# block 1

**Block 1: metal 3**

Drawn at 4 px/um.
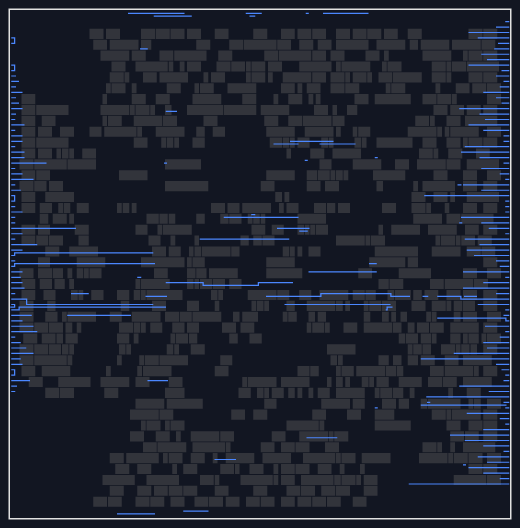

## src/rtl/cpu_types_pkg.sv

```systemverilog
// rtl/cpu_types_pkg.sv - shared types and constants for the MIPS core pipeline
package cpu_types_pkg;

    typedef logic [31:0] word_t;
    typedef logic [4:0]  regbits_t;

    // Memory stage sequencing: DONE parks a finished access until EX/MEM advances.
    typedef enum logic [1:0] {
        IDLE = 2'd0,
        WAIT = 2'd1,
        DONE = 2'd2
    } mem_state_t;

    // Write-back source selects
    localparam logic [1:0] WSEL_ALU = 2'b00;
    localparam logic [1:0] WSEL_MEM = 2'b01;
    localparam logic [1:0] WSEL_PC  = 2'b10;
    localparam logic [1:0] WSEL_LUI = 2'b11;

endpackage

```

## src/rtl/link_reg.sv

```systemverilog
// rtl/link_reg.sv - LL/SC link register with snoop invalidation
//
// Purpose: tracks the address reserved by the last LL and reports whether an SC
// evaluated this cycle may succeed.
// Ports:
//   CLK, nRST          clock, synchronous active-low reset
//   ll_done            an LL completes this cycle (addr is its address)
//   sc_done            an SC completes this cycle (success or failure)
//   sw_done            a plain store completes this cycle at addr
//   addr               address of the instruction in MEM
//   snoop_inv          coherence invalidate, snoop_addr is the invalidated word
//   sc_ok              an SC at addr would succeed this cycle
module link_reg #(
    parameter int WORD_W = 32
) (
    input  logic              CLK,
    input  logic              nRST,
    input  logic              ll_done,
    input  logic              sc_done,
    input  logic              sw_done,
    input  logic [WORD_W-1:0] addr,
    input  logic              snoop_inv,
    input  logic [WORD_W-1:0] snoop_addr,
    output logic              sc_ok
);

    logic              link_valid;
    logic [WORD_W-1:0] link_addr;
    logic              snoop_hit;
    logic              addr_hit;

    assign snoop_hit = snoop_inv & (snoop_addr == link_addr);
    assign addr_hit  = (link_addr == addr);

    // A snoop landing in the same cycle as the SC already kills the reservation.
    assign sc_ok = link_valid & addr_hit & ~snoop_hit;

    always_ff @(posedge CLK) begin
        if (!nRST) begin
            link_valid <= 1'b0;
            link_addr  <= '0;
        end else if (ll_done) begin
            // A new reservation wins over a simultaneous snoop of the old one.
            link_valid <= 1'b1;
            link_addr  <= addr;
        end else if (sc_done || (sw_done && addr_hit) || snoop_hit) begin
            link_valid <= 1'b0;
        end
    end

endmodule

```

## src/rtl/mem_wb_stage.sv

```systemverilog
// rtl/mem_wb_stage.sv - MEM stage and MEM/WB pipeline register
//
// Purpose: issues the dcache request for the instruction in MEM, stalls the
// front of the pipe until dhit, handles LL/SC and latches write-back state.
// Ports:
//   CLK, nRST                      clock, synchronous active-low reset
//   *_MEM                          EX/MEM latch outputs
//   advance                        EX/MEM takes a new instruction at next edge
//   flush                          squash the instruction in MEM
//   dhit, dload                    dcache completion and read data
//   snoop_inv, snoop_addr          coherence invalidate
//   dmemREN/WEN/addr/store         dcache request
//   mem_stall                      freeze IF..EX/MEM
//   RegWr_WB, wsel_WB, wdat_WB     registered write-back controls
//   halt_WB                        sticky registered halt
module mem_wb_stage
    import cpu_types_pkg::*;
#(
    parameter int WORD_W = 32,
    parameter int REG_W  = 5
) (
    input  logic              CLK,
    input  logic              nRST,
    input  logic              RegWr_MEM,
    input  logic              memtoReg_MEM,
    input  logic              memWr_MEM,
    input  logic              datomic_MEM,
    input  logic              halt_MEM,
    input  logic [1:0]        Wsel_MEM,
    input  logic [WORD_W-1:0] Output_Port_MEM,
    input  logic [WORD_W-1:0] busB_MEM,
    input  logic [WORD_W-1:0] next_addr_MEM,
    input  logic [WORD_W-1:0] extended_MEM,
    input  logic [REG_W-1:0]  final_wsel_MEM,
    input  logic              advance,
    input  logic              flush,
    input  logic              dhit,
    input  logic [WORD_W-1:0] dload,
    input  logic              snoop_inv,
    input  logic [WORD_W-1:0] snoop_addr,
    output logic              dmemREN,
    output logic              dmemWEN,
    output logic [WORD_W-1:0] dmemaddr,
    output logic [WORD_W-1:0] dmemstore,
    output logic              mem_stall,
    output logic              RegWr_WB,
    output logic [REG_W-1:0]  wsel_WB,
    output logic [WORD_W-1:0] wdat_WB,
    output logic              halt_WB
);

    mem_state_t        state, state_next;
    logic              is_sc;
    logic              is_ll;
    logic              sc_ok;
    logic              is_sc_fail;
    logic              active;
    logic              latch;
    logic [WORD_W-1:0] wdat_next;

    assign is_sc      = memWr_MEM & datomic_MEM;
    assign is_ll      = memtoReg_MEM & datomic_MEM;
    assign is_sc_fail = is_sc & ~sc_ok;

    // DONE means the access already happened; never re-issue it.
    assign active = (state != DONE) & ~flush;

    assign dmemREN   = memtoReg_MEM & active;
    assign dmemWEN   = memWr_MEM & ~is_sc_fail & active;
    assign dmemaddr  = Output_Port_MEM;
    assign dmemstore = busB_MEM;
    assign mem_stall = (dmemREN | dmemWEN) & ~dhit;

    // Instruction retires into MEM/WB this cycle; otherwise a bubble is loaded.
    assign latch = active & ~mem_stall;

    link_reg #(.WORD_W(WORD_W)) u_link (
        .CLK        (CLK),
        .nRST       (nRST),
        .ll_done    (latch & is_ll),
        .sc_done    (latch & is_sc),
        .sw_done    (latch & memWr_MEM & ~datomic_MEM),
        .addr       (Output_Port_MEM),
        .snoop_inv  (snoop_inv),
        .snoop_addr (snoop_addr),
        .sc_ok      (sc_ok)
    );

    always_comb begin
        state_next = state;
        if (flush) begin
            state_next = IDLE;
        end else if (state == DONE) begin
            if (advance) state_next = IDLE;
        end else if (mem_stall) begin
            state_next = WAIT;
        end else begin
            state_next = advance ? IDLE : DONE;
        end
    end

    always_comb begin
        wdat_next = Output_Port_MEM;
        case (Wsel_MEM)
            WSEL_ALU: wdat_next = Output_Port_MEM;
            WSEL_MEM: wdat_next = dload;
            WSEL_PC:  wdat_next = next_addr_MEM;
            WSEL_LUI: wdat_next = extended_MEM;
            default:  wdat_next = Output_Port_MEM;
        endcase
        if (is_sc) wdat_next = {{(WORD_W-1){1'b0}}, sc_ok};
    end

    always_ff @(posedge CLK) begin
        if (!nRST) begin
            state    <= IDLE;
            RegWr_WB <= 1'b0;
            wsel_WB  <= '0;
            wdat_WB  <= '0;
            halt_WB  <= 1'b0;
        end else begin
            state <= state_next;
            if (latch) begin
                RegWr_WB <= RegWr_MEM;
                wsel_WB  <= final_wsel_MEM;
                wdat_WB  <= wdat_next;
                if (halt_MEM) halt_WB <= 1'b1;
            end else begin
                RegWr_WB <= 1'b0;
            end
        end
    end

endmodule

```

## config.mk

```make
export PLATFORM = sky130hd
export DESIGN_NAME = mem_wb_stage
export DESIGN_NICKNAME = d
export VERILOG_FILES = /design/src/rtl/cpu_types_pkg.sv /design/src/rtl/link_reg.sv /design/src/rtl/mem_wb_stage.sv
export SDC_FILE = /design/constraint.sdc
export NUM_CORES = 1
export LEC_CHECK = 0
export CORE_AREA = 2 2 123 125
export CTS_CLUSTER_SIZE = 28
export DETAILED_ROUTE_END_ITERATION = 8
export DIE_AREA = 0 0 125 127
export PLACE_DENSITY = 0.83
export SYNTH_ARGS = -nofsm -noshare
export SYNTH_HDL_FRONTEND = slang
export SYNTH_SLANG_ARGS = --single-unit
export TNS_END_PERCENT = 20
```

## constraint.sdc

```tcl
create_clock -name CLK -period 4.25 [get_ports CLK]
set_input_delay 0.6375 -clock CLK [delete_from_list [all_inputs] [get_ports CLK]]
set_output_delay 0.6375 -clock CLK [all_outputs]
set_load 0.005 [all_outputs]
```

# block 2

<file path="config.mk">
export PLATFORM = sky130hd
export DESIGN_NAME = xnor_cla_adder16_aor_enc32
export DESIGN_NICKNAME = d
export VERILOG_FILES = /design/src/rtl/xnor_cla_adder16_aor_enc32_pkg.sv /design/src/rtl/xnor_cla_adder16_aor_enc32_cla4_block.sv /design/src/rtl/xnor_cla_adder16_aor_enc32.sv
export SDC_FILE = /design/constraint.sdc
export NUM_CORES = 1
export LEC_CHECK = 0
export ABC_AREA = 1
export CAP_MARGIN = 10
export CORE_MARGIN = 2
export CORE_UTILIZATION = 35
export DETAILED_ROUTE_END_ITERATION = 16
export PLACE_DENSITY_LB_ADDON = 0.3
export SLEW_MARGIN = 30
export SYNTH_ARGS = -nofsm -noshare
export SYNTH_HDL_FRONTEND = slang
export SYNTH_SLANG_ARGS = --single-unit
</file>
<file path="constraint.sdc">
create_clock -name clk_i -period 1.75 [get_ports clk_i]
set_clock_uncertainty 0.05 [all_clocks]
set_input_delay 0.175 -clock clk_i [delete_from_list [all_inputs] [get_ports clk_i]]
set_output_delay 0.175 -clock clk_i [all_outputs]
set_load 0.02 [all_outputs]
</file>
<file path="src/rtl/xnor_cla_adder16_aor_enc32_pkg.sv">
// Shared constants for the key-locked 16-bit XNOR carry-lookahead adder.
//   KEY_W       : width of the locking key
//   OP_W        : operand width
//   RES_W       : result width (carry-out in the MSB)
//   CORRECT_KEY : the unlocking key; bit k selects an AND (1) or OR (0) gate
package xnor_cla_adder16_aor_enc32_pkg;

    localparam int KEY_W = 32;
    localparam int OP_W  = 16;
    localparam int RES_W = OP_W + 1;

    localparam logic [KEY_W-1:0] CORRECT_KEY = 32'h7641831B;

endpackage

</file>
<file path="src/rtl/xnor_cla_adder16_aor_enc32_cla4_block.sv">
// 4-bit carry-lookahead slice.
//   p[3:0], g[3:0] : (locked) per-bit propagate / generate
//   cin            : carry into bit 0 of the slice
//   s[3:0]         : sum bits
//   grp_p, grp_g   : group propagate / generate for the second-level lookahead
module cla4_block (
    input  logic [3:0] p,
    input  logic [3:0] g,
    input  logic       cin,
    output logic [3:0] s,
    output logic       grp_p,
    output logic       grp_g
);

    logic c1, c2, c3;

    assign c1 = g[0] | (p[0] & cin);
    assign c2 = g[1] | (p[1] & g[0]) | (p[1] & p[0] & cin);
    assign c3 = g[2] | (p[2] & g[1]) | (p[2] & p[1] & g[0])
              | (p[2] & p[1] & p[0] & cin);

    assign grp_p = &p;
    assign grp_g = g[3] | (p[3] & g[2]) | (p[3] & p[2] & g[1])
                 | (p[3] & p[2] & p[1] & g[0]);

    // XNOR-style sum: ~(p ~^ c) is p ^ c
    assign s = ~(p ~^ {c3, c2, c1, cin});

endmodule

</file>
<file path="src/rtl/xnor_cla_adder16_aor_enc32.sv">
// Key-locked 16-bit XNOR carry-lookahead adder with a registered result.
//   clk_i    : clock, all state on the rising edge
//   rst_i    : synchronous active-high reset, clears result_o
//   add1_i   : operand A
//   add2_i   : operand B
//   keyinput : locking key; CORRECT_KEY gives result_o = add1_i + add2_i
//   result_o : registered {carry_out, sum[15:0]}
module xnor_cla_adder16_aor_enc32
    import xnor_cla_adder16_aor_enc32_pkg::*;
(
    input  logic             clk_i,
    input  logic             rst_i,
    input  logic [OP_W-1:0]  add1_i,
    input  logic [OP_W-1:0]  add2_i,
    input  logic [KEY_W-1:0] keyinput,
    output logic [RES_W-1:0] result_o
);

    logic [OP_W-1:0] p_raw, g_raw;
    logic [OP_W-1:0] p_lk, g_lk;
    logic [OP_W-1:0] sum;
    logic [3:0]      grp_p, grp_g;
    logic [4:0]      gc;   // carries c0, c4, c8, c12, c16

    assign p_raw = ~(add1_i ~^ add2_i);
    assign g_raw = add1_i & add2_i;

    // Key bit i locks p_i, key bit 16+i locks g_i. The gate type is chosen so
    // the correct key bit is the identity element (1 for AND, 0 for OR).
    for (genvar i = 0; i < OP_W; i++) begin : g_key
        if (CORRECT_KEY[i]) begin : g_p_and
            assign p_lk[i] = p_raw[i] & keyinput[i];
        end else begin : g_p_or
            assign p_lk[i] = p_raw[i] | keyinput[i];
        end
        if (CORRECT_KEY[OP_W+i]) begin : g_g_and
            assign g_lk[i] = g_raw[i] & keyinput[OP_W+i];
        end else begin : g_g_or
            assign g_lk[i] = g_raw[i] | keyinput[OP_W+i];
        end
    end

    for (genvar b = 0; b < 4; b++) begin : g_cla
        cla4_block u_cla4 (
            .p     (p_lk[4*b +: 4]),
            .g     (g_lk[4*b +: 4]),
            .cin   (gc[b]),
            .s     (sum[4*b +: 4]),
            .grp_p (grp_p[b]),
            .grp_g (grp_g[b])
        );
    end

    // Second-level lookahead over the group P/G
    assign gc[0] = 1'b0;
    assign gc[1] = grp_g[0] | (grp_p[0] & gc[0]);
    assign gc[2] = grp_g[1] | (grp_p[1] & grp_g[0])
                 | (grp_p[1] & grp_p[0] & gc[0]);
    assign gc[3] = grp_g[2] | (grp_p[2] & grp_g[1])
                 | (grp_p[2] & grp_p[1] & grp_g[0])
                 | (grp_p[2] & grp_p[1] & grp_p[0] & gc[0]);
    assign gc[4] = grp_g[3] | (grp_p[3] & grp_g[2])
                 | (grp_p[3] & grp_p[2] & grp_g[1])
                 | (grp_p[3] & grp_p[2] & grp_p[1] & grp_g[0])
                 | (grp_p[3] & grp_p[2] & grp_p[1] & grp_p[0] & gc[0]);

    always_ff @(posedge clk_i) begin
        if (rst_i) begin
            result_o <= '0;
        end else begin
            result_o <= {gc[4], sum};
        end
    end

endmodule

</file>

==> layout pictures side by side <==
Metal 1.
Plate I
Drawn at 8 px/um. Supply wires on this layer in gray.
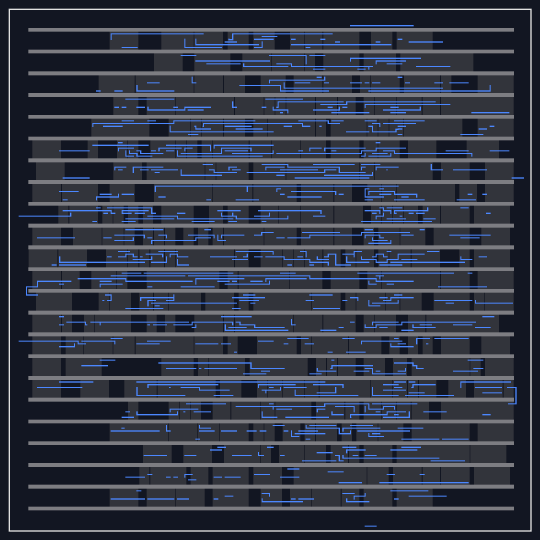
Plate II
Drawn at 4 px/um. Supply wires on this layer in gray.
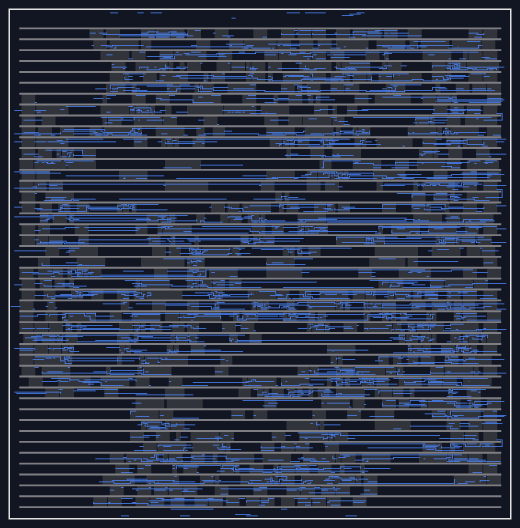
- Plate I = block 2
- Plate II = block 1
Of these, largest die: Plate II

Key to Plate I:
The wires run mostly horizontal. The layer holds 39% of the routed length.

**Block 2: congestion heat map**

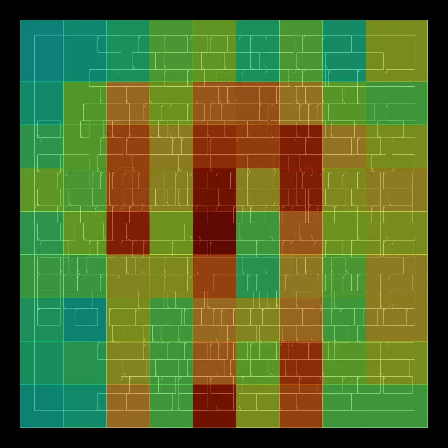
M3 GR Usage: 3.99%
GRT Overall Usage: 19.4%
grt peak-use layer: met2
met1 global-route usage: 20.7%

==> metrics.yaml, block 2 <==
synth.avg_cell_area_sq_um: 6.83
clockBufferDepth: 2
final_util_pct: 78.1
tightestPinTransition_ns: 0.296
timing.hold.ws_ns: 0.329
cts_hold_buf: 0
edf_count: 0
status: "finished, final reports clean"
final_antenna_net_count: 0
hold_path_end: "result_o[6]"
fp_nets: 277
topCellsByArea: "dfxtp_1, ha_1, nor2_1"
vias: 1668
leakagePower_nw: 1.45
final_cells: 360
wirelength_um: 4410
-- block 2: critical path: cells and delay by family --
family	cells	cell delay (ns)
buffers and inverters	1	0.40
AND/OR/NAND/NOR	3	0.36
AND-OR/OR-AND	4	0.51
adder cells (fa/ha/maj)	2	0.39
-- block 2: power by group through the flow --
stage	combinational (mW)	sequential [mW]	clock, mW
2_1_floorplan	0.204	0.496	0
5_1_grt	0.784	0.440	0.331
6_report	0.716	0.436	0.306
3_3_place_gp	0.565	0.444	0
3_5_place_dp	0.575	0.445	0
4_1_cts	0.625	0.437	0.312
-- block 2: area by class of cell --
cell class,count,area (sq um)
clock buffer,3,41.3
clock inverter,1,5.00
timing repair buffer,118,1140
fill,252,796
sequential,17,340
inverter,28,105
tap,48,60.1
multi-input combinational,145,1140
-- block 2: cells by family (layout without fill, tap and decap cells) --
kind of cell    count (synthesis)  in the layout  share of synthesized area [%]
simple gates                   98             98                           35.2
buf+inv                        29            150                           8.35
compound gates                 27             27                           11.1
fa+ha+maj                      20             20                           19.2
flops                          17             17                           26.1
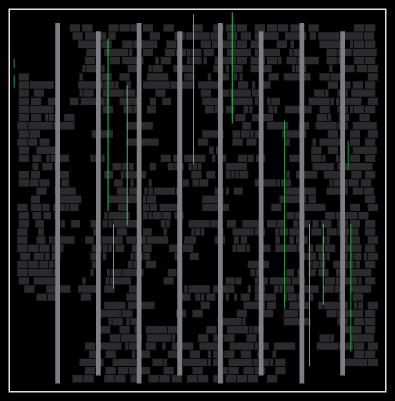
**Above:** block 1 (the metal 4 layer).
Drawn at 3 px/um. Supply wires on this layer in gray.
10 nets have wire on it. The layer holds 2.4% of the routed length. The wires run mostly vertical. The longest straight run is 62.6 um. The layer carries 405 um of wire.

About 'metal 3' of block 1:
The wires run mostly horizontal. The layer carries 1160 um of wire. The layer holds 6.8% of the routed length. 165 nets have wire on it.
Vias: 4377
M3 GR Usage: 4.77%
WL final: 17000 um

==> metrics.yaml, block 1 <==
crit_path_end_kind: "primary output"
setup_violations: 0
path_class: "in2out"
grt_use_total_pct: 21.2
place_ws_ns: 0.257
p_total_mw: 2.18
ys_types: 32
fin_worst_skew_ns: 0.00727
ir_worst_vdd_uv: 227
hold_path_end: "wsel_WB[3]"
wire_per_inst_um: 19.0
synth-seq-cells: 74
final_area_sq_mm: 0.00734
rrSetupSlack_ns: 1.52
cp.depth: 9
nFillCells: 1343
clock_sinks: 74
xor_share_pct: 11.7
maxSlewViolCount: 0
post_cts_resize_count: 0
yosys.area_share.aoi_pct: 5.05
final_antenna_net_count: 0
combAreaFraction_pct: 36.3
flop_cell: "dfxtp_1"
cts_tree: "built"
final-comb-area_sq_mm: 0.00267
fp_nets: 736
worstSetupStartpoint: "Output_Port_MEM[7]"
inverters: 2
clock_latency_ns: 0.34
ys_warn_count: 0
grt_antenna_before_repair: 0
top_area_cell: "dfxtp_1"
h-tree-depth: 3
yosysTopAreaCellShare_pct: 31.0
drtIter0Drc: 242
regArea_sq_mm: 0.00148
ys_top_cells_by_count: "nand2_1, dfxtp_1, buf_4, xor2_1, a21oi_1"
r2r_cells: 8
post-place-cells: 881
min-delay-start: "wsel_WB[3]"
syn_area_sq_mm: 0.00478
synth.most_common_cell: "nand2_1"
ys_sh_mux_pct: 22.9
edf_count: 0
dieArea_sq_mm: 0.0159
hpwlAfterDp_um: 13100
status: "finished, final reports clean"
p_per_area_mw_per_mm2: 297
cap_viol_max_count: 0
cts_hold_buf: 0
path_delay_family: "simple AND/OR/NAND/NOR gates"
ys_area_sq_mm: 0.00478
core-area_sq_mm: 0.0144
cts_inserted_buffers: 9
drc: 0
nWellTaps: 184
dpl_cell_area_sq_mm: 0.00699
row_count: 44
place_congestion: 0.812
min_period_ns: 4.04
## block 1: registers in the layout (all words and copies together), names as in the netlist
register / cells
u_link.link_addr: 32
wdat_WB: 32
wsel_WB: 5
state: 2
RegWr_WB: 1
halt_WB: 1
u_link.link_valid: 1
## block 1: metal layers
layer  vias up  global-route usage [%]  routed length [um]
met3        28                    4.77                1160
li1       2096                       -                   -
met4         0                    8.30                 405
met5         -                       0                   0
met2       199                    34.7                8150
met1      2054                    27.3                7300
## block 1: cells in the final DEF (no fill, tap or decap), types with 2 or more instances in the layout
cell type / n
clkdlybuf4s50_1: 248
nand2_1: 139
dfxtp_1: 74
xor2_1: 63
a21oi_1: 36
mux2i_1: 36
mux4_2: 32
nor4_1: 15
buf_4: 14
clkbuf_16: 9
nor2_1: 5
nand3_1: 4
nand4_1: 3
nor3_1: 3
and2_1: 3
and3_1: 3
bufinv_16: 3
buf_2: 3
o21a_1: 2
clkbuf_8: 2
clkinv_2: 2
## block 1: power breakdown
group | internal [mW] | switching (mW)
Sequential | 0.728 | 0.0211
Combinational | 0.323 | 0.188
Clock | 0.604 | 0.312
Total | 1.66 | 0.521

# block 3

**Block 3: metal 1**

Drawn at 3 px/um. Supply wires on this layer in gray.
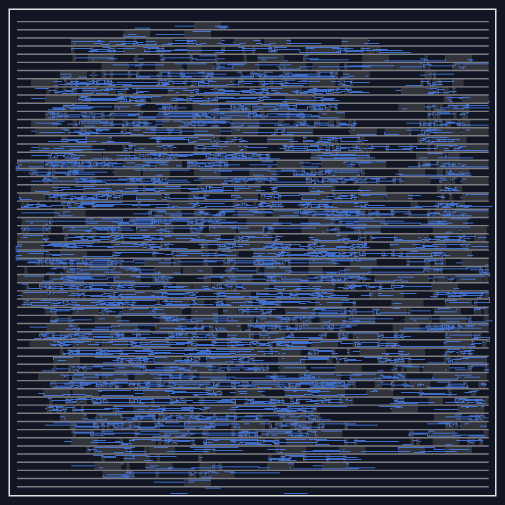

`src/rtl/alu16_pkg.sv`:
```
// Shared types and constants for the 16-bit ALU operation sequencer.
// Holds the FSM state enum and the packed request record carried through the queue.
package alu16_pkg;

    localparam int ALU_W = 16;
    localparam int OPC_W = 4;
    localparam int CNT_W = 4;

    typedef enum logic [1:0] {
        ST_IDLE    = 2'd0,
        ST_SETTLE  = 2'd1,
        ST_RESPOND = 2'd2
    } seq_state_e;

    typedef struct packed {
        logic [ALU_W-1:0] a;
        logic [ALU_W-1:0] b;
        logic [OPC_W-1:0] opcode;
        logic             mode;
        logic             cin;
    } alu_req_t;

endpackage

```
`src/rtl/alu16_req_fifo.sv`:
```
// Request queue for the ALU sequencer: DEPTH entries of alu_req_t, no bypass,
// so an entry written on an edge is visible at the head only afterwards.
module alu16_req_fifo
    import alu16_pkg::*;
#(
    parameter int DEPTH = 4
) (
    input  logic     clk,
    input  logic     rst,
    input  logic     push,
    input  logic     pop,
    input  alu_req_t wdata,
    output alu_req_t rdata,
    output logic     full,
    output logic     empty
);

    localparam int AW = (DEPTH > 1) ? $clog2(DEPTH) : 1;
    localparam logic [AW:0] PTR_ONE = (AW + 1)'(1);

    alu_req_t    mem_r [DEPTH];
    logic [AW:0] wr_ptr_r;
    logic [AW:0] rd_ptr_r;
    logic        push_s;
    logic        pop_s;

    // Extra pointer bit distinguishes full from empty when the indices match.
    assign full   = (wr_ptr_r[AW] != rd_ptr_r[AW]) && (wr_ptr_r[AW-1:0] == rd_ptr_r[AW-1:0]);
    assign empty  = (wr_ptr_r == rd_ptr_r);
    assign push_s = push && !full;
    assign pop_s  = pop && !empty;
    assign rdata  = mem_r[rd_ptr_r[AW-1:0]];

    // Entry storage, cleared on reset so the head never presents stale data.
    always_ff @(posedge clk or posedge rst) begin
        if (rst) begin
            for (int i = 0; i < DEPTH; i++) begin
                mem_r[i] <= '0;
            end
        end else if (push_s) begin
            mem_r[wr_ptr_r[AW-1:0]] <= wdata;
        end
    end

    // Read and write pointers.
    always_ff @(posedge clk or posedge rst) begin
        if (rst) begin
            wr_ptr_r <= '0;
            rd_ptr_r <= '0;
        end else begin
            if (push_s) begin
                wr_ptr_r <= wr_ptr_r + PTR_ONE;
            end
            if (pop_s) begin
                rd_ptr_r <= rd_ptr_r + PTR_ONE;
            end
        end
    end

endmodule

```
`src/rtl/alu16_op_sequencer.sv`:
```
// Sequences queued requests onto an external combinational ALU: drives the pins,
// waits SETTLE_CYCLES edges, captures the outputs and hands them out on a valid/ready port.
module alu16_op_sequencer
    import alu16_pkg::*;
#(
    parameter int SETTLE_CYCLES = 2,
    parameter int FIFO_DEPTH    = 4
) (
    input  logic             clk,
    input  logic             rst,
    input  logic             req_valid,
    output logic             req_ready,
    input  logic [ALU_W-1:0] req_a,
    input  logic [ALU_W-1:0] req_b,
    input  logic [OPC_W-1:0] req_opcode,
    input  logic             req_mode,
    input  logic             req_cin,
    output logic [ALU_W-1:0] operand_a,
    output logic [ALU_W-1:0] operand_b,
    output logic [OPC_W-1:0] opcode,
    output logic             mode,
    output logic             carry_in,
    input  logic [ALU_W-1:0] result,
    input  logic             carry_out,
    input  logic             nBo,
    input  logic             nGo,
    output logic             rsp_valid,
    input  logic             rsp_ready,
    output logic [ALU_W-1:0] rsp_result,
    output logic             rsp_cout,
    output logic             rsp_nbo,
    output logic             rsp_ngo,
    output logic             busy,
    output logic [15:0]      op_count
);

    localparam logic [CNT_W-1:0] SETTLE_LOAD = CNT_W'(SETTLE_CYCLES);

    seq_state_e       state_r;
    seq_state_e       state_nx_s;
    logic [CNT_W-1:0] cnt_r;
    logic             pop_s;
    logic             capture_s;
    logic             complete_s;
    logic             fifo_full_s;
    logic             fifo_empty_s;
    logic             push_s;
    alu_req_t         req_s;
    alu_req_t         head_s;

    logic [ALU_W-1:0] operand_a_r;
    logic [ALU_W-1:0] operand_b_r;
    logic [OPC_W-1:0] opcode_r;
    logic             mode_r;
    logic             carry_in_r;
    logic             rsp_valid_r;
    logic [ALU_W-1:0] rsp_result_r;
    logic             rsp_cout_r;
    logic             rsp_nbo_r;
    logic             rsp_ngo_r;
    logic             busy_r;
    logic [15:0]      op_count_r;

    assign req_ready = !fifo_full_s;
    assign push_s    = req_valid && !fifo_full_s;
    assign req_s     = '{a: req_a, b: req_b, opcode: req_opcode, mode: req_mode, cin: req_cin};

    alu16_req_fifo #(
        .DEPTH (FIFO_DEPTH)
    ) u_req_fifo (
        .clk   (clk),
        .rst   (rst),
        .push  (push_s),
        .pop   (pop_s),
        .wdata (req_s),
        .rdata (head_s),
        .full  (fifo_full_s),
        .empty (fifo_empty_s)
    );

    // Next-state and per-edge action decode.
    always_comb begin
        state_nx_s = state_r;
        pop_s      = 1'b0;
        capture_s  = 1'b0;
        complete_s = 1'b0;
        case (state_r)
            ST_IDLE: begin
                if (!fifo_empty_s) begin
                    pop_s      = 1'b1;
                    state_nx_s = ST_SETTLE;
                end else begin
                    state_nx_s = ST_IDLE;
                end
            end
            ST_SETTLE: begin
                if (cnt_r == 4'd1) begin
                    capture_s  = 1'b1;
                    state_nx_s = ST_RESPOND;
                end else begin
                    state_nx_s = ST_SETTLE;
                end
            end
            ST_RESPOND: begin
                if (rsp_valid_r && rsp_ready) begin
                    complete_s = 1'b1;
                    // Chain straight into the next queued request without an idle cycle.
                    if (!fifo_empty_s) begin
                        pop_s      = 1'b1;
                        state_nx_s = ST_SETTLE;
                    end else begin
                        state_nx_s = ST_IDLE;
                    end
                end else begin
                    state_nx_s = ST_RESPOND;
                end
            end
            default: begin
                state_nx_s = ST_IDLE;
            end
        endcase
    end

    // State register and busy flag, which tracks the next state so it is itself a flop.
    always_ff @(posedge clk or posedge rst) begin
        if (rst) begin
            state_r <= ST_IDLE;
            busy_r  <= 1'b0;
        end else begin
            state_r <= state_nx_s;
            busy_r  <= (state_nx_s != ST_IDLE);
        end
    end

    // Settle counter: loaded on every pop, counts down while settling.
    always_ff @(posedge clk or posedge rst) begin
        if (rst) begin
            cnt_r <= 4'd0;
        end else if (pop_s) begin
            cnt_r <= SETTLE_LOAD;
        end else if ((state_r == ST_SETTLE) && (cnt_r != 4'd0)) begin
            cnt_r <= cnt_r - 4'd1;
        end
    end

    // ALU-side pins: only a pop changes them, so they hold between operations.
    always_ff @(posedge clk or posedge rst) begin
        if (rst) begin
            operand_a_r <= 16'd0;
            operand_b_r <= 16'd0;
            opcode_r    <= 4'd0;
            mode_r      <= 1'b0;
            carry_in_r  <= 1'b0;
        end else if (pop_s) begin
            operand_a_r <= head_s.a;
            operand_b_r <= head_s.b;
            opcode_r    <= head_s.opcode;
            mode_r      <= head_s.mode;
            carry_in_r  <= head_s.cin;
        end
    end

    // Response capture and completion bookkeeping.
    always_ff @(posedge clk or posedge rst) begin
        if (rst) begin
            rsp_valid_r  <= 1'b0;
            rsp_result_r <= 16'd0;
            rsp_cout_r   <= 1'b0;
            rsp_nbo_r    <= 1'b0;
            rsp_ngo_r    <= 1'b0;
            op_count_r   <= 16'd0;
        end else if (capture_s) begin
            rsp_valid_r  <= 1'b1;
            rsp_result_r <= result;
            rsp_cout_r   <= carry_out;
            rsp_nbo_r    <= nBo;
            rsp_ngo_r    <= nGo;
        end else if (complete_s) begin
            rsp_valid_r <= 1'b0;
            op_count_r  <= op_count_r + 16'd1;
        end
    end

    assign operand_a  = operand_a_r;
    assign operand_b  = operand_b_r;
    assign opcode     = opcode_r;
    assign mode       = mode_r;
    assign carry_in   = carry_in_r;
    assign rsp_valid  = rsp_valid_r;
    assign rsp_result = rsp_result_r;
    assign rsp_cout   = rsp_cout_r;
    assign rsp_nbo    = rsp_nbo_r;
    assign rsp_ngo    = rsp_ngo_r;
    assign busy       = busy_r;
    assign op_count   = op_count_r;

endmodule

```
`config.mk`:
```
export PLATFORM = sky130hd
export DESIGN_NAME = alu16_op_sequencer
export DESIGN_NICKNAME = d
export VERILOG_FILES = /design/src/rtl/alu16_pkg.sv /design/src/rtl/alu16_req_fifo.sv /design/src/rtl/alu16_op_sequencer.sv
export SDC_FILE = /design/constraint.sdc
export NUM_CORES = 1
export LEC_CHECK = 0
export ABC_AREA = 1
export CAP_MARGIN = 5
export CORE_MARGIN = 2
export CORE_UTILIZATION = 45
export DETAILED_ROUTE_END_ITERATION = 10
export DONT_BUFFER_PORTS = 1
export PLACE_DENSITY = 0.61
export SETUP_SLACK_MARGIN = 0.05
export SLEW_MARGIN = 10
export SYNTH_ARGS = -nofsm -noshare
export SYNTH_HDL_FRONTEND = slang
export SYNTH_HIERARCHICAL = 1
export SYNTH_SLANG_ARGS = --single-unit
```
`constraint.sdc`:
```
create_clock -name clk -period 15.14 [get_ports clk]
set_input_delay 3.028 -clock clk [delete_from_list [all_inputs] [get_ports clk]]
set_output_delay 3.028 -clock clk [all_outputs]
set_load 0.01 [all_outputs]
```
# block 4

--- config.mk ---
export PLATFORM = sky130hd
export DESIGN_NAME = dac_start_sequencer
export DESIGN_NICKNAME = d
export VERILOG_FILES = /design/src/rtl/dac_seq_pkg.sv /design/src/rtl/sync_edge_detect.sv /design/src/rtl/dac_start_sequencer.sv
export SDC_FILE = /design/constraint.sdc
export NUM_CORES = 1
export LEC_CHECK = 0
export ABC_AREA = 1
export CORE_MARGIN = 5
export CORE_UTILIZATION = 30
export CTS_CLUSTER_SIZE = 20
export DETAILED_ROUTE_END_ITERATION = 12
export HOLD_SLACK_MARGIN = 0.1
export SETUP_SLACK_MARGIN = 0.15
export SLEW_MARGIN = 20
export SYNTH_ARGS = -nofsm -noshare
export SYNTH_HDL_FRONTEND = slang
export SYNTH_SLANG_ARGS = --single-unit
export TNS_END_PERCENT = 1
--- constraint.sdc ---
create_clock -name user_clk -period 2.7 [get_ports user_clk]
set_input_delay 0.27 -clock user_clk [delete_from_list [all_inputs] [get_ports user_clk]]
set_output_delay 0.27 -clock user_clk [all_outputs]
set_load 0.01 [all_outputs]
--- src/rtl/dac_seq_pkg.sv ---
// Shared definitions for the DAC start sequencer: state encoding, control word
// bit positions and status word layout.
package dac_seq_pkg;

    typedef enum logic [2:0] {
        ST_IDLE      = 3'd0,
        ST_RESET     = 3'd1,
        ST_WAIT_LOCK = 3'd2,
        ST_WAIT_SYNC = 3'd3,
        ST_RUN       = 3'd4,
        ST_FAULT     = 3'd5
    } seq_state_e;

    localparam int CTRL_START_BIT = 0;
    localparam int CTRL_STOP_BIT  = 1;

    localparam int STAT_STATE_LSB = 0;
    localparam int STAT_STATE_W   = 3;
    localparam int STAT_FAULT_BIT = 3;
    localparam int STAT_CNT_LSB   = 16;
    localparam int STAT_CNT_W     = 16;

    // Assemble the software-visible status word; unused bits read as zero.
    function automatic logic [31:0] pack_status(input seq_state_e st,
                                                input logic       fault,
                                                input logic [15:0] cnt);
        logic [31:0] word;
        word                                = 32'd0;
        word[STAT_STATE_LSB +: STAT_STATE_W] = st;
        word[STAT_FAULT_BIT]                = fault;
        word[STAT_CNT_LSB +: STAT_CNT_W]    = cnt;
        return word;
    endfunction

endpackage

--- src/rtl/sync_edge_detect.sv ---
// Brings an asynchronous level into the clock domain through two flops and
// emits a registered one-cycle pulse on each rising edge of the synchronized
// level.
module sync_edge_detect (
    input  logic clk,
    input  logic rst_n,
    input  logic async_in,
    output logic rise_pulse
);

    logic meta_r;
    logic sync_r;
    logic prev_r;
    logic pulse_r;

    // Synchronizer chain, history flop and registered edge pulse
    always_ff @(posedge clk or negedge rst_n) begin
        if (!rst_n) begin
            meta_r  <= 1'b0;
            sync_r  <= 1'b0;
            prev_r  <= 1'b0;
            pulse_r <= 1'b0;
        end else begin
            meta_r  <= async_in;
            sync_r  <= meta_r;
            prev_r  <= sync_r;
            pulse_r <= sync_r & ~prev_r;
        end
    end

    assign rise_pulse = pulse_r;

endmodule

--- src/rtl/dac_start_sequencer.sv ---
// DAC start-up sequencer: holds the DAC in reset, waits for clock lock,
// optionally aligns to an external sync edge, then enables the datapath.
// Optional feature macro: DAC_START_SYNC_EN (adds WAIT_SYNC and the sync_in
// synchronizer; without it lock leads straight to RUN).
module dac_start_sequencer
    import dac_seq_pkg::*;
#(
    parameter int unsigned RST_CYCLES   = 16,
    parameter int unsigned LOCK_TIMEOUT = 50000
) (
    input  logic        user_clk,
    input  logic        user_rst_n,
    input  logic [31:0] ctrl_word,
    input  logic        dac_locked,
    input  logic        sync_in,
    output logic        dac_rst_n,
    output logic        dac_en,
    output logic [31:0] status
);

    localparam logic [15:0] RST_LOAD = RST_CYCLES[15:0];
    localparam logic [23:0] TO_LAST  = 24'(LOCK_TIMEOUT - 1);

    seq_state_e  state_r;
    seq_state_e  next_state_s;
    logic [15:0] hold_cnt_r;
    logic [15:0] next_hold_s;
    logic [23:0] to_cnt_r;
    logic [23:0] next_to_s;
    logic        fault_r;
    logic        next_fault_s;
    logic [15:0] count_r;
    logic [15:0] next_count_s;
    logic        start_q_r;
    logic        armed_r;
    logic        start_edge_s;
    logic        stop_s;
    logic        dac_rst_n_r;
    logic        dac_en_r;
    logic        next_dac_rst_n_s;
    logic        next_dac_en_s;
    logic        unused_ctrl_s;

    assign unused_ctrl_s = ^ctrl_word[31:2];

`ifdef DAC_START_SYNC_EN
    logic sync_pulse_s;

    sync_edge_detect u_sync_edge (
        .clk        (user_clk),
        .rst_n      (user_rst_n),
        .async_in   (sync_in),
        .rise_pulse (sync_pulse_s)
    );
`else
    logic unused_sync_s;
    assign unused_sync_s = sync_in;
`endif

    // armed_r blocks a start level held high across reset release from
    // looking like a fresh edge on the first clock afterwards.
    assign start_edge_s = ctrl_word[CTRL_START_BIT] & ~start_q_r & armed_r;
    assign stop_s       = ctrl_word[CTRL_STOP_BIT];

    // Capture start bit history for edge detection
    always_ff @(posedge user_clk or negedge user_rst_n) begin
        if (!user_rst_n) begin
            start_q_r <= 1'b0;
            armed_r   <= 1'b0;
        end else begin
            start_q_r <= ctrl_word[CTRL_START_BIT];
            armed_r   <= 1'b1;
        end
    end

    // State register with hold/timeout counters, fault flag and start count
    always_ff @(posedge user_clk or negedge user_rst_n) begin
        if (!user_rst_n) begin
            state_r    <= ST_IDLE;
            hold_cnt_r <= 16'd0;
            to_cnt_r   <= 24'd0;
            fault_r    <= 1'b0;
            count_r    <= 16'd0;
        end else begin
            state_r    <= next_state_s;
            hold_cnt_r <= next_hold_s;
            to_cnt_r   <= next_to_s;
            fault_r    <= next_fault_s;
            count_r    <= next_count_s;
        end
    end

    // Next-state and counter update; stop overrides everything else
    always_comb begin
        next_state_s = state_r;
        next_hold_s  = hold_cnt_r;
        next_to_s    = to_cnt_r;
        next_fault_s = fault_r;
        next_count_s = count_r;
        if (stop_s) begin
            next_state_s = ST_IDLE;
            next_fault_s = 1'b0;
            next_hold_s  = 16'd0;
            next_to_s    = 24'd0;
        end else begin
            case (state_r)
                ST_IDLE, ST_FAULT: begin
                    if (start_edge_s) begin
                        next_state_s = ST_RESET;
                        next_hold_s  = RST_LOAD;
                        next_fault_s = 1'b0;
                        next_count_s = count_r + 16'd1;
                    end else begin
                        next_state_s = state_r;
                    end
                end
                ST_RESET: begin
                    if (hold_cnt_r <= 16'd1) begin
                        next_state_s = ST_WAIT_LOCK;
                        next_hold_s  = 16'd0;
                        next_to_s    = 24'd0;
                    end else begin
                        next_hold_s = hold_cnt_r - 16'd1;
                    end
                end
                ST_WAIT_LOCK: begin
                    if (dac_locked) begin
`ifdef DAC_START_SYNC_EN
                        next_state_s = ST_WAIT_SYNC;
`else
                        next_state_s = ST_RUN;
`endif
                        next_to_s = 24'd0;
                    end else if (to_cnt_r >= TO_LAST) begin
                        next_state_s = ST_FAULT;
                        next_fault_s = 1'b1;
                        next_to_s    = 24'd0;
                    end else begin
                        next_to_s = to_cnt_r + 24'd1;
                    end
                end
`ifdef DAC_START_SYNC_EN
                ST_WAIT_SYNC: begin
                    if (!dac_locked) begin
                        next_state_s = ST_FAULT;
                        next_fault_s = 1'b1;
                    end else if (sync_pulse_s) begin
                        next_state_s = ST_RUN;
                    end else begin
                        next_state_s = state_r;
                    end
                end
`endif
                ST_RUN: begin
                    if (!dac_locked) begin
                        next_state_s = ST_FAULT;
                        next_fault_s = 1'b1;
                    end else begin
                        next_state_s = state_r;
                    end
                end
                default: begin
                    next_state_s = ST_IDLE;
                    next_fault_s = 1'b0;
                end
            endcase
        end
    end

    // Output decode from the next state so the registered outputs track state_r
    always_comb begin
        next_dac_rst_n_s = 1'b0;
        next_dac_en_s    = 1'b0;
        case (next_state_s)
            ST_WAIT_LOCK, ST_WAIT_SYNC: begin
                next_dac_rst_n_s = 1'b1;
                next_dac_en_s    = 1'b0;
            end
            ST_RUN: begin
                next_dac_rst_n_s = 1'b1;
                next_dac_en_s    = 1'b1;
            end
            default: begin
                next_dac_rst_n_s = 1'b0;
                next_dac_en_s    = 1'b0;
            end
        endcase
    end

    // Output registers; reset drops them asynchronously
    always_ff @(posedge user_clk or negedge user_rst_n) begin
        if (!user_rst_n) begin
            dac_rst_n_r <= 1'b0;
            dac_en_r    <= 1'b0;
        end else begin
            dac_rst_n_r <= next_dac_rst_n_s;
            dac_en_r    <= next_dac_en_s;
        end
    end

    assign dac_rst_n = dac_rst_n_r;
    assign dac_en    = dac_en_r;
    assign status    = pack_status(state_r, fault_r, count_r);

endmodule

# block 5

### config.mk
export PLATFORM = sky130hd
export DESIGN_NAME = slicem_lutram
export DESIGN_NICKNAME = d
export VERILOG_FILES = /design/src/rtl/slicem_lutram.sv
export SDC_FILE = /design/constraint.sdc
export NUM_CORES = 1
export LEC_CHECK = 0
export CAP_MARGIN = 40
export CORE_MARGIN = 2
export CORE_UTILIZATION = 42
export DETAILED_ROUTE_END_ITERATION = 16
export PLACE_DENSITY = 0.56
export SLEW_MARGIN = 20
export SYNTH_ARGS = -nofsm -noshare
export SYNTH_HDL_FRONTEND = slang
export SYNTH_SLANG_ARGS = --single-unit
### constraint.sdc
create_clock -name clk -period 4 [get_ports clk]
set_clock_uncertainty 0.15 [all_clocks]
set_input_delay 1.2 -clock clk [delete_from_list [all_inputs] [get_ports clk]]
set_output_delay 1.2 -clock clk [all_outputs]
set_load 0.02 [all_outputs]
### src/rtl/slicem_lutram.sv
// SLICEM-style LUT/RAM/SRL block: NUM_LUTS dual-half LUTs sharing one serial config chain.
// Optional macro SLICEM_SRL_EN enables shift-register mode (mode 10); without it mode 10 reads as a LUT.

module slicem_lut_rd #(
    parameter int INPUTS = 4
) (
    input  logic [2*(2**INPUTS)-1:0] bits,
    input  logic [INPUTS-1:0]        addr,
    output logic [1:0]               q
);
    assign q[0] = bits[{1'b0, addr}];
    assign q[1] = bits[{1'b1, addr}];
endmodule

module slicem_lutram #(
    parameter  int INPUTS   = 4,
    parameter  int NUM_LUTS = 4,
    localparam int MUX_LVLS = $clog2(NUM_LUTS),
    localparam int AW       = MUX_LVLS + 1 + INPUTS
) (
    input  logic                         clk,
    input  logic                         rst_n,
    input  logic [NUM_LUTS*INPUTS-1:0]   luts_in,
    input  logic                         cfg_in,
    input  logic                         cfg_en,
    input  logic                         cfg_start,
    output logic                         cfg_done,
    input  logic                         write_en,
    input  logic [AW-1:0]                waddr,
    input  logic                         data_in,
    input  logic                         shift_en,
    input  logic                         reg_ce,
    output logic [2*NUM_LUTS-1:0]        out,
    output logic [2*NUM_LUTS-1:0]        sync_out,
    output logic                         srl_out
);
    localparam int LUT_BITS = 2**(INPUTS+1);
    localparam int MEM_BITS = NUM_LUTS*LUT_BITS;
    localparam int CFG_LEN  = MEM_BITS + 2;
    localparam int CW       = $clog2(CFG_LEN+1);
    localparam logic [CW-1:0] CFG_LEN_C = CW'(CFG_LEN);
    localparam logic [1:0] MODE_RAM = 2'b01;
    localparam logic [1:0] MODE_SRL = 2'b10;

    typedef struct packed {
        logic          en;
        logic [AW-1:0] addr;
        logic          data;
    } wr_req_t;

    logic [1:0]          mode;
    logic [MEM_BITS-1:0] mem;
    logic [CW-1:0]       cfg_cnt;
    wr_req_t             wr;
    logic                srl_shift;

    // Config shifting always wins; write and shift only apply in their own mode.
    assign wr.en   = write_en && !cfg_en && (mode == MODE_RAM);
    assign wr.addr = waddr;
    assign wr.data = data_in;

`ifdef SLICEM_SRL_EN
    assign srl_shift = shift_en && !cfg_en && (mode == MODE_SRL);
`else
    logic unused_shift_en;
    assign unused_shift_en = shift_en;
    assign srl_shift       = 1'b0;
`endif

    always_ff @(posedge clk or negedge rst_n) begin
        if (!rst_n) begin
            mode <= 2'b00;
            mem  <= '0;
        end else if (cfg_en) begin
            {mode, mem} <= {mode[0], mem, cfg_in};
        end else if (wr.en) begin
            mem[wr.addr] <= wr.data;
        end else if (srl_shift) begin
            mem <= {mem[MEM_BITS-2:0], data_in};
        end
    end

    always_ff @(posedge clk or negedge rst_n) begin
        if (!rst_n)
            cfg_cnt <= '0;
        else if (cfg_start)
            cfg_cnt <= {{(CW-1){1'b0}}, cfg_en};
        else if (cfg_en && cfg_cnt != CFG_LEN_C)
            cfg_cnt <= cfg_cnt + 1'b1;
    end

    assign cfg_done = (cfg_cnt == CFG_LEN_C);
    assign srl_out  = mem[MEM_BITS-1];

    for (genvar i = 0; i < NUM_LUTS; i++) begin : g_lut
        slicem_lut_rd #(.INPUTS(INPUTS)) u_rd (
            .bits (mem[i*LUT_BITS +: LUT_BITS]),
            .addr (luts_in[i*INPUTS +: INPUTS]),
            .q    (out[2*i +: 2])
        );
    end

    always_ff @(posedge clk or negedge rst_n) begin
        if (!rst_n)
            sync_out <= '0;
        else if (reg_ce)
            sync_out <= out;
    end
endmodule

# block 6

File: config.mk
export PLATFORM = sky130hd
export DESIGN_NAME = btn_repeat_ctrl_flat
export DESIGN_NICKNAME = d
export VERILOG_FILES = /design/src/rtl/btn_repeat_if.sv /design/src/rtl/btn_repeat_ctrl.sv /design/src/flat_wrapper.sv
export SDC_FILE = /design/constraint.sdc
export NUM_CORES = 1
export LEC_CHECK = 0
export CAP_MARGIN = 20
export CORE_MARGIN = 5
export CORE_UTILIZATION = 30
export CTS_CLUSTER_DIAMETER = 80
export DETAILED_ROUTE_END_ITERATION = 8
export HOLD_SLACK_MARGIN = 0.15
export PLACE_DENSITY = 0.6
export SETUP_SLACK_MARGIN = 0.2
export SYNTH_ARGS = -nofsm -noshare
export SYNTH_HDL_FRONTEND = slang
export SYNTH_SLANG_ARGS = --single-unit
File: constraint.sdc
create_clock -name clk -period 3.7 [get_ports clk]
set_clock_uncertainty 0.1 [all_clocks]
set_input_delay 0.74 -clock clk [delete_from_list [all_inputs] [get_ports clk]]
set_output_delay 0.74 -clock clk [all_outputs]
set_load 0.01 [all_outputs]
File: src/rtl/btn_repeat_if.sv
// btn_repeat_if: bundle between the button command controller and the rest of
// the button lab.
//   up_lvl / dn_lvl : debounced button levels, synchronous to clk
//   clr             : synchronous clear of the counter
//   step_up/step_dn : one-cycle command pulses (registered)
//   count           : current counter value (registered)
//   locked          : high while both-button lockout is active (registered)
// The master modport is the side that supplies button levels; the slave
// modport is the controller itself.
interface btn_repeat_if #(
  parameter int WIDTH = 8
);
  logic             up_lvl;
  logic             dn_lvl;
  logic             clr;
  logic             step_up;
  logic             step_dn;
  logic [WIDTH-1:0] count;
  logic             locked;

  modport master (
    output up_lvl, dn_lvl, clr,
    input  step_up, step_dn, count, locked
  );

  modport slave (
    input  up_lvl, dn_lvl, clr,
    output step_up, step_dn, count, locked
  );
endinterface

File: src/rtl/btn_repeat_ctrl.sv
// btn_repeat_ctrl: turns debounced up/down button levels into one-cycle step
// commands (immediate step on press, auto-repeat after a hold delay), locks
// out when both buttons are held, and owns the up/down counter register.
// Ports:
//   clk   : system clock, rising edge
//   rst_p : asynchronous reset, active-high
//   bus   : btn_repeat_if slave (up_lvl, dn_lvl, clr in; step_up, step_dn,
//           count, locked out). All outputs are registered.
// Parameters:
//   WIDTH      : counter width
//   HOLD_DLY   : cycles in HOLD before the first repeat step (>= 2)
//   REPEAT_PER : cycles between repeat steps (>= 1)
//   WRAP       : 1 = modulo wrap, 0 = saturate at 0 / 2^WIDTH-1
module btn_repeat_ctrl #(
  parameter int WIDTH      = 8,
  parameter int HOLD_DLY   = 4,
  parameter int REPEAT_PER = 2,
  parameter int WRAP       = 1
) (
  input  logic         clk,
  input  logic         rst_p,
  btn_repeat_if.slave  bus
);

  localparam int MAXD = (HOLD_DLY > REPEAT_PER) ? HOLD_DLY : REPEAT_PER;
  localparam int TW   = $clog2(MAXD);
  localparam logic [TW-1:0] HOLD_END = TW'(HOLD_DLY - 1);
  localparam logic [TW-1:0] REP_END  = TW'(REPEAT_PER - 1);
  localparam logic [WIDTH-1:0] CNT_MAX = {WIDTH{1'b1}};

  typedef enum logic [1:0] {IDLE, HOLD, REPEAT, LOCK} state_t;

  state_t           state_q, state_d;
  logic [TW-1:0]    timer_q, timer_d;
  logic             dir_q, dir_d;
  logic             step_up_q, step_up_d;
  logic             step_dn_q, step_dn_d;
  logic [WIDTH-1:0] count_q, count_d;
  logic             locked_q, locked_d;

  logic             latched_lvl;
  logic             opp_lvl;
  logic             step_due;

  // One counter step with wrap or clamp at the ends.
  function automatic logic [WIDTH-1:0] next_count(input logic [WIDTH-1:0] cur,
                                                  input logic             up);
    if (up) begin
      if (cur == CNT_MAX && WRAP == 0) return cur;
      return cur + WIDTH'(1);
    end
    if (cur == '0 && WRAP == 0) return cur;
    return cur - WIDTH'(1);
  endfunction

  always_comb begin
    state_d     = state_q;
    timer_d     = timer_q;
    dir_d       = dir_q;
    step_up_d   = 1'b0;
    step_dn_d   = 1'b0;
    latched_lvl = dir_q ? bus.up_lvl : bus.dn_lvl;
    opp_lvl     = dir_q ? bus.dn_lvl : bus.up_lvl;
    step_due    = (state_q == HOLD) ? (timer_q == HOLD_END) : (timer_q == REP_END);

    case (state_q)
      IDLE: begin
        if (bus.up_lvl && !bus.dn_lvl) begin
          step_up_d = 1'b1;
          dir_d     = 1'b1;
          timer_d   = '0;
          state_d   = HOLD;
        end else if (bus.dn_lvl && !bus.up_lvl) begin
          step_dn_d = 1'b1;
          dir_d     = 1'b0;
          timer_d   = '0;
          state_d   = HOLD;
        end else if (bus.up_lvl && bus.dn_lvl) begin
          state_d   = LOCK;
        end
      end
      HOLD, REPEAT: begin
        // Release is checked first so it wins over a step falling due.
        if (!latched_lvl) begin
          state_d = IDLE;
          timer_d = '0;
        end else if (opp_lvl) begin
          state_d = LOCK;
          timer_d = '0;
        end else if (step_due) begin
          step_up_d = dir_q;
          step_dn_d = !dir_q;
          timer_d   = '0;
          state_d   = REPEAT;
        end else begin
          timer_d = timer_q + TW'(1);
        end
      end
      LOCK: begin
        // Only a full release leaves lockout; partial release never steps.
        if (!bus.up_lvl && !bus.dn_lvl) state_d = IDLE;
      end
      default: state_d = IDLE;
    endcase

    // Clear overrides a same-cycle step on the count only.
    if (bus.clr)        count_d = '0;
    else if (step_up_d) count_d = next_count(count_q, 1'b1);
    else if (step_dn_d) count_d = next_count(count_q, 1'b0);
    else                count_d = count_q;

    locked_d = (state_d == LOCK);
  end

  always_ff @(posedge clk or posedge rst_p) begin
    if (rst_p) begin
      state_q   <= IDLE;
      timer_q   <= '0;
      dir_q     <= 1'b0;
      step_up_q <= 1'b0;
      step_dn_q <= 1'b0;
      count_q   <= '0;
      locked_q  <= 1'b0;
    end else begin
      state_q   <= state_d;
      timer_q   <= timer_d;
      dir_q     <= dir_d;
      step_up_q <= step_up_d;
      step_dn_q <= step_dn_d;
      count_q   <= count_d;
      locked_q  <= locked_d;
    end
  end

  assign bus.step_up = step_up_q;
  assign bus.step_dn = step_dn_q;
  assign bus.count   = count_q;
  assign bus.locked  = locked_q;

endmodule

File: src/flat_wrapper.sv
// flat-port wrapper written by rule: the top's interface ports become plain ports
module btn_repeat_ctrl_flat 
#(
  parameter int WIDTH      = 8,
  parameter int HOLD_DLY   = 4,
  parameter int REPEAT_PER = 2,
  parameter int WRAP       = 1
)
  (clk, rst_p, bus_up_lvl, bus_dn_lvl, bus_clr, bus_step_up, bus_step_dn, bus_count, bus_locked);
  btn_repeat_if #(.WIDTH(WIDTH)) bus_i ();
  input  logic clk;
  input  logic rst_p;
  input wire logic [$bits(bus_i.up_lvl)-1:0] bus_up_lvl;
  input wire logic [$bits(bus_i.dn_lvl)-1:0] bus_dn_lvl;
  input wire logic [$bits(bus_i.clr)-1:0] bus_clr;
  output wire logic [$bits(bus_i.step_up)-1:0] bus_step_up;
  output wire logic [$bits(bus_i.step_dn)-1:0] bus_step_dn;
  output wire logic [$bits(bus_i.count)-1:0] bus_count;
  output wire logic [$bits(bus_i.locked)-1:0] bus_locked;
  assign bus_i.up_lvl = bus_up_lvl;
  assign bus_i.dn_lvl = bus_dn_lvl;
  assign bus_i.clr = bus_clr;
  assign bus_step_up = bus_i.step_up;
  assign bus_step_dn = bus_i.step_dn;
  assign bus_count = bus_i.count;
  assign bus_locked = bus_i.locked;
  btn_repeat_ctrl #(.WIDTH(WIDTH), .HOLD_DLY(HOLD_DLY), .REPEAT_PER(REPEAT_PER), .WRAP(WRAP)) u_core (.clk(clk), .rst_p(rst_p), .bus(bus_i));
endmodule
**Block 5: congestion heat map**

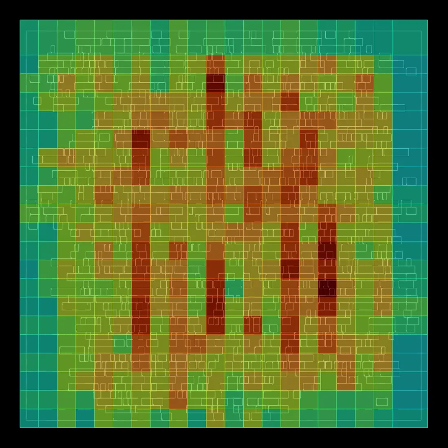
Final Util: 50.5%
GRT Overall Usage: 22.9%
grt peak-use layer: met2

==> metrics.yaml, block 5 <==
core-area_sq_mm: 0.0211
p_per_area_mw_per_mm2: 343
met2_usage_pct: 34.9
drive_gt1_share_pct: 17.7
cap_viol_max_count: 0
wire_per_inst_um: 20.0
ys_sh_adder_pct: 0.276
fp_nets: 974
cp.depth: 5
ys_types: 48
rsz0062_at_grt: "no"
leakagePower_nw: 4.45
power_switching_mw: 1.01
synth.most_common_cell: "dfrtp_1"
path_delay_family: "multiplexers"
final_area_sq_mm: 0.0107
cts_inserted_buffers: 17
path_max_fanout: 2
path_class: "in2out"
comb_power_share_pct: 13.3
async_reset_ff_share_pct: 100
final_antenna_net_count: 0
hp-class: "reg2reg"
synth-seq-cells: 146
xor_share_pct: 0.579
yosysTopAreaCellShare_pct: 40.3
yosys.area_share.aoi_pct: 8.98
fp.dieH_um: 151
cp-endpoint: "out[7]"
min_period_over_period_pct: 97.9
holdPathStages: 2
path_cells: "clkdlybuf4s15_1 -> mux4_2 -> mux2_2 -> a32o_1 -> buf_2"
ir_worst_vdd_uv: 238
cts_tree: "built"
topCellsByArea: "dfrtp_1, mux2i_1, nand2_1"
die_w_um: 151
io_pins: 50
clk_root_buffer_cell: "clkbuf_16"
grt_pass1_wl_um: 40300
tightestPinTransition_ns: 0.799
top_area_cell: "dfrtp_1"
place_congestion: 0.769
netlist_instances: 940
rrSetupSlack_ns: 1.82
cp.arrival_ns: 2.57
clockBufferDepth: 2
min-delay-start: "mem[62]"
worstSetupStartpoint: "luts_in[12]"
status: "finished, final reports clean"
row_count: 53
io_buffers: 48
hpwlAfterDp_um: 14800
## block 5: state kept, by name (all words and copies together), names as in the netlist
signal	count
sync_out	8
mode	2
cfg_cnt	8
mem	128
## block 5: final cells by class
type                    count  area, sq um
repair buffers            114         1060
multi-input cells         681         5020
inverters                   2         7.51
well taps                 275          344
clock buffers              17          425
clock inverters            15          144
fillers                  1978        10400
flip-flops and latches    146         3650
## block 5: power by group through the flow
stage	Clock, mW	Combinational (mW)	Sequential [mW]
floorplan	0	0.267	1.60
global placement	0	0.481	1.61
detailed placement	0	0.487	1.61
CTS	1.61	0.488	1.58
global route	1.68	0.529	1.59
finish	1.58	0.487	1.58
## block 5: through the flow
step	TNS, ns	hold slack [ns]	cells	setup slack [ns]	util (%)
after floorplan	0	0.316	940	0.210	-
after global placement	-4.81	0.337	1215	-0.679	47.7
after detailed placement	-4.76	0.348	1216	-0.675	47.8
after CTS	0	0.363	1250	0.000788	50.6
after global routing	0	0.374	1250	0.000928	50.5
final	0	0.357	1250	0.0840	50.5
## block 5: repair_timing
action | in CTS | in global routing
pin swaps | 1 | 0
gates resized | 55 | 10
gates cloned | 0 | 0
endpoints found under the setup margin | 8 | 7
setup buffers | 2 | 0
hold buffers | 0 | 0
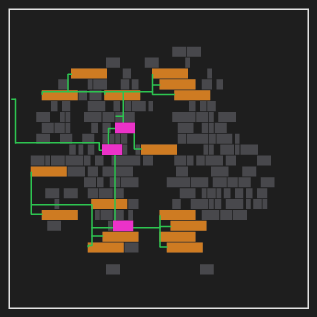
**Above:** block 6 (routed clock nets over the placement).
Drawn at 4 px/um.
Magenta stands for cells driving clock nets, count 3. Orange stands for flip-flops, count 16. Green stands for clock wires, length 208 um.
There are 4 routed clock nets.

==> metrics.yaml, block 6 <==
top_area_cell: "dfrtp_1"
yosysTopAreaCellShare_pct: 32.2
grt_max_degree: 17
post-place-cells: 198
buffers_excl_clock: 18
seq-power_mw: 0.307
maxSlewViolCount: 0
hold_path_end: "u_core.bus.count[5]"
ys_types: 40
top_power_group: "combinational logic"
min_period_over_period_pct: 88.5
drtIter0Drc: 69
reg2reg_from: "u_core.state_q[1]"
path_cells: "clkdlybuf4s50_1 -> inv_1 -> ha_1 -> and3b_1 -> a41oi_2 -> buf_4 -> ha_1 -> o211ai_1 -> o211ai_1 -> a21oi_1 -> mux2i_1 -> o221ai_1"
status: "finished, final reports clean"
comb_power_share_pct: 63.5
path_class: "in2reg"
buffer_area_share_pct: 11.3
final_nets: 171
use_met1_pct: 13.1
final_common_cell: "dfrtp_1"
combAreaFraction_pct: 52.5
dr_wl_met3_um: 65
top_layer_used: "met4"
cpPeakStageDelay_ns: 0.48
h-tree-depth: 1
first_pass_iters: 4
-- block 6: per-stage QoR --
step	cell area [sq um]	hold slack (ns)	util [%]	power, mW	worst slack, ns
floorplan	1240	0.432	-	0.869	0.597
global placement	1470	0.450	36.7	1.07	0.201
detailed placement	1470	0.446	36.7	1.09	0.126
CTS	1520	0.468	38.1	1.26	0.338
global route	1530	0.514	38.3	1.38	0.224
finish	1530	0.456	38.3	1.26	0.425
-- block 6: state kept, by name, indices dropped and copies added, names as in the netlist --
signal	cells
u_core.bus.count	8
u_core.bus.locked	1
u_core.bus.step_dn	1
u_core.bus.step_up	1
u_core.dir_q	1
u_core.state_q	2
u_core.timer_q	2
-- block 6: logic make-up after synthesis --
kind of cell	after synthesis	share of synthesized area, %
xor gates and xnor gates	6	4.23
muxes	8	6.55
buffers and inverters	12	3.73
adders and majority gates	13	13.7
and+or+nand+nor	40	18.3
DFF	16	32.2
AOI/OAI and AO/OA	37	21.2
-- block 6: repair_timing --
item	in CTS	in global routing
endpoints found under the hold margin	0	0
setup buffers	0	0
endpoints found under the setup margin	0	3
resized	0	1
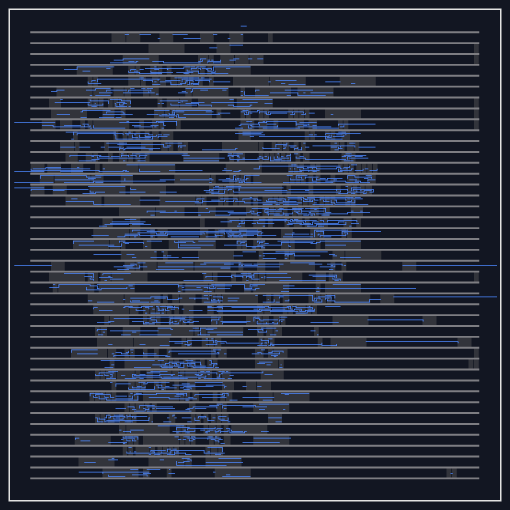
**Above:** block 4 (metal 1).
Drawn at 4 px/um. Supply wires on this layer in gray.
512 nets have wire on it. The layer holds 48% of the routed length.
WL final: 8540 um
Vias: 3283
met1 global-route usage: 16.3%

==> metrics.yaml, block 4 <==
dieArea_sq_mm: 0.0150
drc: 0
viasPerCell: 4.52
clk_root_buffer_cell: "clkbuf_16"
syn2layout_area_growth_pct: 19.0
power_switching_mw: 1.45
worstReg2RegEnd: "to_cnt_r[15]"
grt.overflow.total: 0
hold_path_end: "start_q_r"
seq-power_mw: 1.24
final_cells: 726
antenna_cells: 0
ys_types: 32
clock_sinks: 64
final_antenna_net_count: 0
top_layer_used: "met4"
fp.dieH_um: 123
post_cts_resize_count: 0
maxSlewViolCount: 0
wire_per_inst_um: 11.8
status: "finished, final reports clean"
final_nets: 589
tightestPinTransition_ns: 0.702
timing.hold.ws_ns: 0.415
cp_num_buf_inv: 1
-- block 4: logic make-up after synthesis --
kind of cell / share of synthesized area (%)
flops: 42.2
compound gates: 6.65
fa+ha+maj: 1.32
other cells: 0.198
buf+inv: 9.95
simple gates: 34.9
xor+xnor: 4.84
-- block 4: layout make-up --
type | count | area (sq um) | share of cell area, %
Multi-Input combinational cell | 386 | 1860 | 41.1
Clock buffer | 11 | 243 | 5.37
Timing Repair Buffer | 31 | 308 | 6.81
Clock inverter | 5 | 80.1 | 1.77
Tap cell | 172 | 215 | 4.76
Inverter | 57 | 214 | 4.73
Sequential cell | 64 | 1600 | 35.4
-- block 4: flip-flops by register name, indices dropped and copies added, names as in the netlist --
signal and flops:
start_q_r 1, count_r 16, dac_en 1, state_r 3, dac_rst_n 1, armed_r 1
fault_r 1, to_cnt_r 24, hold_cnt_r 16
-- block 4: metal layers --
metal | vias up | GRT usage, %
met5 | - | 0
met4 | 0 | 5.60
met3 | 8 | 2.35
met2 | 57 | 19.0
met1 | 1532 | 16.3
li1 | 1686 | -
-- block 4: what timing repair did --
item,in CTS,in global routing
hold buffers,1,0
hold endpoints to repair,26,0
setup buffers,0,0
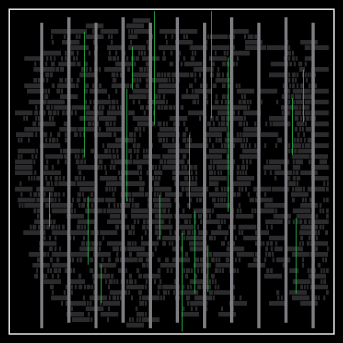
**Above:** block 3 (the metal 4 layer).
Drawn at 2 px/um. Supply wires on this layer in gray.
The layer holds 2.2% of the routed length. 11 nets have wire on it. The longest straight run is 76.8 um. The wires run mostly vertical.

About 'metal 1' of block 3:
1216 nets have wire on it. The layer holds 44% of the routed length.

==> metrics.yaml, block 3 <==
dieArea_sq_mm: 0.0261
maxSlewViolCount: 0
syn_area_sq_mm: 0.0112
clk_share_pct: 7.70
cp_slowest_cell: "dfrtp_1"
clock_latency_ns: 0.53
seqPwrFrac_pct: 39.1
inverters: 32
top_power_group: "registers"
drc: 0
fp_nets: 1402
status: "finished, final reports clean"
multi_input_comb_cells: 956
flop_cell: "dfrtp_1"
fp.dieH_um: 162
top_area_cell: "dfrtp_1"
combAreaFraction_pct: 37.8
syn2layout_area_growth_pct: 8.05
min_period_over_period_pct: 39.4
min-delay-start: "u_req_fifo/mem_r[98]"
cts_tree: "built"
grt_pass1_vias: 8802
path_max_fanout: 69
antenna_cells: 0
buffer_area_share_pct: 0.621
slew_headroom_pct: 19.5
grt.overflow.total: 0
final_nets: 1335
synth-seq-cells: 239
met3_usage_pct: 5.06
met2_usage_pct: 37.2
io_pins: 137
async_reset_ff_share_pct: 100
sh_seq_area_pct: 49.5
p_total_mw: 2.90
clockBufferCount: 40
clockBufferDepth: 3
hold_path_end: "u_req_fifo/mem_r[98]"
vias: 9056
grt_pass1_wl_um: 48100
## block 3: placed cells by master (no fill, tap or decap), types with 6 or more instances in the layout
cell and n:
nand2_1 509, dfrtp_1 238, nand4_1 156, nor2_1 85, o21ai_0 78, o22ai_1 38
nand3_1 32, clkbuf_16 27, inv_1 26, buf_4 10, xor2_1 8, nor2_4 7
clkbuf_1 7, clkinv_2 6, clkbuf_8 6
## block 3: worst reg2reg max path: stages, from the launching register on
cell and delay (ns):
dfrtp_1 0.65, buf_4 0.44, inv_1 0.11, nand2_1 0.07, nand2_1 0.09, nand3_4 0.61, buf_4 0.88, nand3_2 1.26
nand2_1 0.35, nand2_1 0.09
## block 3: cells by family after synthesis
kind of cell               Yosys count  share of synthesized area, %
DFF                                239                          53.5
buffers and inverters              138                          5.98
AOI/OAI and AO/OA                  125                          6.04
adders and majority gates            8                         0.895
xor gates and xnor gates            13                          1.19
and+or+nand+nor                    810                          32.4
## block 3: per-stage QoR
| stage | std cells | util (%) |
|---|---|---|
| after floorplan | 1333 | - |
| after global placement | 1561 | 45.7 |
| after detailed placement | 1561 | 45.7 |
| after CTS | 1610 | 49.5 |
| after global routing | 1610 | 49.5 |
| final | 1610 | 49.5 |

# block 7

**Block 7: metal 1**

Drawn at 2 px/um. Supply wires on this layer in gray.
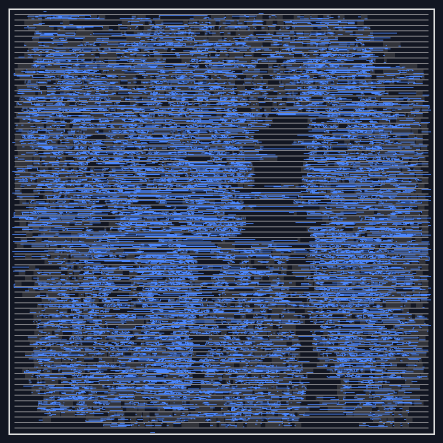

==> src/rtl/bfly_stage_param.sv <==
// Sign-magnitude butterfly / (1+COEF) scale / bypass over LANES words, pairs STRIDE apart.
// Latency 2 cycles (input register, compute register); full-rate valid/ready, IN_READY drops only when both stages hold and OUT_READY is low.
module bfly_stage_param #(
    parameter int               W          = 12,
    parameter int               LANES      = 8,
    parameter int               STRIDE     = 1,
    parameter int unsigned      COEF       = 13573,
    parameter logic [LANES-1:0] SCALE_MASK = LANES'(8'b0011_0011)
) (
    input  logic               CLK,
    input  logic               RESET_N,
    input  logic               IN_VALID,
    output logic               IN_READY,
    input  logic [1:0]         IN_MODE,
    input  logic [LANES*W-1:0] IN_DATA,
    output logic               OUT_VALID,
    input  logic               OUT_READY,
    output logic [LANES*W-1:0] OUT_DATA,
    output logic               OUT_SAT,
    output logic               SAT_STICKY,
    input  logic               CLR_SAT
);
    localparam int MW = W - 1;
    localparam int PW = MW + 15;
    localparam logic [MW-1:0] MAXM = '1;

    typedef struct packed {
        logic         sat;
        logic [W-1:0] word;
    } res_t;

    // mag is one bit wider than a lane magnitude so sums can overflow visibly before clamping
    function automatic res_t sm_pack(input logic s, input logic [W-1:0] mag);
        res_t r;
        r.sat  = (mag > {1'b0, MAXM});
        r.word = {s & (mag != '0), (r.sat ? MAXM : mag[MW-1:0])};
        return r;
    endfunction

    function automatic res_t sm_add(input logic [W-1:0] a, input logic [W-1:0] b, input logic neg_b);
        logic         sa, sb, s;
        logic [W-1:0] ma, mb, m;
        sa = a[W-1];
        sb = b[W-1] ^ neg_b;
        ma = {1'b0, a[MW-1:0]};
        mb = {1'b0, b[MW-1:0]};
        if (sa == sb) begin
            m = ma + mb;
            s = sa;
        end else if (ma >= mb) begin
            m = ma - mb;
            s = sa;
        end else begin
            m = mb - ma;
            s = sb;
        end
        return sm_pack(s, m);
    endfunction

    function automatic res_t sm_scale(input logic [W-1:0] a);
        logic [PW-1:0] prod;
        prod = {15'd0, a[MW-1:0]} * PW'(COEF);
        return sm_pack(a[W-1], {1'b0, a[MW-1:0]} + W'(prod >> 15));
    endfunction

    function automatic res_t sm_pass(input logic [W-1:0] a);
        return sm_pack(a[W-1], {1'b0, a[MW-1:0]});
    endfunction

    logic               rdy_en_q;
    logic               s1_vld_q;
    logic [1:0]         s1_mode_q;
    logic [LANES*W-1:0] s1_dat_q;
    logic               s2_vld_q;
    logic [LANES*W-1:0] s2_dat_q, s2_dat_d;
    logic               s2_sat_q, s2_sat_d;
    logic               sticky_q, sticky_d;
    logic               adv1, adv2, in_fire;
    res_t               lane_r [LANES];

    assign adv2     = ~s2_vld_q | OUT_READY;
    assign adv1     = ~s1_vld_q | adv2;
    assign IN_READY = rdy_en_q & adv1;
    assign in_fire  = IN_VALID & IN_READY;

    for (genvar g = 0; g < LANES; g++) begin : g_pair
        if (((g / STRIDE) % 2) == 0) begin : g_lo
            localparam int H = g + STRIDE;
            logic [W-1:0] lo, hi;
            res_t         bf_sum, bf_dif, r_lo, r_hi;

            assign lo     = s1_dat_q[g*W +: W];
            assign hi     = s1_dat_q[H*W +: W];
            assign bf_sum = sm_add(lo, hi, 1'b0);
            assign bf_dif = sm_add(lo, hi, 1'b1);

            // modes 2 and 3 pass the raw words, including any -0
            always_comb begin
                r_lo = {1'b0, lo};
                r_hi = {1'b0, hi};
                if (s1_mode_q == 2'd0 ||
                    (s1_mode_q == 2'd1 && !SCALE_MASK[g] && !SCALE_MASK[H])) begin
                    r_lo = bf_sum;
                    r_hi = bf_dif;
                end else if (s1_mode_q == 2'd1) begin
                    r_lo = SCALE_MASK[g] ? sm_scale(lo) : sm_pass(lo);
                    r_hi = SCALE_MASK[H] ? sm_scale(hi) : sm_pass(hi);
                end
            end

            assign lane_r[g] = r_lo;
            assign lane_r[H] = r_hi;
        end
    end

    always_comb begin
        s2_dat_d = '0;
        s2_sat_d = 1'b0;
        for (int k = 0; k < LANES; k++) begin
            s2_dat_d[k*W +: W] = lane_r[k].word;
            s2_sat_d           = s2_sat_d | lane_r[k].sat;
        end
    end

    assign sticky_d = (s2_vld_q & OUT_READY & s2_sat_q) | (sticky_q & ~CLR_SAT);

    always_ff @(posedge CLK or negedge RESET_N) begin
        if (!RESET_N) begin
            rdy_en_q  <= 1'b0;
            s1_vld_q  <= 1'b0;
            s1_mode_q <= 2'd0;
            s1_dat_q  <= '0;
            s2_vld_q  <= 1'b0;
            s2_dat_q  <= '0;
            s2_sat_q  <= 1'b0;
            sticky_q  <= 1'b0;
        end else begin
            rdy_en_q <= 1'b1;
            sticky_q <= sticky_d;
            if (adv1) begin
                s1_vld_q <= in_fire;
                if (in_fire) begin
                    s1_mode_q <= IN_MODE;
                    s1_dat_q  <= IN_DATA;
                end
            end
            if (adv2) begin
                s2_vld_q <= s1_vld_q;
                if (s1_vld_q) begin
                    s2_dat_q <= s2_dat_d;
                    s2_sat_q <= s2_sat_d;
                end
            end
        end
    end

    assign OUT_VALID  = s2_vld_q;
    assign OUT_DATA   = s2_dat_q;
    assign OUT_SAT    = s2_sat_q;
    assign SAT_STICKY = sticky_q;

endmodule

==> config.mk <==
export PLATFORM = sky130hd
export DESIGN_NAME = bfly_stage_param
export DESIGN_NICKNAME = d
export VERILOG_FILES = /design/src/rtl/bfly_stage_param.sv
export SDC_FILE = /design/constraint.sdc
export NUM_CORES = 1
export LEC_CHECK = 0
export CORE_MARGIN = 2
export CORE_UTILIZATION = 58
export CTS_BUF_LIST = sky130_fd_sc_hd__clkbuf_2
export DETAILED_ROUTE_END_ITERATION = 16
export PLACE_DENSITY = 0.86
export SLEW_MARGIN = 30
export SYNTH_ARGS = -nofsm -noshare
export SYNTH_HDL_FRONTEND = slang
export SYNTH_SLANG_ARGS = --single-unit
==> constraint.sdc <==
create_clock -name CLK -period 8.1 [get_ports CLK]
set_clock_uncertainty 0.2 [all_clocks]
set_input_delay 1.62 -clock CLK [delete_from_list [all_inputs] [get_ports CLK]]
set_output_delay 1.62 -clock CLK [all_outputs]
set_load 0.1 [all_outputs]
# block 8

<file path="config.mk">
export PLATFORM = sky130hd
export DESIGN_NAME = mdl_syncdet_flat
export DESIGN_NICKNAME = d
export VERILOG_FILES = /design/src/rtl/mdl_syncdet_if.sv /design/src/rtl/mdl_syncdet.sv /design/src/flat_wrapper.sv
export SDC_FILE = /design/constraint.sdc
export NUM_CORES = 1
export LEC_CHECK = 0
export CAP_MARGIN = 20
export CELL_PAD_IN_SITES_DETAIL_PLACEMENT = 1
export CELL_PAD_IN_SITES_GLOBAL_PLACEMENT = 1
export CORE_ASPECT_RATIO = 0.9
export CORE_UTILIZATION = 30
export DETAILED_ROUTE_END_ITERATION = 16
export GPL_ROUTABILITY_DRIVEN = 0
export PLACE_DENSITY = 0.64
export SLEW_MARGIN = 20
export SYNTH_ARGS = -nofsm -noshare
export SYNTH_HDL_FRONTEND = slang
export SYNTH_SLANG_ARGS = --single-unit
</file>
<file path="constraint.sdc">
create_clock -name i_MCLK -period 1.8 [get_ports i_MCLK]
set_input_delay 0.36 -clock i_MCLK [delete_from_list [all_inputs] [get_ports i_MCLK]]
set_output_delay 0.36 -clock i_MCLK [all_outputs]
set_load 0.02 [all_outputs]
</file>
<file path="src/rtl/mdl_syncdet_if.sv">
// Bundle of the sync-detector's control/data inputs and status outputs.
// The detector connects via the slave modport; the driving logic uses master.
interface mdl_syncdet_if;
  logic        i_CLK2M_PCEN_n;
  logic        i_BIT_STB_n;
  logic        i_BDI;
  logic        i_SEARCH_START_n;
  logic        i_BMODE_n;
  logic        o_SYNCED_FLAG_SET_n;
  logic        o_SEARCHING;
  logic        o_SYNC_TIMEOUT;
  logic [11:0] o_BITCNT;

  modport master (
    output i_CLK2M_PCEN_n, i_BIT_STB_n, i_BDI, i_SEARCH_START_n, i_BMODE_n,
    input  o_SYNCED_FLAG_SET_n, o_SEARCHING, o_SYNC_TIMEOUT, o_BITCNT
  );

  modport slave (
    input  i_CLK2M_PCEN_n, i_BIT_STB_n, i_BDI, i_SEARCH_START_n, i_BMODE_n,
    output o_SYNCED_FLAG_SET_n, o_SEARCHING, o_SYNC_TIMEOUT, o_BITCNT
  );
endinterface

</file>
<file path="src/rtl/mdl_syncdet.sv">
// Bootloader sync-word detector: slides a 16-bit window over the serial bubble
// data and emits a one-tick active-low strobe on match, with a bit-count timeout.
module mdl_syncdet #(
  parameter logic [15:0] SYNC_PATTERN = 16'hFD3A,
  parameter int          SEARCH_LIMIT = 2053
) (
  input logic          i_MCLK,
  input logic          i_SYS_RST,
  mdl_syncdet_if.slave bus
);

  localparam logic [11:0] LIMIT = 12'(SEARCH_LIMIT);

  typedef enum logic [1:0] {
    ST_IDLE    = 2'd0,
    ST_SEARCH  = 2'd1,
    ST_LOCKED  = 2'd2,
    ST_TIMEOUT = 2'd3
  } state_t;

  state_t      state_reg, state_next;
  logic [15:0] shreg_reg, shreg_next;
  logic [4:0]  fill_reg, fill_next;
  logic [11:0] bitcnt_reg, bitcnt_next;
  logic        strobe_n_reg, strobe_n_next;
  logic        timeout_reg, timeout_next;

  logic        tick;
  logic        start_req;
  logic [15:0] shifted;
  logic [4:0]  fill_inc;
  logic [11:0] bitcnt_inc;
  logic        match;

  assign tick       = ~bus.i_CLK2M_PCEN_n;
  assign start_req  = ~bus.i_SEARCH_START_n & ~bus.i_BMODE_n;
  assign shifted    = {shreg_reg[14:0], bus.i_BDI};
  assign fill_inc   = (fill_reg == 5'd16) ? 5'd16 : fill_reg + 5'd1;
  assign bitcnt_inc = bitcnt_reg + 12'd1;
  // A full window is required, so leading zeros can never fake a match.
  assign match      = (fill_inc == 5'd16) && (shifted == SYNC_PATTERN);

  always_ff @(posedge i_MCLK or posedge i_SYS_RST) begin
    if (i_SYS_RST) begin
      state_reg    <= ST_IDLE;
      shreg_reg    <= 16'd0;
      fill_reg     <= 5'd0;
      bitcnt_reg   <= 12'd0;
      strobe_n_reg <= 1'b1;
      timeout_reg  <= 1'b0;
    end else begin
      state_reg    <= state_next;
      shreg_reg    <= shreg_next;
      fill_reg     <= fill_next;
      bitcnt_reg   <= bitcnt_next;
      strobe_n_reg <= strobe_n_next;
      timeout_reg  <= timeout_next;
    end
  end

  always_comb begin
    state_next    = state_reg;
    shreg_next    = shreg_reg;
    fill_next     = fill_reg;
    bitcnt_next   = bitcnt_reg;
    timeout_next  = timeout_reg;
    // Strobe is released on every tick unless a match re-asserts it below.
    strobe_n_next = tick ? 1'b1 : strobe_n_reg;
    if (tick) begin
      if (start_req) begin
        state_next   = ST_SEARCH;
        shreg_next   = 16'd0;
        fill_next    = 5'd0;
        bitcnt_next  = 12'd0;
        timeout_next = 1'b0;
      end else if (state_reg == ST_SEARCH) begin
        if (bus.i_BMODE_n) begin
          state_next = ST_IDLE;
        end else if (!bus.i_BIT_STB_n) begin
          shreg_next  = shifted;
          fill_next   = fill_inc;
          bitcnt_next = bitcnt_inc;
          if (match) begin
            state_next    = ST_LOCKED;
            strobe_n_next = 1'b0;
          end else if (bitcnt_inc == LIMIT) begin
            state_next   = ST_TIMEOUT;
            timeout_next = 1'b1;
          end
        end
      end
    end
  end

  always_comb begin
    bus.o_SYNCED_FLAG_SET_n = strobe_n_reg;
    bus.o_SEARCHING         = (state_reg == ST_SEARCH);
    bus.o_SYNC_TIMEOUT      = timeout_reg;
    bus.o_BITCNT            = bitcnt_reg;
  end

endmodule

</file>
<file path="src/flat_wrapper.sv">
// flat-port wrapper written by rule: the top's interface ports become plain ports
module mdl_syncdet_flat 
#(
  parameter logic [15:0] SYNC_PATTERN = 16'hFD3A,
  parameter int          SEARCH_LIMIT = 2053
)
  (i_MCLK, i_SYS_RST, bus_i_CLK2M_PCEN_n, bus_i_BIT_STB_n, bus_i_BDI, bus_i_SEARCH_START_n, bus_i_BMODE_n, bus_o_SYNCED_FLAG_SET_n, bus_o_SEARCHING, bus_o_SYNC_TIMEOUT, bus_o_BITCNT);
  mdl_syncdet_if bus_i ();
  input logic i_MCLK;
  input logic i_SYS_RST;
  input wire logic [$bits(bus_i.i_CLK2M_PCEN_n)-1:0] bus_i_CLK2M_PCEN_n;
  input wire logic [$bits(bus_i.i_BIT_STB_n)-1:0] bus_i_BIT_STB_n;
  input wire logic [$bits(bus_i.i_BDI)-1:0] bus_i_BDI;
  input wire logic [$bits(bus_i.i_SEARCH_START_n)-1:0] bus_i_SEARCH_START_n;
  input wire logic [$bits(bus_i.i_BMODE_n)-1:0] bus_i_BMODE_n;
  output wire logic [$bits(bus_i.o_SYNCED_FLAG_SET_n)-1:0] bus_o_SYNCED_FLAG_SET_n;
  output wire logic [$bits(bus_i.o_SEARCHING)-1:0] bus_o_SEARCHING;
  output wire logic [$bits(bus_i.o_SYNC_TIMEOUT)-1:0] bus_o_SYNC_TIMEOUT;
  output wire logic [$bits(bus_i.o_BITCNT)-1:0] bus_o_BITCNT;
  assign bus_i.i_CLK2M_PCEN_n = bus_i_CLK2M_PCEN_n;
  assign bus_i.i_BIT_STB_n = bus_i_BIT_STB_n;
  assign bus_i.i_BDI = bus_i_BDI;
  assign bus_i.i_SEARCH_START_n = bus_i_SEARCH_START_n;
  assign bus_i.i_BMODE_n = bus_i_BMODE_n;
  assign bus_o_SYNCED_FLAG_SET_n = bus_i.o_SYNCED_FLAG_SET_n;
  assign bus_o_SEARCHING = bus_i.o_SEARCHING;
  assign bus_o_SYNC_TIMEOUT = bus_i.o_SYNC_TIMEOUT;
  assign bus_o_BITCNT = bus_i.o_BITCNT;
  mdl_syncdet #(.SYNC_PATTERN(SYNC_PATTERN), .SEARCH_LIMIT(SEARCH_LIMIT)) u_core (.i_MCLK(i_MCLK), .i_SYS_RST(i_SYS_RST), .bus(bus_i));
endmodule
</file>
# block 9

`src/rtl/lane_gather_sum_pkg.sv`:
```
// Shared constants, state encoding and sizing helper for the lane gather/sum block.
package lane_gather_sum_pkg;

    localparam int DEF_N_LANES = 3;
    localparam int DEF_WIDTH   = 32;

    typedef enum logic {
        COLLECT = 1'b0,
        EMIT    = 1'b1
    } state_t;

    // Internal sum width: enough headroom for n words of w bits, plus one spare bit.
    function automatic int sum_width(input int w, input int n);
        return w + $clog2(n) + 1;
    endfunction

endpackage

```
`src/rtl/lane_gather_sum_capture.sv`:
```
// Per-lane capture slot: holds one word per set and raises got once it has it.
module lane_capture
    import lane_gather_sum_pkg::*;
#(
    parameter int WIDTH = DEF_WIDTH
) (
    input  logic             clock,
    input  logic             reset,
    input  logic             collect,
    input  logic             clear,
    input  logic             in_valid,
    input  logic [WIDTH-1:0] in_bits,
    output logic             in_ready,
    output logic             fire,
    output logic             got,
    output logic [WIDTH-1:0] hold
);

    logic             got_q;
    logic [WIDTH-1:0] hold_q;

    // Ready depends only on state and the got flag, never on valid.
    always_comb begin
        in_ready = collect & ~got_q & ~reset;
        fire     = in_valid & in_ready;
    end

    // Capture the lane word on handshake; clear releases the slot for the next set.
    always_ff @(posedge clock) begin
        if (reset) begin
            got_q  <= 1'b0;
            hold_q <= '0;
        end else if (clear) begin
            got_q  <= 1'b0;
        end else if (fire) begin
            got_q  <= 1'b1;
            hold_q <= in_bits;
        end
    end

    assign got  = got_q;
    assign hold = hold_q;

endmodule

```
`src/rtl/lane_gather_sum.sv`:
```
// Gathers one word from each producer lane and emits their sum with a carry flag.
module lane_gather_sum
    import lane_gather_sum_pkg::*;
#(
    parameter int N_LANES = DEF_N_LANES,
    parameter int WIDTH   = DEF_WIDTH
) (
    input  logic                       clock,
    input  logic                       reset,
    input  logic [N_LANES-1:0]         io_in_valid,
    output logic [N_LANES-1:0]         io_in_ready,
    input  logic [N_LANES*WIDTH-1:0]   io_in_bits,
    output logic                       io_out_valid,
    input  logic                       io_out_ready,
    output logic [WIDTH-1:0]           io_out_bits,
    output logic                       io_out_carry
);

    localparam int SUM_W = sum_width(WIDTH, N_LANES);

    state_t                          state_q;
    state_t                          state_d;
    logic                            collect;
    logic                            out_fire;
    logic                            set_complete;
    logic [N_LANES-1:0]              fire;
    logic [N_LANES-1:0]              got;
    logic [N_LANES-1:0][WIDTH-1:0]   hold;
    logic [SUM_W-1:0]                sum_c;
    logic [WIDTH-1:0]                out_bits_q;
    logic                            out_carry_q;

    for (genvar g = 0; g < N_LANES; g++) begin : g_lane
        lane_capture #(
            .WIDTH(WIDTH)
        ) u_capture (
            .clock    (clock),
            .reset    (reset),
            .collect  (collect),
            .clear    (out_fire),
            .in_valid (io_in_valid[g]),
            .in_bits  (io_in_bits[g*WIDTH +: WIDTH]),
            .in_ready (io_in_ready[g]),
            .fire     (fire[g]),
            .got      (got[g]),
            .hold     (hold[g])
        );
    end

    // Set completion and sum: lanes handshaking this cycle bypass their hold register.
    always_comb begin
        set_complete = collect;
        sum_c        = '0;
        for (int unsigned i = 0; i < N_LANES; i++) begin
            set_complete = set_complete & (got[i] | fire[i]);
            sum_c        = sum_c + SUM_W'(fire[i] ? io_in_bits[i*WIDTH +: WIDTH] : hold[i]);
        end
    end

    // State register.
    always_ff @(posedge clock) begin
        if (reset) begin
            state_q <= COLLECT;
        end else begin
            state_q <= state_d;
        end
    end

    // Next-state logic: collect until the set is complete, then hold the result until taken.
    always_comb begin
        state_d = state_q;
        case (state_q)
            COLLECT: if (set_complete) state_d = EMIT;
            EMIT:    if (io_out_ready) state_d = COLLECT;
            default: state_d = COLLECT;
        endcase
    end

    // State-decoded controls for the lanes and the output handshake.
    always_comb begin
        collect  = (state_q == COLLECT);
        out_fire = (state_q == EMIT) & io_out_ready;
    end

    // Result registers, loaded on the edge that completes a set.
    always_ff @(posedge clock) begin
        if (reset) begin
            out_bits_q  <= '0;
            out_carry_q <= 1'b0;
        end else if (set_complete) begin
            out_bits_q  <= sum_c[WIDTH-1:0];
            out_carry_q <= |sum_c[SUM_W-1:WIDTH];
        end
    end

    assign io_out_valid = (state_q == EMIT);
    assign io_out_bits  = out_bits_q;
    assign io_out_carry = out_carry_q;

endmodule

```
`config.mk`:
```
export PLATFORM = sky130hd
export DESIGN_NAME = lane_gather_sum
export DESIGN_NICKNAME = d
export VERILOG_FILES = /design/src/rtl/lane_gather_sum_pkg.sv /design/src/rtl/lane_gather_sum_capture.sv /design/src/rtl/lane_gather_sum.sv
export SDC_FILE = /design/constraint.sdc
export NUM_CORES = 1
export LEC_CHECK = 0
export CAP_MARGIN = 20
export CELL_PAD_IN_SITES_DETAIL_PLACEMENT = 0
export CELL_PAD_IN_SITES_GLOBAL_PLACEMENT = 1
export CORE_ASPECT_RATIO = 1.25
export CORE_UTILIZATION = 42
export CTS_BUF_LIST = sky130_fd_sc_hd__clkbuf_2
export DETAILED_ROUTE_END_ITERATION = 8
export GPL_ROUTABILITY_DRIVEN = 0
export PLACE_DENSITY = 0.79
export SYNTH_ARGS = -nofsm -noshare
export SYNTH_HDL_FRONTEND = slang
export SYNTH_HIERARCHICAL = 1
export SYNTH_SLANG_ARGS = --single-unit
```
`constraint.sdc`:
```
create_clock -name clock -period 8.3 [get_ports clock]
set_input_delay 2.075 -clock clock [delete_from_list [all_inputs] [get_ports clock]]
set_output_delay 2.075 -clock clock [all_outputs]
set_load 0.05 [all_outputs]
```
**Block 9: metal 3**

Drawn at 4 px/um.
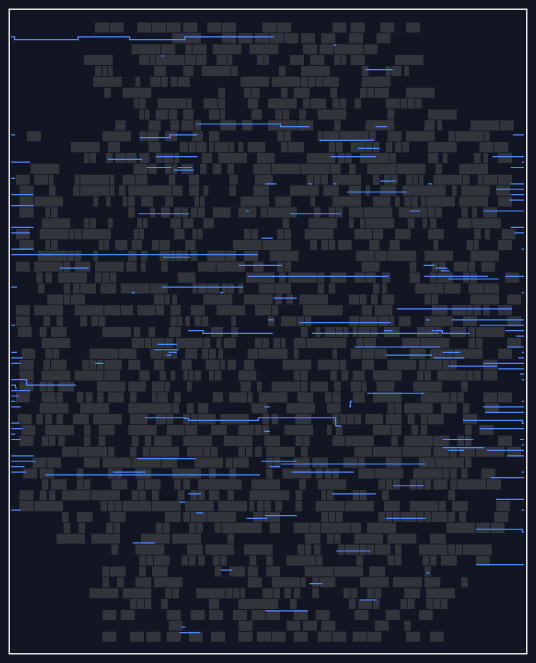
The longest straight run is 61.4 um. The layer carries 1220 um of wire.

==> metrics.yaml, block 9 <==
status: "finished, final reports clean"
drc: 0
timing.hold.ws_ns: 0.465
ys_sh_adder_pct: 12.4
cpPeakStageDelay_ns: 0.49
dieArea_sq_mm: 0.0207
final_antenna_net_count: 0
final_common_cell: "a21oi_1"
tool_warnings: 26
post_cts_resize_count: 0
top_usage_layer: "met2"
edf_count: 0
fp-utilization_pct: 43.2
slew_headroom_pct: 28.0
rsz0062_at_grt: "no"
min_period_over_period_pct: 75.5
die_w_um: 129
flop_cell: "dfxtp_1"
synth-seq-cells: 133
path_max_fanout: 33
fin_worst_skew_ns: 0.0328
top_layer_used: "met4"
top_area_cell: "dfxtp_1"
core-area_sq_mm: 0.0196
r2r_cells: 17
fmax_mhz: 160
cp_num_buf_inv: 4
grt_pass1_wl_um: 40100
final_cells: 1345
reg2reg_from: "io_out_valid"
block 9: worst max path at each step:
| stage | end | slack, ns |
|---|---|---|
| after floorplan | io_out_bits[23] | 1.84 |
| final | io_out_bits[27] | 2.03 |
| after detailed placement | io_out_carry | 1.33 |
| after CTS | io_out_bits[27] | 2.11 |
| after global placement | io_out_carry | 1.39 |
| after global routing | io_out_bits[27] | 1.88 |
block 9: through the flow:
stage | worst slack, ns | util (%) | area (sq um)
after detailed placement | 1.33 | 50.9 | 9980
final | 2.03 | 52.3 | 10300
after floorplan | 1.84 | - | 8470
after global placement | 1.39 | 50.6 | 9930
after CTS | 2.11 | 52.3 | 10300
after global routing | 1.88 | 52.3 | 10300
block 9: state kept, by name, indices dropped and copies added (netlist names):
register	flops
g_lane.u_capture/got	3
g_lane.u_capture/hold	96
io_out_valid	1
io_out_carry	1
io_out_bits	32
block 9: cell type report:
class,count,area [sq um]
diodes,1,2.50
flip-flops and latches,133,2660
clock buffers,19,95.1
well taps,265,332
multi-input cells,738,5340
repair buffers,156,1570
clock inverters,13,183
inverters,20,78.8
fillers,1911,9350
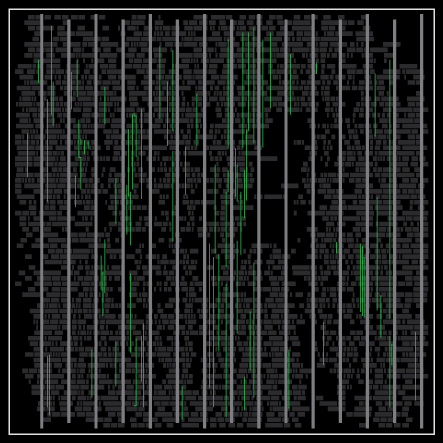
**Above:** block 7 (the metal 4 layer).
Drawn at 2 px/um. Supply wires on this layer in gray.
The layer holds 3.4% of the routed length. The layer carries 2470 um of wire. The wires run mostly vertical. The longest straight run is 129 um.

About 'metal 1' of block 7:
The layer holds 43% of the routed length. The wires run mostly horizontal. 3338 nets have wire on it.

==> metrics.yaml, block 7 <==
status: "finished, final reports clean"
combAreaFraction_pct: 65.9
core-area_sq_mm: 0.0428
path_delay_family: "AND-OR/OR-AND gates"
drc: 0
ys_sh_adder_pct: 31.4
rsz0062_at_grt: "no"
worstSetupStartpoint: "s1_dat_q[20]"
clock_sinks: 199
fp-utilization_pct: 58.5
viasPerCell: 6.24
path_class: "reg2reg"
timing.hold.ws_ns: 0.183
xor_share_pct: 4.90
cts_hold_buf: 0
post-place-cells: 3484
multi_input_comb_cells: 2163
cp_slowest_cell: "dfrtp_1"
tightestPinTransition_ns: 1.03
buffer_area_share_pct: 8.17
flops: 199
-- block 7: worst reg2reg max path: cells and delay by family (launching register included) --
family	cells	cell delay, ns
AND-OR/OR-AND	14	3.06
flip-flops	1	0.64
AND/OR/NAND/NOR	6	0.79
buffers and inverters	3	0.30
adder cells (fa/ha/maj)	7	2.42
-- block 7: routing by layer --
| layer | GRT usage (%) | share of wire [%] | routed length, um | vias up |
|---|---|---|---|---|
| met4 | 13.2 | 3.4 | 2470 | 0 |
| li1 | - | - | - | 10300 |
| met2 | 54.9 | 47 | 34000 | 847 |
| met1 | 43.1 | 43 | 30900 | 10700 |
| met3 | 5.67 | 6.9 | 4990 | 160 |
| met5 | 0 | 0 | 0 | - |
-- block 7: state kept, by name, summed over array words and instances, names as in the netlist --
register,count
OUT_DATA,96
s1_dat_q,96
s1_mode_q,2
OUT_SAT,1
OUT_VALID,1
SAT_STICKY,1
rdy_en_q,1
s1_vld_q,1
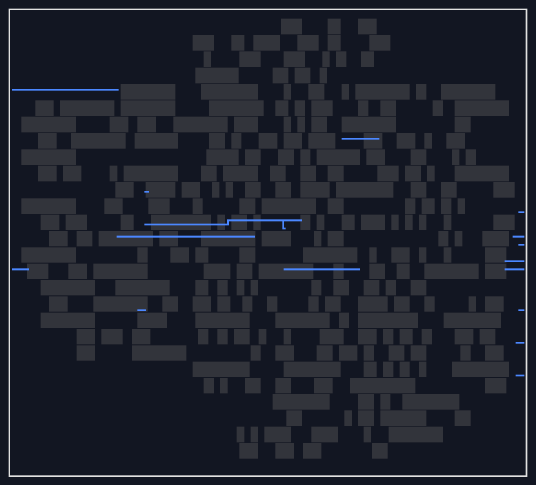
**Above:** block 8 (metal 3).
Drawn at 6 px/um.
The layer carries 103 um of wire. The wires run mostly horizontal. 12 nets have wire on it. The layer holds 2.1% of the routed length. The longest straight run is 22.8 um.
Vias: 1675
WL final: 4830 um

==> metrics.yaml, block 8 <==
grt_pass1_wl_um: 8770
tns_ns: -0.228
cpPeakStageDelay_ns: 0.42
syn2layout_area_growth_pct: 41.8
final_cells: 333
drive_gt1_share_pct: 28.5
fp_nets: 199
violations: "negative setup slack"
status: "complete, but fails checks"
worstSetupStartpoint: "u_core.fill_reg[1]"
fp.dieH_um: 77.6
async_reset_ff_share_pct: 100
clk_root_buffer_cell: "clkbuf_8"
cp-endpoint: "u_core.bus.o_SYNC_TIMEOUT"
cap_viol_max_count: 0
cp_num_buf_inv: 1
die_w_um: 86.0
final_common_cell: "buf_4"
first_pass_iters: 4
path_class: "reg2reg"
clkTransAtPathRegs_ns: 0.08
clock_sinks: 36
ys_area_sq_mm: 0.00190
maxSlewViolCount: 0
fmax_mhz: 521
ys_types: 44
setup_slack_ns: -0.119
hpwlAfterDp_um: 3460
ys_top_cells_by_count: "dfrtp_1, o21ai_0, a22o_1, nor2_1, nand2_1"
cts_inserted_buffers: 5
cts_hold_buf: 0
setup_violations: 3
[block 8: kinds of logic after synthesis]
kind of cell | after synthesis | synth area share (%)
adders and majority gates | 4 | 2.63
and+or+nand+nor | 66 | 19.5
xor gates and xnor gates | 7 | 3.22
muxes | 2 | 1.12
DFF | 36 | 47.4
buffers and inverters | 16 | 3.22
AOI/OAI and AO/OA | 57 | 22.9
[block 8: final cells by class]
class                   instances  area (sq um)  share of cell area (%)
multi-input cells             136          1010                    37.4
flip-flops and latches         36           910                    33.7
repair buffers                 59           533                    19.7
well taps                      87           109                    4.03
clock buffers                   5          68.8                    2.55
clock inverters                 3          42.5                    1.58
inverters                       7          26.3                   0.974
[block 8: timing repair]
action / in CTS / in global routing
buffers inserted: 0 / 1
gates resized: 7 / 6
pin swaps: 2 / 2
cloned: 0 / 0
endpoints found under the setup margin: 9 / 7
[block 8: layer usage]
metal	GRT usage, %	wire length [um]
met5	0	0
met4	4.50	44
met3	3.83	102
met2	29.0	2460
met1	20.5	2220

# block 10

**Block 10: routed clock nets over the placement**

Drawn at 4 px/um.
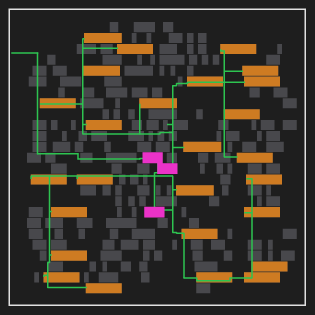

==> src/rtl/mux8_scan_ctrl.sv <==
// mux8_scan_ctrl: steps the select of an 8:1 single-bit mux through the enabled
//   channels in ascending order, holds each select DWELL cycles, and captures F
//   into a parallel byte on the last cycle of each dwell.
// Latency: k enabled channels -> done pulses k*DWELL cycles after the accepting edge;
//   an empty mask pulses done on the cycle right after the accepting edge.
// Backpressure: none; start is only looked at while idle and is dropped while busy.
//
// Ports:
//   clk, rst   - system clock (rising edge), asynchronous active-high reset
//   start      - scan request, accepted only in IDLE
//   en_mask    - channel enables (bit n = channel n), latched on an accepted start
//   F          - output of the mux under control
//   S          - registered select driven to the mux
//   busy/done  - scan in progress / one-cycle completion pulse
//   data/valid - captured bits (unscanned bits 0) / capture complete and stable
module mux8_scan_ctrl #(
  parameter int DWELL = 2,  // cycles per channel, 1..15
  parameter int CNT_W = 4   // must be wide enough to hold DWELL-1
) (
  input  logic       clk,
  input  logic       rst,
  input  logic       start,
  input  logic [7:0] en_mask,
  input  logic       F,
  output logic [2:0] S,
  output logic       busy,
  output logic       done,
  output logic [7:0] data,
  output logic       valid
);

  localparam logic [CNT_W-1:0] LAST = CNT_W'(DWELL - 1);

  typedef enum logic {ST_IDLE, ST_SCAN} state_t;

  state_t           r_state;
  state_t           w_state_nxt;
  logic [7:0]       r_mask,  w_mask_nxt;
  logic [7:0]       r_data,  w_data_nxt;
  logic [2:0]       r_sel,   w_sel_nxt;
  logic [CNT_W-1:0] r_cnt,   w_cnt_nxt;
  logic             r_busy,  w_busy_nxt;
  logic             r_done,  w_done_nxt;
  logic             r_valid, w_valid_nxt;

  logic [7:0] w_above;     // enabled channels strictly above the current select
  logic [2:0] w_first_idx; // lowest enabled channel of the incoming mask
  logic [2:0] w_next_idx;  // lowest enabled channel above the current select
  logic       w_last;      // this edge is the sample edge of the current channel

  assign w_above = r_mask & (8'hFE << r_sel);
  assign w_last  = (r_cnt == LAST);

  // Priority encoders: iterate downwards so the lowest set bit wins.
  always_comb begin
    w_first_idx = 3'd0;
    w_next_idx  = 3'd0;
    for (int i = 7; i >= 0; i--) begin
      if (en_mask[i]) w_first_idx = 3'(i);
      if (w_above[i]) w_next_idx  = 3'(i);
    end
  end

  // State register plus all registered outputs.
  always_ff @(posedge clk or posedge rst) begin
    if (rst) begin
      r_state <= ST_IDLE;
      r_mask  <= 8'h00;
      r_data  <= 8'h00;
      r_sel   <= 3'd0;
      r_cnt   <= '0;
      r_busy  <= 1'b0;
      r_done  <= 1'b0;
      r_valid <= 1'b0;
    end else begin
      r_state <= w_state_nxt;
      r_mask  <= w_mask_nxt;
      r_data  <= w_data_nxt;
      r_sel   <= w_sel_nxt;
      r_cnt   <= w_cnt_nxt;
      r_busy  <= w_busy_nxt;
      r_done  <= w_done_nxt;
      r_valid <= w_valid_nxt;
    end
  end

  // Next-state logic. An empty mask completes without leaving IDLE.
  always_comb begin
    w_state_nxt = r_state;
    case (r_state)
      ST_IDLE: if (start && (en_mask != 8'h00)) w_state_nxt = ST_SCAN;
      ST_SCAN: if (w_last && (w_above == 8'h00)) w_state_nxt = ST_IDLE;
      default: w_state_nxt = ST_IDLE;
    endcase
  end

  // Output logic: next values for the registered outputs and datapath.
  always_comb begin
    w_mask_nxt  = r_mask;
    w_data_nxt  = r_data;
    w_sel_nxt   = r_sel;
    w_cnt_nxt   = r_cnt;
    w_busy_nxt  = r_busy;
    w_done_nxt  = 1'b0;
    w_valid_nxt = r_valid;
    case (r_state)
      ST_IDLE: begin
        if (start) begin
          w_mask_nxt  = en_mask;
          w_data_nxt  = 8'h00;
          w_valid_nxt = 1'b0;
          if (en_mask == 8'h00) begin
            w_done_nxt  = 1'b1;
            w_valid_nxt = 1'b1;
          end else begin
            w_busy_nxt = 1'b1;
            w_sel_nxt  = w_first_idx;
            w_cnt_nxt  = '0;
          end
        end
      end
      ST_SCAN: begin
        if (!w_last) begin
          w_cnt_nxt = r_cnt + CNT_W'(1);
        end else begin
          w_data_nxt[r_sel] = F;
          if (w_above != 8'h00) begin
            w_sel_nxt = w_next_idx;
            w_cnt_nxt = '0;
          end else begin
            // Select is left on the last channel once the scan ends.
            w_busy_nxt  = 1'b0;
            w_done_nxt  = 1'b1;
            w_valid_nxt = 1'b1;
          end
        end
      end
      default: ;
    endcase
  end

  assign S     = r_sel;
  assign busy  = r_busy;
  assign done  = r_done;
  assign data  = r_data;
  assign valid = r_valid;

endmodule

==> config.mk <==
export PLATFORM = sky130hd
export DESIGN_NAME = mux8_scan_ctrl
export DESIGN_NICKNAME = d
export VERILOG_FILES = /design/src/rtl/mux8_scan_ctrl.sv
export SDC_FILE = /design/constraint.sdc
export NUM_CORES = 1
export LEC_CHECK = 0
export CELL_PAD_IN_SITES_DETAIL_PLACEMENT = 1
export CELL_PAD_IN_SITES_GLOBAL_PLACEMENT = 2
export CORE_UTILIZATION = 30
export DETAILED_ROUTE_END_ITERATION = 6
export GPL_TIMING_DRIVEN = 0
export PLACE_DENSITY_LB_ADDON = 0.1
export SYNTH_ARGS = -nofsm -noshare
export SYNTH_HDL_FRONTEND = slang
export SYNTH_SLANG_ARGS = --single-unit
export TNS_END_PERCENT = 100
==> constraint.sdc <==
create_clock -name clk -period 1.8 [get_ports clk]
set_clock_uncertainty 0.2 [all_clocks]
set_input_delay 0.18 -clock clk [delete_from_list [all_inputs] [get_ports clk]]
set_output_delay 0.18 -clock clk [all_outputs]
set_load 0.03 [all_outputs]
# block 11

[src/rtl/data_wb_pkg.sv]
// Shared CPU types and constants for the write-back stage.
// Latency: n/a (types only).
// Backpressure: n/a (types only).
package data_wb_pkg;

    // Zero register: reads as zero, writes are discarded
    localparam logic [4:0] XZR      = 5'd31;
    // Link register written by BL
    localparam logic [4:0] LINK_REG = 5'd30;

    // MEM/WB pipeline register contents
    typedef struct packed {
        logic        valid;
        logic        reg_write;
        logic        mem_to_reg;
        logic        bl;
        logic [4:0]  rd;
        logic [63:0] alu_result;
        logic [63:0] read_data;
        logic [63:0] pc;
    } memwb_t;

endpackage

[src/rtl/mux2_64.sv]
// 64-bit 2:1 multiplexer.
// Latency: combinational.
// Backpressure: none.
module mux2_64 (
    input  logic        sel,
    input  logic [63:0] a,
    input  logic [63:0] b,
    output logic [63:0] y
);

    // sel=0 passes a, sel=1 passes b
    always_comb begin
        y = sel ? b : a;
    end

endmodule

[src/rtl/wb_bypass.sv]
// Forwards the in-flight register-file write onto one decode read port.
// Latency: combinational.
// Backpressure: none; follows write-back state directly.
module wb_bypass
    import data_wb_pkg::*;
(
    input  logic        wr_en,
    input  logic [4:0]  wr_addr,
    input  logic [63:0] wr_dat,
    input  logic [4:0]  rd_addr,
    input  logic [63:0] rd_raw,
    output logic [63:0] rd_dat
);

    logic hit;

    // XZR reads never forward, so the zero register stays zero at decode
    always_comb begin
        hit    = wr_en && (rd_addr == wr_addr) && (rd_addr != XZR);
        rd_dat = hit ? wr_dat : rd_raw;
    end

endmodule

[src/rtl/data_wb.sv]
// LEGv8 write-back stage: MEM/WB register, write-data select, decode bypass, retire counter.
// Latency: mem_* captured on edge N drive the write port until edge N+1; bypass is combinational.
// Backpressure: stall holds the MEM/WB register; flush invalidates it and wins over stall.
module data_wb
    import data_wb_pkg::*;
#(
    parameter int PC_STEP = 4,
    parameter int CNT_W   = 32
) (
    input  logic             clk,
    input  logic             reset,
    input  logic             stall,
    input  logic             flush,
    input  logic             mem_valid,
    input  logic             mem_RegWrite,
    input  logic             mem_MemtoReg,
    input  logic             mem_BLsignal,
    input  logic [4:0]       mem_Rd,
    input  logic [63:0]      mem_alu_result,
    input  logic [63:0]      mem_read_data,
    input  logic [63:0]      mem_pc,
    input  logic [4:0]       id_Ra,
    input  logic [4:0]       id_Rb,
    input  logic [63:0]      id_Da_raw,
    input  logic [63:0]      id_Db_raw,
    output logic             RegWrite_wb,
    output logic [4:0]       Rd_wb,
    output logic [63:0]      Dw,
    output logic [63:0]      id_Da,
    output logic [63:0]      id_Db,
    output logic [CNT_W-1:0] retired
);

    memwb_t      wb_q;
    logic [63:0] link_dat;
    logic [63:0] mem_or_alu;
    logic        load_en;

    assign load_en = !flush && !stall;

    // MEM/WB register: flush drops the instruction, stall holds it, otherwise load
    always_ff @(posedge clk or negedge reset) begin
        if (!reset) begin
            wb_q <= '0;
        end else if (flush) begin
            wb_q.valid     <= 1'b0;
            wb_q.reg_write <= 1'b0;
        end else if (!stall) begin
            wb_q.valid      <= mem_valid;
            wb_q.reg_write  <= mem_RegWrite;
            wb_q.mem_to_reg <= mem_MemtoReg;
            wb_q.bl         <= mem_BLsignal;
            wb_q.rd         <= mem_Rd;
            wb_q.alu_result <= mem_alu_result;
            wb_q.read_data  <= mem_read_data;
            wb_q.pc         <= mem_pc;
        end
    end

    // Count each real instruction once, on the edge it enters write-back
    always_ff @(posedge clk or negedge reset) begin
        if (!reset) begin
            retired <= '0;
        end else if (load_en && mem_valid) begin
            retired <= retired + CNT_W'(1);
        end
    end

    // Link value wraps at 64 bits
    always_comb begin
        link_dat = wb_q.pc + 64'(PC_STEP);
    end

    mux2_64 u_mux_mem (
        .sel (wb_q.mem_to_reg),
        .a   (wb_q.alu_result),
        .b   (wb_q.read_data),
        .y   (mem_or_alu)
    );

    // BL overrides the load/ALU choice
    mux2_64 u_mux_bl (
        .sel (wb_q.bl),
        .a   (mem_or_alu),
        .b   (link_dat),
        .y   (Dw)
    );

    // Write port address and enable; X31 writes are suppressed
    always_comb begin
        Rd_wb       = wb_q.bl ? LINK_REG : wb_q.rd;
        RegWrite_wb = wb_q.valid && (wb_q.reg_write || wb_q.bl) && (Rd_wb != XZR);
    end

    wb_bypass u_byp_a (
        .wr_en   (RegWrite_wb),
        .wr_addr (Rd_wb),
        .wr_dat  (Dw),
        .rd_addr (id_Ra),
        .rd_raw  (id_Da_raw),
        .rd_dat  (id_Da)
    );

    wb_bypass u_byp_b (
        .wr_en   (RegWrite_wb),
        .wr_addr (Rd_wb),
        .wr_dat  (Dw),
        .rd_addr (id_Rb),
        .rd_raw  (id_Db_raw),
        .rd_dat  (id_Db)
    );

endmodule

[config.mk]
export PLATFORM = sky130hd
export DESIGN_NAME = data_wb
export DESIGN_NICKNAME = d
export VERILOG_FILES = /design/src/rtl/data_wb_pkg.sv /design/src/rtl/mux2_64.sv /design/src/rtl/wb_bypass.sv /design/src/rtl/data_wb.sv
export SDC_FILE = /design/constraint.sdc
export NUM_CORES = 1
export LEC_CHECK = 0
export ABC_AREA = 1
export CAP_MARGIN = 30
export CORE_AREA = 2 2 223 225
export CTS_CLUSTER_DIAMETER = 200
export DETAILED_ROUTE_END_ITERATION = 10
export DIE_AREA = 0 0 225 227
export PLACE_DENSITY = 0.61
export SETUP_SLACK_MARGIN = 0.05
export SYNTH_ARGS = -nofsm -noshare
export SYNTH_HDL_FRONTEND = slang
export SYNTH_HIERARCHICAL = 1
export SYNTH_SLANG_ARGS = --single-unit
[constraint.sdc]
create_clock -name clk -period 3.3 [get_ports clk]
set_input_delay 0.33 -clock clk [delete_from_list [all_inputs] [get_ports clk]]
set_output_delay 0.33 -clock clk [all_outputs]
set_load 0.005 [all_outputs]
# block 12

==> src/rtl/project_pkg.sv <==
// project_pkg
// Shared types and constants for the matrix storage and streaming blocks.
//   MAX_DIM          largest legal row/col count of a stored matrix
//   DIM_W            width of a row/col count or index
//   matrix_element_t signed 8-bit matrix cell
//   matrix_t         dims, validity flag and cell array of a stored matrix
//   stream_state_t   state of matrix_stream_out, visible to benches
package project_pkg;

    localparam int MAX_DIM = 5;
    localparam int DIM_W   = 3;
    localparam int ELEM_W  = 8;

    typedef logic signed [ELEM_W-1:0] matrix_element_t;

    typedef struct packed {
        logic [DIM_W-1:0]                        rows;
        logic [DIM_W-1:0]                        cols;
        logic                                    is_valid;
        matrix_element_t [MAX_DIM*MAX_DIM-1:0]   cells;
    } matrix_t;

    typedef enum logic [1:0] {
        ST_IDLE  = 2'd0,
        ST_HDR_R = 2'd1,
        ST_HDR_C = 2'd2,
        ST_DATA  = 2'd3
    } stream_state_t;

    // A dimension is usable when it is non-zero and fits the storage.
    function automatic logic dim_ok(input logic [DIM_W-1:0] d, input int max_dim);
        return (d != '0) && (int'(d) <= max_dim);
    endfunction

endpackage

==> src/rtl/matrix_addr_walker.sv <==
// matrix_addr_walker
// Row-major row/col counter used as the read pointer of matrix_stream_out.
//   clk, rst        clock, synchronous active-high reset
//   load_i          latch rows_i/cols_i and clear the pointer to (0,0)
//   rows_i, cols_i  dimensions to latch on load
//   adv_i           step the pointer to the next element (col first)
//   row_o, col_o    current pointer
//   cols_o          latched column count
//   is_eol_o        pointer sits on the last column of a row
//   is_last_o       pointer sits on the final element (R-1, C-1)
module matrix_addr_walker
    import project_pkg::DIM_W;
(
    input  logic             clk,
    input  logic             rst,
    input  logic             load_i,
    input  logic [DIM_W-1:0] rows_i,
    input  logic [DIM_W-1:0] cols_i,
    input  logic             adv_i,
    output logic [DIM_W-1:0] row_o,
    output logic [DIM_W-1:0] col_o,
    output logic [DIM_W-1:0] cols_o,
    output logic             is_eol_o,
    output logic             is_last_o
);

    logic [DIM_W-1:0] row_q, row_d;
    logic [DIM_W-1:0] col_q, col_d;
    logic [DIM_W-1:0] rows_q, rows_d;
    logic [DIM_W-1:0] cols_q, cols_d;

    assign is_eol_o  = (col_q == cols_q - DIM_W'(1));
    assign is_last_o = is_eol_o && (row_q == rows_q - DIM_W'(1));

    always_comb begin
        row_d  = row_q;
        col_d  = col_q;
        rows_d = rows_q;
        cols_d = cols_q;
        if (load_i) begin
            rows_d = rows_i;
            cols_d = cols_i;
            row_d  = '0;
            col_d  = '0;
        end else if (adv_i) begin
            if (is_last_o) begin
                // Wrap to the origin so the address never leaves the array.
                row_d = '0;
                col_d = '0;
            end else if (is_eol_o) begin
                row_d = row_q + DIM_W'(1);
                col_d = '0;
            end else begin
                col_d = col_q + DIM_W'(1);
            end
        end
    end

    always_ff @(posedge clk) begin
        if (rst) begin
            row_q  <= '0;
            col_q  <= '0;
            rows_q <= '0;
            cols_q <= '0;
        end else begin
            row_q  <= row_d;
            col_q  <= col_d;
            rows_q <= rows_d;
            cols_q <= cols_d;
        end
    end

    assign row_o  = row_q;
    assign col_o  = col_q;
    assign cols_o = cols_q;

endmodule

==> src/rtl/matrix_stream_out.sv <==
// matrix_stream_out
// Streams a stored matrix out of a matrix_unit as valid/ready beats:
// rows header, cols header, then every element in row-major order.
//   clk, rst             clock, synchronous active-high reset
//   start, abort         begin a transfer (idle only) / cancel it
//   src_rows/cols/valid  dims and validity of the stored matrix
//   r_row, r_col, r_data combinational read port of the matrix_unit
//   out_valid/ready      beat handshake; out_data carries header or element
//   out_hdr/eol/last     beat flags
//   busy, done, err      transfer active / finished pulse / rejected pulse
module matrix_stream_out
    import project_pkg::DIM_W;
    import project_pkg::ELEM_W;
    import project_pkg::stream_state_t;
    import project_pkg::ST_IDLE;
    import project_pkg::ST_HDR_R;
    import project_pkg::ST_HDR_C;
    import project_pkg::ST_DATA;
    import project_pkg::dim_ok;
#(
    parameter int MAX_DIM = project_pkg::MAX_DIM
) (
    input  logic              clk,
    input  logic              rst,
    input  logic              start,
    input  logic              abort,
    input  logic [DIM_W-1:0]  src_rows,
    input  logic [DIM_W-1:0]  src_cols,
    input  logic              src_valid,
    output logic [DIM_W-1:0]  r_row,
    output logic [DIM_W-1:0]  r_col,
    input  logic [ELEM_W-1:0] r_data,
    output logic              out_valid,
    input  logic              out_ready,
    output logic [ELEM_W-1:0] out_data,
    output logic              out_hdr,
    output logic              out_eol,
    output logic              out_last,
    output logic              busy,
    output logic              done,
    output logic              err
);

    stream_state_t     state_q, state_d;
    logic              valid_q, valid_d;
    logic [ELEM_W-1:0] data_q, data_d;
    logic              hdr_q, hdr_d;
    logic              eol_q, eol_d;
    logic              last_q, last_d;
    logic              busy_q, busy_d;
    logic              done_q, done_d;
    logic              err_q, err_d;

    logic              walk_load;
    logic              walk_adv;
    logic [DIM_W-1:0]  walk_cols;
    logic              walk_eol;
    logic              walk_last;
    logic              hs;
    logic              start_ok;

    matrix_addr_walker u_walker (
        .clk       (clk),
        .rst       (rst),
        .load_i    (walk_load),
        .rows_i    (src_rows),
        .cols_i    (src_cols),
        .adv_i     (walk_adv),
        .row_o     (r_row),
        .col_o     (r_col),
        .cols_o    (walk_cols),
        .is_eol_o  (walk_eol),
        .is_last_o (walk_last)
    );

    assign hs       = valid_q && out_ready;
    assign start_ok = src_valid && dim_ok(src_rows, MAX_DIM) && dim_ok(src_cols, MAX_DIM);

    always_comb begin
        state_d   = state_q;
        valid_d   = valid_q;
        data_d    = data_q;
        hdr_d     = hdr_q;
        eol_d     = eol_q;
        last_d    = last_q;
        busy_d    = busy_q;
        done_d    = 1'b0;
        err_d     = 1'b0;
        walk_load = 1'b0;
        walk_adv  = 1'b0;

        if (state_q == ST_IDLE) begin
            if (start) begin
                if (start_ok) begin
                    state_d   = ST_HDR_R;
                    valid_d   = 1'b1;
                    data_d    = ELEM_W'(src_rows);
                    hdr_d     = 1'b1;
                    eol_d     = 1'b0;
                    last_d    = 1'b0;
                    busy_d    = 1'b1;
                    walk_load = 1'b1;
                end else begin
                    err_d = 1'b1;
                end
            end
        end else if (abort) begin
            // Abort takes priority over any handshake-driven advance.
            state_d = ST_IDLE;
            valid_d = 1'b0;
            hdr_d   = 1'b0;
            eol_d   = 1'b0;
            last_d  = 1'b0;
            busy_d  = 1'b0;
        end else if (hs) begin
            case (state_q)
                ST_HDR_R: begin
                    data_d  = ELEM_W'(walk_cols);
                    state_d = ST_HDR_C;
                end
                ST_HDR_C: begin
                    // Flags describe the element being loaded, i.e. the
                    // pointer position before it advances.
                    data_d   = r_data;
                    hdr_d    = 1'b0;
                    eol_d    = walk_eol;
                    last_d   = walk_last;
                    walk_adv = 1'b1;
                    state_d  = ST_DATA;
                end
                ST_DATA: begin
                    if (last_q) begin
                        state_d = ST_IDLE;
                        valid_d = 1'b0;
                        eol_d   = 1'b0;
                        last_d  = 1'b0;
                        busy_d  = 1'b0;
                        done_d  = 1'b1;
                    end else begin
                        data_d   = r_data;
                        eol_d    = walk_eol;
                        last_d   = walk_last;
                        walk_adv = 1'b1;
                    end
                end
                default: begin
                    state_d = ST_IDLE;
                end
            endcase
        end
    end

    always_ff @(posedge clk) begin
        if (rst) begin
            state_q <= ST_IDLE;
            valid_q <= 1'b0;
            data_q  <= '0;
            hdr_q   <= 1'b0;
            eol_q   <= 1'b0;
            last_q  <= 1'b0;
            busy_q  <= 1'b0;
            done_q  <= 1'b0;
            err_q   <= 1'b0;
        end else begin
            state_q <= state_d;
            valid_q <= valid_d;
            data_q  <= data_d;
            hdr_q   <= hdr_d;
            eol_q   <= eol_d;
            last_q  <= last_d;
            busy_q  <= busy_d;
            done_q  <= done_d;
            err_q   <= err_d;
        end
    end

    assign out_valid = valid_q;
    assign out_data  = data_q;
    assign out_hdr   = hdr_q;
    assign out_eol   = eol_q;
    assign out_last  = last_q;
    assign busy      = busy_q;
    assign done      = done_q;
    assign err       = err_q;

endmodule

==> config.mk <==
export PLATFORM = sky130hd
export DESIGN_NAME = matrix_stream_out
export DESIGN_NICKNAME = d
export VERILOG_FILES = /design/src/rtl/project_pkg.sv /design/src/rtl/matrix_addr_walker.sv /design/src/rtl/matrix_stream_out.sv
export SDC_FILE = /design/constraint.sdc
export NUM_CORES = 1
export LEC_CHECK = 0
export ABC_AREA = 1
export CAP_MARGIN = 15
export CORE_MARGIN = 2
export CORE_UTILIZATION = 33
export CTS_CLUSTER_SIZE = 40
export DETAILED_ROUTE_END_ITERATION = 6
export GPL_ROUTABILITY_DRIVEN = 0
export PLACE_DENSITY = 0.59
export SLEW_MARGIN = 0
export SYNTH_ARGS = -nofsm -noshare
export SYNTH_HDL_FRONTEND = slang
export SYNTH_SLANG_ARGS = --single-unit
export TNS_END_PERCENT = 50
==> constraint.sdc <==
create_clock -name clk -period 3.7 [get_ports clk]
set_clock_uncertainty 0.15 [all_clocks]
set_input_delay 0.74 -clock clk [delete_from_list [all_inputs] [get_ports clk]]
set_output_delay 0.74 -clock clk [all_outputs]
set_load 0.02 [all_outputs]
**Block 10: metal 1**

Drawn at 6 px/um. Supply wires on this layer in gray.
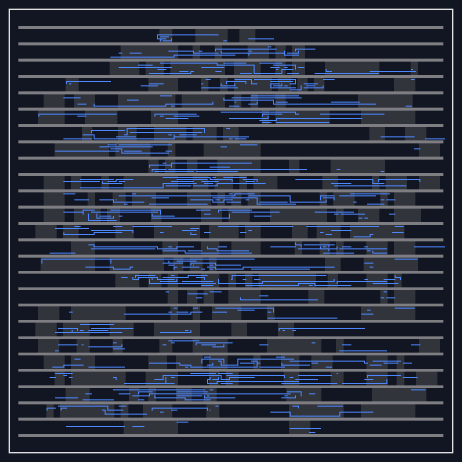
The longest straight run is 35.4 um. 174 nets have wire on it.

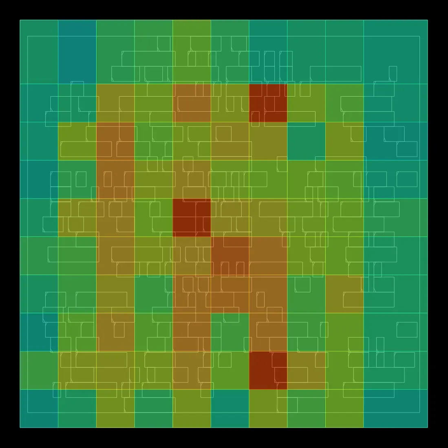
**Above:** block 10 (congestion heat map).
Final Util: 43.5%
M2 GR Usage: 27.5%
GRT Overall Usage: 16.2%

Notes on 'routed clock nets over the placement' of block 10 above:
Orange stands for flip-flops, count 26. Magenta stands for cells driving clock nets, count 3. Green stands for clock wires, length 385 um.
Position of the flops: all over the die. There are 4 routed clock nets.

==> metrics.yaml, block 10 <==
min_period_ns: 1.96
final_cells: 258
grt_pass1_wl_um: 6620
clockBufferDepth: 2
final_cell_mix: "clkdlybuf4s50_1, dfrtp_1, nand2_1"
wl_met2_um: 2060
setup_slack_ns: -0.165
yosys.area_share.aoi_pct: 19.3
grt.overflow.total: 0
drtIter0Drc: 24
setup_violations: 8
fp-utilization_pct: 32.0
io_buffers: 25
p_per_area_mw_per_mm2: 1960
maxSlewViolCount: 0
synth.most_common_cell: "dfrtp_1"
yosys_cells: 154
fp_nets: 168
post-place-cells: 246
status: "complete, but fails checks"
hpwlAfterDp_um: 2930
violations: "negative setup slack"
block 10: registers in the layout, summed over array words and instances, names as in the netlist:
register  count
done          1
S             3
r_cnt         4
valid         1
r_state       1
r_mask        7
data          8
busy          1
block 10: cell families after synthesis:
family / after synthesis
simple gates: 56
compound gates: 41
flops: 26
mux: 15
buf+inv: 14
fa+ha+maj: 2
block 10: what timing repair did:
| action | in CTS | in global routing |
|---|---|---|
| gates resized | 6 | 25 |
| buffers inserted | 5 | 3 |
| hold buffers | 0 | 0 |
| pin swaps | 1 | 5 |
| setup endpoints to repair | 10 | 21 |
block 10: power by group through the flow:
| stage | sequential, mW | combinational, mW | clock, mW |
|---|---|---|---|
| floorplan | 1.35 | 1.30 | 0 |
| global placement | 1.12 | 2.15 | 0 |
| detailed placement | 1.14 | 2.20 | 0 |
| CTS | 1.12 | 2.35 | 0.364 |
| global route | 1.18 | 2.84 | 0.384 |
| finish | 1.14 | 2.63 | 0.348 |
block 10: layout make-up:
type,instances,area (sq um),share of cell area (%)
Tap cell,67,83.8,4.00
Multi-Input combinational cell,114,896,42.7
Inverter,8,30.0,1.43
Clock buffer,4,45.0,2.15
Timing Repair Buffer,33,322,15.3
Buffer,6,63.8,3.04
Sequential cell,26,657,31.3
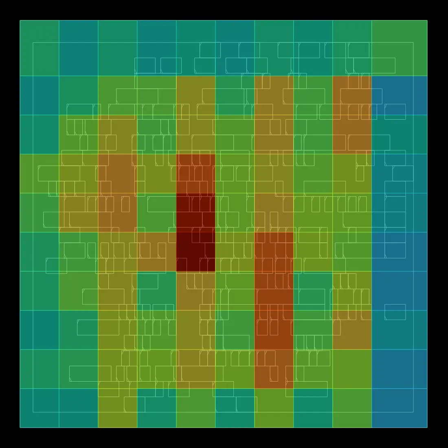
**Above:** block 12 (congestion heat map).
M3 GR Usage: 1.67%
GRT Overall Usage: 15.1%
DR WL/cell: 11.4 um

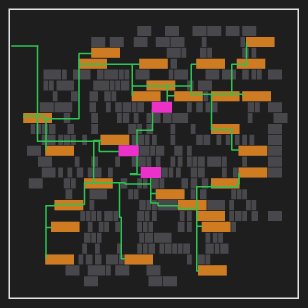
**Above:** block 12 (routed clock nets over the placement).
Drawn at 4 px/um.
Orange stands for flip-flops, count 28. Magenta stands for cells driving clock nets, count 3. Green stands for clock wires, length 369 um.
There are 4 routed clock nets.

==> metrics.yaml, block 12 <==
grt.overflow.total: 0
cp.depth: 9
ys_area_sq_mm: 0.00152
p_per_area_mw_per_mm2: 389
fp.dieH_um: 71.9
ys_sh_mux_pct: 0
status: "finished, final reports clean"
setup_slack_ns: 1.38
topCellsByArea: "dfxtp_1, nand2_1, a21oi_1"
seq-power_mw: 0.340
io_pins: 41
min_period_ns: 2.32
final_cell_mix: "nand2_1, clkdlybuf4s50_1, dfxtp_1"
drive_gt1_share_pct: 5.90
ir_worst_vdd_uv: 186
hold_violations: 0
worstReg2RegEnd: "u_walker.row_o[1]"
dieArea_sq_mm: 0.00517
switching_share_pct: 33.8
top_power_group: "registers"
cp-endpoint: "state_q[0]"
## block 12: per-layer routing
layer / wire length [um] / share of wire [%]
met1: 1870 / 51
met2: 1650 / 45
met3: 120 / 3.3
met4: 34 / 0.92
met5: 0 / 0
## block 12: layout make-up
cell class,count,area [sq um]
repair buffers,40,400
multi-input cells,171,836
well taps,52,65.1
fillers,481,2360
clock buffers,4,55.1
inverters,28,105
flip-flops and latches,28,561
## block 12: worst register-to-register path: cells and delay by family (launching register included)
family | cells | cell delay [ns]
AOI/OAI and AO/OA | 1 | 0.14
adders and majority gates | 1 | 0.31
buffers and inverters | 2 | 0.15
DFF | 1 | 0.41
and+or+nand+nor | 5 | 0.83
## block 12: synthesized netlist by cell type
cell,number
o21bai_1,1
or2_2,1
inv_1,25
buf_4,1
nand4_1,3
o21ai_0,15
a21oi_1,22
o21ai_1,1
nand2_1,71
nor2_2,2
dfxtp_1,28
nand2_2,4
a31oi_1,3
inv_2,3
nor2_4,2
xor2_1,1
nand3_1,13
buf_2,1
clkbuf_1,2
ha_1,8
nor2_1,21
nor3_1,3
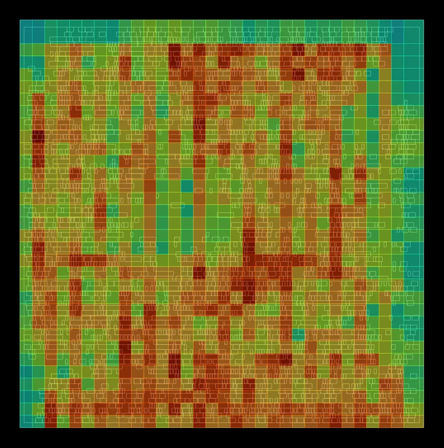
**Above:** block 11 (congestion heat map).
M3 GR Usage: 6.85%
M2 GR Usage: 46.6%
Final Util: 52.0%
met1 global-route usage: 36.1%

==> metrics.yaml, block 11 <==
first_pass_iters: 6
place_ws_ns: 0.261
wire_per_inst_um: 21.3
grt_antenna_before_repair: 13
status: "finished, final reports clean"
largest_reg_flops: 201
row_count: 81
power_switching_mw: 3.19
wl_met2_um: 37600
top_power_group: "registers"
seq-power_mw: 3.46
rrSetupSlack_ns: 1.60
final_common_cell: "nand2_1"
path_cells: "nand2_1 -> nor2_4 -> nand2_2 -> nor2_2 -> nand2_2 -> nor2_1 -> nand2_1 -> nand2_1 -> nand2_1 -> nand2_2 -> nand3_2 -> nand2_1 -> clkdlybuf4s50_1"
hold_violations: 0
final_area_sq_mm: 0.0253
ir_worst_vdd_uv: 308
dr_wl_met3_um: 5480
clock_sinks: 233
maxSlewViolCount: 0
p_per_area_mw_per_mm2: 390
top_layer_used: "met5"
vias: 17600
tool_warnings: 34
drive_gt1_share_pct: 17.8
path_common_cell: "nand2_1"
synth.avg_cell_area_sq_um: 6.65
top_usage_layer: "met2"
synth_seq_share_pct: 37.2
min-delay-start: "mem_read_data[30]"
postCtsSetupBuffers: 37
topCellsByArea: "dfrtp_1, nand2_1, nand3_2"
worstReg2RegEnd: "retired[22]"
reg2reg_from: "retired[0]"
[block 11: layout make-up]
class	instances	area, sq um
well taps	622	778
fillers	4842	23300
clock inverters	7	118
clock buffers	44	882
multi-input cells	1904	9390
diodes	8	20.0
inverters	109	419
flip-flops and latches	233	5840
repair buffers	732	7810
[block 11: critical path, delay by kind of cell, from the launching register on]
kind	cells	cell delay (ns)
DFF	1	0.42
and+or+nand+nor	12	1.36
buffers and inverters	1	0.50
[block 11: logic make-up (layout without fill, tap and decap cells)]
logic type	count (synthesis)	count (layout)	synth area share, %
buf+inv	218	892	7.95
xor+xnor	69	69	3.86
compound gates	65	65	2.08
other cells	0	8	0
fa+ha+maj	2	2	0.160
simple gates	1767	1768	48.7
flops	233	233	37.2
[block 11: cell usage after synthesis (all sizes together)]
master,count
nand2,1400
dfrtp,233
nand3,173
nor2,163
inv,106
buf,83
o21ai,62
xor2,55
clkbuf,26
xnor2,14
nand4,12
nand3b,8
and2,6
nor3,4
a21oi,3
clkinv,3
ha,2
or2,1

==> gallery <==
Metal 3.
shot_01.png
Drawn at 8 px/um.
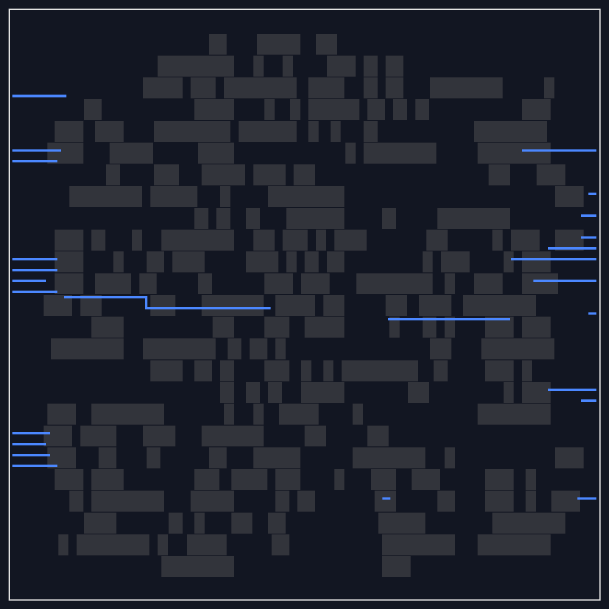
shot_02.png
Drawn at 2 px/um.
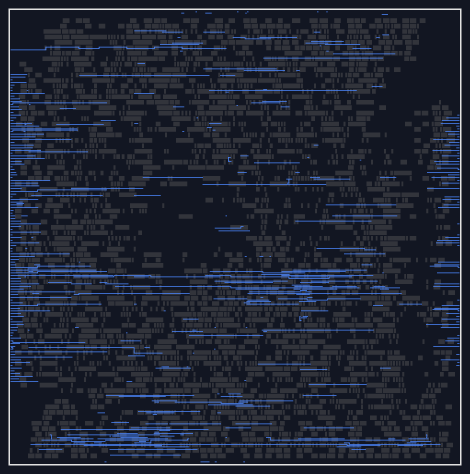
shot_03.png
Drawn at 8 px/um.
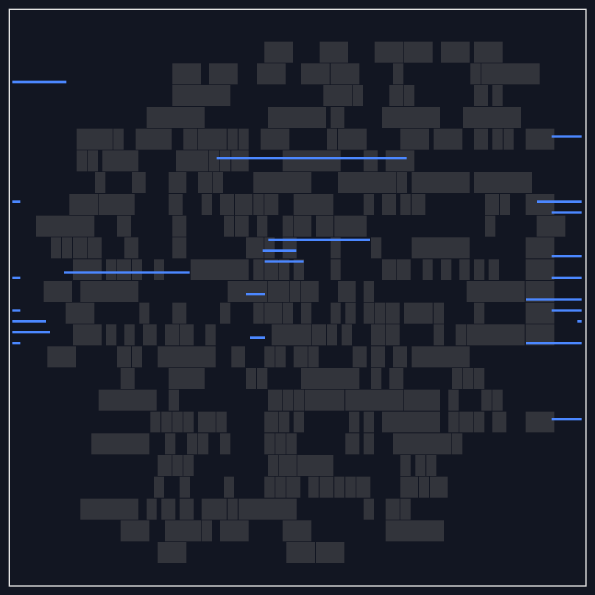
The one with the largest die is shot_02.png.
shot_01.png -> block 10
shot_03.png -> block 12
shot_02.png -> block 11


# block 13

## src/rtl/mmio_feedback_unit.sv

```systemverilog
// Per-channel MMIO loopback: returns each core output as direct, delayed,
// held or change-counted data, plus a sticky "value changed" flag per channel.
module mmio_feedback_unit #(
    parameter int NUM_PORTS = 8,
    parameter int WIDTH     = 32,
    parameter int DELAY     = 1
) (
    input  logic                       clock,
    input  logic                       reset,
    input  logic [NUM_PORTS*WIDTH-1:0] mmio_out,
    output logic [NUM_PORTS*WIDTH-1:0] mmio_in,
    input  logic [NUM_PORTS*2-1:0]     mode,
    input  logic [NUM_PORTS-1:0]       capture,
    input  logic [NUM_PORTS-1:0]       clear,
    output logic [NUM_PORTS-1:0]       changed
);

    localparam logic [1:0] MODE_DIRECT = 2'b00;
    localparam logic [1:0] MODE_DELAY  = 2'b01;
    localparam logic [1:0] MODE_HOLD   = 2'b10;
    localparam logic [1:0] MODE_COUNT  = 2'b11;

    for (genvar g = 0; g < NUM_PORTS; g++) begin : g_ch
        logic [WIDTH-1:0] w_out;
        logic [1:0]       w_mode;
        logic             w_diff;
        logic [WIDTH-1:0] w_sel;
        logic [WIDTH-1:0] r_dly [DELAY];
        logic [WIDTH-1:0] r_hold;
        logic [WIDTH-1:0] r_prev;
        logic [WIDTH-1:0] r_cnt;
        logic             r_chg;

        assign w_out  = mmio_out[g*WIDTH +: WIDTH];
        assign w_mode = mode[2*g +: 2];
        assign w_diff = (w_out != r_prev);

        // The delay line runs in every mode so entering delayed mode shows real history.
        always_ff @(posedge clock or negedge reset) begin
            if (!reset) begin
                for (int k = 0; k < DELAY; k++) begin
                    r_dly[k] <= '0;
                end
            end else begin
                r_dly[0] <= w_out;
                for (int k = 1; k < DELAY; k++) begin
                    r_dly[k] <= r_dly[k-1];
                end
            end
        end

        always_ff @(posedge clock or negedge reset) begin
            if (!reset) begin
                r_hold <= '0;
                r_prev <= '0;
            end else begin
                r_prev <= w_out;
                if (capture[g]) begin
                    r_hold <= w_out;
                end
            end
        end

        // Clear has priority over a same-edge change; the counter saturates at all-ones.
        always_ff @(posedge clock or negedge reset) begin
            if (!reset) begin
                r_cnt <= '0;
                r_chg <= 1'b0;
            end else if (clear[g]) begin
                r_cnt <= '0;
                r_chg <= 1'b0;
            end else begin
                if (w_diff) begin
                    r_chg <= 1'b1;
                end
                if (w_diff && (w_mode == MODE_COUNT) && (r_cnt != '1)) begin
                    r_cnt <= r_cnt + WIDTH'(1);
                end
            end
        end

        always_comb begin
            w_sel = w_out;
            case (w_mode)
                MODE_DIRECT: w_sel = w_out;
                MODE_DELAY:  w_sel = r_dly[DELAY-1];
                MODE_HOLD:   w_sel = r_hold;
                MODE_COUNT:  w_sel = r_cnt;
                default:     w_sel = w_out;
            endcase
        end

        assign mmio_in[g*WIDTH +: WIDTH] = w_sel;
        assign changed[g]                = r_chg;
    end

endmodule

```

## config.mk

```make
export PLATFORM = sky130hd
export DESIGN_NAME = mmio_feedback_unit
export DESIGN_NICKNAME = d
export VERILOG_FILES = /design/src/rtl/mmio_feedback_unit.sv
export SDC_FILE = /design/constraint.sdc
export NUM_CORES = 2
export LEC_CHECK = 0
export ABC_AREA = 1
export CAP_MARGIN = 40
export CORE_UTILIZATION = 35
export DETAILED_ROUTE_END_ITERATION = 6
export PLACE_DENSITY = 0.56
export SLEW_MARGIN = 20
export SYNTH_ARGS = -nofsm -noshare
export SYNTH_HDL_FRONTEND = slang
export SYNTH_SLANG_ARGS = --single-unit
```

## constraint.sdc

```tcl
create_clock -name clock -period 2.25 [get_ports clock]
set_input_delay 0.3375 -clock clock [delete_from_list [all_inputs] [get_ports clock]]
set_output_delay 0.3375 -clock clock [all_outputs]
set_load 0.02 [all_outputs]
```

# block 14

<file path="config.mk">
export PLATFORM = sky130hd
export DESIGN_NAME = or_gate_lab1_st
export DESIGN_NICKNAME = d
export VERILOG_FILES = /design/src/rtl/or_gate_lab1_st.sv
export SDC_FILE = /design/constraint.sdc
export NUM_CORES = 1
export LEC_CHECK = 0
export ABC_AREA = 1
export ABC_CLOCK_PERIOD_IN_PS = 2500
export CAP_MARGIN = 20
export CORE_AREA = 3 3 40 42
export DETAILED_ROUTE_END_ITERATION = 10
export DIE_AREA = 0 0 43 45
export MAX_ROUTING_LAYER = met4
export PLACE_DENSITY = 0.66
export SLEW_MARGIN = 10
export SYNTH_ARGS = -nofsm -noshare
export SYNTH_HDL_FRONTEND = slang
export SYNTH_SLANG_ARGS = --single-unit
</file>
<file path="constraint.sdc">
create_clock -name clk -period 2.5 [get_ports clk]
set_input_delay 0.5 -clock clk [delete_from_list [all_inputs] [get_ports clk]]
set_output_delay 0.5 -clock clk [all_outputs]
set_load 0.01 [all_outputs]
</file>
<file path="src/rtl/or_gate_lab1_st.sv">
// ---------------------------------------------------------------------------
// or_gate_lab1_st
// Purpose: a gate-level bitwise two-input OR with a clocked observation side
//          path. The side path registers the OR result and keeps a saturating
//          count of cycles in which any output bit was high.
//
// Parameters:
//   WIDTH    - bit width of a, b, c and c_q (OR is applied per bit)
//   CNT_W    - width of hi_count
//
// Ports (declaration order lets the positional form (a, b, c) bind the gate):
//   a        in  [WIDTH]  OR operand A
//   b        in  [WIDTH]  OR operand B
//   c        out [WIDTH]  a | b, built from one or-primitive per bit
//   clk      in  1        rising-edge clock, registered path only
//   rst      in  1        synchronous active-high reset, registered path only
//   c_q      out [WIDTH]  c sampled at the previous rising edge
//   c_any    out 1        reduction OR of c, combinational
//   hi_count out [CNT_W]  saturating count of edges that sampled c_any = 1
// ---------------------------------------------------------------------------
module or_gate_lab1_st #(
    parameter int unsigned WIDTH = 1,
    parameter int unsigned CNT_W = 8
) (
    input  logic [WIDTH-1:0] a,
    input  logic [WIDTH-1:0] b,
    output wire  [WIDTH-1:0] c,
    input  logic             clk,
    input  logic             rst,
    output logic [WIDTH-1:0] c_q,
    output logic             c_any,
    output logic [CNT_W-1:0] hi_count
);

    // Saturation ceiling of the cycle counter.
    localparam logic [CNT_W-1:0] CNT_MAX = {CNT_W{1'b1}};

    logic [WIDTH-1:0] r_c_q;
    logic [CNT_W-1:0] r_hi_count;
    logic             w_c_any;
    logic             w_cnt_en;

    // Gate-level core: c stays usable with clk/rst left unconnected.
    for (genvar gi = 0; gi < int'(WIDTH); gi++) begin : g_or
        or u_or (c[gi], a[gi], b[gi]);
    end

    // Any-bit-high indicator, follows the gate outputs with no clocking.
    assign w_c_any = |c;

    // Count only while below the ceiling so the counter never wraps.
    assign w_cnt_en = w_c_any && (r_hi_count != CNT_MAX);

    // Observation registers; reset drops any increment pending on that edge.
    always_ff @(posedge clk) begin
        if (rst) begin
            r_c_q      <= '0;
            r_hi_count <= '0;
        end else begin
            r_c_q <= c;
            if (w_cnt_en) begin
                r_hi_count <= r_hi_count + CNT_W'(1);
            end
        end
    end

    assign c_q      = r_c_q;
    assign c_any    = w_c_any;
    assign hi_count = r_hi_count;

endmodule

</file>
# block 15

===== src/rtl/eco32f_pkg.sv =====
// Shared definitions for the ECO32F load/store unit: access size codes,
// LSU state encoding and the alignment rule.
package eco32f_pkg;

  localparam logic [1:0] SZ_BYTE = 2'b00;
  localparam logic [1:0] SZ_HALF = 2'b01;
  localparam logic [1:0] SZ_WORD = 2'b10;

  typedef enum logic {
    LSU_IDLE   = 1'b0,
    LSU_ACCESS = 1'b1
  } lsu_state_e;

  // Size code 2'b11 is illegal and behaves as a word access.
  function automatic logic is_misaligned(input logic [1:0] size, input logic [1:0] off);
    logic m;
    m = 1'b0;
    case (size)
      SZ_BYTE: m = 1'b0;
      SZ_HALF: m = off[0];
      default: m = |off;
    endcase
    return m;
  endfunction

endpackage


===== src/rtl/eco32f_lsu_align.sv =====
// Big-endian lane steering: store byte-select/replication and load
// extraction with zero/sign extension. Purely combinational.
module eco32f_lsu_align
  import eco32f_pkg::*;
(
  input  logic [1:0]  st_size,
  input  logic [1:0]  st_off,
  input  logic [31:0] st_data,
  input  logic [1:0]  ld_size,
  input  logic [1:0]  ld_off,
  input  logic        ld_signed,
  input  logic [31:0] ld_data,
  output logic [3:0]  st_sel,
  output logic [31:0] st_dat,
  output logic [31:0] ld_result
);

  logic [7:0]  byte_v;
  logic [15:0] half_v;

  always_comb begin
    st_sel = 4'b1111;
    st_dat = st_data;
    case (st_size)
      SZ_BYTE: begin
        st_sel = 4'b1000 >> st_off;
        st_dat = {4{st_data[7:0]}};
      end
      SZ_HALF: begin
        st_sel = st_off[1] ? 4'b0011 : 4'b1100;
        st_dat = {2{st_data[15:0]}};
      end
      default: ;
    endcase
  end

  // Offset 0 is the most significant lane.
  always_comb begin
    byte_v = ld_data[31:24];
    case (ld_off)
      2'd0: byte_v = ld_data[31:24];
      2'd1: byte_v = ld_data[23:16];
      2'd2: byte_v = ld_data[15:8];
      2'd3: byte_v = ld_data[7:0];
      default: ;
    endcase
    half_v = ld_off[1] ? ld_data[15:0] : ld_data[31:16];

    ld_result = ld_data;
    case (ld_size)
      SZ_BYTE: ld_result = {{24{ld_signed & byte_v[7]}}, byte_v};
      SZ_HALF: ld_result = {{16{ld_signed & half_v[15]}}, half_v};
      default: ;
    endcase
  end

endmodule


===== src/rtl/eco32f_lsu.sv =====
// ECO32F load/store unit: one outstanding data-bus access, alignment and
// bus-error exceptions, registered load writeback.
//
// state      | meaning
// LSU_IDLE   | no bus cycle; accepts a new load/store
// LSU_ACCESS | cyc/stb asserted, waiting for ack or err
module eco32f_lsu
  import eco32f_pkg::*;
(
  input  logic        clk,
  input  logic        rst,
  input  logic        ex_stall,
  input  logic        ex_op_load,
  input  logic        ex_op_store,
  input  logic [1:0]  ex_ls_size,
  input  logic        ex_ls_signed,
  input  logic [31:0] ex_add_result,
  input  logic [31:0] ex_rf_y,
  output logic [31:0] dbus_adr_o,
  output logic [31:0] dbus_dat_o,
  output logic [3:0]  dbus_sel_o,
  output logic        dbus_we_o,
  output logic        dbus_cyc_o,
  output logic        dbus_stb_o,
  input  logic [31:0] dbus_dat_i,
  input  logic        dbus_ack_i,
  input  logic        dbus_err_i,
  output logic        lsu_stall,
  output logic        mem_except_align,
  output logic        mem_except_bus,
  output logic [31:0] mem_badaddr,
  output logic        wb_op_load,
  output logic [31:0] wb_lsu_result
);

  lsu_state_e  state_q, state_d;
  logic [31:0] addr_q, addr_d;
  logic [31:0] dat_q, dat_d;
  logic [3:0]  sel_q, sel_d;
  logic        we_q, we_d;
  logic [1:0]  size_q, size_d;
  logic        signed_q, signed_d;
  logic        align_exc_q, align_exc_d;
  logic        bus_exc_q, bus_exc_d;
  logic [31:0] badaddr_q, badaddr_d;
  logic        wb_load_q, wb_load_d;
  logic [31:0] wb_result_q, wb_result_d;

  logic        accept;
  logic        misaligned;
  logic        take;
  logic [3:0]  st_sel;
  logic [31:0] st_dat;
  logic [31:0] ld_result;

  eco32f_lsu_align u_align (
    .st_size   (ex_ls_size),
    .st_off    (ex_add_result[1:0]),
    .st_data   (ex_rf_y),
    .ld_size   (size_q),
    .ld_off    (addr_q[1:0]),
    .ld_signed (signed_q),
    .ld_data   (dbus_dat_i),
    .st_sel    (st_sel),
    .st_dat    (st_dat),
    .ld_result (ld_result)
  );

  assign accept     = (ex_op_load | ex_op_store) & ~ex_stall;
  assign misaligned = is_misaligned(ex_ls_size, ex_add_result[1:0]);

  always_comb begin
    state_d     = state_q;
    addr_d      = addr_q;
    dat_d       = dat_q;
    sel_d       = sel_q;
    we_d        = we_q;
    size_d      = size_q;
    signed_d    = signed_q;
    align_exc_d = 1'b0;
    bus_exc_d   = 1'b0;
    badaddr_d   = badaddr_q;
    wb_load_d   = 1'b0;
    wb_result_d = wb_result_q;
    take        = 1'b0;

    case (state_q)
      LSU_IDLE: take = accept;
      LSU_ACCESS: begin
        // err has priority over a simultaneous ack; an erroring access never chains.
        if (dbus_err_i) begin
          bus_exc_d = 1'b1;
          badaddr_d = addr_q;
          state_d   = LSU_IDLE;
        end else if (dbus_ack_i) begin
          wb_load_d = ~we_q;
          if (!we_q) wb_result_d = ld_result;
          state_d = LSU_IDLE;
          take    = accept;
        end
      end
      default: state_d = LSU_IDLE;
    endcase

    if (take) begin
      if (misaligned) begin
        align_exc_d = 1'b1;
        badaddr_d   = ex_add_result;
      end else begin
        state_d  = LSU_ACCESS;
        addr_d   = ex_add_result;
        dat_d    = st_dat;
        sel_d    = st_sel;
        we_d     = ex_op_store;
        size_d   = ex_ls_size;
        signed_d = ex_ls_signed;
      end
    end
  end

  always_ff @(posedge clk or negedge rst) begin
    if (!rst) begin
      state_q     <= LSU_IDLE;
      addr_q      <= '0;
      dat_q       <= '0;
      sel_q       <= '0;
      we_q        <= 1'b0;
      size_q      <= SZ_WORD;
      signed_q    <= 1'b0;
      align_exc_q <= 1'b0;
      bus_exc_q   <= 1'b0;
      badaddr_q   <= '0;
      wb_load_q   <= 1'b0;
      wb_result_q <= '0;
    end else begin
      state_q     <= state_d;
      addr_q      <= addr_d;
      dat_q       <= dat_d;
      sel_q       <= sel_d;
      we_q        <= we_d;
      size_q      <= size_d;
      signed_q    <= signed_d;
      align_exc_q <= align_exc_d;
      bus_exc_q   <= bus_exc_d;
      badaddr_q   <= badaddr_d;
      wb_load_q   <= wb_load_d;
      wb_result_q <= wb_result_d;
    end
  end

  assign dbus_cyc_o       = (state_q == LSU_ACCESS);
  assign dbus_stb_o       = dbus_cyc_o;
  assign dbus_we_o        = dbus_cyc_o & we_q;
  assign dbus_sel_o       = dbus_cyc_o ? sel_q : 4'b0000;
  assign dbus_adr_o       = {addr_q[31:2], 2'b00};
  assign dbus_dat_o       = dat_q;
  assign lsu_stall        = dbus_cyc_o & ~(dbus_ack_i | dbus_err_i);
  assign mem_except_align = align_exc_q;
  assign mem_except_bus   = bus_exc_q;
  assign mem_badaddr      = badaddr_q;
  assign wb_op_load       = wb_load_q;
  assign wb_lsu_result    = wb_result_q;

endmodule

===== config.mk =====
export PLATFORM = sky130hd
export DESIGN_NAME = eco32f_lsu
export DESIGN_NICKNAME = d
export VERILOG_FILES = /design/src/rtl/eco32f_pkg.sv /design/src/rtl/eco32f_lsu_align.sv /design/src/rtl/eco32f_lsu.sv
export SDC_FILE = /design/constraint.sdc
export NUM_CORES = 1
export LEC_CHECK = 0
export CAP_MARGIN = 0
export CELL_PAD_IN_SITES_DETAIL_PLACEMENT = 0
export CELL_PAD_IN_SITES_GLOBAL_PLACEMENT = 2
export CORE_AREA = 2 2 158 160
export CTS_BUF_LIST = sky130_fd_sc_hd__clkbuf_4
export DETAILED_ROUTE_END_ITERATION = 10
export DIE_AREA = 0 0 160 162
export GPL_TIMING_DRIVEN = 0
export HOLD_SLACK_MARGIN = 0.03
export PLACE_DENSITY_LB_ADDON = 0.1
export SLEW_MARGIN = 10
export SYNTH_ARGS = -nofsm -noshare
export SYNTH_HDL_FRONTEND = slang
export SYNTH_HIERARCHICAL = 1
export SYNTH_SLANG_ARGS = --single-unit
export TNS_END_PERCENT = 100

===== constraint.sdc =====
create_clock -name clk -period 2.67 [get_ports clk]
set_clock_uncertainty 0.15 [all_clocks]
set_input_delay 0.534 -clock clk [delete_from_list [all_inputs] [get_ports clk]]
set_output_delay 0.534 -clock clk [all_outputs]
set_load 0.02 [all_outputs]

# block 16

File: config.mk
export PLATFORM = sky130hd
export DESIGN_NAME = mem_access_unit
export DESIGN_NICKNAME = d
export VERILOG_FILES = /design/src/rtl/mem_access_unit.sv
export SDC_FILE = /design/constraint.sdc
export NUM_CORES = 1
export LEC_CHECK = 0
export CAP_MARGIN = 20
export CORE_MARGIN = 1.5
export CORE_UTILIZATION = 45
export CTS_BUF_LIST = sky130_fd_sc_hd__clkbuf_2 sky130_fd_sc_hd__clkbuf_4 sky130_fd_sc_hd__clkbuf_8
export CTS_CLUSTER_DIAMETER = 200
export CTS_CLUSTER_SIZE = 8
export DETAILED_ROUTE_END_ITERATION = 16
export PLACE_DENSITY = 0.78
export SYNTH_ARGS = -nofsm -noshare
export SYNTH_HDL_FRONTEND = slang
export SYNTH_SLANG_ARGS = --single-unit
File: constraint.sdc
create_clock -name clk -period 8.8 [get_ports clk]
set_clock_uncertainty 0.15 [all_clocks]
set_input_delay 1.76 -clock clk [delete_from_list [all_inputs] [get_ports clk]]
set_output_delay 1.76 -clock clk [all_outputs]
set_load 0.02 [all_outputs]
File: src/rtl/mem_access_unit.sv
// mem_access_unit: initiator side of a word-only data memory.
// Accepts load/store requests, issues word reads/writes to the DM,
// performs read-modify-write for sb/sh, and returns extended load data
// plus a misalignment flag as a one-cycle response pulse.
// Optional build macro MEM_TRACE_EN: print one trace line per DM write.
module mem_access_unit #(
  parameter int ADDR_W = 10
) (
  input  logic              clk,
  input  logic              reset,
  input  logic              req_valid,
  output logic              req_ready,
  input  logic [2:0]        req_op,
  input  logic [31:0]       req_addr,
  input  logic [31:0]       req_wdata,
  input  logic [31:0]       req_pc,
  output logic              rsp_valid,
  output logic [31:0]       rsp_rdata,
  output logic              rsp_err,
  output logic [ADDR_W-1:0] dm_addr,
  output logic [31:0]       dm_wdata,
  output logic              dm_we,
  input  logic [31:0]       dm_rdata
);

  localparam logic [2:0] OP_LW  = 3'b000;
  localparam logic [2:0] OP_LH  = 3'b001;
  localparam logic [2:0] OP_LHU = 3'b010;
  localparam logic [2:0] OP_LB  = 3'b011;
  localparam logic [2:0] OP_LBU = 3'b100;
  localparam logic [2:0] OP_SW  = 3'b101;
  localparam logic [2:0] OP_SH  = 3'b110;
  localparam logic [2:0] OP_SB  = 3'b111;

  typedef enum logic [1:0] {IDLE, LOOKUP, WRITE, RESP} state_t;

  state_t             state_q, state_d;
  logic [2:0]         op_q, op_d;
  logic [ADDR_W+1:0]  addr_q, addr_d;
  logic [31:0]        wdata_q, wdata_d;
  logic               req_ready_q, req_ready_d;
  logic               rsp_valid_q, rsp_valid_d;
  logic [31:0]        rsp_rdata_q, rsp_rdata_d;
  logic               rsp_err_q, rsp_err_d;
  logic [ADDR_W-1:0]  dm_addr_q, dm_addr_d;
  logic [31:0]        dm_wdata_q, dm_wdata_d;
  logic               dm_we_q, dm_we_d;

  // Byte addresses above the DM size simply wrap, so those bits are dropped.
  logic unused_addr_hi;
  assign unused_addr_hi = ^req_addr[31:ADDR_W+2];

  function automatic logic misaligned(input logic [2:0] op, input logic [1:0] a);
    case (op)
      OP_LW, OP_SW:         misaligned = (a != 2'b00);
      OP_LH, OP_LHU, OP_SH: misaligned = a[0];
      default:              misaligned = 1'b0;
    endcase
  endfunction

  function automatic logic is_store(input logic [2:0] op);
    is_store = (op == OP_SW) || (op == OP_SH) || (op == OP_SB);
  endfunction

  function automatic logic [31:0] load_ext(input logic [2:0] op, input logic [31:0] word,
                                           input logic [1:0] a);
    logic [31:0] shifted;
    logic [7:0]  b;
    logic [15:0] h;
    shifted = word >> {a, 3'b000};
    b = shifted[7:0];
    h = a[1] ? word[31:16] : word[15:0];
    case (op)
      OP_LW:   load_ext = word;
      OP_LH:   load_ext = {{16{h[15]}}, h};
      OP_LHU:  load_ext = {16'h0000, h};
      OP_LB:   load_ext = {{24{b[7]}}, b};
      OP_LBU:  load_ext = {24'h000000, b};
      default: load_ext = 32'h0;
    endcase
  endfunction

  // Insert the store byte/half into the word just read from the DM.
  function automatic logic [31:0] merge(input logic [2:0] op, input logic [31:0] word,
                                        input logic [1:0] a, input logic [31:0] wd);
    merge = wd;
    if (op == OP_SH) begin
      merge = a[1] ? {wd[15:0], word[15:0]} : {word[31:16], wd[15:0]};
    end else if (op == OP_SB) begin
      case (a)
        2'd0:    merge = {word[31:8], wd[7:0]};
        2'd1:    merge = {word[31:16], wd[7:0], word[7:0]};
        2'd2:    merge = {word[31:24], wd[7:0], word[15:0]};
        default: merge = {wd[7:0], word[23:0]};
      endcase
    end
  endfunction

  // Next-state and next-output logic; all outputs are registered so each
  // one is set on the edge that enters the state in which it must appear.
  always_comb begin
    state_d     = state_q;
    op_d        = op_q;
    addr_d      = addr_q;
    wdata_d     = wdata_q;
    rsp_valid_d = 1'b0;
    rsp_rdata_d = rsp_rdata_q;
    rsp_err_d   = rsp_err_q;
    dm_addr_d   = dm_addr_q;
    dm_wdata_d  = dm_wdata_q;
    dm_we_d     = 1'b0;
    case (state_q)
      IDLE: begin
        if (req_valid && req_ready_q) begin
          op_d    = req_op;
          addr_d  = req_addr[ADDR_W+1:0];
          wdata_d = req_wdata;
          if (misaligned(req_op, req_addr[1:0])) begin
            state_d     = RESP;
            rsp_valid_d = 1'b1;
            rsp_err_d   = 1'b1;
            rsp_rdata_d = 32'h0;
          end else if (req_op == OP_SW) begin
            state_d    = WRITE;
            dm_addr_d  = req_addr[ADDR_W+1:2];
            dm_we_d    = 1'b1;
            dm_wdata_d = req_wdata;
          end else begin
            state_d   = LOOKUP;
            dm_addr_d = req_addr[ADDR_W+1:2];
          end
        end
      end
      LOOKUP: begin
        // dm_rdata is valid now; it is captured on the edge that ends LOOKUP.
        if (is_store(op_q)) begin
          state_d    = WRITE;
          dm_we_d    = 1'b1;
          dm_wdata_d = merge(op_q, dm_rdata, addr_q[1:0], wdata_q);
        end else begin
          state_d     = RESP;
          rsp_valid_d = 1'b1;
          rsp_err_d   = 1'b0;
          rsp_rdata_d = load_ext(op_q, dm_rdata, addr_q[1:0]);
        end
      end
      WRITE: begin
        state_d     = RESP;
        rsp_valid_d = 1'b1;
        rsp_err_d   = 1'b0;
        rsp_rdata_d = 32'h0;
      end
      default: begin
        state_d = IDLE;
      end
    endcase
    req_ready_d = (state_d == IDLE);
  end

  // State and output registers; async reset drops dm_we at once.
  always_ff @(posedge clk or posedge reset) begin
    if (reset) begin
      state_q     <= IDLE;
      op_q        <= 3'b000;
      addr_q      <= '0;
      wdata_q     <= 32'h0;
      req_ready_q <= 1'b1;
      rsp_valid_q <= 1'b0;
      rsp_rdata_q <= 32'h0;
      rsp_err_q   <= 1'b0;
      dm_addr_q   <= '0;
      dm_wdata_q  <= 32'h0;
      dm_we_q     <= 1'b0;
    end else begin
      state_q     <= state_d;
      op_q        <= op_d;
      addr_q      <= addr_d;
      wdata_q     <= wdata_d;
      req_ready_q <= req_ready_d;
      rsp_valid_q <= rsp_valid_d;
      rsp_rdata_q <= rsp_rdata_d;
      rsp_err_q   <= rsp_err_d;
      dm_addr_q   <= dm_addr_d;
      dm_wdata_q  <= dm_wdata_d;
      dm_we_q     <= dm_we_d;
    end
  end

  assign req_ready = req_ready_q;
  assign rsp_valid = rsp_valid_q;
  assign rsp_rdata = rsp_rdata_q;
  assign rsp_err   = rsp_err_q;
  assign dm_addr   = dm_addr_q;
  assign dm_wdata  = dm_wdata_q;
  assign dm_we     = dm_we_q;

`ifdef MEM_TRACE_EN
  logic [31:0] pc_q, pc_d;

  // Capture the issuing PC with the rest of the request.
  always_comb begin
    pc_d = pc_q;
    if (state_q == IDLE && req_valid && req_ready_q) pc_d = req_pc;
  end

  // Latch the PC used by the write trace.
  always_ff @(posedge clk or posedge reset) begin
    if (reset) pc_q <= 32'h0;
    else       pc_q <= pc_d;
  end

  // One trace line per DM write, showing the merged word for sb/sh.
  always_ff @(posedge clk) begin
    if (!reset && state_q == WRITE)
      $display("@%h: *%h <= %h", pc_q, {{(30-ADDR_W){1'b0}}, dm_addr_q, 2'b00}, dm_wdata_q);
  end
`else
  logic unused_pc;
  assign unused_pc = ^req_pc;
`endif

endmodule

# block 17

<file path="src/rtl/sincronizador_2ff.sv">
// sincronizador_2ff: two-flop synchronizer bringing an asynchronous input into the clk domain.
module sincronizador_2ff (
   input  logic clk,
   input  logic rst,
   input  logic d,
   output logic q
);
   logic meta_q;
   always_ff @(posedge clk or posedge rst)
      if (rst) {q, meta_q} <= 2'b00;
      else     {q, meta_q} <= {meta_q, d};
endmodule

</file>
<file path="src/rtl/filtro_rebote.sv">
// filtro_rebote: contact debouncer; output follows the synchronized input only after N stable cycles.
module filtro_rebote #(
   parameter int DURACION_MS = 50,
   parameter int CLK_KHZ     = 50000
) (
   input  logic clk,
   input  logic rst,
   input  logic pulso_real,
   output logic pulso_ideal
);
   localparam int N = DURACION_MS * CLK_KHZ;
   localparam int W = $clog2(N + 1);
   logic         sync;
   logic [W-1:0] cnt_q, cnt_d;
   logic         ideal_q, ideal_d;
   logic         differs, done;
   sincronizador_2ff u_sync (.clk(clk), .rst(rst), .d(pulso_real), .q(sync));
   // Any cycle where sync agrees with the output restarts the window, so bounces never accumulate.
   always_comb begin
      differs = sync != ideal_q;
      done    = differs && (cnt_q == W'(N - 1));
      cnt_d   = (!differs || done) ? '0 : cnt_q + W'(1);
      ideal_d = done ? sync : ideal_q;
   end
   always_ff @(posedge clk or posedge rst)
      if (rst) begin
         cnt_q   <= '0;
         ideal_q <= 1'b0;
      end else begin
         cnt_q   <= cnt_d;
         ideal_q <= ideal_d;
      end
   assign pulso_ideal = ideal_q;
endmodule

</file>
<file path="config.mk">
export PLATFORM = sky130hd
export DESIGN_NAME = filtro_rebote
export DESIGN_NICKNAME = d
export VERILOG_FILES = /design/src/rtl/sincronizador_2ff.sv /design/src/rtl/filtro_rebote.sv
export SDC_FILE = /design/constraint.sdc
export NUM_CORES = 1
export LEC_CHECK = 0
export ABC_AREA = 0
export CAP_MARGIN = 20
export CORE_ASPECT_RATIO = 0.75
export CORE_MARGIN = 2
export CORE_UTILIZATION = 25
export CTS_CLUSTER_SIZE = 8
export DETAILED_ROUTE_END_ITERATION = 10
export SYNTH_ARGS = -nofsm -noshare
export SYNTH_HDL_FRONTEND = slang
export SYNTH_SLANG_ARGS = --single-unit
</file>
<file path="constraint.sdc">
create_clock -name clk -period 2.2 [get_ports clk]
set_input_delay 0.22 -clock clk [delete_from_list [all_inputs] [get_ports clk]]
set_output_delay 0.22 -clock clk [all_outputs]
set_load 0.05 [all_outputs]
</file>
**Block 15: the metal 2 layer**

Drawn at 3 px/um.
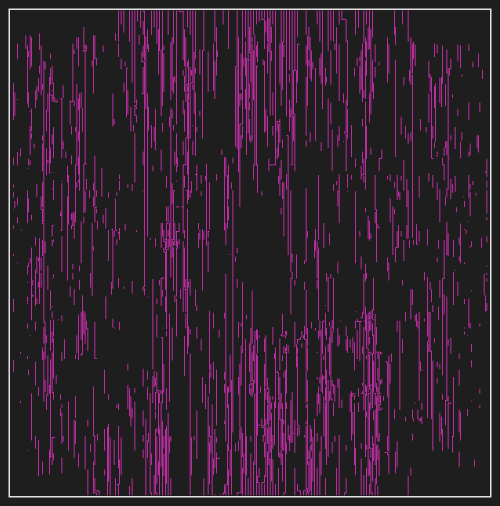
The layer carries 10300 um of wire. The longest straight run is 80.6 um.
WL final: 20600 um
Vias: 5240
M2 GR Usage: 27.9%

==> metrics.yaml, block 15 <==
status: "finished, final reports clean"
r2r_cells: 5
min_period_over_period_pct: 91.9
final_util_pct: 43.0
inverters: 4
synth.most_common_cell: "mux2_2"
buffers_excl_clock: 324
synth-seq-cells: 140
clockBufferCount: 19
syn2layout_area_growth_pct: 43.8
slew_headroom_pct: 43.2
clk_share_pct: 2.66
antenna_cells: 1
flop_cell: "dfrtp_1"
place_ws_ns: -0.597
drc: 0
cp.arrival_ns: 1.77
leakagePower_nw: 4.33
hpwlAfterDp_um: 15600
comb_power_share_pct: 47.9
timing.hold.ws_ns: 0.331
setup_slack_ns: 0.215
clock_power_mw: 1.39
synth_seq_share_pct: 48.7
grt.overflow.total: 0
drive_gt1_share_pct: 36.0
grt_use_total_pct: 16.0
clock_sinks: 140
grt_pass1_wl_um: 32000
ys_types: 35
setup_violations: 0
combAreaFraction_pct: 30.3
grt_antenna_before_repair: 1
rsz0062_at_grt: "no"
maxSlewViolCount: 0
place_congestion: 0.774
dieArea_sq_mm: 0.0259
seqPwrFrac_pct: 36.3
post_cts_resize_count: 8
yosysTopAreaCellShare_pct: 48.3
nWellTaps: 324
grt_pass1_vias: 5518
top_usage_layer: "met2"
core-area_sq_mm: 0.0241
final-comb-area_sq_mm: 0.00314
edf_count: 0
hp-class: "in2async"
fp-utilization_pct: 29.9
grt_max_degree: 79
[block 15: logic make-up after synthesis]
group | synth area share, %
AND-OR/OR-AND | 8.44
buffers and inverters | 7.85
flip-flops | 48.7
multiplexers | 31.3
other | 0.0521
AND/OR/NAND/NOR | 3.70
[block 15: critical path, cell delays in order, from the launching register on]
cell      delay, ns
dfrtp_1        0.41
buf_2          0.24
nor3b_1        0.32
clkbuf_2       0.26
[block 15: sequential cells by signal, summed over array words and instances, names as in the netlist]
signal	flops
addr_q	32
dbus_cyc_o	1
dbus_dat_o	32
mem_badaddr	32
mem_except_align	1
mem_except_bus	1
sel_q	4
signed_q	1
size_q	2
wb_lsu_result	32
wb_op_load	1
we_q	1
[block 15: per-stage QoR]
step / cells / instance area (sq um)
detailed placement: 1115 / 10100
floorplan: 548 / 7210
CTS: 1148 / 10300
global route: 1151 / 10400
finish: 1151 / 10400
global placement: 1114 / 10000
[block 15: layer usage]
metal  wire length, um  vias to the layer above
li1                  -                     2479
met4               208                        0
met3              1420                       11
met2             10300                      160
met1              8670                     2590
met5                 0                        -
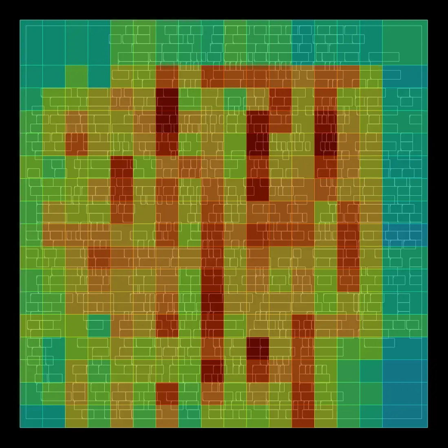
**Above:** block 16 (congestion heat map).
Final Util: 60.5%
DR WL/cell: 19.6 um

==> metrics.yaml, block 16 <==
final_cell_mix: "clkdlybuf4s50_1, dfrtp_1, o21ai_0"
worstReg2RegEnd: "dm_wdata[4]"
top_power_group: "combinational logic"
grt_use_total_pct: 26.3
timing.hold.ws_ns: 0.333
cp_num_buf_inv: 1
start_kind: "primary input"
xor_share_pct: 0.133
setup_slack_ns: 4.75
path_max_fanout: 17
fp.dieH_um: 124
status: "finished, final reports clean"
nFillCells: 1227
place_ws_ns: 4.29
final_cells: 1003
ys_sh_adder_pct: 0.758
## block 16: layer usage
layer  share of wire (%)  track usage, %  up-vias
li1                    -               -     2731
met1                  43            35.2     2896
met4                 2.4            9.38        0
met2                  48            42.3      198
met3                 5.7            5.40       30
met5                   0               0        -
## block 16: how the worst min path moves through the flow
stage | from | to | slack (ns) | cells past startpoint
detailed placement | wdata_q[21] | wdata_q[21] | 0.32 | 2
finish | wdata_q[21] | wdata_q[21] | 0.33 | 2
global placement | wdata_q[16] | wdata_q[16] | 0.31 | 2
CTS | wdata_q[21] | wdata_q[21] | 0.34 | 2
floorplan | wdata_q[16] | wdata_q[16] | 0.29 | 2
global route | wdata_q[20] | wdata_q[20] | 0.35 | 2
## block 16: final cells by class
class | count | area [sq um] | share of cell area [%]
multi-input combinational | 482 | 3380 | 38.7
sequential | 117 | 2930 | 33.6
timing repair buffer | 164 | 1630 | 18.7
clock buffer | 21 | 289 | 3.31
tap | 184 | 230 | 2.64
clock inverter | 11 | 171 | 1.97
inverter | 24 | 92.6 | 1.06
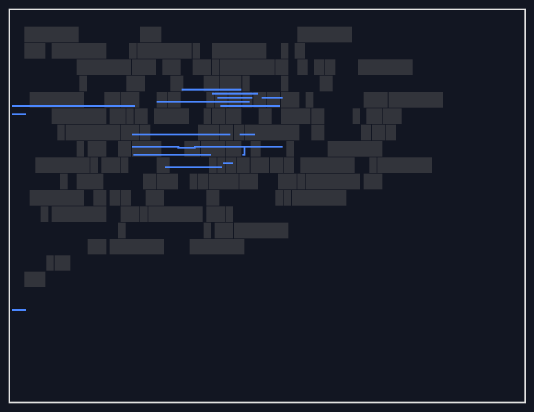
**Above:** block 17 (metal 3).
Drawn at 6 px/um.
14 nets have wire on it. The longest straight run is 20.2 um. The layer carries 143 um of wire. The wires run mostly horizontal.
Vias: 969
WL final: 2540 um

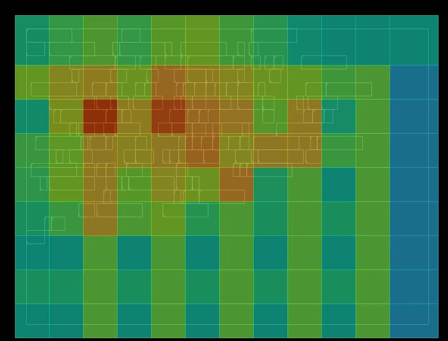
**Above:** block 17 (congestion heat map).
M3 GR Usage: 3.02%
DR WL/cell: 13.1 um

==> metrics.yaml, block 17 <==
die_w_um: 85.7
cpPeakStageDelay_ns: 0.56
combAreaFraction_pct: 42.6
fmax_mhz: 521
synth_seq_share_pct: 50.0
buffers_excl_clock: 6
ys_sh_mux_pct: 1.70
clkTransAtPathRegs_ns: 0.09
final_common_cell: "dfrtp_1"
fin_worst_skew_ns: 0.00558
antenna_cells: 0
seqPwrFrac_pct: 60.5
power_switching_mw: 0.172
syn_area_sq_mm: 0.00125
fp-utilization_pct: 25.7
first_pass_iters: 4
cap_viol_max_count: 0
drc: 0
final_nets: 139
p_comb_mw: 0.0348
seq-power_mw: 0.472
setup_violations: 0
regArea_sq_um: 626
clockBufferDepth: 2
clk_root_buffer_cell: "clkbuf_8"
tightestPinTransition_ns: 0.502
postCtsSetupBuffers: 0
post_cts_resize_count: 0
ys_top_logic_family: "simple AND/OR/NAND/NOR gates"
syn2layout_area_growth_pct: 13.1
synth-seq-cells: 25
cp_slowest_cell: "or4_4"
grt_use_total_pct: 10.6
sh_seq_area_pct: 44.2
ys_top_cells_by_count: "dfrtp_1, nor2_1, nand2_1, xnor2_1, nor4_1"
clockBufferCount: 4
ys_types: 30
status: "finished, final reports clean"
final_cell_mix: "dfrtp_1, nor2_1, nand2_1"
flops: 25
min_period_ns: 1.92
start_kind: "flop"
yosys.area_share.aoi_pct: 6.99
ys_sh_adder_pct: 0.999
grt_pass1_vias: 936
drtIter0Drc: 91
yosysTopAreaCellShare_pct: 50.0
rsz0062_at_grt: "no"
reg2reg_from: "cnt_q[5]"
min_period_over_period_pct: 87.2
cp_num_buf_inv: 0
nWellTaps: 60
inverters: 4
tool_warnings: 26
multi_input_comb_cells: 95
grt.overflow.total: 0
block 17: metrics by stage:
stage | cell area (sq um) | cells | worst slack, ns | power, mW | hold WS [ns]
after floorplan | 1250 | 128 | 0.412 | 0.501 | 0.247
after global placement | 1370 | 190 | 0.304 | 0.516 | 0.334
after detailed placement | 1370 | 190 | 0.310 | 0.517 | 0.340
after CTS | 1420 | 194 | 0.278 | 0.789 | 0.305
after global routing | 1420 | 194 | 0.139 | 0.817 | 0.340
final | 1420 | 194 | 0.281 | 0.780 | 0.292
block 17: metal layers:
metal,up-vias,track usage [%],part of all wire [%]
li1,470,-,-
met1,467,17.3,55
met2,30,13.4,39
met3,2,3.02,5.6
met4,0,1.79,0.31
met5,-,0,0
block 17: cells by family (layout without fill, tap and decap cells):
logic type,count (synthesis),in the layout
adder cells (fa/ha/maj),1,1
AND/OR/NAND/NOR,64,64
AND-OR/OR-AND,14,14
flip-flops,25,25
multiplexers,2,2
XOR/XNOR,14,14
buffers and inverters,8,14
block 17: state kept, by name, summed over array words and instances (netlist names):
register       flops
pulso_ideal        1
u_sync.q           1
cnt_q             22
u_sync.meta_q      1
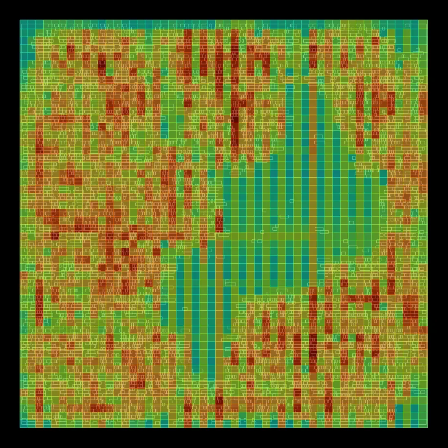
**Above:** block 13 (congestion heat map).
GRT Overall Usage: 23.8%
DR WL/cell: 18.7 um

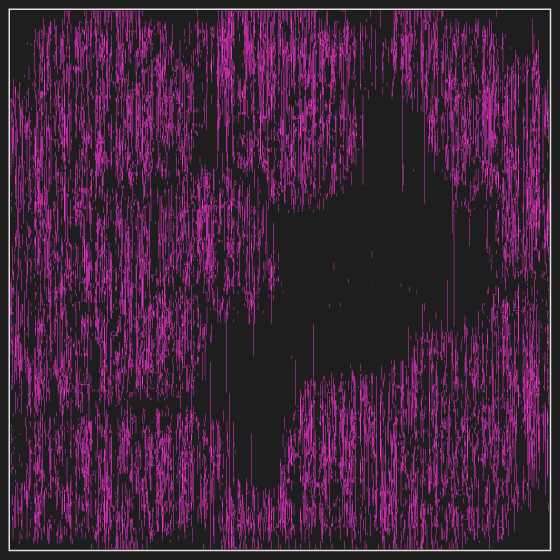
**Above:** block 13 (the metal 2 layer).
Drawn at 1.5 px/um.
The layer holds 44% of the routed length. The layer carries 69.5 mm of wire. 5528 nets have wire on it. The wires run mostly vertical.
Vias: 42800
M2 GR Usage: 36.3%

==> metrics.yaml, block 13 <==
buffer_area_share_pct: 15.4
final_util_pct: 46.3
tightestPinTransition_ns: 0.663
final_cell_mix: "nand2_1, dfrtp_1, nor2_1"
ys_sh_simple_pct: 32.5
place_congestion: 0.939
dieArea_sq_mm: 0.129
status: "finished, final reports clean"
h-tree-depth: 3
row_count: 130
final_antenna_net_count: 0
final_area_sq_mm: 0.0585
grt_pass1_wl_um: 243000
first_pass_iters: 5
post_cts_resize_count: 599
top_area_cell: "dfrtp_1"
power_switching_mw: 10.2
yosys_cells: 5950
buffers_excl_clock: 913
min_period_over_period_pct: 97.9
clkTransAtPathRegs_ns: 0.06
timing.hold.ws_ns: 0.112
path_class: "in2out"
path_cells: "clkdlybuf4s50_1 -> buf_4 -> nor2_2 -> buf_4 -> nand2_1 -> o2111ai_1 -> dlygate4sd2_1"
cpPeakStageDelay_ns: 0.45
xor_share_pct: 5.59
nFillCells: 12600
ys_top_logic_family: "simple AND/OR/NAND/NOR gates"
syn2layout_area_growth_pct: 30.5
final_common_cell: "nand2_1"
multi_input_comb_cells: 4344
topCellsByArea: "dfrtp_1, nand2_1, nor2_1"
tool_warnings: 30
clockBufferCount: 133
final_nets: 7001
p_int_mw: 27.1
fp_nets: 6248
rrSetupSlack_ns: 0.14
comb_power_share_pct: 15.9
ys_sh_adder_pct: 0.223
synth_seq_share_pct: 43.3
grt.overflow.total: 0
viasPerCell: 5.08
-- block 13: sequential cells by signal, indices dropped and copies added, names as in the netlist --
signal / cells
g_ch.r_cnt: 256
g_ch.r_chg: 8
g_ch.r_hold: 256
g_ch.r_prev: 256
-- block 13: synth_stat cells (2+ instances only) --
cell type	number
buf_8	3
nand2_2	14
nand3b_1	2
buf_6	21
nand3_2	4
mux2_2	181
xor2_1	69
xnor2_1	217
o2111ai_1	210
or2_2	3
dfrtp_1	776
buf_1	17
nand3_1	420
buf_4	8
ha_1	8
nand2_4	6
nor2_2	8
nor2b_1	4
a22oi_1	13
a221oi_1	13
nand2_1	2132
o22ai_1	2
clkbuf_1	176
nand4_1	267
and2_1	10
clkinv_1	4
o21ai_0	60
nand2_8	2
inv_1	559
buf_2	32
nor3_1	13
inv_2	9
a21oi_1	85
nor2_1	589
nor2_4	11
-- block 13: per-layer routing --
metal | up-vias | track usage [%] | wire (um)
li1 | 20800 | - | -
met1 | 20500 | 32.9 | 71800
met2 | 1227 | 36.3 | 69500
met3 | 223 | 6.31 | 12000
met4 | 32 | 6.97 | 3870
met5 | - | 0 | 192
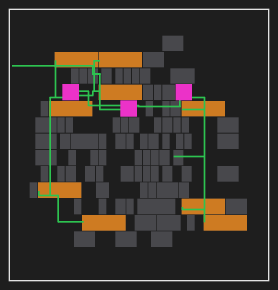
**Above:** block 14 (routed clock nets over the placement).
Drawn at 6 px/um.
Green stands for clock wires, length 135 um. Orange stands for flip-flops, count 9. Magenta stands for cells driving clock nets, count 3.
There are 4 routed clock nets.

==> metrics.yaml, block 14 <==
status: "finished, final reports clean"
top_layer_used: "met3"
cap_viol_max_count: 0
ys_warn_count: 0
grt_pass1_wl_um: 1840
wl_met1_um: 486
topCellsByArea: "dfxtp_1, nor2_1, nand2_1"
fp-utilization_pct: 38.8
setup_violations: 0
setup_slack_ns: 0.264
clock_latency_ns: 0.26
reg2reg_from: "hi_count[0]"
worstReg2RegEnd: "hi_count[4]"
syn2layout_area_growth_pct: 35.9
dpl_cell_area_sq_um: 649
flop_cell: "dfxtp_1"
path_class: "in2out"
start_kind: "primary input"
fin_worst_skew_ns: 0.00454
p_total_mw: 0.311
dr_wl_met3_um: 42
top_usage_layer: "met2"
grt.overflow.total: 0
hp-class: "reg2reg"
grt_pass1_vias: 448
path_max_fanout: 8
tns_ns: 0
tightestPinTransition_ns: 0.264
netlist_instances: 75
io_buffers: 14
die_w_um: 43
final_area_sq_um: 677
final_util_pct: 52.7
dieArea_sq_mm: 0.00194
antenna_cells: 0
tool_warnings: 26
## block 14: worst reg2reg max path, stage by stage, from the launching register on
cell	delay, ns
dfxtp_1	0.42
ha_1	0.24
nand2_2	0.09
clkinv_2	0.09
nand2_1	0.07
nor2_1	0.12
nand3_1	0.08
nand2_1	0.06
nor2_1	0.04
## block 14: power breakdown
part / total [mW] / internal (mW) / leakage, nW / switching, mW
clock network: 0.112 / 0.0590 / 0.0177 / 0.0530
logic: 0.0441 / 0.0237 / 0.196 / 0.0204
registers: 0.155 / 0.149 / 0.0735 / 0.00629
## block 14: logic make-up after synthesis
logic type	Yosys count	synth area share [%]
simple gates	46	44.5
flops	9	36.2
fa+ha+maj	1	2.51
compound gates	6	6.03
buf+inv	13	10.8
## block 14: cells in the mapped netlist, types with 2 or more instances
library cell  count
a21oi_1           5
dfxtp_1           9
inv_1             9
inv_2             2
nand2_1          14
nand2_2           2
nand3_1           6
nor2_1           16
nor2_4            2
nor3_1            4
## block 14: area by class of cell
class	instances	area, sq um
clock inverters	1	5.00
flip-flops and latches	9	180
well taps	15	18.8
inverters	12	46.3
clock buffers	3	22.5
multi-input cells	53	264
repair buffers	14	140
fillers	133	608

## Gallery

Metal 1.
image #1
Drawn at 12 px/um. Supply wires on this layer in gray.
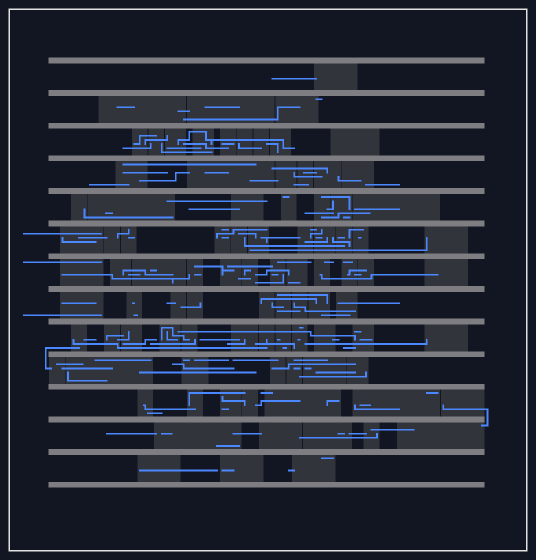
image #2
Drawn at 1.5 px/um. Supply wires on this layer in gray.
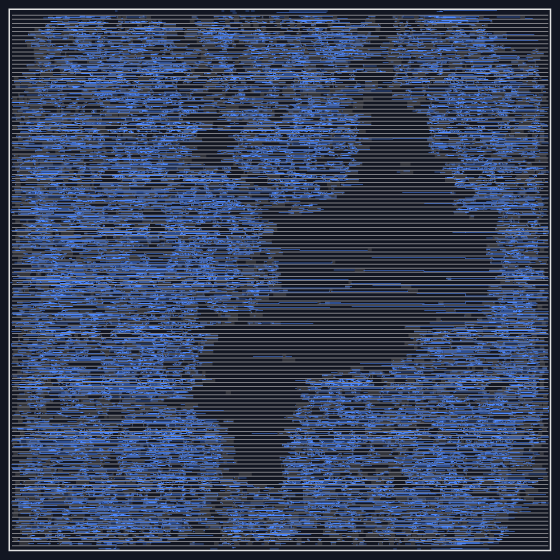
image #3
Drawn at 6 px/um. Supply wires on this layer in gray.
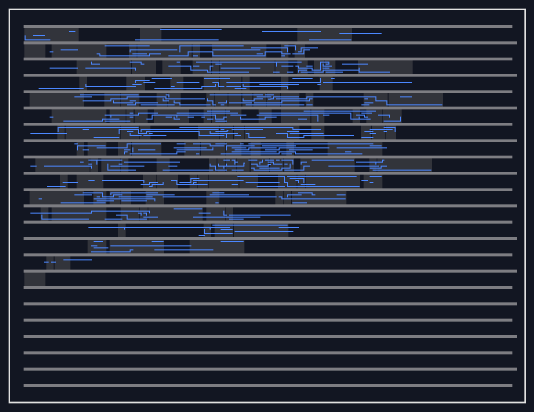
image #4
Drawn at 4 px/um. Supply wires on this layer in gray.
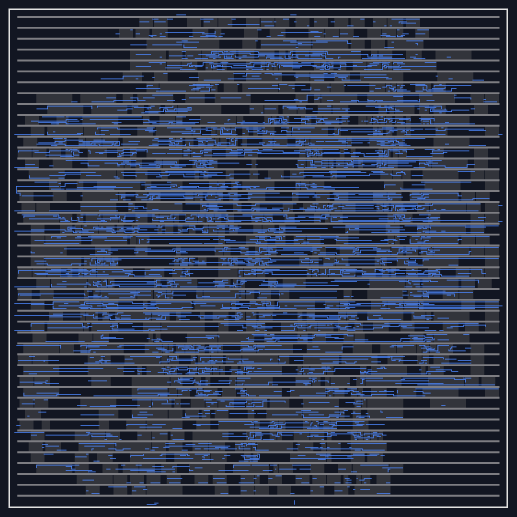
image #5
Drawn at 3 px/um. Supply wires on this layer in gray.
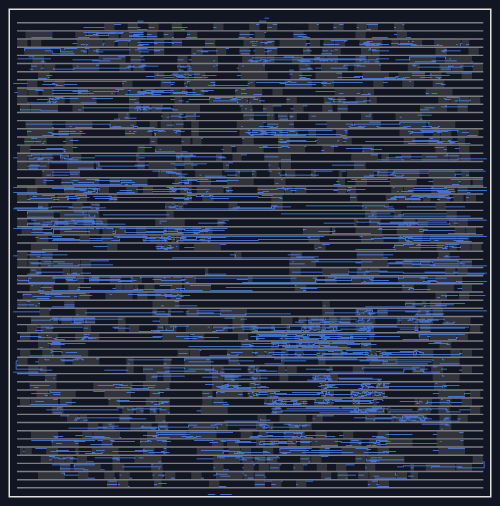
The one with the largest die is image #2.
The one with the smallest die is image #1.
- block 13 = image #2
- block 17 = image #3
- block 16 = image #4
- block 14 = image #1
- block 15 = image #5

Key to image #4:
The layer carries 8530 um of wire. 790 nets have wire on it.


# block 18

**Block 18: the metal 2 layer**

Drawn at 4 px/um.
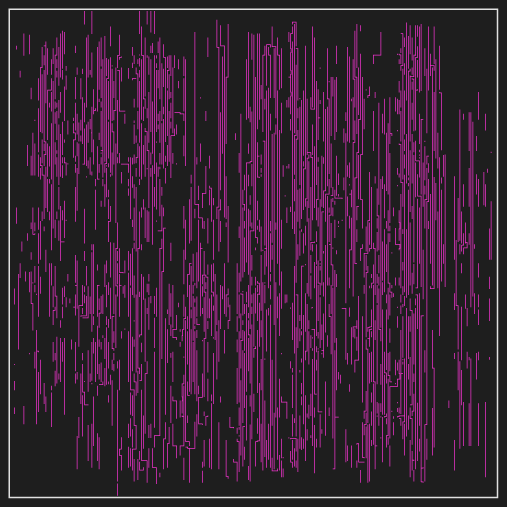

## src/rtl/kbd_ascii_fifo_if.sv

```systemverilog
// Keyboard-to-CPU character path: scancode input side and FIFO read side.
interface kbd_ascii_fifo_if #(
  parameter int DEPTH = 16
) ();
  localparam int AW = $clog2(DEPTH);

  logic [7:0]  scancode;
  logic        code_strobe;
  logic        rd_en;
  logic        ovf_clr;
  logic [7:0]  rd_data;
  logic        empty;
  logic        full;
  logic [AW:0] count;
  logic        overflow;
  logic        shift;

  modport master (
    output scancode, code_strobe, rd_en, ovf_clr,
    input  rd_data, empty, full, count, overflow, shift
  );

  modport slave (
    input  scancode, code_strobe, rd_en, ovf_clr,
    output rd_data, empty, full, count, overflow, shift
  );
endinterface

```

## src/rtl/kbd_ascii_fifo.sv

```systemverilog
// Set-2 scancode prefix tracker, ASCII decoder and first-word-fall-through
// character FIFO feeding the CPU keyboard port.
module kbd_ascii_fifo #(
  parameter int DEPTH = 16
) (
  input  logic          fclk,
  input  logic          rst,
  kbd_ascii_fifo_if.slave bus
);
  localparam int AW = $clog2(DEPTH);

  localparam logic [1:0] ST_IDLE    = 2'd0;
  localparam logic [1:0] ST_EXT     = 2'd1;
  localparam logic [1:0] ST_BRK     = 2'd2;
  localparam logic [1:0] ST_EXT_BRK = 2'd3;

  // Returns {valid, ascii} for a non-extended make code.
  function automatic logic [8:0] decode_make(input logic [7:0] code, input logic shift_held);
    logic [7:0] base;
    base = shift_held ? 8'h41 : 8'h61;
    case (code)
      8'h1C: decode_make = {1'b1, base + 8'd0};
      8'h32: decode_make = {1'b1, base + 8'd1};
      8'h21: decode_make = {1'b1, base + 8'd2};
      8'h23: decode_make = {1'b1, base + 8'd3};
      8'h24: decode_make = {1'b1, base + 8'd4};
      8'h2B: decode_make = {1'b1, base + 8'd5};
      8'h34: decode_make = {1'b1, base + 8'd6};
      8'h33: decode_make = {1'b1, base + 8'd7};
      8'h43: decode_make = {1'b1, base + 8'd8};
      8'h3B: decode_make = {1'b1, base + 8'd9};
      8'h42: decode_make = {1'b1, base + 8'd10};
      8'h4B: decode_make = {1'b1, base + 8'd11};
      8'h3A: decode_make = {1'b1, base + 8'd12};
      8'h31: decode_make = {1'b1, base + 8'd13};
      8'h44: decode_make = {1'b1, base + 8'd14};
      8'h4D: decode_make = {1'b1, base + 8'd15};
      8'h15: decode_make = {1'b1, base + 8'd16};
      8'h2D: decode_make = {1'b1, base + 8'd17};
      8'h1B: decode_make = {1'b1, base + 8'd18};
      8'h2C: decode_make = {1'b1, base + 8'd19};
      8'h3C: decode_make = {1'b1, base + 8'd20};
      8'h2A: decode_make = {1'b1, base + 8'd21};
      8'h1D: decode_make = {1'b1, base + 8'd22};
      8'h22: decode_make = {1'b1, base + 8'd23};
      8'h35: decode_make = {1'b1, base + 8'd24};
      8'h1A: decode_make = {1'b1, base + 8'd25};
      8'h45: decode_make = {1'b1, 8'h30};
      8'h16: decode_make = {1'b1, 8'h31};
      8'h1E: decode_make = {1'b1, 8'h32};
      8'h26: decode_make = {1'b1, 8'h33};
      8'h25: decode_make = {1'b1, 8'h34};
      8'h2E: decode_make = {1'b1, 8'h35};
      8'h36: decode_make = {1'b1, 8'h36};
      8'h3D: decode_make = {1'b1, 8'h37};
      8'h3E: decode_make = {1'b1, 8'h38};
      8'h46: decode_make = {1'b1, 8'h39};
      8'h29: decode_make = {1'b1, 8'h20};
      8'h5A: decode_make = {1'b1, 8'h0D};
      8'h66: decode_make = {1'b1, 8'h08};
      default: decode_make = {1'b0, 8'h00};
    endcase
  endfunction

  logic [1:0]    state_r, state_next_s;
  logic          shift_r, shift_next_s;
  logic          push_r, push_next_s;
  logic [7:0]    char_r, char_next_s;
  logic [8:0]    dec_s;
  logic          is_shift_s;

  logic [7:0]    mem_r [DEPTH];
  logic [AW-1:0] wptr_r, rptr_r, wptr_next_s, rptr_next_s;
  logic [AW:0]   count_r, count_next_s;
  logic          empty_r, full_r, overflow_r;
  logic [7:0]    rd_data_r, head_next_s;
  logic          pop_ok_s, push_eff_s, drop_s;

  // Prefix FSM, shift tracking and make decode; only strobed bytes advance it.
  always_comb begin
    state_next_s = state_r;
    shift_next_s = shift_r;
    push_next_s  = 1'b0;
    char_next_s  = 8'h00;
    dec_s        = decode_make(bus.scancode, shift_r);
    is_shift_s   = (bus.scancode == 8'h12) || (bus.scancode == 8'h59);
    if (bus.code_strobe) begin
      case (state_r)
        ST_IDLE: begin
          if (bus.scancode == 8'hE0) begin
            state_next_s = ST_EXT;
          end else if (bus.scancode == 8'hF0) begin
            state_next_s = ST_BRK;
          end else if (is_shift_s) begin
            shift_next_s = 1'b1;
          end else begin
            push_next_s = dec_s[8];
            char_next_s = dec_s[7:0];
          end
        end
        ST_EXT: begin
          if (bus.scancode == 8'hF0) begin
            state_next_s = ST_EXT_BRK;
          end else if (bus.scancode == 8'hE0) begin
            state_next_s = ST_EXT;
          end else begin
            state_next_s = ST_IDLE;
            push_next_s  = (bus.scancode == 8'h5A);
            char_next_s  = (bus.scancode == 8'h5A) ? 8'h0D : 8'h00;
          end
        end
        ST_BRK: begin
          state_next_s = ST_IDLE;
          if (is_shift_s) begin
            shift_next_s = 1'b0;
          end else begin
            shift_next_s = shift_r;
          end
        end
        ST_EXT_BRK: state_next_s = ST_IDLE;
        default:    state_next_s = ST_IDLE;
      endcase
    end else begin
      state_next_s = state_r;
    end
  end

  // Decode pipeline register: char and push flag one edge after the strobe.
  always_ff @(posedge fclk or negedge rst) begin
    if (!rst) begin
      state_r <= ST_IDLE;
      shift_r <= 1'b0;
      push_r  <= 1'b0;
      char_r  <= 8'h00;
    end else begin
      state_r <= state_next_s;
      shift_r <= shift_next_s;
      push_r  <= push_next_s;
      char_r  <= char_next_s;
    end
  end

  // FIFO next-state; a full FIFO still accepts a push when a pop frees a slot.
  always_comb begin
    pop_ok_s     = bus.rd_en & ~empty_r;
    push_eff_s   = push_r & (~full_r | pop_ok_s);
    drop_s       = push_r & full_r & ~pop_ok_s;
    rptr_next_s  = pop_ok_s   ? rptr_r + AW'(1) : rptr_r;
    wptr_next_s  = push_eff_s ? wptr_r + AW'(1) : wptr_r;
    count_next_s = count_r + (AW+1)'(push_eff_s) - (AW+1)'(pop_ok_s);
    // The new head is the char being written when the FIFO drains to it.
    if (count_next_s == (AW+1)'(0)) begin
      head_next_s = 8'h00;
    end else if (push_eff_s && (rptr_next_s == wptr_r)) begin
      head_next_s = char_r;
    end else begin
      head_next_s = mem_r[rptr_next_s];
    end
  end

  // Character storage.
  always_ff @(posedge fclk) begin
    if (push_eff_s) begin
      mem_r[wptr_r] <= char_r;
    end
  end

  // Pointers, occupancy, flags and registered head.
  always_ff @(posedge fclk or negedge rst) begin
    if (!rst) begin
      wptr_r     <= '0;
      rptr_r     <= '0;
      count_r    <= '0;
      empty_r    <= 1'b1;
      full_r     <= 1'b0;
      overflow_r <= 1'b0;
      rd_data_r  <= 8'h00;
    end else begin
      wptr_r     <= wptr_next_s;
      rptr_r     <= rptr_next_s;
      count_r    <= count_next_s;
      empty_r    <= (count_next_s == (AW+1)'(0));
      full_r     <= (count_next_s == (AW+1)'(DEPTH));
      overflow_r <= drop_s | (overflow_r & ~bus.ovf_clr);
      rd_data_r  <= head_next_s;
    end
  end

  assign bus.rd_data  = rd_data_r;
  assign bus.empty    = empty_r;
  assign bus.full     = full_r;
  assign bus.count    = count_r;
  assign bus.overflow = overflow_r;
  assign bus.shift    = shift_r;
endmodule

```

## src/flat_wrapper.sv

```systemverilog
// flat-port wrapper written by rule: the top's interface ports become plain ports
module kbd_ascii_fifo_flat 
#(
  parameter int DEPTH = 16
)
  (fclk, rst, bus_scancode, bus_code_strobe, bus_rd_en, bus_ovf_clr, bus_rd_data, bus_empty, bus_full, bus_count, bus_overflow, bus_shift);
  kbd_ascii_fifo_if #(.DEPTH(DEPTH)) bus_i ();
  input  logic fclk;
  input  logic rst;
  input wire logic [$bits(bus_i.scancode)-1:0] bus_scancode;
  input wire logic [$bits(bus_i.code_strobe)-1:0] bus_code_strobe;
  input wire logic [$bits(bus_i.rd_en)-1:0] bus_rd_en;
  input wire logic [$bits(bus_i.ovf_clr)-1:0] bus_ovf_clr;
  output wire logic [$bits(bus_i.rd_data)-1:0] bus_rd_data;
  output wire logic [$bits(bus_i.empty)-1:0] bus_empty;
  output wire logic [$bits(bus_i.full)-1:0] bus_full;
  output wire logic [$bits(bus_i.count)-1:0] bus_count;
  output wire logic [$bits(bus_i.overflow)-1:0] bus_overflow;
  output wire logic [$bits(bus_i.shift)-1:0] bus_shift;
  assign bus_i.scancode = bus_scancode;
  assign bus_i.code_strobe = bus_code_strobe;
  assign bus_i.rd_en = bus_rd_en;
  assign bus_i.ovf_clr = bus_ovf_clr;
  assign bus_rd_data = bus_i.rd_data;
  assign bus_empty = bus_i.empty;
  assign bus_full = bus_i.full;
  assign bus_count = bus_i.count;
  assign bus_overflow = bus_i.overflow;
  assign bus_shift = bus_i.shift;
  kbd_ascii_fifo #(.DEPTH(DEPTH)) u_core (.fclk(fclk), .rst(rst), .bus(bus_i));
endmodule
```

## config.mk

```make
export PLATFORM = sky130hd
export DESIGN_NAME = kbd_ascii_fifo_flat
export DESIGN_NICKNAME = d
export VERILOG_FILES = /design/src/rtl/kbd_ascii_fifo_if.sv /design/src/rtl/kbd_ascii_fifo.sv /design/src/flat_wrapper.sv
export SDC_FILE = /design/constraint.sdc
export NUM_CORES = 1
export LEC_CHECK = 0
export CAP_MARGIN = 20
export CORE_UTILIZATION = 60
export DETAILED_ROUTE_END_ITERATION = 10
export PLACE_DENSITY_LB_ADDON = 0.15
export SLEW_MARGIN = 20
export SYNTH_ARGS = -nofsm -noshare
export SYNTH_HDL_FRONTEND = slang
export SYNTH_SLANG_ARGS = --single-unit
```

## constraint.sdc

```tcl
create_clock -name fclk -period 4.7 [get_ports fclk]
set_clock_uncertainty 0.15 [all_clocks]
set_input_delay 0.705 -clock fclk [delete_from_list [all_inputs] [get_ports fclk]]
set_output_delay 0.705 -clock fclk [all_outputs]
set_load 0.02 [all_outputs]
```

# block 19

<file path="src/rtl/line_engine_pkg.sv">
// Shared types and width helpers for the Bresenham line rasteriser.
package line_engine_pkg;

   typedef enum logic {
      IDLE = 1'b0,
      RUN  = 1'b1
   } state_e;

   // Signed delta, error accumulator and doubled-error widths for a CW-bit coordinate.
   function automatic int dw_f(input int cw);
      return cw + 1;
   endfunction

   function automatic int ew_f(input int cw);
      return cw + 2;
   endfunction

   function automatic int e2w_f(input int cw);
      return cw + 3;
   endfunction

endpackage

</file>
<file path="src/rtl/line_engine_step.sv">
// One combinational Bresenham step: advances x and/or y and updates the error term.
module line_step
   import line_engine_pkg::*;
#(
   parameter int CW = 8
) (
   input  logic [CW-1:0]        x,
   input  logic [CW-1:0]        y,
   input  logic signed [CW+1:0] err,
   input  logic signed [CW:0]   dx,
   input  logic signed [CW:0]   dy,
   input  logic                 sx_neg,
   input  logic                 sy_neg,
   output logic [CW-1:0]        nx,
   output logic [CW-1:0]        ny,
   output logic signed [CW+1:0] nerr
);

   localparam int EW  = ew_f(CW);
   localparam int E2W = e2w_f(CW);

   logic signed [E2W-1:0] e2, dx_w, dy_w;

   always_comb begin
      e2   = E2W'(err);
      e2   = e2 <<< 1;
      dx_w = E2W'(dx);
      dy_w = E2W'(dy);
      nx   = x;
      ny   = y;
      nerr = err;
      // Both tests use the pre-step error, so a diagonal move applies both updates.
      if (e2 >= dy_w) begin
         nerr = nerr + EW'(dy);
         nx   = sx_neg ? x - CW'(1) : x + CW'(1);
      end
      if (e2 <= dx_w) begin
         nerr = nerr + EW'(dx);
         ny   = sy_neg ? y - CW'(1) : y + CW'(1);
      end
   end

endmodule

</file>
<file path="src/rtl/line_engine.sv">
// Segment rasteriser: accepts one start/end command, streams every pixel with backpressure.
module line_engine
   import line_engine_pkg::*;
#(
   parameter int CW        = 8,
   parameter bit SKIP_LAST = 1'b0
) (
   input  logic          pclk,
   input  logic          rst_n,
   input  logic          cmd_valid,
   output logic          cmd_ready,
   input  logic [CW-1:0] stax,
   input  logic [CW-1:0] stay,
   input  logic [CW-1:0] endx,
   input  logic [CW-1:0] endy,
   input  logic          abort,
   output logic          pt_valid,
   input  logic          pt_ready,
   output logic [CW-1:0] pt_x,
   output logic [CW-1:0] pt_y,
   output logic          pt_last,
   output logic          busy,
   output logic          done
);

   localparam int DW = dw_f(CW);
   localparam int EW = ew_f(CW);

   state_e                state_q, state_d;
   logic [CW-1:0]         x_q, x_d, y_q, y_d, ex_q, ex_d, ey_q, ey_d;
   logic signed [DW-1:0]  dx_q, dx_d, dy_q, dy_d;
   logic signed [EW-1:0]  err_q, err_d, nerr;
   logic                  sxn_q, sxn_d, syn_q, syn_d, done_q, done_d;
   logic [CW-1:0]         nx, ny, adx, ady;
   logic                  at_end, vld, last;

   line_step #(.CW(CW)) u_step (
      .x      (x_q),
      .y      (y_q),
      .err    (err_q),
      .dx     (dx_q),
      .dy     (dy_q),
      .sx_neg (sxn_q),
      .sy_neg (syn_q),
      .nx     (nx),
      .ny     (ny),
      .nerr   (nerr)
   );

   always_comb begin
      adx    = (endx >= stax) ? endx - stax : stax - endx;
      ady    = (endy >= stay) ? endy - stay : stay - endy;
      at_end = (x_q == ex_q) && (y_q == ey_q);
      // With SKIP_LAST the endpoint itself is never presented, only reached.
      vld    = (state_q == RUN) && !(SKIP_LAST && at_end);
      last   = SKIP_LAST ? ((nx == ex_q) && (ny == ey_q)) : at_end;

      state_d = state_q;
      x_d     = x_q;
      y_d     = y_q;
      ex_d    = ex_q;
      ey_d    = ey_q;
      dx_d    = dx_q;
      dy_d    = dy_q;
      err_d   = err_q;
      sxn_d   = sxn_q;
      syn_d   = syn_q;
      done_d  = 1'b0;

      case (state_q)
         IDLE: begin
            if (cmd_valid) begin
               state_d = RUN;
               x_d     = stax;
               y_d     = stay;
               ex_d    = endx;
               ey_d    = endy;
               dx_d    = $signed({1'b0, adx});
               dy_d    = -$signed({1'b0, ady});
               err_d   = $signed({2'b00, adx}) - $signed({2'b00, ady});
               sxn_d   = endx < stax;
               syn_d   = endy < stay;
            end
         end
         default: begin
            if (abort || !vld) begin
               state_d = IDLE;
               done_d  = 1'b1;
            end else if (pt_ready) begin
               if (last) begin
                  state_d = IDLE;
                  done_d  = 1'b1;
               end else begin
                  x_d   = nx;
                  y_d   = ny;
                  err_d = nerr;
               end
            end
         end
      endcase
   end

   always_ff @(posedge pclk or negedge rst_n) begin
      if (!rst_n) begin
         state_q <= IDLE;
         x_q     <= '0;
         y_q     <= '0;
         ex_q    <= '0;
         ey_q    <= '0;
         dx_q    <= '0;
         dy_q    <= '0;
         err_q   <= '0;
         sxn_q   <= 1'b0;
         syn_q   <= 1'b0;
         done_q  <= 1'b0;
      end else begin
         state_q <= state_d;
         x_q     <= x_d;
         y_q     <= y_d;
         ex_q    <= ex_d;
         ey_q    <= ey_d;
         dx_q    <= dx_d;
         dy_q    <= dy_d;
         err_q   <= err_d;
         sxn_q   <= sxn_d;
         syn_q   <= syn_d;
         done_q  <= done_d;
      end
   end

   assign cmd_ready = (state_q == IDLE);
   assign busy      = (state_q == RUN);
   assign done      = done_q;
   assign pt_valid  = vld;
   assign pt_last   = vld && last;
   assign pt_x      = x_q;
   assign pt_y      = y_q;

endmodule
</file>
<file path="config.mk">
export PLATFORM = sky130hd
export DESIGN_NAME = line_engine
export DESIGN_NICKNAME = d
export VERILOG_FILES = /design/src/rtl/line_engine_pkg.sv /design/src/rtl/line_engine_step.sv /design/src/rtl/line_engine.sv
export SDC_FILE = /design/constraint.sdc
export NUM_CORES = 1
export LEC_CHECK = 0
export ABC_CLOCK_PERIOD_IN_PS = 3780
export CAP_MARGIN = 25
export CORE_MARGIN = 2
export CORE_UTILIZATION = 54
export DETAILED_ROUTE_END_ITERATION = 16
export PLACE_DENSITY = 0.81
export SYNTH_ARGS = -nofsm -noshare
export SYNTH_HDL_FRONTEND = slang
export SYNTH_SLANG_ARGS = --single-unit
</file>
<file path="constraint.sdc">
create_clock -name pclk -period 3.78 [get_ports pclk]
set_input_delay 0.567 -clock pclk [delete_from_list [all_inputs] [get_ports pclk]]
set_output_delay 0.567 -clock pclk [all_outputs]
set_load 0.01 [all_outputs]
</file>
# block 20

--- src/rtl/ps2_pkg.sv ---
// Shared types and constants for the PS/2 receive path: FSM state, FIFO word
// layout, scan-code prefixes and the frame parity helper.
package ps2_pkg;

    localparam logic [7:0] PS2_PREFIX_EXT = 8'hE0;
    localparam logic [7:0] PS2_PREFIX_BRK = 8'hF0;

    typedef enum logic [1:0] {
        IDLE   = 2'd0,
        DATA   = 2'd1,
        PARITY = 2'd2,
        STOP   = 2'd3
    } ps2_state_t;

    typedef struct packed {
        logic       ext;
        logic       brk;
        logic [7:0] code;
    } ps2_event_t;

    // PS/2 uses odd parity: data plus parity bit must hold an odd number of ones.
    function automatic logic odd_parity_ok(input logic [7:0] data, input logic par);
        return ^{data, par};
    endfunction

endpackage

--- src/rtl/ps2_fifo.sv ---
// First-word-fall-through FIFO of ps2_event_t. The head word is held in a
// register that is 0 whenever the FIFO is empty.
module ps2_fifo
    import ps2_pkg::*;
#(
    parameter int DEPTH = 16
) (
    input  logic                   clk,
    input  logic                   reset,
    input  logic                   push,
    input  ps2_event_t             push_data,
    input  logic                   pop,
    output logic                   full,
    output logic                   empty,
    output ps2_event_t             head,
    output logic [$clog2(DEPTH):0] count
);

    localparam int AW = $clog2(DEPTH);
    localparam int CW = AW + 1;
    localparam logic [CW-1:0] FULL_CNT = CW'(DEPTH);

    ps2_event_t    mem_r [DEPTH];
    ps2_event_t    head_r;
    ps2_event_t    head_nxt_s;
    logic [AW-1:0] wr_ptr_r;
    logic [AW-1:0] rd_ptr_r;
    logic [AW-1:0] rd_ptr_nxt_s;
    logic [CW-1:0] count_r;
    logic [CW-1:0] count_nxt_s;
    logic [CW-1:0] remain_s;
    logic          valid_r;
    logic          full_s;
    logic          do_push_s;
    logic          do_pop_s;

    // Occupancy bookkeeping and look-ahead of the next head word.
    always_comb begin
        full_s       = (count_r == FULL_CNT);
        do_pop_s     = pop & valid_r;
        do_push_s    = push & (~full_s | do_pop_s);
        rd_ptr_nxt_s = do_pop_s ? (rd_ptr_r + AW'(1)) : rd_ptr_r;
        remain_s     = count_r - CW'(do_pop_s);
        count_nxt_s  = remain_s + CW'(do_push_s);
        // With nothing left after the pop, the incoming word becomes the head directly.
        if (count_nxt_s == '0) begin
            head_nxt_s = '0;
        end else if (remain_s == '0) begin
            head_nxt_s = push_data;
        end else begin
            head_nxt_s = mem_r[rd_ptr_nxt_s];
        end
    end

    // Storage, pointers, count and registered head.
    always_ff @(posedge clk or posedge reset) begin
        if (reset) begin
            for (int i = 0; i < DEPTH; i++) begin
                mem_r[i] <= '0;
            end
            wr_ptr_r <= '0;
            rd_ptr_r <= '0;
            count_r  <= '0;
            head_r   <= '0;
            valid_r  <= 1'b0;
        end else begin
            if (do_push_s) begin
                mem_r[wr_ptr_r] <= push_data;
                wr_ptr_r        <= wr_ptr_r + AW'(1);
            end
            rd_ptr_r <= rd_ptr_nxt_s;
            count_r  <= count_nxt_s;
            head_r   <= head_nxt_s;
            valid_r  <= (count_nxt_s != '0);
        end
    end

    assign full  = full_s;
    assign empty = ~valid_r;
    assign head  = head_r;
    assign count = count_r;

endmodule

--- src/rtl/ps2_rx_fifo.sv ---
// PS/2 keyboard receiver in the system clock domain: synchronise, glitch-filter,
// decode 11-bit frames, fold E0/F0 prefixes and buffer events in a FIFO.
module ps2_rx_fifo
    import ps2_pkg::*;
#(
    parameter int FILTER_LEN    = 8,
    parameter int TIMEOUT_CYC   = 20000,
    parameter int FIFO_DEPTH    = 16,
    parameter int PREFIX_DECODE = 1
) (
    input  logic                        clk,
    input  logic                        reset,
    input  logic                        ps2_clk_i,
    input  logic                        ps2_data_i,
    output logic                        rd_valid,
    input  logic                        rd_ready,
    output logic [7:0]                  rd_code,
    output logic                        rd_ext,
    output logic                        rd_brk,
    output logic                        parity_err,
    output logic                        frame_err,
    output logic                        overflow,
    output logic [$clog2(FIFO_DEPTH):0] fifo_count
);

    localparam int TW = $clog2(TIMEOUT_CYC + 1);
    localparam logic [TW-1:0] TMO_LAST = TW'(TIMEOUT_CYC - 1);
    localparam logic [7:0] FILT_LAST = 8'(FILTER_LEN - 1);
    localparam logic PREFIX_EN = (PREFIX_DECODE != 0);

    logic [1:0]    clk_sync_r;
    logic [1:0]    data_sync_r;
    logic [7:0]    filt_cnt_r;
    logic          filt_clk_r;
    logic          fall_r;
    ps2_state_t    state_r;
    ps2_state_t    state_nxt_s;
    logic [7:0]    shreg_r;
    logic [2:0]    bitcnt_r;
    logic          par_r;
    logic [TW-1:0] tmo_cnt_r;
    logic          ext_pend_r;
    logic          brk_pend_r;
    logic          parity_err_r;
    logic          frame_err_r;
    logic          overflow_r;
    logic          data_s;
    logic          tmo_hit_s;
    logic          commit_s;
    logic          perr_s;
    logic          ferr_s;
    logic          is_prefix_s;
    logic          push_s;
    ps2_event_t    push_ev_s;
    ps2_event_t    head_s;
    logic          full_s;
    logic          empty_s;

    assign data_s    = data_sync_r[1];
    assign tmo_hit_s = (state_r != IDLE) && !fall_r && (tmo_cnt_r == TMO_LAST);

    // Two-flop synchronisers for both pins; idle bus level is high.
    always_ff @(posedge clk or posedge reset) begin
        if (reset) begin
            clk_sync_r  <= 2'b11;
            data_sync_r <= 2'b11;
        end else begin
            clk_sync_r  <= {clk_sync_r[0], ps2_clk_i};
            data_sync_r <= {data_sync_r[0], ps2_data_i};
        end
    end

    // Glitch filter on the clock line plus the registered falling-edge pulse.
    always_ff @(posedge clk or posedge reset) begin
        if (reset) begin
            filt_cnt_r <= 8'd0;
            filt_clk_r <= 1'b1;
            fall_r     <= 1'b0;
        end else begin
            fall_r <= filt_clk_r && !clk_sync_r[1] && (filt_cnt_r == FILT_LAST);
            if (clk_sync_r[1] == filt_clk_r) begin
                filt_cnt_r <= 8'd0;
            end else if (filt_cnt_r == FILT_LAST) begin
                filt_clk_r <= clk_sync_r[1];
                filt_cnt_r <= 8'd0;
            end else begin
                filt_cnt_r <= filt_cnt_r + 8'd1;
            end
        end
    end

    // Frame FSM state register.
    always_ff @(posedge clk or posedge reset) begin
        if (reset) begin
            state_r <= IDLE;
        end else begin
            state_r <= state_nxt_s;
        end
    end

    // Frame FSM next-state logic; a timeout overrides any other transition.
    always_comb begin
        state_nxt_s = state_r;
        if (tmo_hit_s) begin
            state_nxt_s = IDLE;
        end else if (fall_r) begin
            case (state_r)
                IDLE:    state_nxt_s = data_s ? IDLE : DATA;
                DATA:    state_nxt_s = (bitcnt_r == 3'd7) ? PARITY : DATA;
                PARITY:  state_nxt_s = STOP;
                STOP:    state_nxt_s = IDLE;
                default: state_nxt_s = IDLE;
            endcase
        end else begin
            state_nxt_s = state_r;
        end
    end

    // Frame FSM outputs: verdict on the stop-bit edge, or a timeout abort.
    always_comb begin
        commit_s = 1'b0;
        perr_s   = 1'b0;
        ferr_s   = 1'b0;
        if (tmo_hit_s) begin
            ferr_s = 1'b1;
        end else if ((state_r == STOP) && fall_r) begin
            if (!odd_parity_ok(shreg_r, par_r)) begin
                perr_s = 1'b1;
            end else if (!data_s) begin
                ferr_s = 1'b1;
            end else begin
                commit_s = 1'b1;
            end
        end else begin
            commit_s = 1'b0;
        end
    end

    // Shift register, bit counter, parity capture and inter-edge timeout counter.
    always_ff @(posedge clk or posedge reset) begin
        if (reset) begin
            shreg_r   <= 8'd0;
            bitcnt_r  <= 3'd0;
            par_r     <= 1'b0;
            tmo_cnt_r <= '0;
        end else begin
            case (state_r)
                IDLE: bitcnt_r <= 3'd0;
                DATA: begin
                    if (fall_r) begin
                        shreg_r  <= {data_s, shreg_r[7:1]};
                        bitcnt_r <= bitcnt_r + 3'd1;
                    end
                end
                PARITY: begin
                    if (fall_r) begin
                        par_r <= data_s;
                    end
                end
                default: bitcnt_r <= bitcnt_r;
            endcase
            if ((state_r == IDLE) || fall_r || tmo_hit_s) begin
                tmo_cnt_r <= '0;
            end else begin
                tmo_cnt_r <= tmo_cnt_r + TW'(1);
            end
        end
    end

    // Prefix folding: E0/F0 are absorbed into flags that ride on the next real code.
    always_comb begin
        is_prefix_s = PREFIX_EN && ((shreg_r == PS2_PREFIX_EXT) || (shreg_r == PS2_PREFIX_BRK));
        push_s      = commit_s && !is_prefix_s;
        push_ev_s   = '{ext: ext_pend_r & PREFIX_EN, brk: brk_pend_r & PREFIX_EN, code: shreg_r};
    end

    // Pending prefix flags.
    always_ff @(posedge clk or posedge reset) begin
        if (reset) begin
            ext_pend_r <= 1'b0;
            brk_pend_r <= 1'b0;
        end else if (perr_s || ferr_s || push_s) begin
            ext_pend_r <= 1'b0;
            brk_pend_r <= 1'b0;
        end else if (commit_s && is_prefix_s) begin
            if (shreg_r == PS2_PREFIX_EXT) begin
                ext_pend_r <= 1'b1;
            end else begin
                brk_pend_r <= 1'b1;
            end
        end
    end

    // Registered status pulses.
    always_ff @(posedge clk or posedge reset) begin
        if (reset) begin
            parity_err_r <= 1'b0;
            frame_err_r  <= 1'b0;
            overflow_r   <= 1'b0;
        end else begin
            parity_err_r <= perr_s;
            frame_err_r  <= ferr_s;
            overflow_r   <= push_s && full_s && !(rd_ready && !empty_s);
        end
    end

    ps2_fifo #(
        .DEPTH(FIFO_DEPTH)
    ) u_fifo (
        .clk       (clk),
        .reset     (reset),
        .push      (push_s),
        .push_data (push_ev_s),
        .pop       (rd_ready),
        .full      (full_s),
        .empty     (empty_s),
        .head      (head_s),
        .count     (fifo_count)
    );

    assign rd_valid   = ~empty_s;
    assign rd_code    = head_s.code;
    assign rd_ext     = head_s.ext;
    assign rd_brk     = head_s.brk;
    assign parity_err = parity_err_r;
    assign frame_err  = frame_err_r;
    assign overflow   = overflow_r;

endmodule

--- config.mk ---
export PLATFORM = sky130hd
export DESIGN_NAME = ps2_rx_fifo
export DESIGN_NICKNAME = d
export VERILOG_FILES = /design/src/rtl/ps2_pkg.sv /design/src/rtl/ps2_fifo.sv /design/src/rtl/ps2_rx_fifo.sv
export SDC_FILE = /design/constraint.sdc
export NUM_CORES = 1
export LEC_CHECK = 0
export CAP_MARGIN = 10
export CELL_PAD_IN_SITES_DETAIL_PLACEMENT = 1
export CELL_PAD_IN_SITES_GLOBAL_PLACEMENT = 2
export CORE_MARGIN = 4
export CORE_UTILIZATION = 43
export CTS_CLUSTER_DIAMETER = 150
export DETAILED_ROUTE_END_ITERATION = 6
export GPL_TIMING_DRIVEN = 1
export PLACE_DENSITY_LB_ADDON = 0.1
export SLEW_MARGIN = 20
export SYNTH_ARGS = -nofsm -noshare
export SYNTH_HDL_FRONTEND = slang
export SYNTH_SLANG_ARGS = --single-unit
--- constraint.sdc ---
create_clock -name clk -period 9 [get_ports clk]
set_input_delay 1.35 -clock clk [delete_from_list [all_inputs] [get_ports clk]]
set_output_delay 1.35 -clock clk [all_outputs]
set_load 0.02 [all_outputs]
**Block 19: the metal 2 layer**

Drawn at 4 px/um.
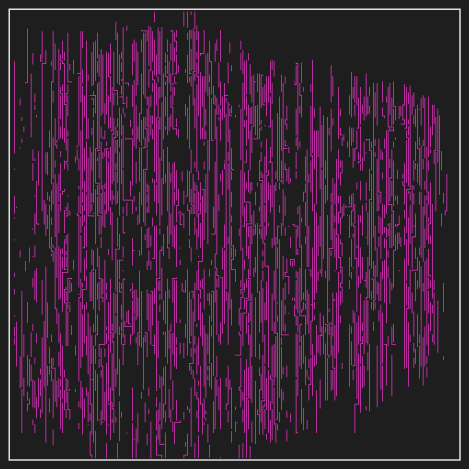
The layer carries 9430 um of wire. The wires run mostly vertical.
WL final: 19300 um
Vias: 6199
M2 GR Usage: 50.8%

==> metrics.yaml, block 19 <==
status: "finished, final reports clean"
dr_wl_met3_um: 969
die_w_um: 112
grt_pass1_wl_um: 30400
core-area_sq_mm: 0.0114
yosys_cells: 739
clock_latency_ns: 0.33
syn_area_sq_mm: 0.00634
final_common_cell: "buf_4"
path_max_fanout: 5
cpPeakStageDelay_ns: 0.48
dieArea_sq_mm: 0.0126
ir_worst_vdd_uv: 1020
largest_reg_flops: 10
inverters: 73
cts_tree: "built"
combAreaFraction_pct: 54.4
ys_warn_count: 0
clock_power_mw: 0.755
met3_usage_pct: 4.10
ys_top_logic_family: "AND-OR/OR-AND gates"
rsz0062_at_grt: "yes"
final_util_pct: 75.5
io_buffers: 57
start_kind: "primary input"
wire_per_inst_um: 18.1
grt_antenna_before_repair: 0
postCtsSetupBuffers: 4
nWellTaps: 143
final_area_sq_mm: 0.00862
top_usage_layer: "met2"
hold_violations: 0
flops: 63
largest-register: "err_q"
final-comb-area_sq_mm: 0.00469
async_reset_ff_share_pct: 100
clk_share_pct: 3.08
syn2layout_area_growth_pct: 36.0
netlist_instances: 739
regArea_sq_mm: 0.00158
multi_input_comb_cells: 578
fp_nets: 871
synth.most_common_cell: "ha_1"
cp_num_buf_inv: 5
synth_seq_share_pct: 24.9
seq-power_mw: 1.23
top_layer_used: "met4"
top_area_cell: "dfrtp_1"
hpwlAfterDp_um: 14400
ys_types: 65
wl_met1_um: 8210
grt_use_total_pct: 30.0
switching_share_pct: 45.2
post_cts_resize_count: 20
fmax_mhz: 274
nFillCells: 801
drtIter0Drc: 400
grt.overflow.total: 0
tool_warnings: 44
ys_sh_simple_pct: 13.7
slew_headroom_pct: 54.8
synth-seq-cells: 63
cp.arrival_ns: 3.90
top_power_group: "combinational logic"
fp-utilization_pct: 55.5
[block 19: worst paths after layout]
| path | from | endpoint | slack [ns] | cells after the start |
|---|---|---|---|---|
| worst min-delay path | rst_n | dx_q[4] | 0.19 | 1 |
| worst min register to register | ey_q[7] | ey_q[7] | 0.50 | 2 |
| max in group asynchronous | rst_n | ex_q[5] | 2.76 | 3 |
| worst max-delay path | stax[5] | err_q[6] | 0.13 | 17 |
| worst max register to register | err_q[7] | err_q[8] | 0.14 | 18 |
| min in group pclk | ey_q[7] | ey_q[7] | 0.50 | 2 |
[block 19: stage by stage]
step	TNS (ns)	hold slack, ns	setup slack [ns]	total power [mW]	instances
finish	0	0.194	0.127	7.15	1067
global route	-0.147	0.222	-0.0624	7.69	1067
CTS	-0.00135	0.204	-0.00135	6.65	1051
detailed placement	-3.44	0.489	-0.556	5.77	1032
global placement	-2.42	0.483	-0.439	5.61	1031
floorplan	0	0.271	0.00875	4.23	739
[block 19: logic make-up after synthesis]
logic type,after synthesis
xor+xnor,61
flops,63
buf+inv,98
fa+ha+maj,95
mux,33
compound gates,206
simple gates,183
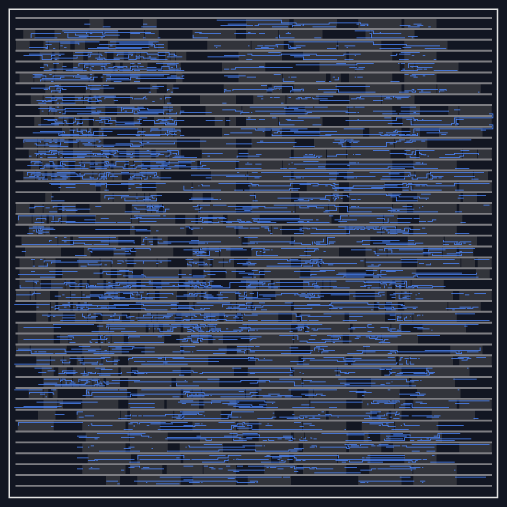
**Above:** block 18 (metal 1).
Drawn at 4 px/um. Supply wires on this layer in gray.
602 nets have wire on it. The longest straight run is 35.0 um. The wires run mostly horizontal. The layer carries 7940 um of wire. The layer holds 38% of the routed length.
met1 global-route usage: 39.1%
Vias: 5608
WL final: 20700 um

Notes on 'the metal 2 layer' of block 18 above:
The layer carries 10500 um of wire. 580 nets have wire on it. The layer holds 51% of the routed length.

==> metrics.yaml, block 18 <==
edf_count: 128
ys_sh_mux_pct: 18.0
status: "finished, final reports clean"
die_w_um: 122
clockBufferDepth: 2
grt.overflow.total: 0
yosys_cells: 585
xor_share_pct: 1.21
hold_violations: 0
h-tree-depth: 4
flops: 164
crit_path_end_kind: "flop"
start_kind: "primary input"
rrSetupSlack_ns: 0.80
final_cell_mix: "edfxtp_1, mux4_2, dfrtp_1"
fp_nets: 610
p_clk_share_pct: 23.5
antenna_cells: 0
setup_violations: 0
core-area_sq_mm: 0.0139
-- block 18: metrics by stage --
stage	util, %	cells	hold slack [ns]	setup WS (ns)
after floorplan	-	585	0.259	0.948
after global placement	65.3	780	0.339	0.441
after detailed placement	65.3	780	0.370	0.261
after CTS	69.3	812	0.255	0.661
after global routing	69.3	812	0.319	0.464
final	69.3	812	0.249	0.615
-- block 18: routing by layer --
layer	vias up	share of wire [%]
met5	-	0
met4	0	2.7
met3	46	7.8
met2	328	51
met1	2815	38
li1	2419	-
-- block 18: registers in the layout, summed over array words and instances, names as in the netlist, 2 cells and up --
register and flops:
u_core.bus.count 5, u_core.bus.rd_data 8, u_core.char_r 8, u_core.mem_r 128, u_core.rptr_r 4, u_core.state_r 2, u_core.wptr_r 4
-- block 18: worst max-delay path, cell delays in order --
cell and delay [ns]:
clkdlybuf4s50_1 0.50, nand2b_2 0.07, inv_1 0.17, ha_1 0.26, inv_1 0.06, ha_1 0.16, inv_1 0.06, fa_1 0.40
xor2_1 0.23, or4b_1 0.46, mux2i_1 0.31, nand3_1 0.20, o211ai_2 0.22, a21oi_1 0.10, a211o_1 0.32
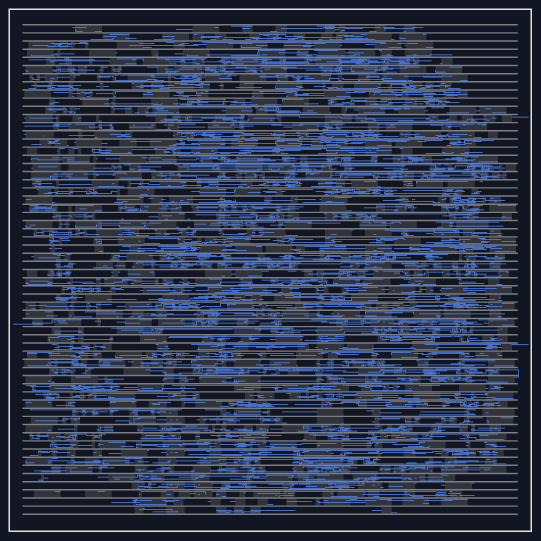
**Above:** block 20 (metal 1).
Drawn at 3 px/um. Supply wires on this layer in gray.
The layer carries 14500 um of wire. The layer holds 42% of the routed length. The wires run mostly horizontal. The longest straight run is 76.4 um.

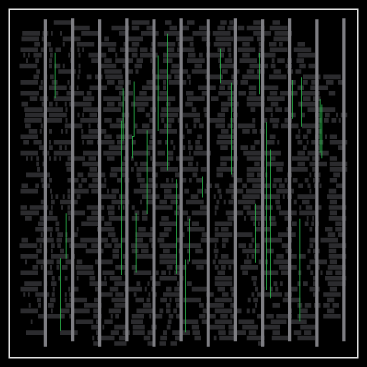
**Above:** block 20 (the metal 4 layer).
Drawn at 2 px/um. Supply wires on this layer in gray.
The layer carries 931 um of wire. The longest straight run is 83.6 um. The wires run mostly vertical.
Vias: 8150
WL final: 34300 um

==> metrics.yaml, block 20 <==
netlist_instances: 1012
slew_headroom_pct: 30.7
async_reset_ff_share_pct: 100
hold_violations: 0
grt_use_total_pct: 22.6
tns_ns: 0
cp-endpoint: "u_fifo.head[2]"
min_period_ns: 5.73
cp.required_ns: 9.38
seq-power_mw: 1.16
nFillCells: 2814
dpl_cell_area_sq_mm: 0.0123
status: "finished, final reports clean"
fp_nets: 1031
grt_antenna_before_repair: 1
flop_cell: "dfrtp_1"
core-area_sq_mm: 0.0270
tool_warnings: 31
cp_num_buf_inv: 4
-- block 20: final cells by class --
cell class                      count  area (sq um)  share of cell area, %
Multi-Input combinational cell    682          5580                   42.4
Timing Repair Buffer               40           358                   2.72
Clock inverter                     10           106                  0.808
Clock buffer                       40           764                   5.81
Inverter                           27           109                  0.827
Sequential cell                   232          5810                   44.2
Tap cell                          341           427                   3.24
-- block 20: placed cells by master (no fill, tap or decap), types with 25 or more instances in the layout --
cell type,count
mux2_2,161
dfrtp_1,226
o21ai_0,35
inv_1,25
mux2i_1,43
clkbuf_16,27
nand3_1,36
nand2_1,61
a211oi_1,30
nor2_1,55
-- block 20: routing by layer --
layer  GRT usage, %  wire (um)  up-vias
met1           29.7      14500     4228
met5              0          0        -
met4           6.09        930        0
li1               -          -     3716
met3           3.10       1600       56
met2           39.6      17200      150
-- block 20: flip-flops by register name (all words and copies together), names as in the netlist, 2 cells and up --
register	flops
bitcnt_r	3
clk_sync_r	2
data_sync_r	2
filt_cnt_r	8
shreg_r	8
state_r	2
tmo_cnt_r	15
u_fifo.count	5
u_fifo.head	10
u_fifo.mem_r	160
u_fifo.rd_ptr_r	4
u_fifo.wr_ptr_r	4

# block 21

## src/rtl/ex_mem_skid.sv

```systemverilog
// rtl/ex_mem_skid.sv - EX/MEM pipeline boundary with two-entry skid buffer
//
// Selects the shifter or ALU result and captures it with the destination and
// memory-control fields. The result goes to the MEM stage through a
// valid/ready handshake. Because of the main/skid register pair, in_ready
// comes only from registered state, so MEM back-pressure never reaches EX
// combinationally.
//
// Optional feature macro: EX_MEM_STALL_CNT_EN adds a saturating 16-bit
// stall_cnt output that counts cycles with out_valid & ~out_ready.
//
// Ports:
//   clk, rst_n          clock, synchronous active-low reset
//   flush               squash all held entries, drop any same-cycle input
//   in_valid/in_ready   EX-side handshake
//   in_sel_shift        1 = in_shift_out, 0 = in_alu_out
//   in_shift_out, in_alu_out, in_store_data (32), in_rd (5)
//   in_reg_write, in_mem_read, in_mem_write
//   out_valid/out_ready MEM-side handshake
//   out_result, out_store_data (32), out_rd (5)
//   out_reg_write, out_mem_read, out_mem_write
//   stall_cnt (16)      only with EX_MEM_STALL_CNT_EN

module ex_mem_skid (
    input  logic        clk,
    input  logic        rst_n,
    input  logic        flush,
    input  logic        in_valid,
    output logic        in_ready,
    input  logic        in_sel_shift,
    input  logic [31:0] in_shift_out,
    input  logic [31:0] in_alu_out,
    input  logic [31:0] in_store_data,
    input  logic [4:0]  in_rd,
    input  logic        in_reg_write,
    input  logic        in_mem_read,
    input  logic        in_mem_write,
    output logic        out_valid,
    input  logic        out_ready,
    output logic [31:0] out_result,
    output logic [31:0] out_store_data,
    output logic [4:0]  out_rd,
    output logic        out_reg_write,
    output logic        out_mem_read,
    output logic        out_mem_write
`ifdef EX_MEM_STALL_CNT_EN
    ,
    output logic [15:0] stall_cnt
`endif
);

    typedef struct packed {
        logic [31:0] result;
        logic [31:0] store_data;
        logic [4:0]  rd;
        logic        reg_write;
        logic        mem_read;
        logic        mem_write;
    } entry_t;

    // ONE means main valid only; FULL means main and skid valid.
    typedef enum logic [1:0] {
        ST_EMPTY = 2'd0,
        ST_ONE   = 2'd1,
        ST_FULL  = 2'd2
    } state_t;

    state_t r_state;
    state_t w_next_state;
    entry_t r_main;
    entry_t r_skid;
    entry_t w_in_entry;

    logic w_accept;
    logic w_transfer;
    logic w_load_main_in;
    logic w_load_main_skid;
    logic w_load_skid;

    // Only the muxed result is stored. Writes to $0 never reach the register file.
    always_comb begin
        w_in_entry            = '0;
        w_in_entry.result     = in_sel_shift ? in_shift_out : in_alu_out;
        w_in_entry.store_data = in_store_data;
        w_in_entry.rd         = in_rd;
        w_in_entry.reg_write  = in_reg_write & (in_rd != 5'd0);
        w_in_entry.mem_read   = in_mem_read;
        w_in_entry.mem_write  = in_mem_write;
    end

    assign out_valid = (r_state != ST_EMPTY);
    // in_ready depends on registered state and rst_n only.
    assign in_ready  = rst_n & (r_state != ST_FULL);

    // A flushed cycle never accepts, even when in_ready reads 1.
    assign w_accept   = in_valid & in_ready & ~flush;
    assign w_transfer = out_valid & out_ready;

    always_comb begin
        w_next_state     = r_state;
        w_load_main_in   = 1'b0;
        w_load_main_skid = 1'b0;
        w_load_skid      = 1'b0;
        if (flush) begin
            w_next_state = ST_EMPTY;
        end else begin
            case (r_state)
                ST_EMPTY: begin
                    if (w_accept) begin
                        w_next_state   = ST_ONE;
                        w_load_main_in = 1'b1;
                    end
                end
                ST_ONE: begin
                    if (w_accept && w_transfer) begin
                        w_load_main_in = 1'b1;
                    end else if (w_accept) begin
                        w_next_state = ST_FULL;
                        w_load_skid  = 1'b1;
                    end else if (w_transfer) begin
                        w_next_state = ST_EMPTY;
                    end
                end
                ST_FULL: begin
                    // No accept is possible here because in_ready is low.
                    if (w_transfer) begin
                        w_next_state     = ST_ONE;
                        w_load_main_skid = 1'b1;
                    end
                end
                default: begin
                    w_next_state = ST_EMPTY;
                end
            endcase
        end
    end

    always_ff @(posedge clk) begin
        if (!rst_n) begin
            r_state <= ST_EMPTY;
            r_main  <= '0;
            r_skid  <= '0;
        end else begin
            r_state <= w_next_state;
            if (w_load_main_in) begin
                r_main <= w_in_entry;
            end else if (w_load_main_skid) begin
                r_main <= r_skid;
            end
            if (w_load_skid) begin
                r_skid <= w_in_entry;
            end
        end
    end

    assign out_result     = r_main.result;
    assign out_store_data = r_main.store_data;
    assign out_rd         = r_main.rd;
    assign out_reg_write  = r_main.reg_write;
    assign out_mem_read   = r_main.mem_read;
    assign out_mem_write  = r_main.mem_write;

`ifdef EX_MEM_STALL_CNT_EN
    logic [15:0] r_stall_cnt;

    // Flush does not clear the counter. It saturates instead of wrapping.
    always_ff @(posedge clk) begin
        if (!rst_n) begin
            r_stall_cnt <= 16'd0;
        end else if (out_valid && !out_ready && (r_stall_cnt != 16'hFFFF)) begin
            r_stall_cnt <= r_stall_cnt + 16'd1;
        end
    end

    assign stall_cnt = r_stall_cnt;
`endif

endmodule

```

## config.mk

```make
export PLATFORM = sky130hd
export DESIGN_NAME = ex_mem_skid
export DESIGN_NICKNAME = d
export VERILOG_FILES = /design/src/rtl/ex_mem_skid.sv
export SDC_FILE = /design/constraint.sdc
export NUM_CORES = 1
export LEC_CHECK = 0
export ABC_AREA = 1
export CORE_MARGIN = 2
export CORE_UTILIZATION = 52
export CTS_BUF_LIST = sky130_fd_sc_hd__clkbuf_8
export DETAILED_ROUTE_END_ITERATION = 10
export GPL_TIMING_DRIVEN = 0
export PLACE_DENSITY_LB_ADDON = 0.2
export SYNTH_ARGS = -nofsm -noshare
export SYNTH_HDL_FRONTEND = slang
export SYNTH_SLANG_ARGS = --single-unit
```

## constraint.sdc

```tcl
create_clock -name clk -period 1.7 [get_ports clk]
set_input_delay 0.34 -clock clk [delete_from_list [all_inputs] [get_ports clk]]
set_output_delay 0.34 -clock clk [all_outputs]
set_load 0.01 [all_outputs]
```

# block 22

File: config.mk
export PLATFORM = sky130hd
export DESIGN_NAME = if_id_pipe_reg
export DESIGN_NICKNAME = d
export VERILOG_FILES = /design/src/rtl/if_id_pipe_reg.sv
export SDC_FILE = /design/constraint.sdc
export NUM_CORES = 1
export LEC_CHECK = 0
export CORE_UTILIZATION = 35
export DETAILED_ROUTE_END_ITERATION = 16
export PLACE_DENSITY = 0.65
export SLEW_MARGIN = 10
export SYNTH_ARGS = -nofsm -noshare
export SYNTH_HDL_FRONTEND = slang
export SYNTH_SLANG_ARGS = --single-unit
File: constraint.sdc
create_clock -name clk -period 10.95 [get_ports clk]
set_input_delay 3.285 -clock clk [delete_from_list [all_inputs] [get_ports clk]]
set_output_delay 3.285 -clock clk [all_outputs]
set_load 0.02 [all_outputs]
File: src/rtl/if_id_pipe_reg.sv
// IF/ID pipeline register: carries instr/pc/npc from fetch to decode under a
// valid/ready handshake. Supports decode stall, synchronous flush, and an
// optional skid entry (SKID=1) that makes in_ready a registered signal.
// Optional performance counters are enabled by defining IF_ID_PERF_EN.
//
// state | meaning
// ------+-------------------------------------------
// EMPTY | no entry held, out_valid=0, out_instr=NOP
// ONE   | main entry valid, skid empty
// TWO   | main and skid entries valid (SKID=1 only)
module if_id_pipe_reg #(
  parameter int unsigned     XLEN = 32,
  parameter int unsigned     ILEN = 32,
  parameter logic [ILEN-1:0] NOP  = 32'h00000013,
  parameter bit              SKID = 1'b1
) (
  input  logic            clk,
  input  logic            reset,
  input  logic            flush,
  input  logic            in_valid,
  output logic            in_ready,
  input  logic [ILEN-1:0] in_instr,
  input  logic [XLEN-1:0] in_pc,
  input  logic [XLEN-1:0] in_npc,
  output logic            out_valid,
  input  logic            out_ready,
  output logic [ILEN-1:0] out_instr,
  output logic [XLEN-1:0] out_pc,
  output logic [XLEN-1:0] out_npc
`ifdef IF_ID_PERF_EN
  ,
  output logic [31:0]     stall_cnt,
  output logic [15:0]     flush_cnt
`endif
);

  typedef enum logic [1:0] {
    EMPTY = 2'd0,
    ONE   = 2'd1,
    TWO   = 2'd2
  } state_t;

  state_t state, state_nxt;

  logic [ILEN-1:0] main_instr, skid_instr;
  logic [XLEN-1:0] main_pc, skid_pc;
  logic [XLEN-1:0] main_npc, skid_npc;

  logic in_xfer;
  logic out_xfer;

  // Handshake qualifiers; a flush drops any incoming word.
  always_comb begin
    in_xfer  = in_valid & in_ready & ~flush;
    out_xfer = out_valid & out_ready;
  end

  // State register.
  always_ff @(posedge clk or posedge reset) begin
    if (reset) begin
      state <= EMPTY;
    end else begin
      state <= state_nxt;
    end
  end

  // Next-state logic; flush overrides every other transition.
  always_comb begin
    state_nxt = state;
    if (flush) begin
      state_nxt = EMPTY;
    end else begin
      case (state)
        EMPTY: begin
          if (in_xfer) state_nxt = ONE;
        end
        ONE: begin
          if (in_xfer && out_xfer)       state_nxt = ONE;
          else if (in_xfer && SKID)      state_nxt = TWO;
          else if (out_xfer)             state_nxt = EMPTY;
        end
        TWO: begin
          if (out_xfer) state_nxt = ONE;
        end
        default: state_nxt = EMPTY;
      endcase
    end
  end

  // Output logic; the bubble word replaces the held instruction when idle.
  always_comb begin
    out_valid = (state != EMPTY);
    out_instr = out_valid ? main_instr : NOP;
    out_pc    = main_pc;
    out_npc   = main_npc;
  end

  // Datapath: main takes the incoming word or drains from skid; skid catches
  // a word that arrives while main is stalled.
  always_ff @(posedge clk or posedge reset) begin
    if (reset) begin
      main_instr <= NOP;
      main_pc    <= '0;
      main_npc   <= '0;
      skid_instr <= NOP;
      skid_pc    <= '0;
      skid_npc   <= '0;
    end else if (!flush) begin
      case (state)
        EMPTY: begin
          if (in_xfer) begin
            main_instr <= in_instr;
            main_pc    <= in_pc;
            main_npc   <= in_npc;
          end
        end
        ONE: begin
          if (in_xfer && out_xfer) begin
            main_instr <= in_instr;
            main_pc    <= in_pc;
            main_npc   <= in_npc;
          end else if (in_xfer) begin
            skid_instr <= in_instr;
            skid_pc    <= in_pc;
            skid_npc   <= in_npc;
          end
        end
        TWO: begin
          if (out_xfer) begin
            main_instr <= skid_instr;
            main_pc    <= skid_pc;
            main_npc   <= skid_npc;
          end
        end
        default: ;
      endcase
    end
  end

  generate
    if (SKID) begin : g_skid
      logic in_ready_q;

      // Registered ready: low only while both entries are occupied, so there
      // is no combinational path from out_ready to in_ready.
      always_ff @(posedge clk or posedge reset) begin
        if (reset) begin
          in_ready_q <= 1'b1;
        end else begin
          in_ready_q <= (state_nxt != TWO);
        end
      end

      assign in_ready = in_ready_q;
    end else begin : g_noskid
      assign in_ready = ~out_valid | out_ready;
    end
  endgenerate

`ifdef IF_ID_PERF_EN
  // Saturating counters for decode stalls and flushes that killed an entry.
  always_ff @(posedge clk or posedge reset) begin
    if (reset) begin
      stall_cnt <= '0;
      flush_cnt <= '0;
    end else begin
      if (out_valid && !out_ready && (stall_cnt != '1)) begin
        stall_cnt <= stall_cnt + 32'd1;
      end
      if (flush && out_valid && (flush_cnt != '1)) begin
        flush_cnt <= flush_cnt + 16'd1;
      end
    end
  end
`endif

endmodule
# block 23

`config.mk`:
```
export PLATFORM = sky130hd
export DESIGN_NAME = fault_conf_ctrl
export DESIGN_NICKNAME = d
export VERILOG_FILES = /design/src/rtl/fault_conf_ctrl.sv
export SDC_FILE = /design/constraint.sdc
export NUM_CORES = 1
export LEC_CHECK = 0
export CORE_MARGIN = 2
export CORE_UTILIZATION = 47
export DETAILED_ROUTE_END_ITERATION = 8
export PLACE_DENSITY = 0.82
export REMOVE_ABC_BUFFERS = 1
export SLEW_MARGIN = 30
export SYNTH_ARGS = -nofsm -noshare
export SYNTH_HDL_FRONTEND = slang
export SYNTH_SLANG_ARGS = --single-unit
```
`constraint.sdc`:
```
create_clock -name clock -period 2.7 [get_ports clock]
set_input_delay 0.81 -clock clock [delete_from_list [all_inputs] [get_ports clock]]
set_output_delay 0.81 -clock clock [all_outputs]
set_load 0.03 [all_outputs]
```
`src/rtl/fault_conf_ctrl.sv`:
```
// CAN fault-confinement controller: tracks error-active / error-passive / bus-off
// from TEC/REC threshold flags and runs the 128x11-recessive-bit bus-off recovery.
module fault_conf_ctrl #(
    parameter int BITS_PER_SEQ = 11,
    parameter int SEQ_COUNT    = 128
) (
    input  logic       clock,
    input  logic       reset,
    input  logic       tec_ge96,
    input  logic       tec_ge128,
    input  logic       tec_ge256,
    input  logic       rec_ge96,
    input  logic       rec_ge128,
    input  logic       bit_tick,
    input  logic       rcv_bit,
    input  logic       rec_en,
    output logic       erroractive,
    output logic       errorpassive,
    output logic       busoff,
    output logic       warning,
    output logic       ctr_clr_n,
    output logic [7:0] recseq
);

    typedef enum logic [1:0] {
        ERROR_ACTIVE  = 2'd0,
        ERROR_PASSIVE = 2'd1,
        BUS_OFF       = 2'd2,
        CLEAR         = 2'd3
    } state_e;

    localparam logic [3:0] BIT_LAST = 4'(BITS_PER_SEQ - 1);
    localparam logic [7:0] SEQ_LAST = 8'(SEQ_COUNT);

    state_e     state_q, state_d;
    logic [3:0] bitcnt_q, bitcnt_d;
    logic [7:0] recseq_q, recseq_d;
    logic       erroractive_q, erroractive_d;
    logic       errorpassive_q, errorpassive_d;
    logic       busoff_q, busoff_d;
    logic       warning_q, warning_d;
    logic       ctr_clr_n_q, ctr_clr_n_d;

    always_ff @(posedge clock) begin
        if (!reset) begin
            state_q        <= ERROR_ACTIVE;
            bitcnt_q       <= '0;
            recseq_q       <= '0;
            erroractive_q  <= 1'b1;
            errorpassive_q <= 1'b0;
            busoff_q       <= 1'b0;
            warning_q      <= 1'b0;
            ctr_clr_n_q    <= 1'b1;
        end else begin
            state_q        <= state_d;
            bitcnt_q       <= bitcnt_d;
            recseq_q       <= recseq_d;
            erroractive_q  <= erroractive_d;
            errorpassive_q <= errorpassive_d;
            busoff_q       <= busoff_d;
            warning_q      <= warning_d;
            ctr_clr_n_q    <= ctr_clr_n_d;
        end
    end

    always_comb begin
        state_d  = state_q;
        bitcnt_d = bitcnt_q;
        recseq_d = recseq_q;
        case (state_q)
            ERROR_ACTIVE: begin
                if (tec_ge256)                   state_d = BUS_OFF;
                else if (tec_ge128 || rec_ge128) state_d = ERROR_PASSIVE;
            end
            ERROR_PASSIVE: begin
                if (tec_ge256)                     state_d = BUS_OFF;
                else if (!tec_ge128 && !rec_ge128) state_d = ERROR_ACTIVE;
            end
            BUS_OFF: begin
                if (bit_tick) begin
                    if (!rec_en) begin
                        bitcnt_d = '0;
                        recseq_d = '0;
                    end else if (!rcv_bit) begin
                        bitcnt_d = '0;
                    end else if (bitcnt_q == BIT_LAST) begin
                        bitcnt_d = '0;
                        recseq_d = recseq_q + 8'd1;
                        // Completing tick enters CLEAR on the same edge; recseq holds SEQ_COUNT there.
                        if (recseq_d == SEQ_LAST) state_d = CLEAR;
                    end else begin
                        bitcnt_d = bitcnt_q + 4'd1;
                    end
                end
            end
            CLEAR: begin
                state_d  = ERROR_ACTIVE;
                bitcnt_d = '0;
                recseq_d = '0;
            end
            default: state_d = ERROR_ACTIVE;
        endcase
        if (state_q != BUS_OFF && state_d == BUS_OFF) begin
            bitcnt_d = '0;
            recseq_d = '0;
        end

        // Outputs are decoded from the next state so they leave the flops aligned with state_q.
        erroractive_d  = (state_d == ERROR_ACTIVE);
        errorpassive_d = (state_d == ERROR_PASSIVE);
        busoff_d       = (state_d == BUS_OFF) || (state_d == CLEAR);
        warning_d      = !busoff_d && (tec_ge96 || rec_ge96);
        ctr_clr_n_d    = (state_d != CLEAR);
    end

    assign erroractive  = erroractive_q;
    assign errorpassive = errorpassive_q;
    assign busoff       = busoff_q;
    assign warning      = warning_q;
    assign ctr_clr_n    = ctr_clr_n_q;
    assign recseq       = recseq_q;

endmodule
```
# block 24

File: config.mk
export PLATFORM = sky130hd
export DESIGN_NAME = siso_loopback_ctrl
export DESIGN_NICKNAME = d
export VERILOG_FILES = /design/src/rtl/siso_loopback_ctrl.sv
export SDC_FILE = /design/constraint.sdc
export NUM_CORES = 1
export LEC_CHECK = 0
export ABC_AREA = 1
export CORE_MARGIN = 5
export CORE_UTILIZATION = 45
export CTS_CLUSTER_DIAMETER = 100
export CTS_CLUSTER_SIZE = 16
export DETAILED_ROUTE_END_ITERATION = 6
export GPL_ROUTABILITY_DRIVEN = 0
export GPL_TIMING_DRIVEN = 0
export PLACE_DENSITY = 0.76
export SYNTH_ARGS = -nofsm -noshare
export SYNTH_HDL_FRONTEND = slang
export SYNTH_SLANG_ARGS = --single-unit
File: constraint.sdc
create_clock -name clk -period 1.3 [get_ports clk]
set_clock_uncertainty 0.05 [all_clocks]
set_input_delay 0.39 -clock clk [delete_from_list [all_inputs] [get_ports clk]]
set_output_delay 0.39 -clock clk [all_outputs]
set_load 0.01 [all_outputs]
File: src/rtl/siso_loopback_ctrl.sv
`default_nettype none
// ============================================================================
// Module   : siso_loopback_ctrl
// Purpose  : Round-robin scheduler and sequencer in front of a shared N-stage
//            serial-in/serial-out shift register. A granted parallel word is
//            sent LSB-first, followed by N flush zeros. The word coming back
//            out of the shift register is rebuilt and returned with the
//            requester ID and a loopback-compare flag.
// Ports    : clk, rst         - clock and asynchronous active-high reset,
//                               both shared with the shift register
//            req0_* / req1_*  - valid/ready/data for each requester
//            siso_in          - serial bit driven into the shift register
//            siso_out         - serial bit sampled from the shift register
//            rsp_*            - response: valid/ready, returned word,
//                               owning requester ID, compare-error flag
//            busy             - high whenever the block is not IDLE
// Revision : 1.0 - initial release
// ============================================================================
module siso_loopback_ctrl #(
  parameter int W = 8,
  parameter int N = 4
) (
  input  logic         clk,
  input  logic         rst,
  input  logic         req0_valid,
  input  logic [W-1:0] req0_data,
  output logic         req0_ready,
  input  logic         req1_valid,
  input  logic [W-1:0] req1_data,
  output logic         req1_ready,
  output logic         siso_in,
  input  logic         siso_out,
  output logic         rsp_valid,
  input  logic         rsp_ready,
  output logic [W-1:0] rsp_data,
  output logic         rsp_id,
  output logic         rsp_err,
  output logic         busy
);

  localparam int CW = $clog2(W + N + 1);
  localparam logic [CW-1:0] C_LAST = CW'(W + N - 1);
  localparam logic [CW-1:0] C_CAP  = CW'(N);

  typedef enum logic [1:0] {
    IDLE  = 2'd0,
    SHIFT = 2'd1,
    RESP  = 2'd2
  } state_t;

  state_t          r_state;
  logic [CW-1:0]   r_cnt;
  logic [W-1:0]    r_tx;    // word as sent, kept for the loopback compare
  logic [W-1:0]    r_sh;    // working copy shifted out LSB-first
  logic [W-1:0]    r_rx;    // word rebuilt from siso_out
  logic            r_id;
  logic            r_last;  // requester granted most recently

  logic            w_idle;
  logic            w_gnt0;
  logic            w_gnt1;
  logic            w_acc;

  // Requester 1 wins when it is the only one asking, or when both ask and
  // requester 0 had the previous grant.
  assign w_idle = (r_state == IDLE);
  assign w_gnt1 = req1_valid && (!req0_valid || !r_last);
  assign w_gnt0 = req0_valid && !w_gnt1;
  assign w_acc  = w_idle && (w_gnt0 || w_gnt1);

  assign req0_ready = w_idle && w_gnt0;
  assign req1_ready = w_idle && w_gnt1;

  // r_sh shifts in zeros, so once the W data bits are gone its LSB supplies
  // the flush zeros without any extra count comparison.
  assign siso_in   = (r_state == SHIFT) && r_sh[0];
  assign rsp_valid = (r_state == RESP);
  assign rsp_data  = r_rx;
  assign rsp_id    = r_id;
  assign rsp_err   = (r_state == RESP) && (r_rx != r_tx);
  assign busy      = !w_idle;

  always_ff @(posedge clk or posedge rst) begin
    if (rst) begin
      r_state <= IDLE;
      r_cnt   <= '0;
      r_tx    <= '0;
      r_sh    <= '0;
      r_rx    <= '0;
      r_id    <= 1'b0;
      r_last  <= 1'b1;
    end else begin
      case (r_state)
        IDLE: begin
          if (w_acc) begin
            r_tx    <= w_gnt1 ? req1_data : req0_data;
            r_sh    <= w_gnt1 ? req1_data : req0_data;
            r_id    <= w_gnt1;
            r_last  <= w_gnt1;
            r_cnt   <= '0;
            r_state <= SHIFT;
          end
        end
        SHIFT: begin
          r_sh <= r_sh >> 1;
          // Bit k sent in cycle k reappears in cycle k+N; filling from the
          // top leaves the first returned bit in the LSB after W captures.
          if (r_cnt >= C_CAP) begin
            r_rx <= (r_rx >> 1) | (W'(siso_out) << (W - 1));
          end
          if (r_cnt == C_LAST) begin
            r_state <= RESP;
          end else begin
            r_cnt <= r_cnt + 1'b1;
          end
        end
        RESP: begin
          if (rsp_ready) begin
            r_state <= IDLE;
          end
        end
        default: r_state <= IDLE;
      endcase
    end
  end

endmodule
`default_nettype wire
**Block 22: the metal 2 layer**

Drawn at 3 px/um.
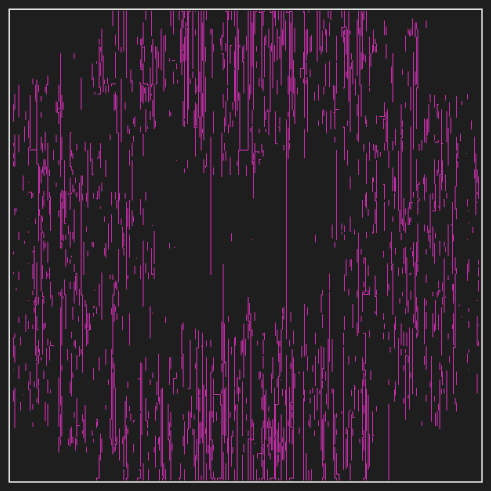
The wires run mostly vertical. 829 nets have wire on it.

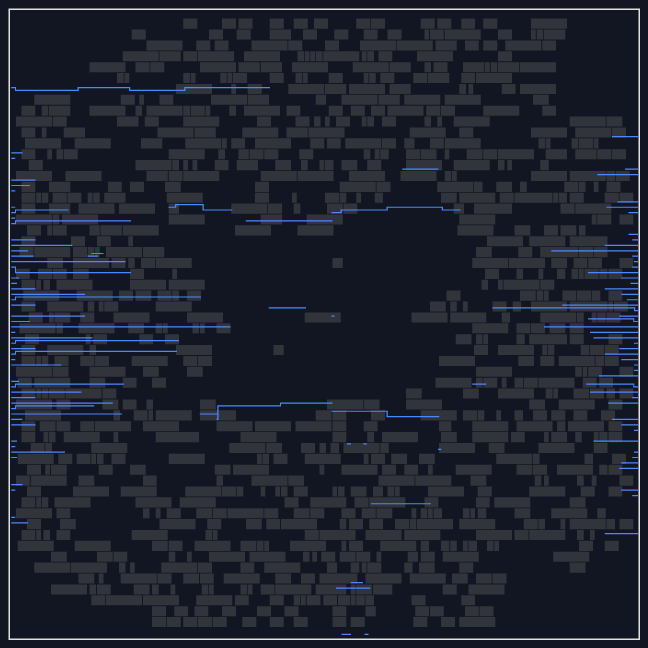
**Above:** block 22 (metal 3).
Drawn at 4 px/um.
The layer holds 6.5% of the routed length. The wires run mostly horizontal. The layer carries 1180 um of wire. 105 nets have wire on it.

==> metrics.yaml, block 22 <==
fmax_mhz: 173
p_int_mw: 1.48
clkTransAtPathRegs_ns: 0.07
status: "finished, final reports clean"
min_period_over_period_pct: 52.8
place_congestion: 0.758
final_area_sq_mm: 0.0112
min-delay-start: "skid_instr[14]"
min_period_ns: 5.79
leakagePower_nw: 5.33
maxSlewViolCount: 0
setup_violations: 0
drtIter0Drc: 216
tool_warnings: 28
antenna_cells: 0
synth.avg_cell_area_sq_um: 12.5
holdPathStages: 1
io_buffers: 198
p_total_mw: 2.07
==> block 22: worst max-delay path by stage <==
stage	from	to	slack, ns	cells past startpoint
after floorplan	reset	main_instr[10]	2.36	1
after global placement	out_ready	main_instr[18]	4.83	6
after detailed placement	in_valid	main_instr[9]	4.75	7
after CTS	out_ready	main_instr[9]	5.18	7
after global routing	out_ready	main_instr[22]	4.88	7
final	in_valid	main_instr[9]	5.16	7
==> block 22: layer usage <==
metal  vias to the layer above  global-route usage, %  share of wire [%]
li1                       2684                      -                  -
met1                      2716                   20.6                 46
met2                       127                   24.3                 46
met3                        13                   4.79                6.5
met4                         0                   4.11                1.1
met5                         -                      0                  0
==> block 22: kinds of logic (layout without fill, tap and decap cells) <==
kind of cell / Yosys count / count (layout) / synth area share [%]
multiplexers: 193 / 193 / 25.7
flip-flops: 195 / 195 / 58.1
AND/OR/NAND/NOR: 138 / 138 / 7.43
AND-OR/OR-AND: 99 / 99 / 5.97
buffers and inverters: 50 / 240 / 2.82
==> block 22: registers in the layout, summed over array words and instances, names as in the netlist <==
name and flops:
main_instr 32, out_npc 32, out_pc 32, skid_instr 32, skid_npc 32, skid_pc 32
state 2, in_ready 1
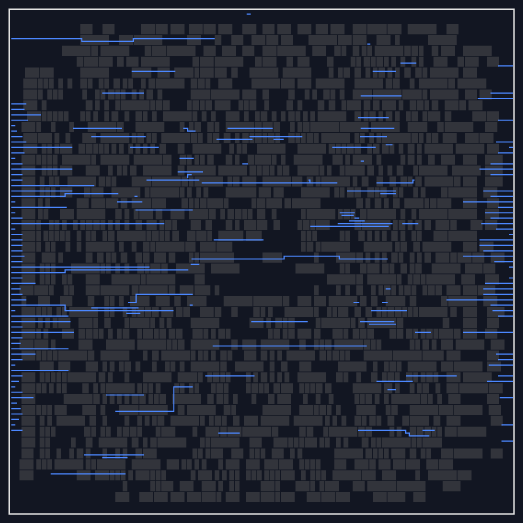
**Above:** block 21 (metal 3).
Drawn at 4 px/um.
152 nets have wire on it. The layer carries 1350 um of wire.
WL final: 20800 um
Vias: 7743

==> metrics.yaml, block 21 <==
status: "complete, but fails checks"
violations: "negative setup slack"
regArea_sq_mm: 0.00293
multi_input_comb_cells: 797
crit_path_end_kind: "primary output"
first_pass_iters: 6
fin_worst_skew_ns: 0.00680
clk_share_pct: 3.58
min_period_ns: 1.73
postCtsSetupBuffers: 2
wl_met2_um: 9970
cap_viol_max_count: 0
nWellTaps: 184
synth.avg_cell_area_sq_um: 6.72
p_comb_mw: 1.14
clock_power_mw: 2.53
start_kind: "flop"
fp_nets: 1258
setup_slack_ns: -0.0317
post-place-cells: 1514
final_util_pct: 70.3
hp-class: "in2reg"
maxSlewViolCount: 0
row_count: 44
synth.most_common_cell: "nand2_1"
clock_latency_ns: 0.46
grt_pass1_wl_um: 34600
top_area_cell: "dfxtp_1"
topCellsByArea: "dfxtp_1, nand2_1, nand3_1"
p_total_mw: 7.26
netlist_instances: 1148
ys_types: 22
grt_use_total_pct: 26.6
grt_max_degree: 17
flops: 146
grt_antenna_before_repair: 1
synth_seq_share_pct: 37.9
sh_seq_area_pct: 28.7
p_per_area_mw_per_mm2: 710
ys_area_sq_mm: 0.00772
final-comb-area_sq_mm: 0.00386
wl_met1_um: 9220
drc: 0
place_ws_ns: -0.981
final_area_sq_mm: 0.0102
largestClassByArea: "multi-input combinational cells"
fp-utilization_pct: 53.1
setup_violations: 1
p_int_mw: 5.33
inverters: 115
tightestPinTransition_ns: 0.654
tool_warnings: 28
cp.arrival_ns: 1.39
largest_reg_flops: 72
met2_usage_pct: 44.2
top_power_group: "registers"
fp.dieH_um: 126
block 21: worst reg2reg max path, cell delays in order, from the launching register on:
cell and delay [ns]:
dfxtp_2 0.38, inv_2 0.06, nor2_1 0.17, nand3_4 0.15, inv_2 0.12, buf_4 0.20
buf_4 0.20, nor2_1 0.06, nor2_1 0.11
block 21: worst paths after layout:
check / start / end / cells after the start
min: rst_n / r_state[1] / 3
min reg2reg: out_result[26] / out_result[26] / 2
max reg2reg: r_state[0] / r_skid[8] / 8
max: r_state[1] / in_ready / 6
block 21: cell usage in the layout (no fill, tap or decap), drive strengths merged:
cell type	count
o21ai	40
clkinv	4
nand4	1
nor2	150
nand3	216
a21oi	77
inv	119
buf	53
clkbuf	67
nand2	313
dlymetal6s2s	8
dlygate4sd2	66
diode	1
clkdlybuf4s50	107
dfxtp	146
block 21: cell families (layout without fill, tap and decap cells):
logic type | count (synthesis) | in the layout | share of synthesized area, %
other cells | 0 | 1 | 0
compound gates | 117 | 117 | 8.12
flops | 146 | 146 | 37.9
buf+inv | 205 | 424 | 12.5
simple gates | 680 | 680 | 41.5
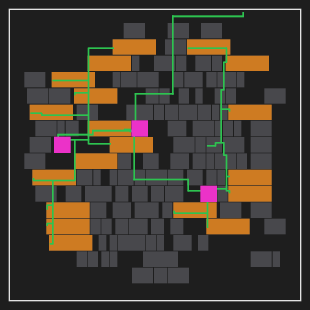
**Above:** block 23 (routed clock nets over the placement).
Drawn at 6 px/um.
Green stands for clock wires, length 202 um. Orange stands for flip-flops, count 19. Magenta stands for cells driving clock nets, count 3.
There are 4 routed clock nets.

==> metrics.yaml, block 23 <==
final_common_cell: "clkdlybuf4s50_1"
status: "finished, final reports clean"
wire_per_inst_um: 13.3
ys_types: 39
io_pins: 23
grt_use_total_pct: 19.4
clock_power_mw: 0.145
cap_viol_max_count: 0
cp_slowest_cell: "clkdlybuf4s50_1"
ys_area_sq_um: 923
grt_max_degree: 13
syn_area_sq_um: 923
sh_seq_area_pct: 31.4
cts_tree: "built"
edf_count: 0
grt.overflow.total: 0
netlist_instances: 103
antenna_cells: 0
place_congestion: 0.853
hpwlAfterDp_um: 1590
p_clk_share_pct: 28.8
clk_share_pct: 2.48
final_antenna_net_count: 0
top_area_cell: "dfxtp_1"
drive_gt1_share_pct: 8.53
ir_worst_vdd_uv: 390
wl_met2_um: 990
topCellsByArea: "dfxtp_1, o211a_1, ha_1"
p_comb_mw: 0.0667
final_nets: 143
flops: 19
block 23: stage by stage:
step | cells | utilization [%] | cell area [sq um] | setup slack [ns]
3_3_place_gp | 152 | 62.0 | 1180 | 0.197
4_1_cts | 156 | 63.6 | 1210 | 0.392
3_5_place_dp | 152 | 62.0 | 1180 | 0.167
6_report | 156 | 63.6 | 1210 | 0.402
5_1_grt | 156 | 63.6 | 1210 | 0.345
2_1_floorplan | 100 | - | 903 | 0.718
block 23: worst register-to-register path: stages, from the launching register on:
cell and delay [ns]:
dfxtp_1 0.39, inv_1 0.07, ha_1 0.22, and3b_1 0.25, or4_4 0.54, or3_1 0.35
a21oi_1 0.14
block 23: kinds of logic (layout without fill, tap and decap cells):
group / after synthesis / after routing / share of synthesized area [%]
AND-OR/OR-AND: 30 / 30 / 24.3
multiplexers: 1 / 1 / 1.08
AND/OR/NAND/NOR: 45 / 45 / 26.4
adder cells (fa/ha/maj): 3 / 3 / 4.07
buffers and inverters: 5 / 31 / 2.98
flip-flops: 19 / 19 / 41.2
block 23: sequential cells by signal, summed over array words and instances, names as in the netlist:
register      cells
ctr_clr_n         1
erroractive       1
busoff            1
state_q           2
errorpassive      1
recseq            8
warning           1
bitcnt_q          4
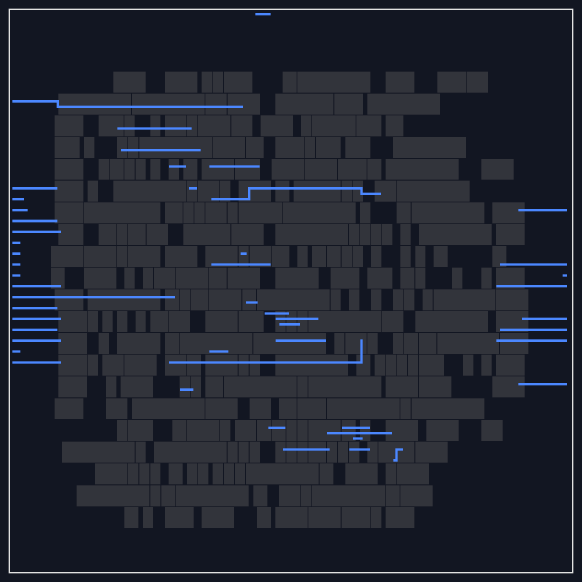
**Above:** block 24 (metal 3).
Drawn at 8 px/um.
The layer holds 6.0% of the routed length. The layer carries 286 um of wire. The longest straight run is 23.9 um. 43 nets have wire on it. The wires run mostly horizontal.
M3 GR Usage: 5.02%
WL final: 4780 um

==> metrics.yaml, block 24 <==
drive_gt1_share_pct: 37.2
violations: "negative setup slack"
vias: 1676
regArea_sq_um: 802
fp.dieH_um: 70.2
final_area_sq_mm: 0.00264
cpPeakStageDelay_ns: 0.43
final-comb-area_sq_um: 842
status: "complete, but fails checks"
setup_violations: 38
ys_sh_simple_pct: 28.0
setup_slack_ns: -0.611
path_cells: "inv_2 -> nand2_1 -> nand2_1 -> nor2_1 -> nand2_1 -> nor2_2 -> nor2_2 -> buf_2"
grt_max_degree: 33
top_power_group: "combinational logic"
final_antenna_net_count: 0
place_ws_ns: -1.02
-- block 24: placed cells by master, fill, tap and decap left out --
cell type and n:
nand2_1 63, buf_8 3, inv_8 1, buf_4 12, inv_1 27, dlygate4sd2_1 2
clkdlybuf4s50_1 19, inv_6 1, nand3_2 6, buf_6 33, o22ai_1 1, clkinvlp_4 1
nand2_4 3, o211ai_2 1, o211ai_1 2, a21oi_1 1, o21ai_2 6, dfrtp_1 31
clkinv_2 1, inv_2 1, buf_2 7, clkbuf_4 5, inv_4 1, o21ai_4 2
dfstp_2 1, ha_2 1, o21ai_0 2, nor2_1 12, clkbuf_1 1, o21ai_1 12
o211ai_4 2, nor2_4 7, nand3_1 6, xor2_1 2, nand2_8 1, nor2_2 4
nand2_2 7
-- block 24: worst paths after layout --
check	slack, ns	start	to
max	-0.61	rsp_data[4]	rsp_err
min	0.44	rst	r_cnt[0]
max reg2reg	-0.36	r_state[1]	r_sh[4]
min reg2reg	0.45	rsp_id	rsp_id
max in group asynchronous	0.37	rst	r_state[0]
min in group clk	0.45	rsp_id	rsp_id
-- block 24: registers in the layout, indices dropped and copies added, names as in the netlist --
register and flops:
r_last 1, r_state 2, r_tx 8, rsp_data 8
r_sh 8, rsp_id 1, r_cnt 4


==> screenshots <==
Routed clock nets over the placement.
(a)
Drawn at 3 px/um.
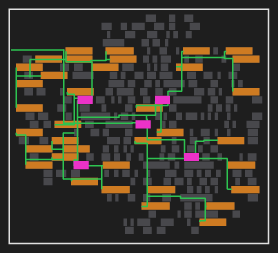
(b)
Drawn at 4 px/um.
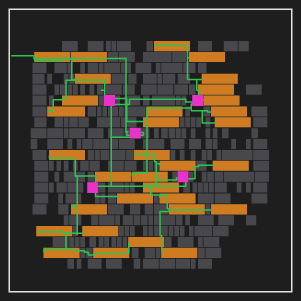
(c)
Drawn at 1.5 px/um.
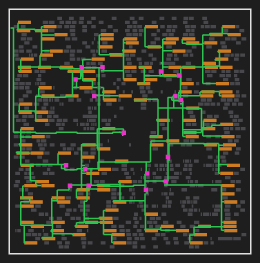
(d)
Drawn at 4 px/um.
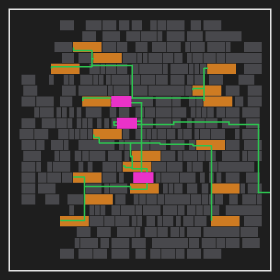
(e)
Drawn at 3 px/um.
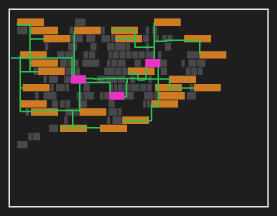
(b) comes from block 24.
(d) comes from block 2.
(c) comes from block 15.
(a) comes from block 8.
(e) comes from block 17.
The one with the smallest die is (d).


==> gallery <==
Metal 1.
panel A
Drawn at 4 px/um. Supply wires on this layer in gray.
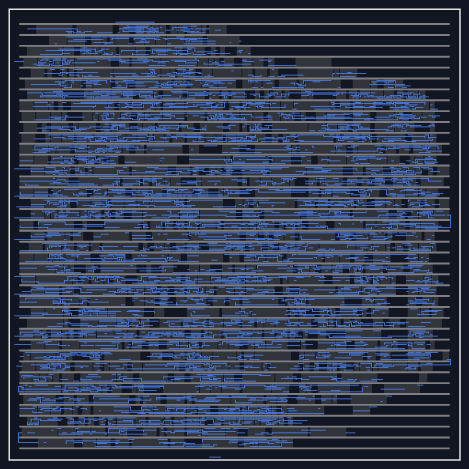
panel B
Drawn at 6 px/um. Supply wires on this layer in gray.
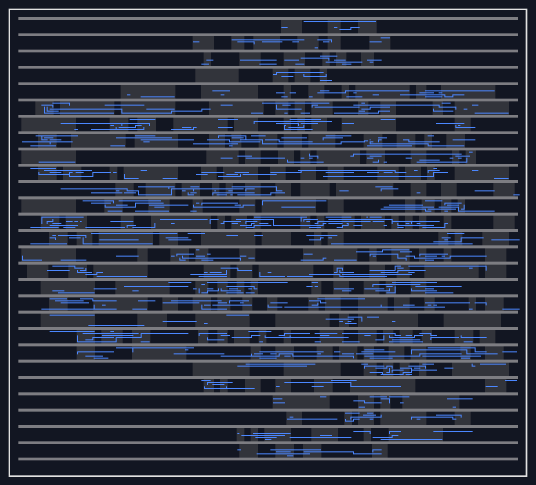
panel C
Drawn at 3 px/um. Supply wires on this layer in gray.
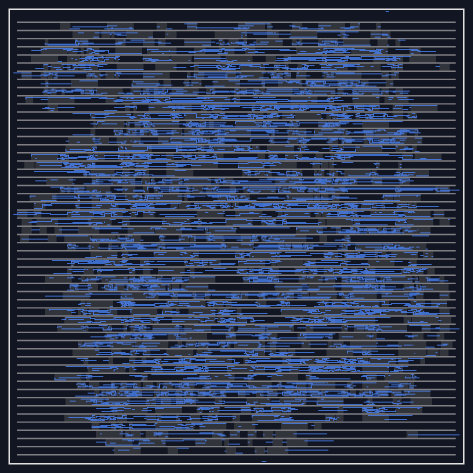
panel D
Drawn at 6 px/um. Supply wires on this layer in gray.
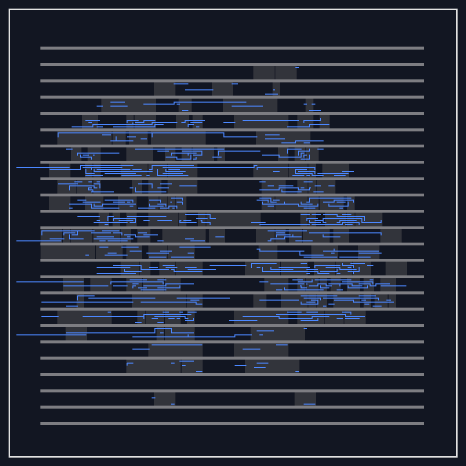
panel E
Drawn at 10 px/um. Supply wires on this layer in gray.
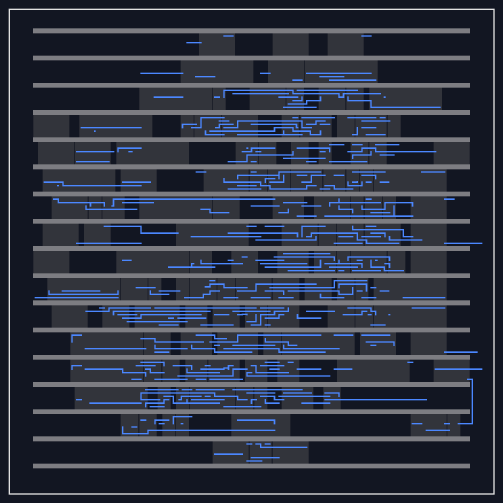
panel F
Drawn at 3 px/um. Supply wires on this layer in gray.
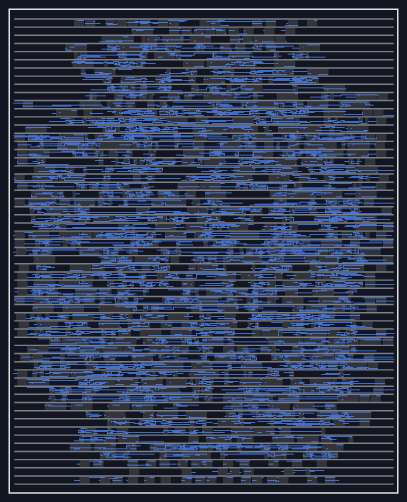
- block 5 = panel C
- block 23 = panel E
- block 6 = panel D
- block 8 = panel B
- block 19 = panel A
- block 9 = panel F

No activity file was given, so power comes from the tool's default toggle rates.
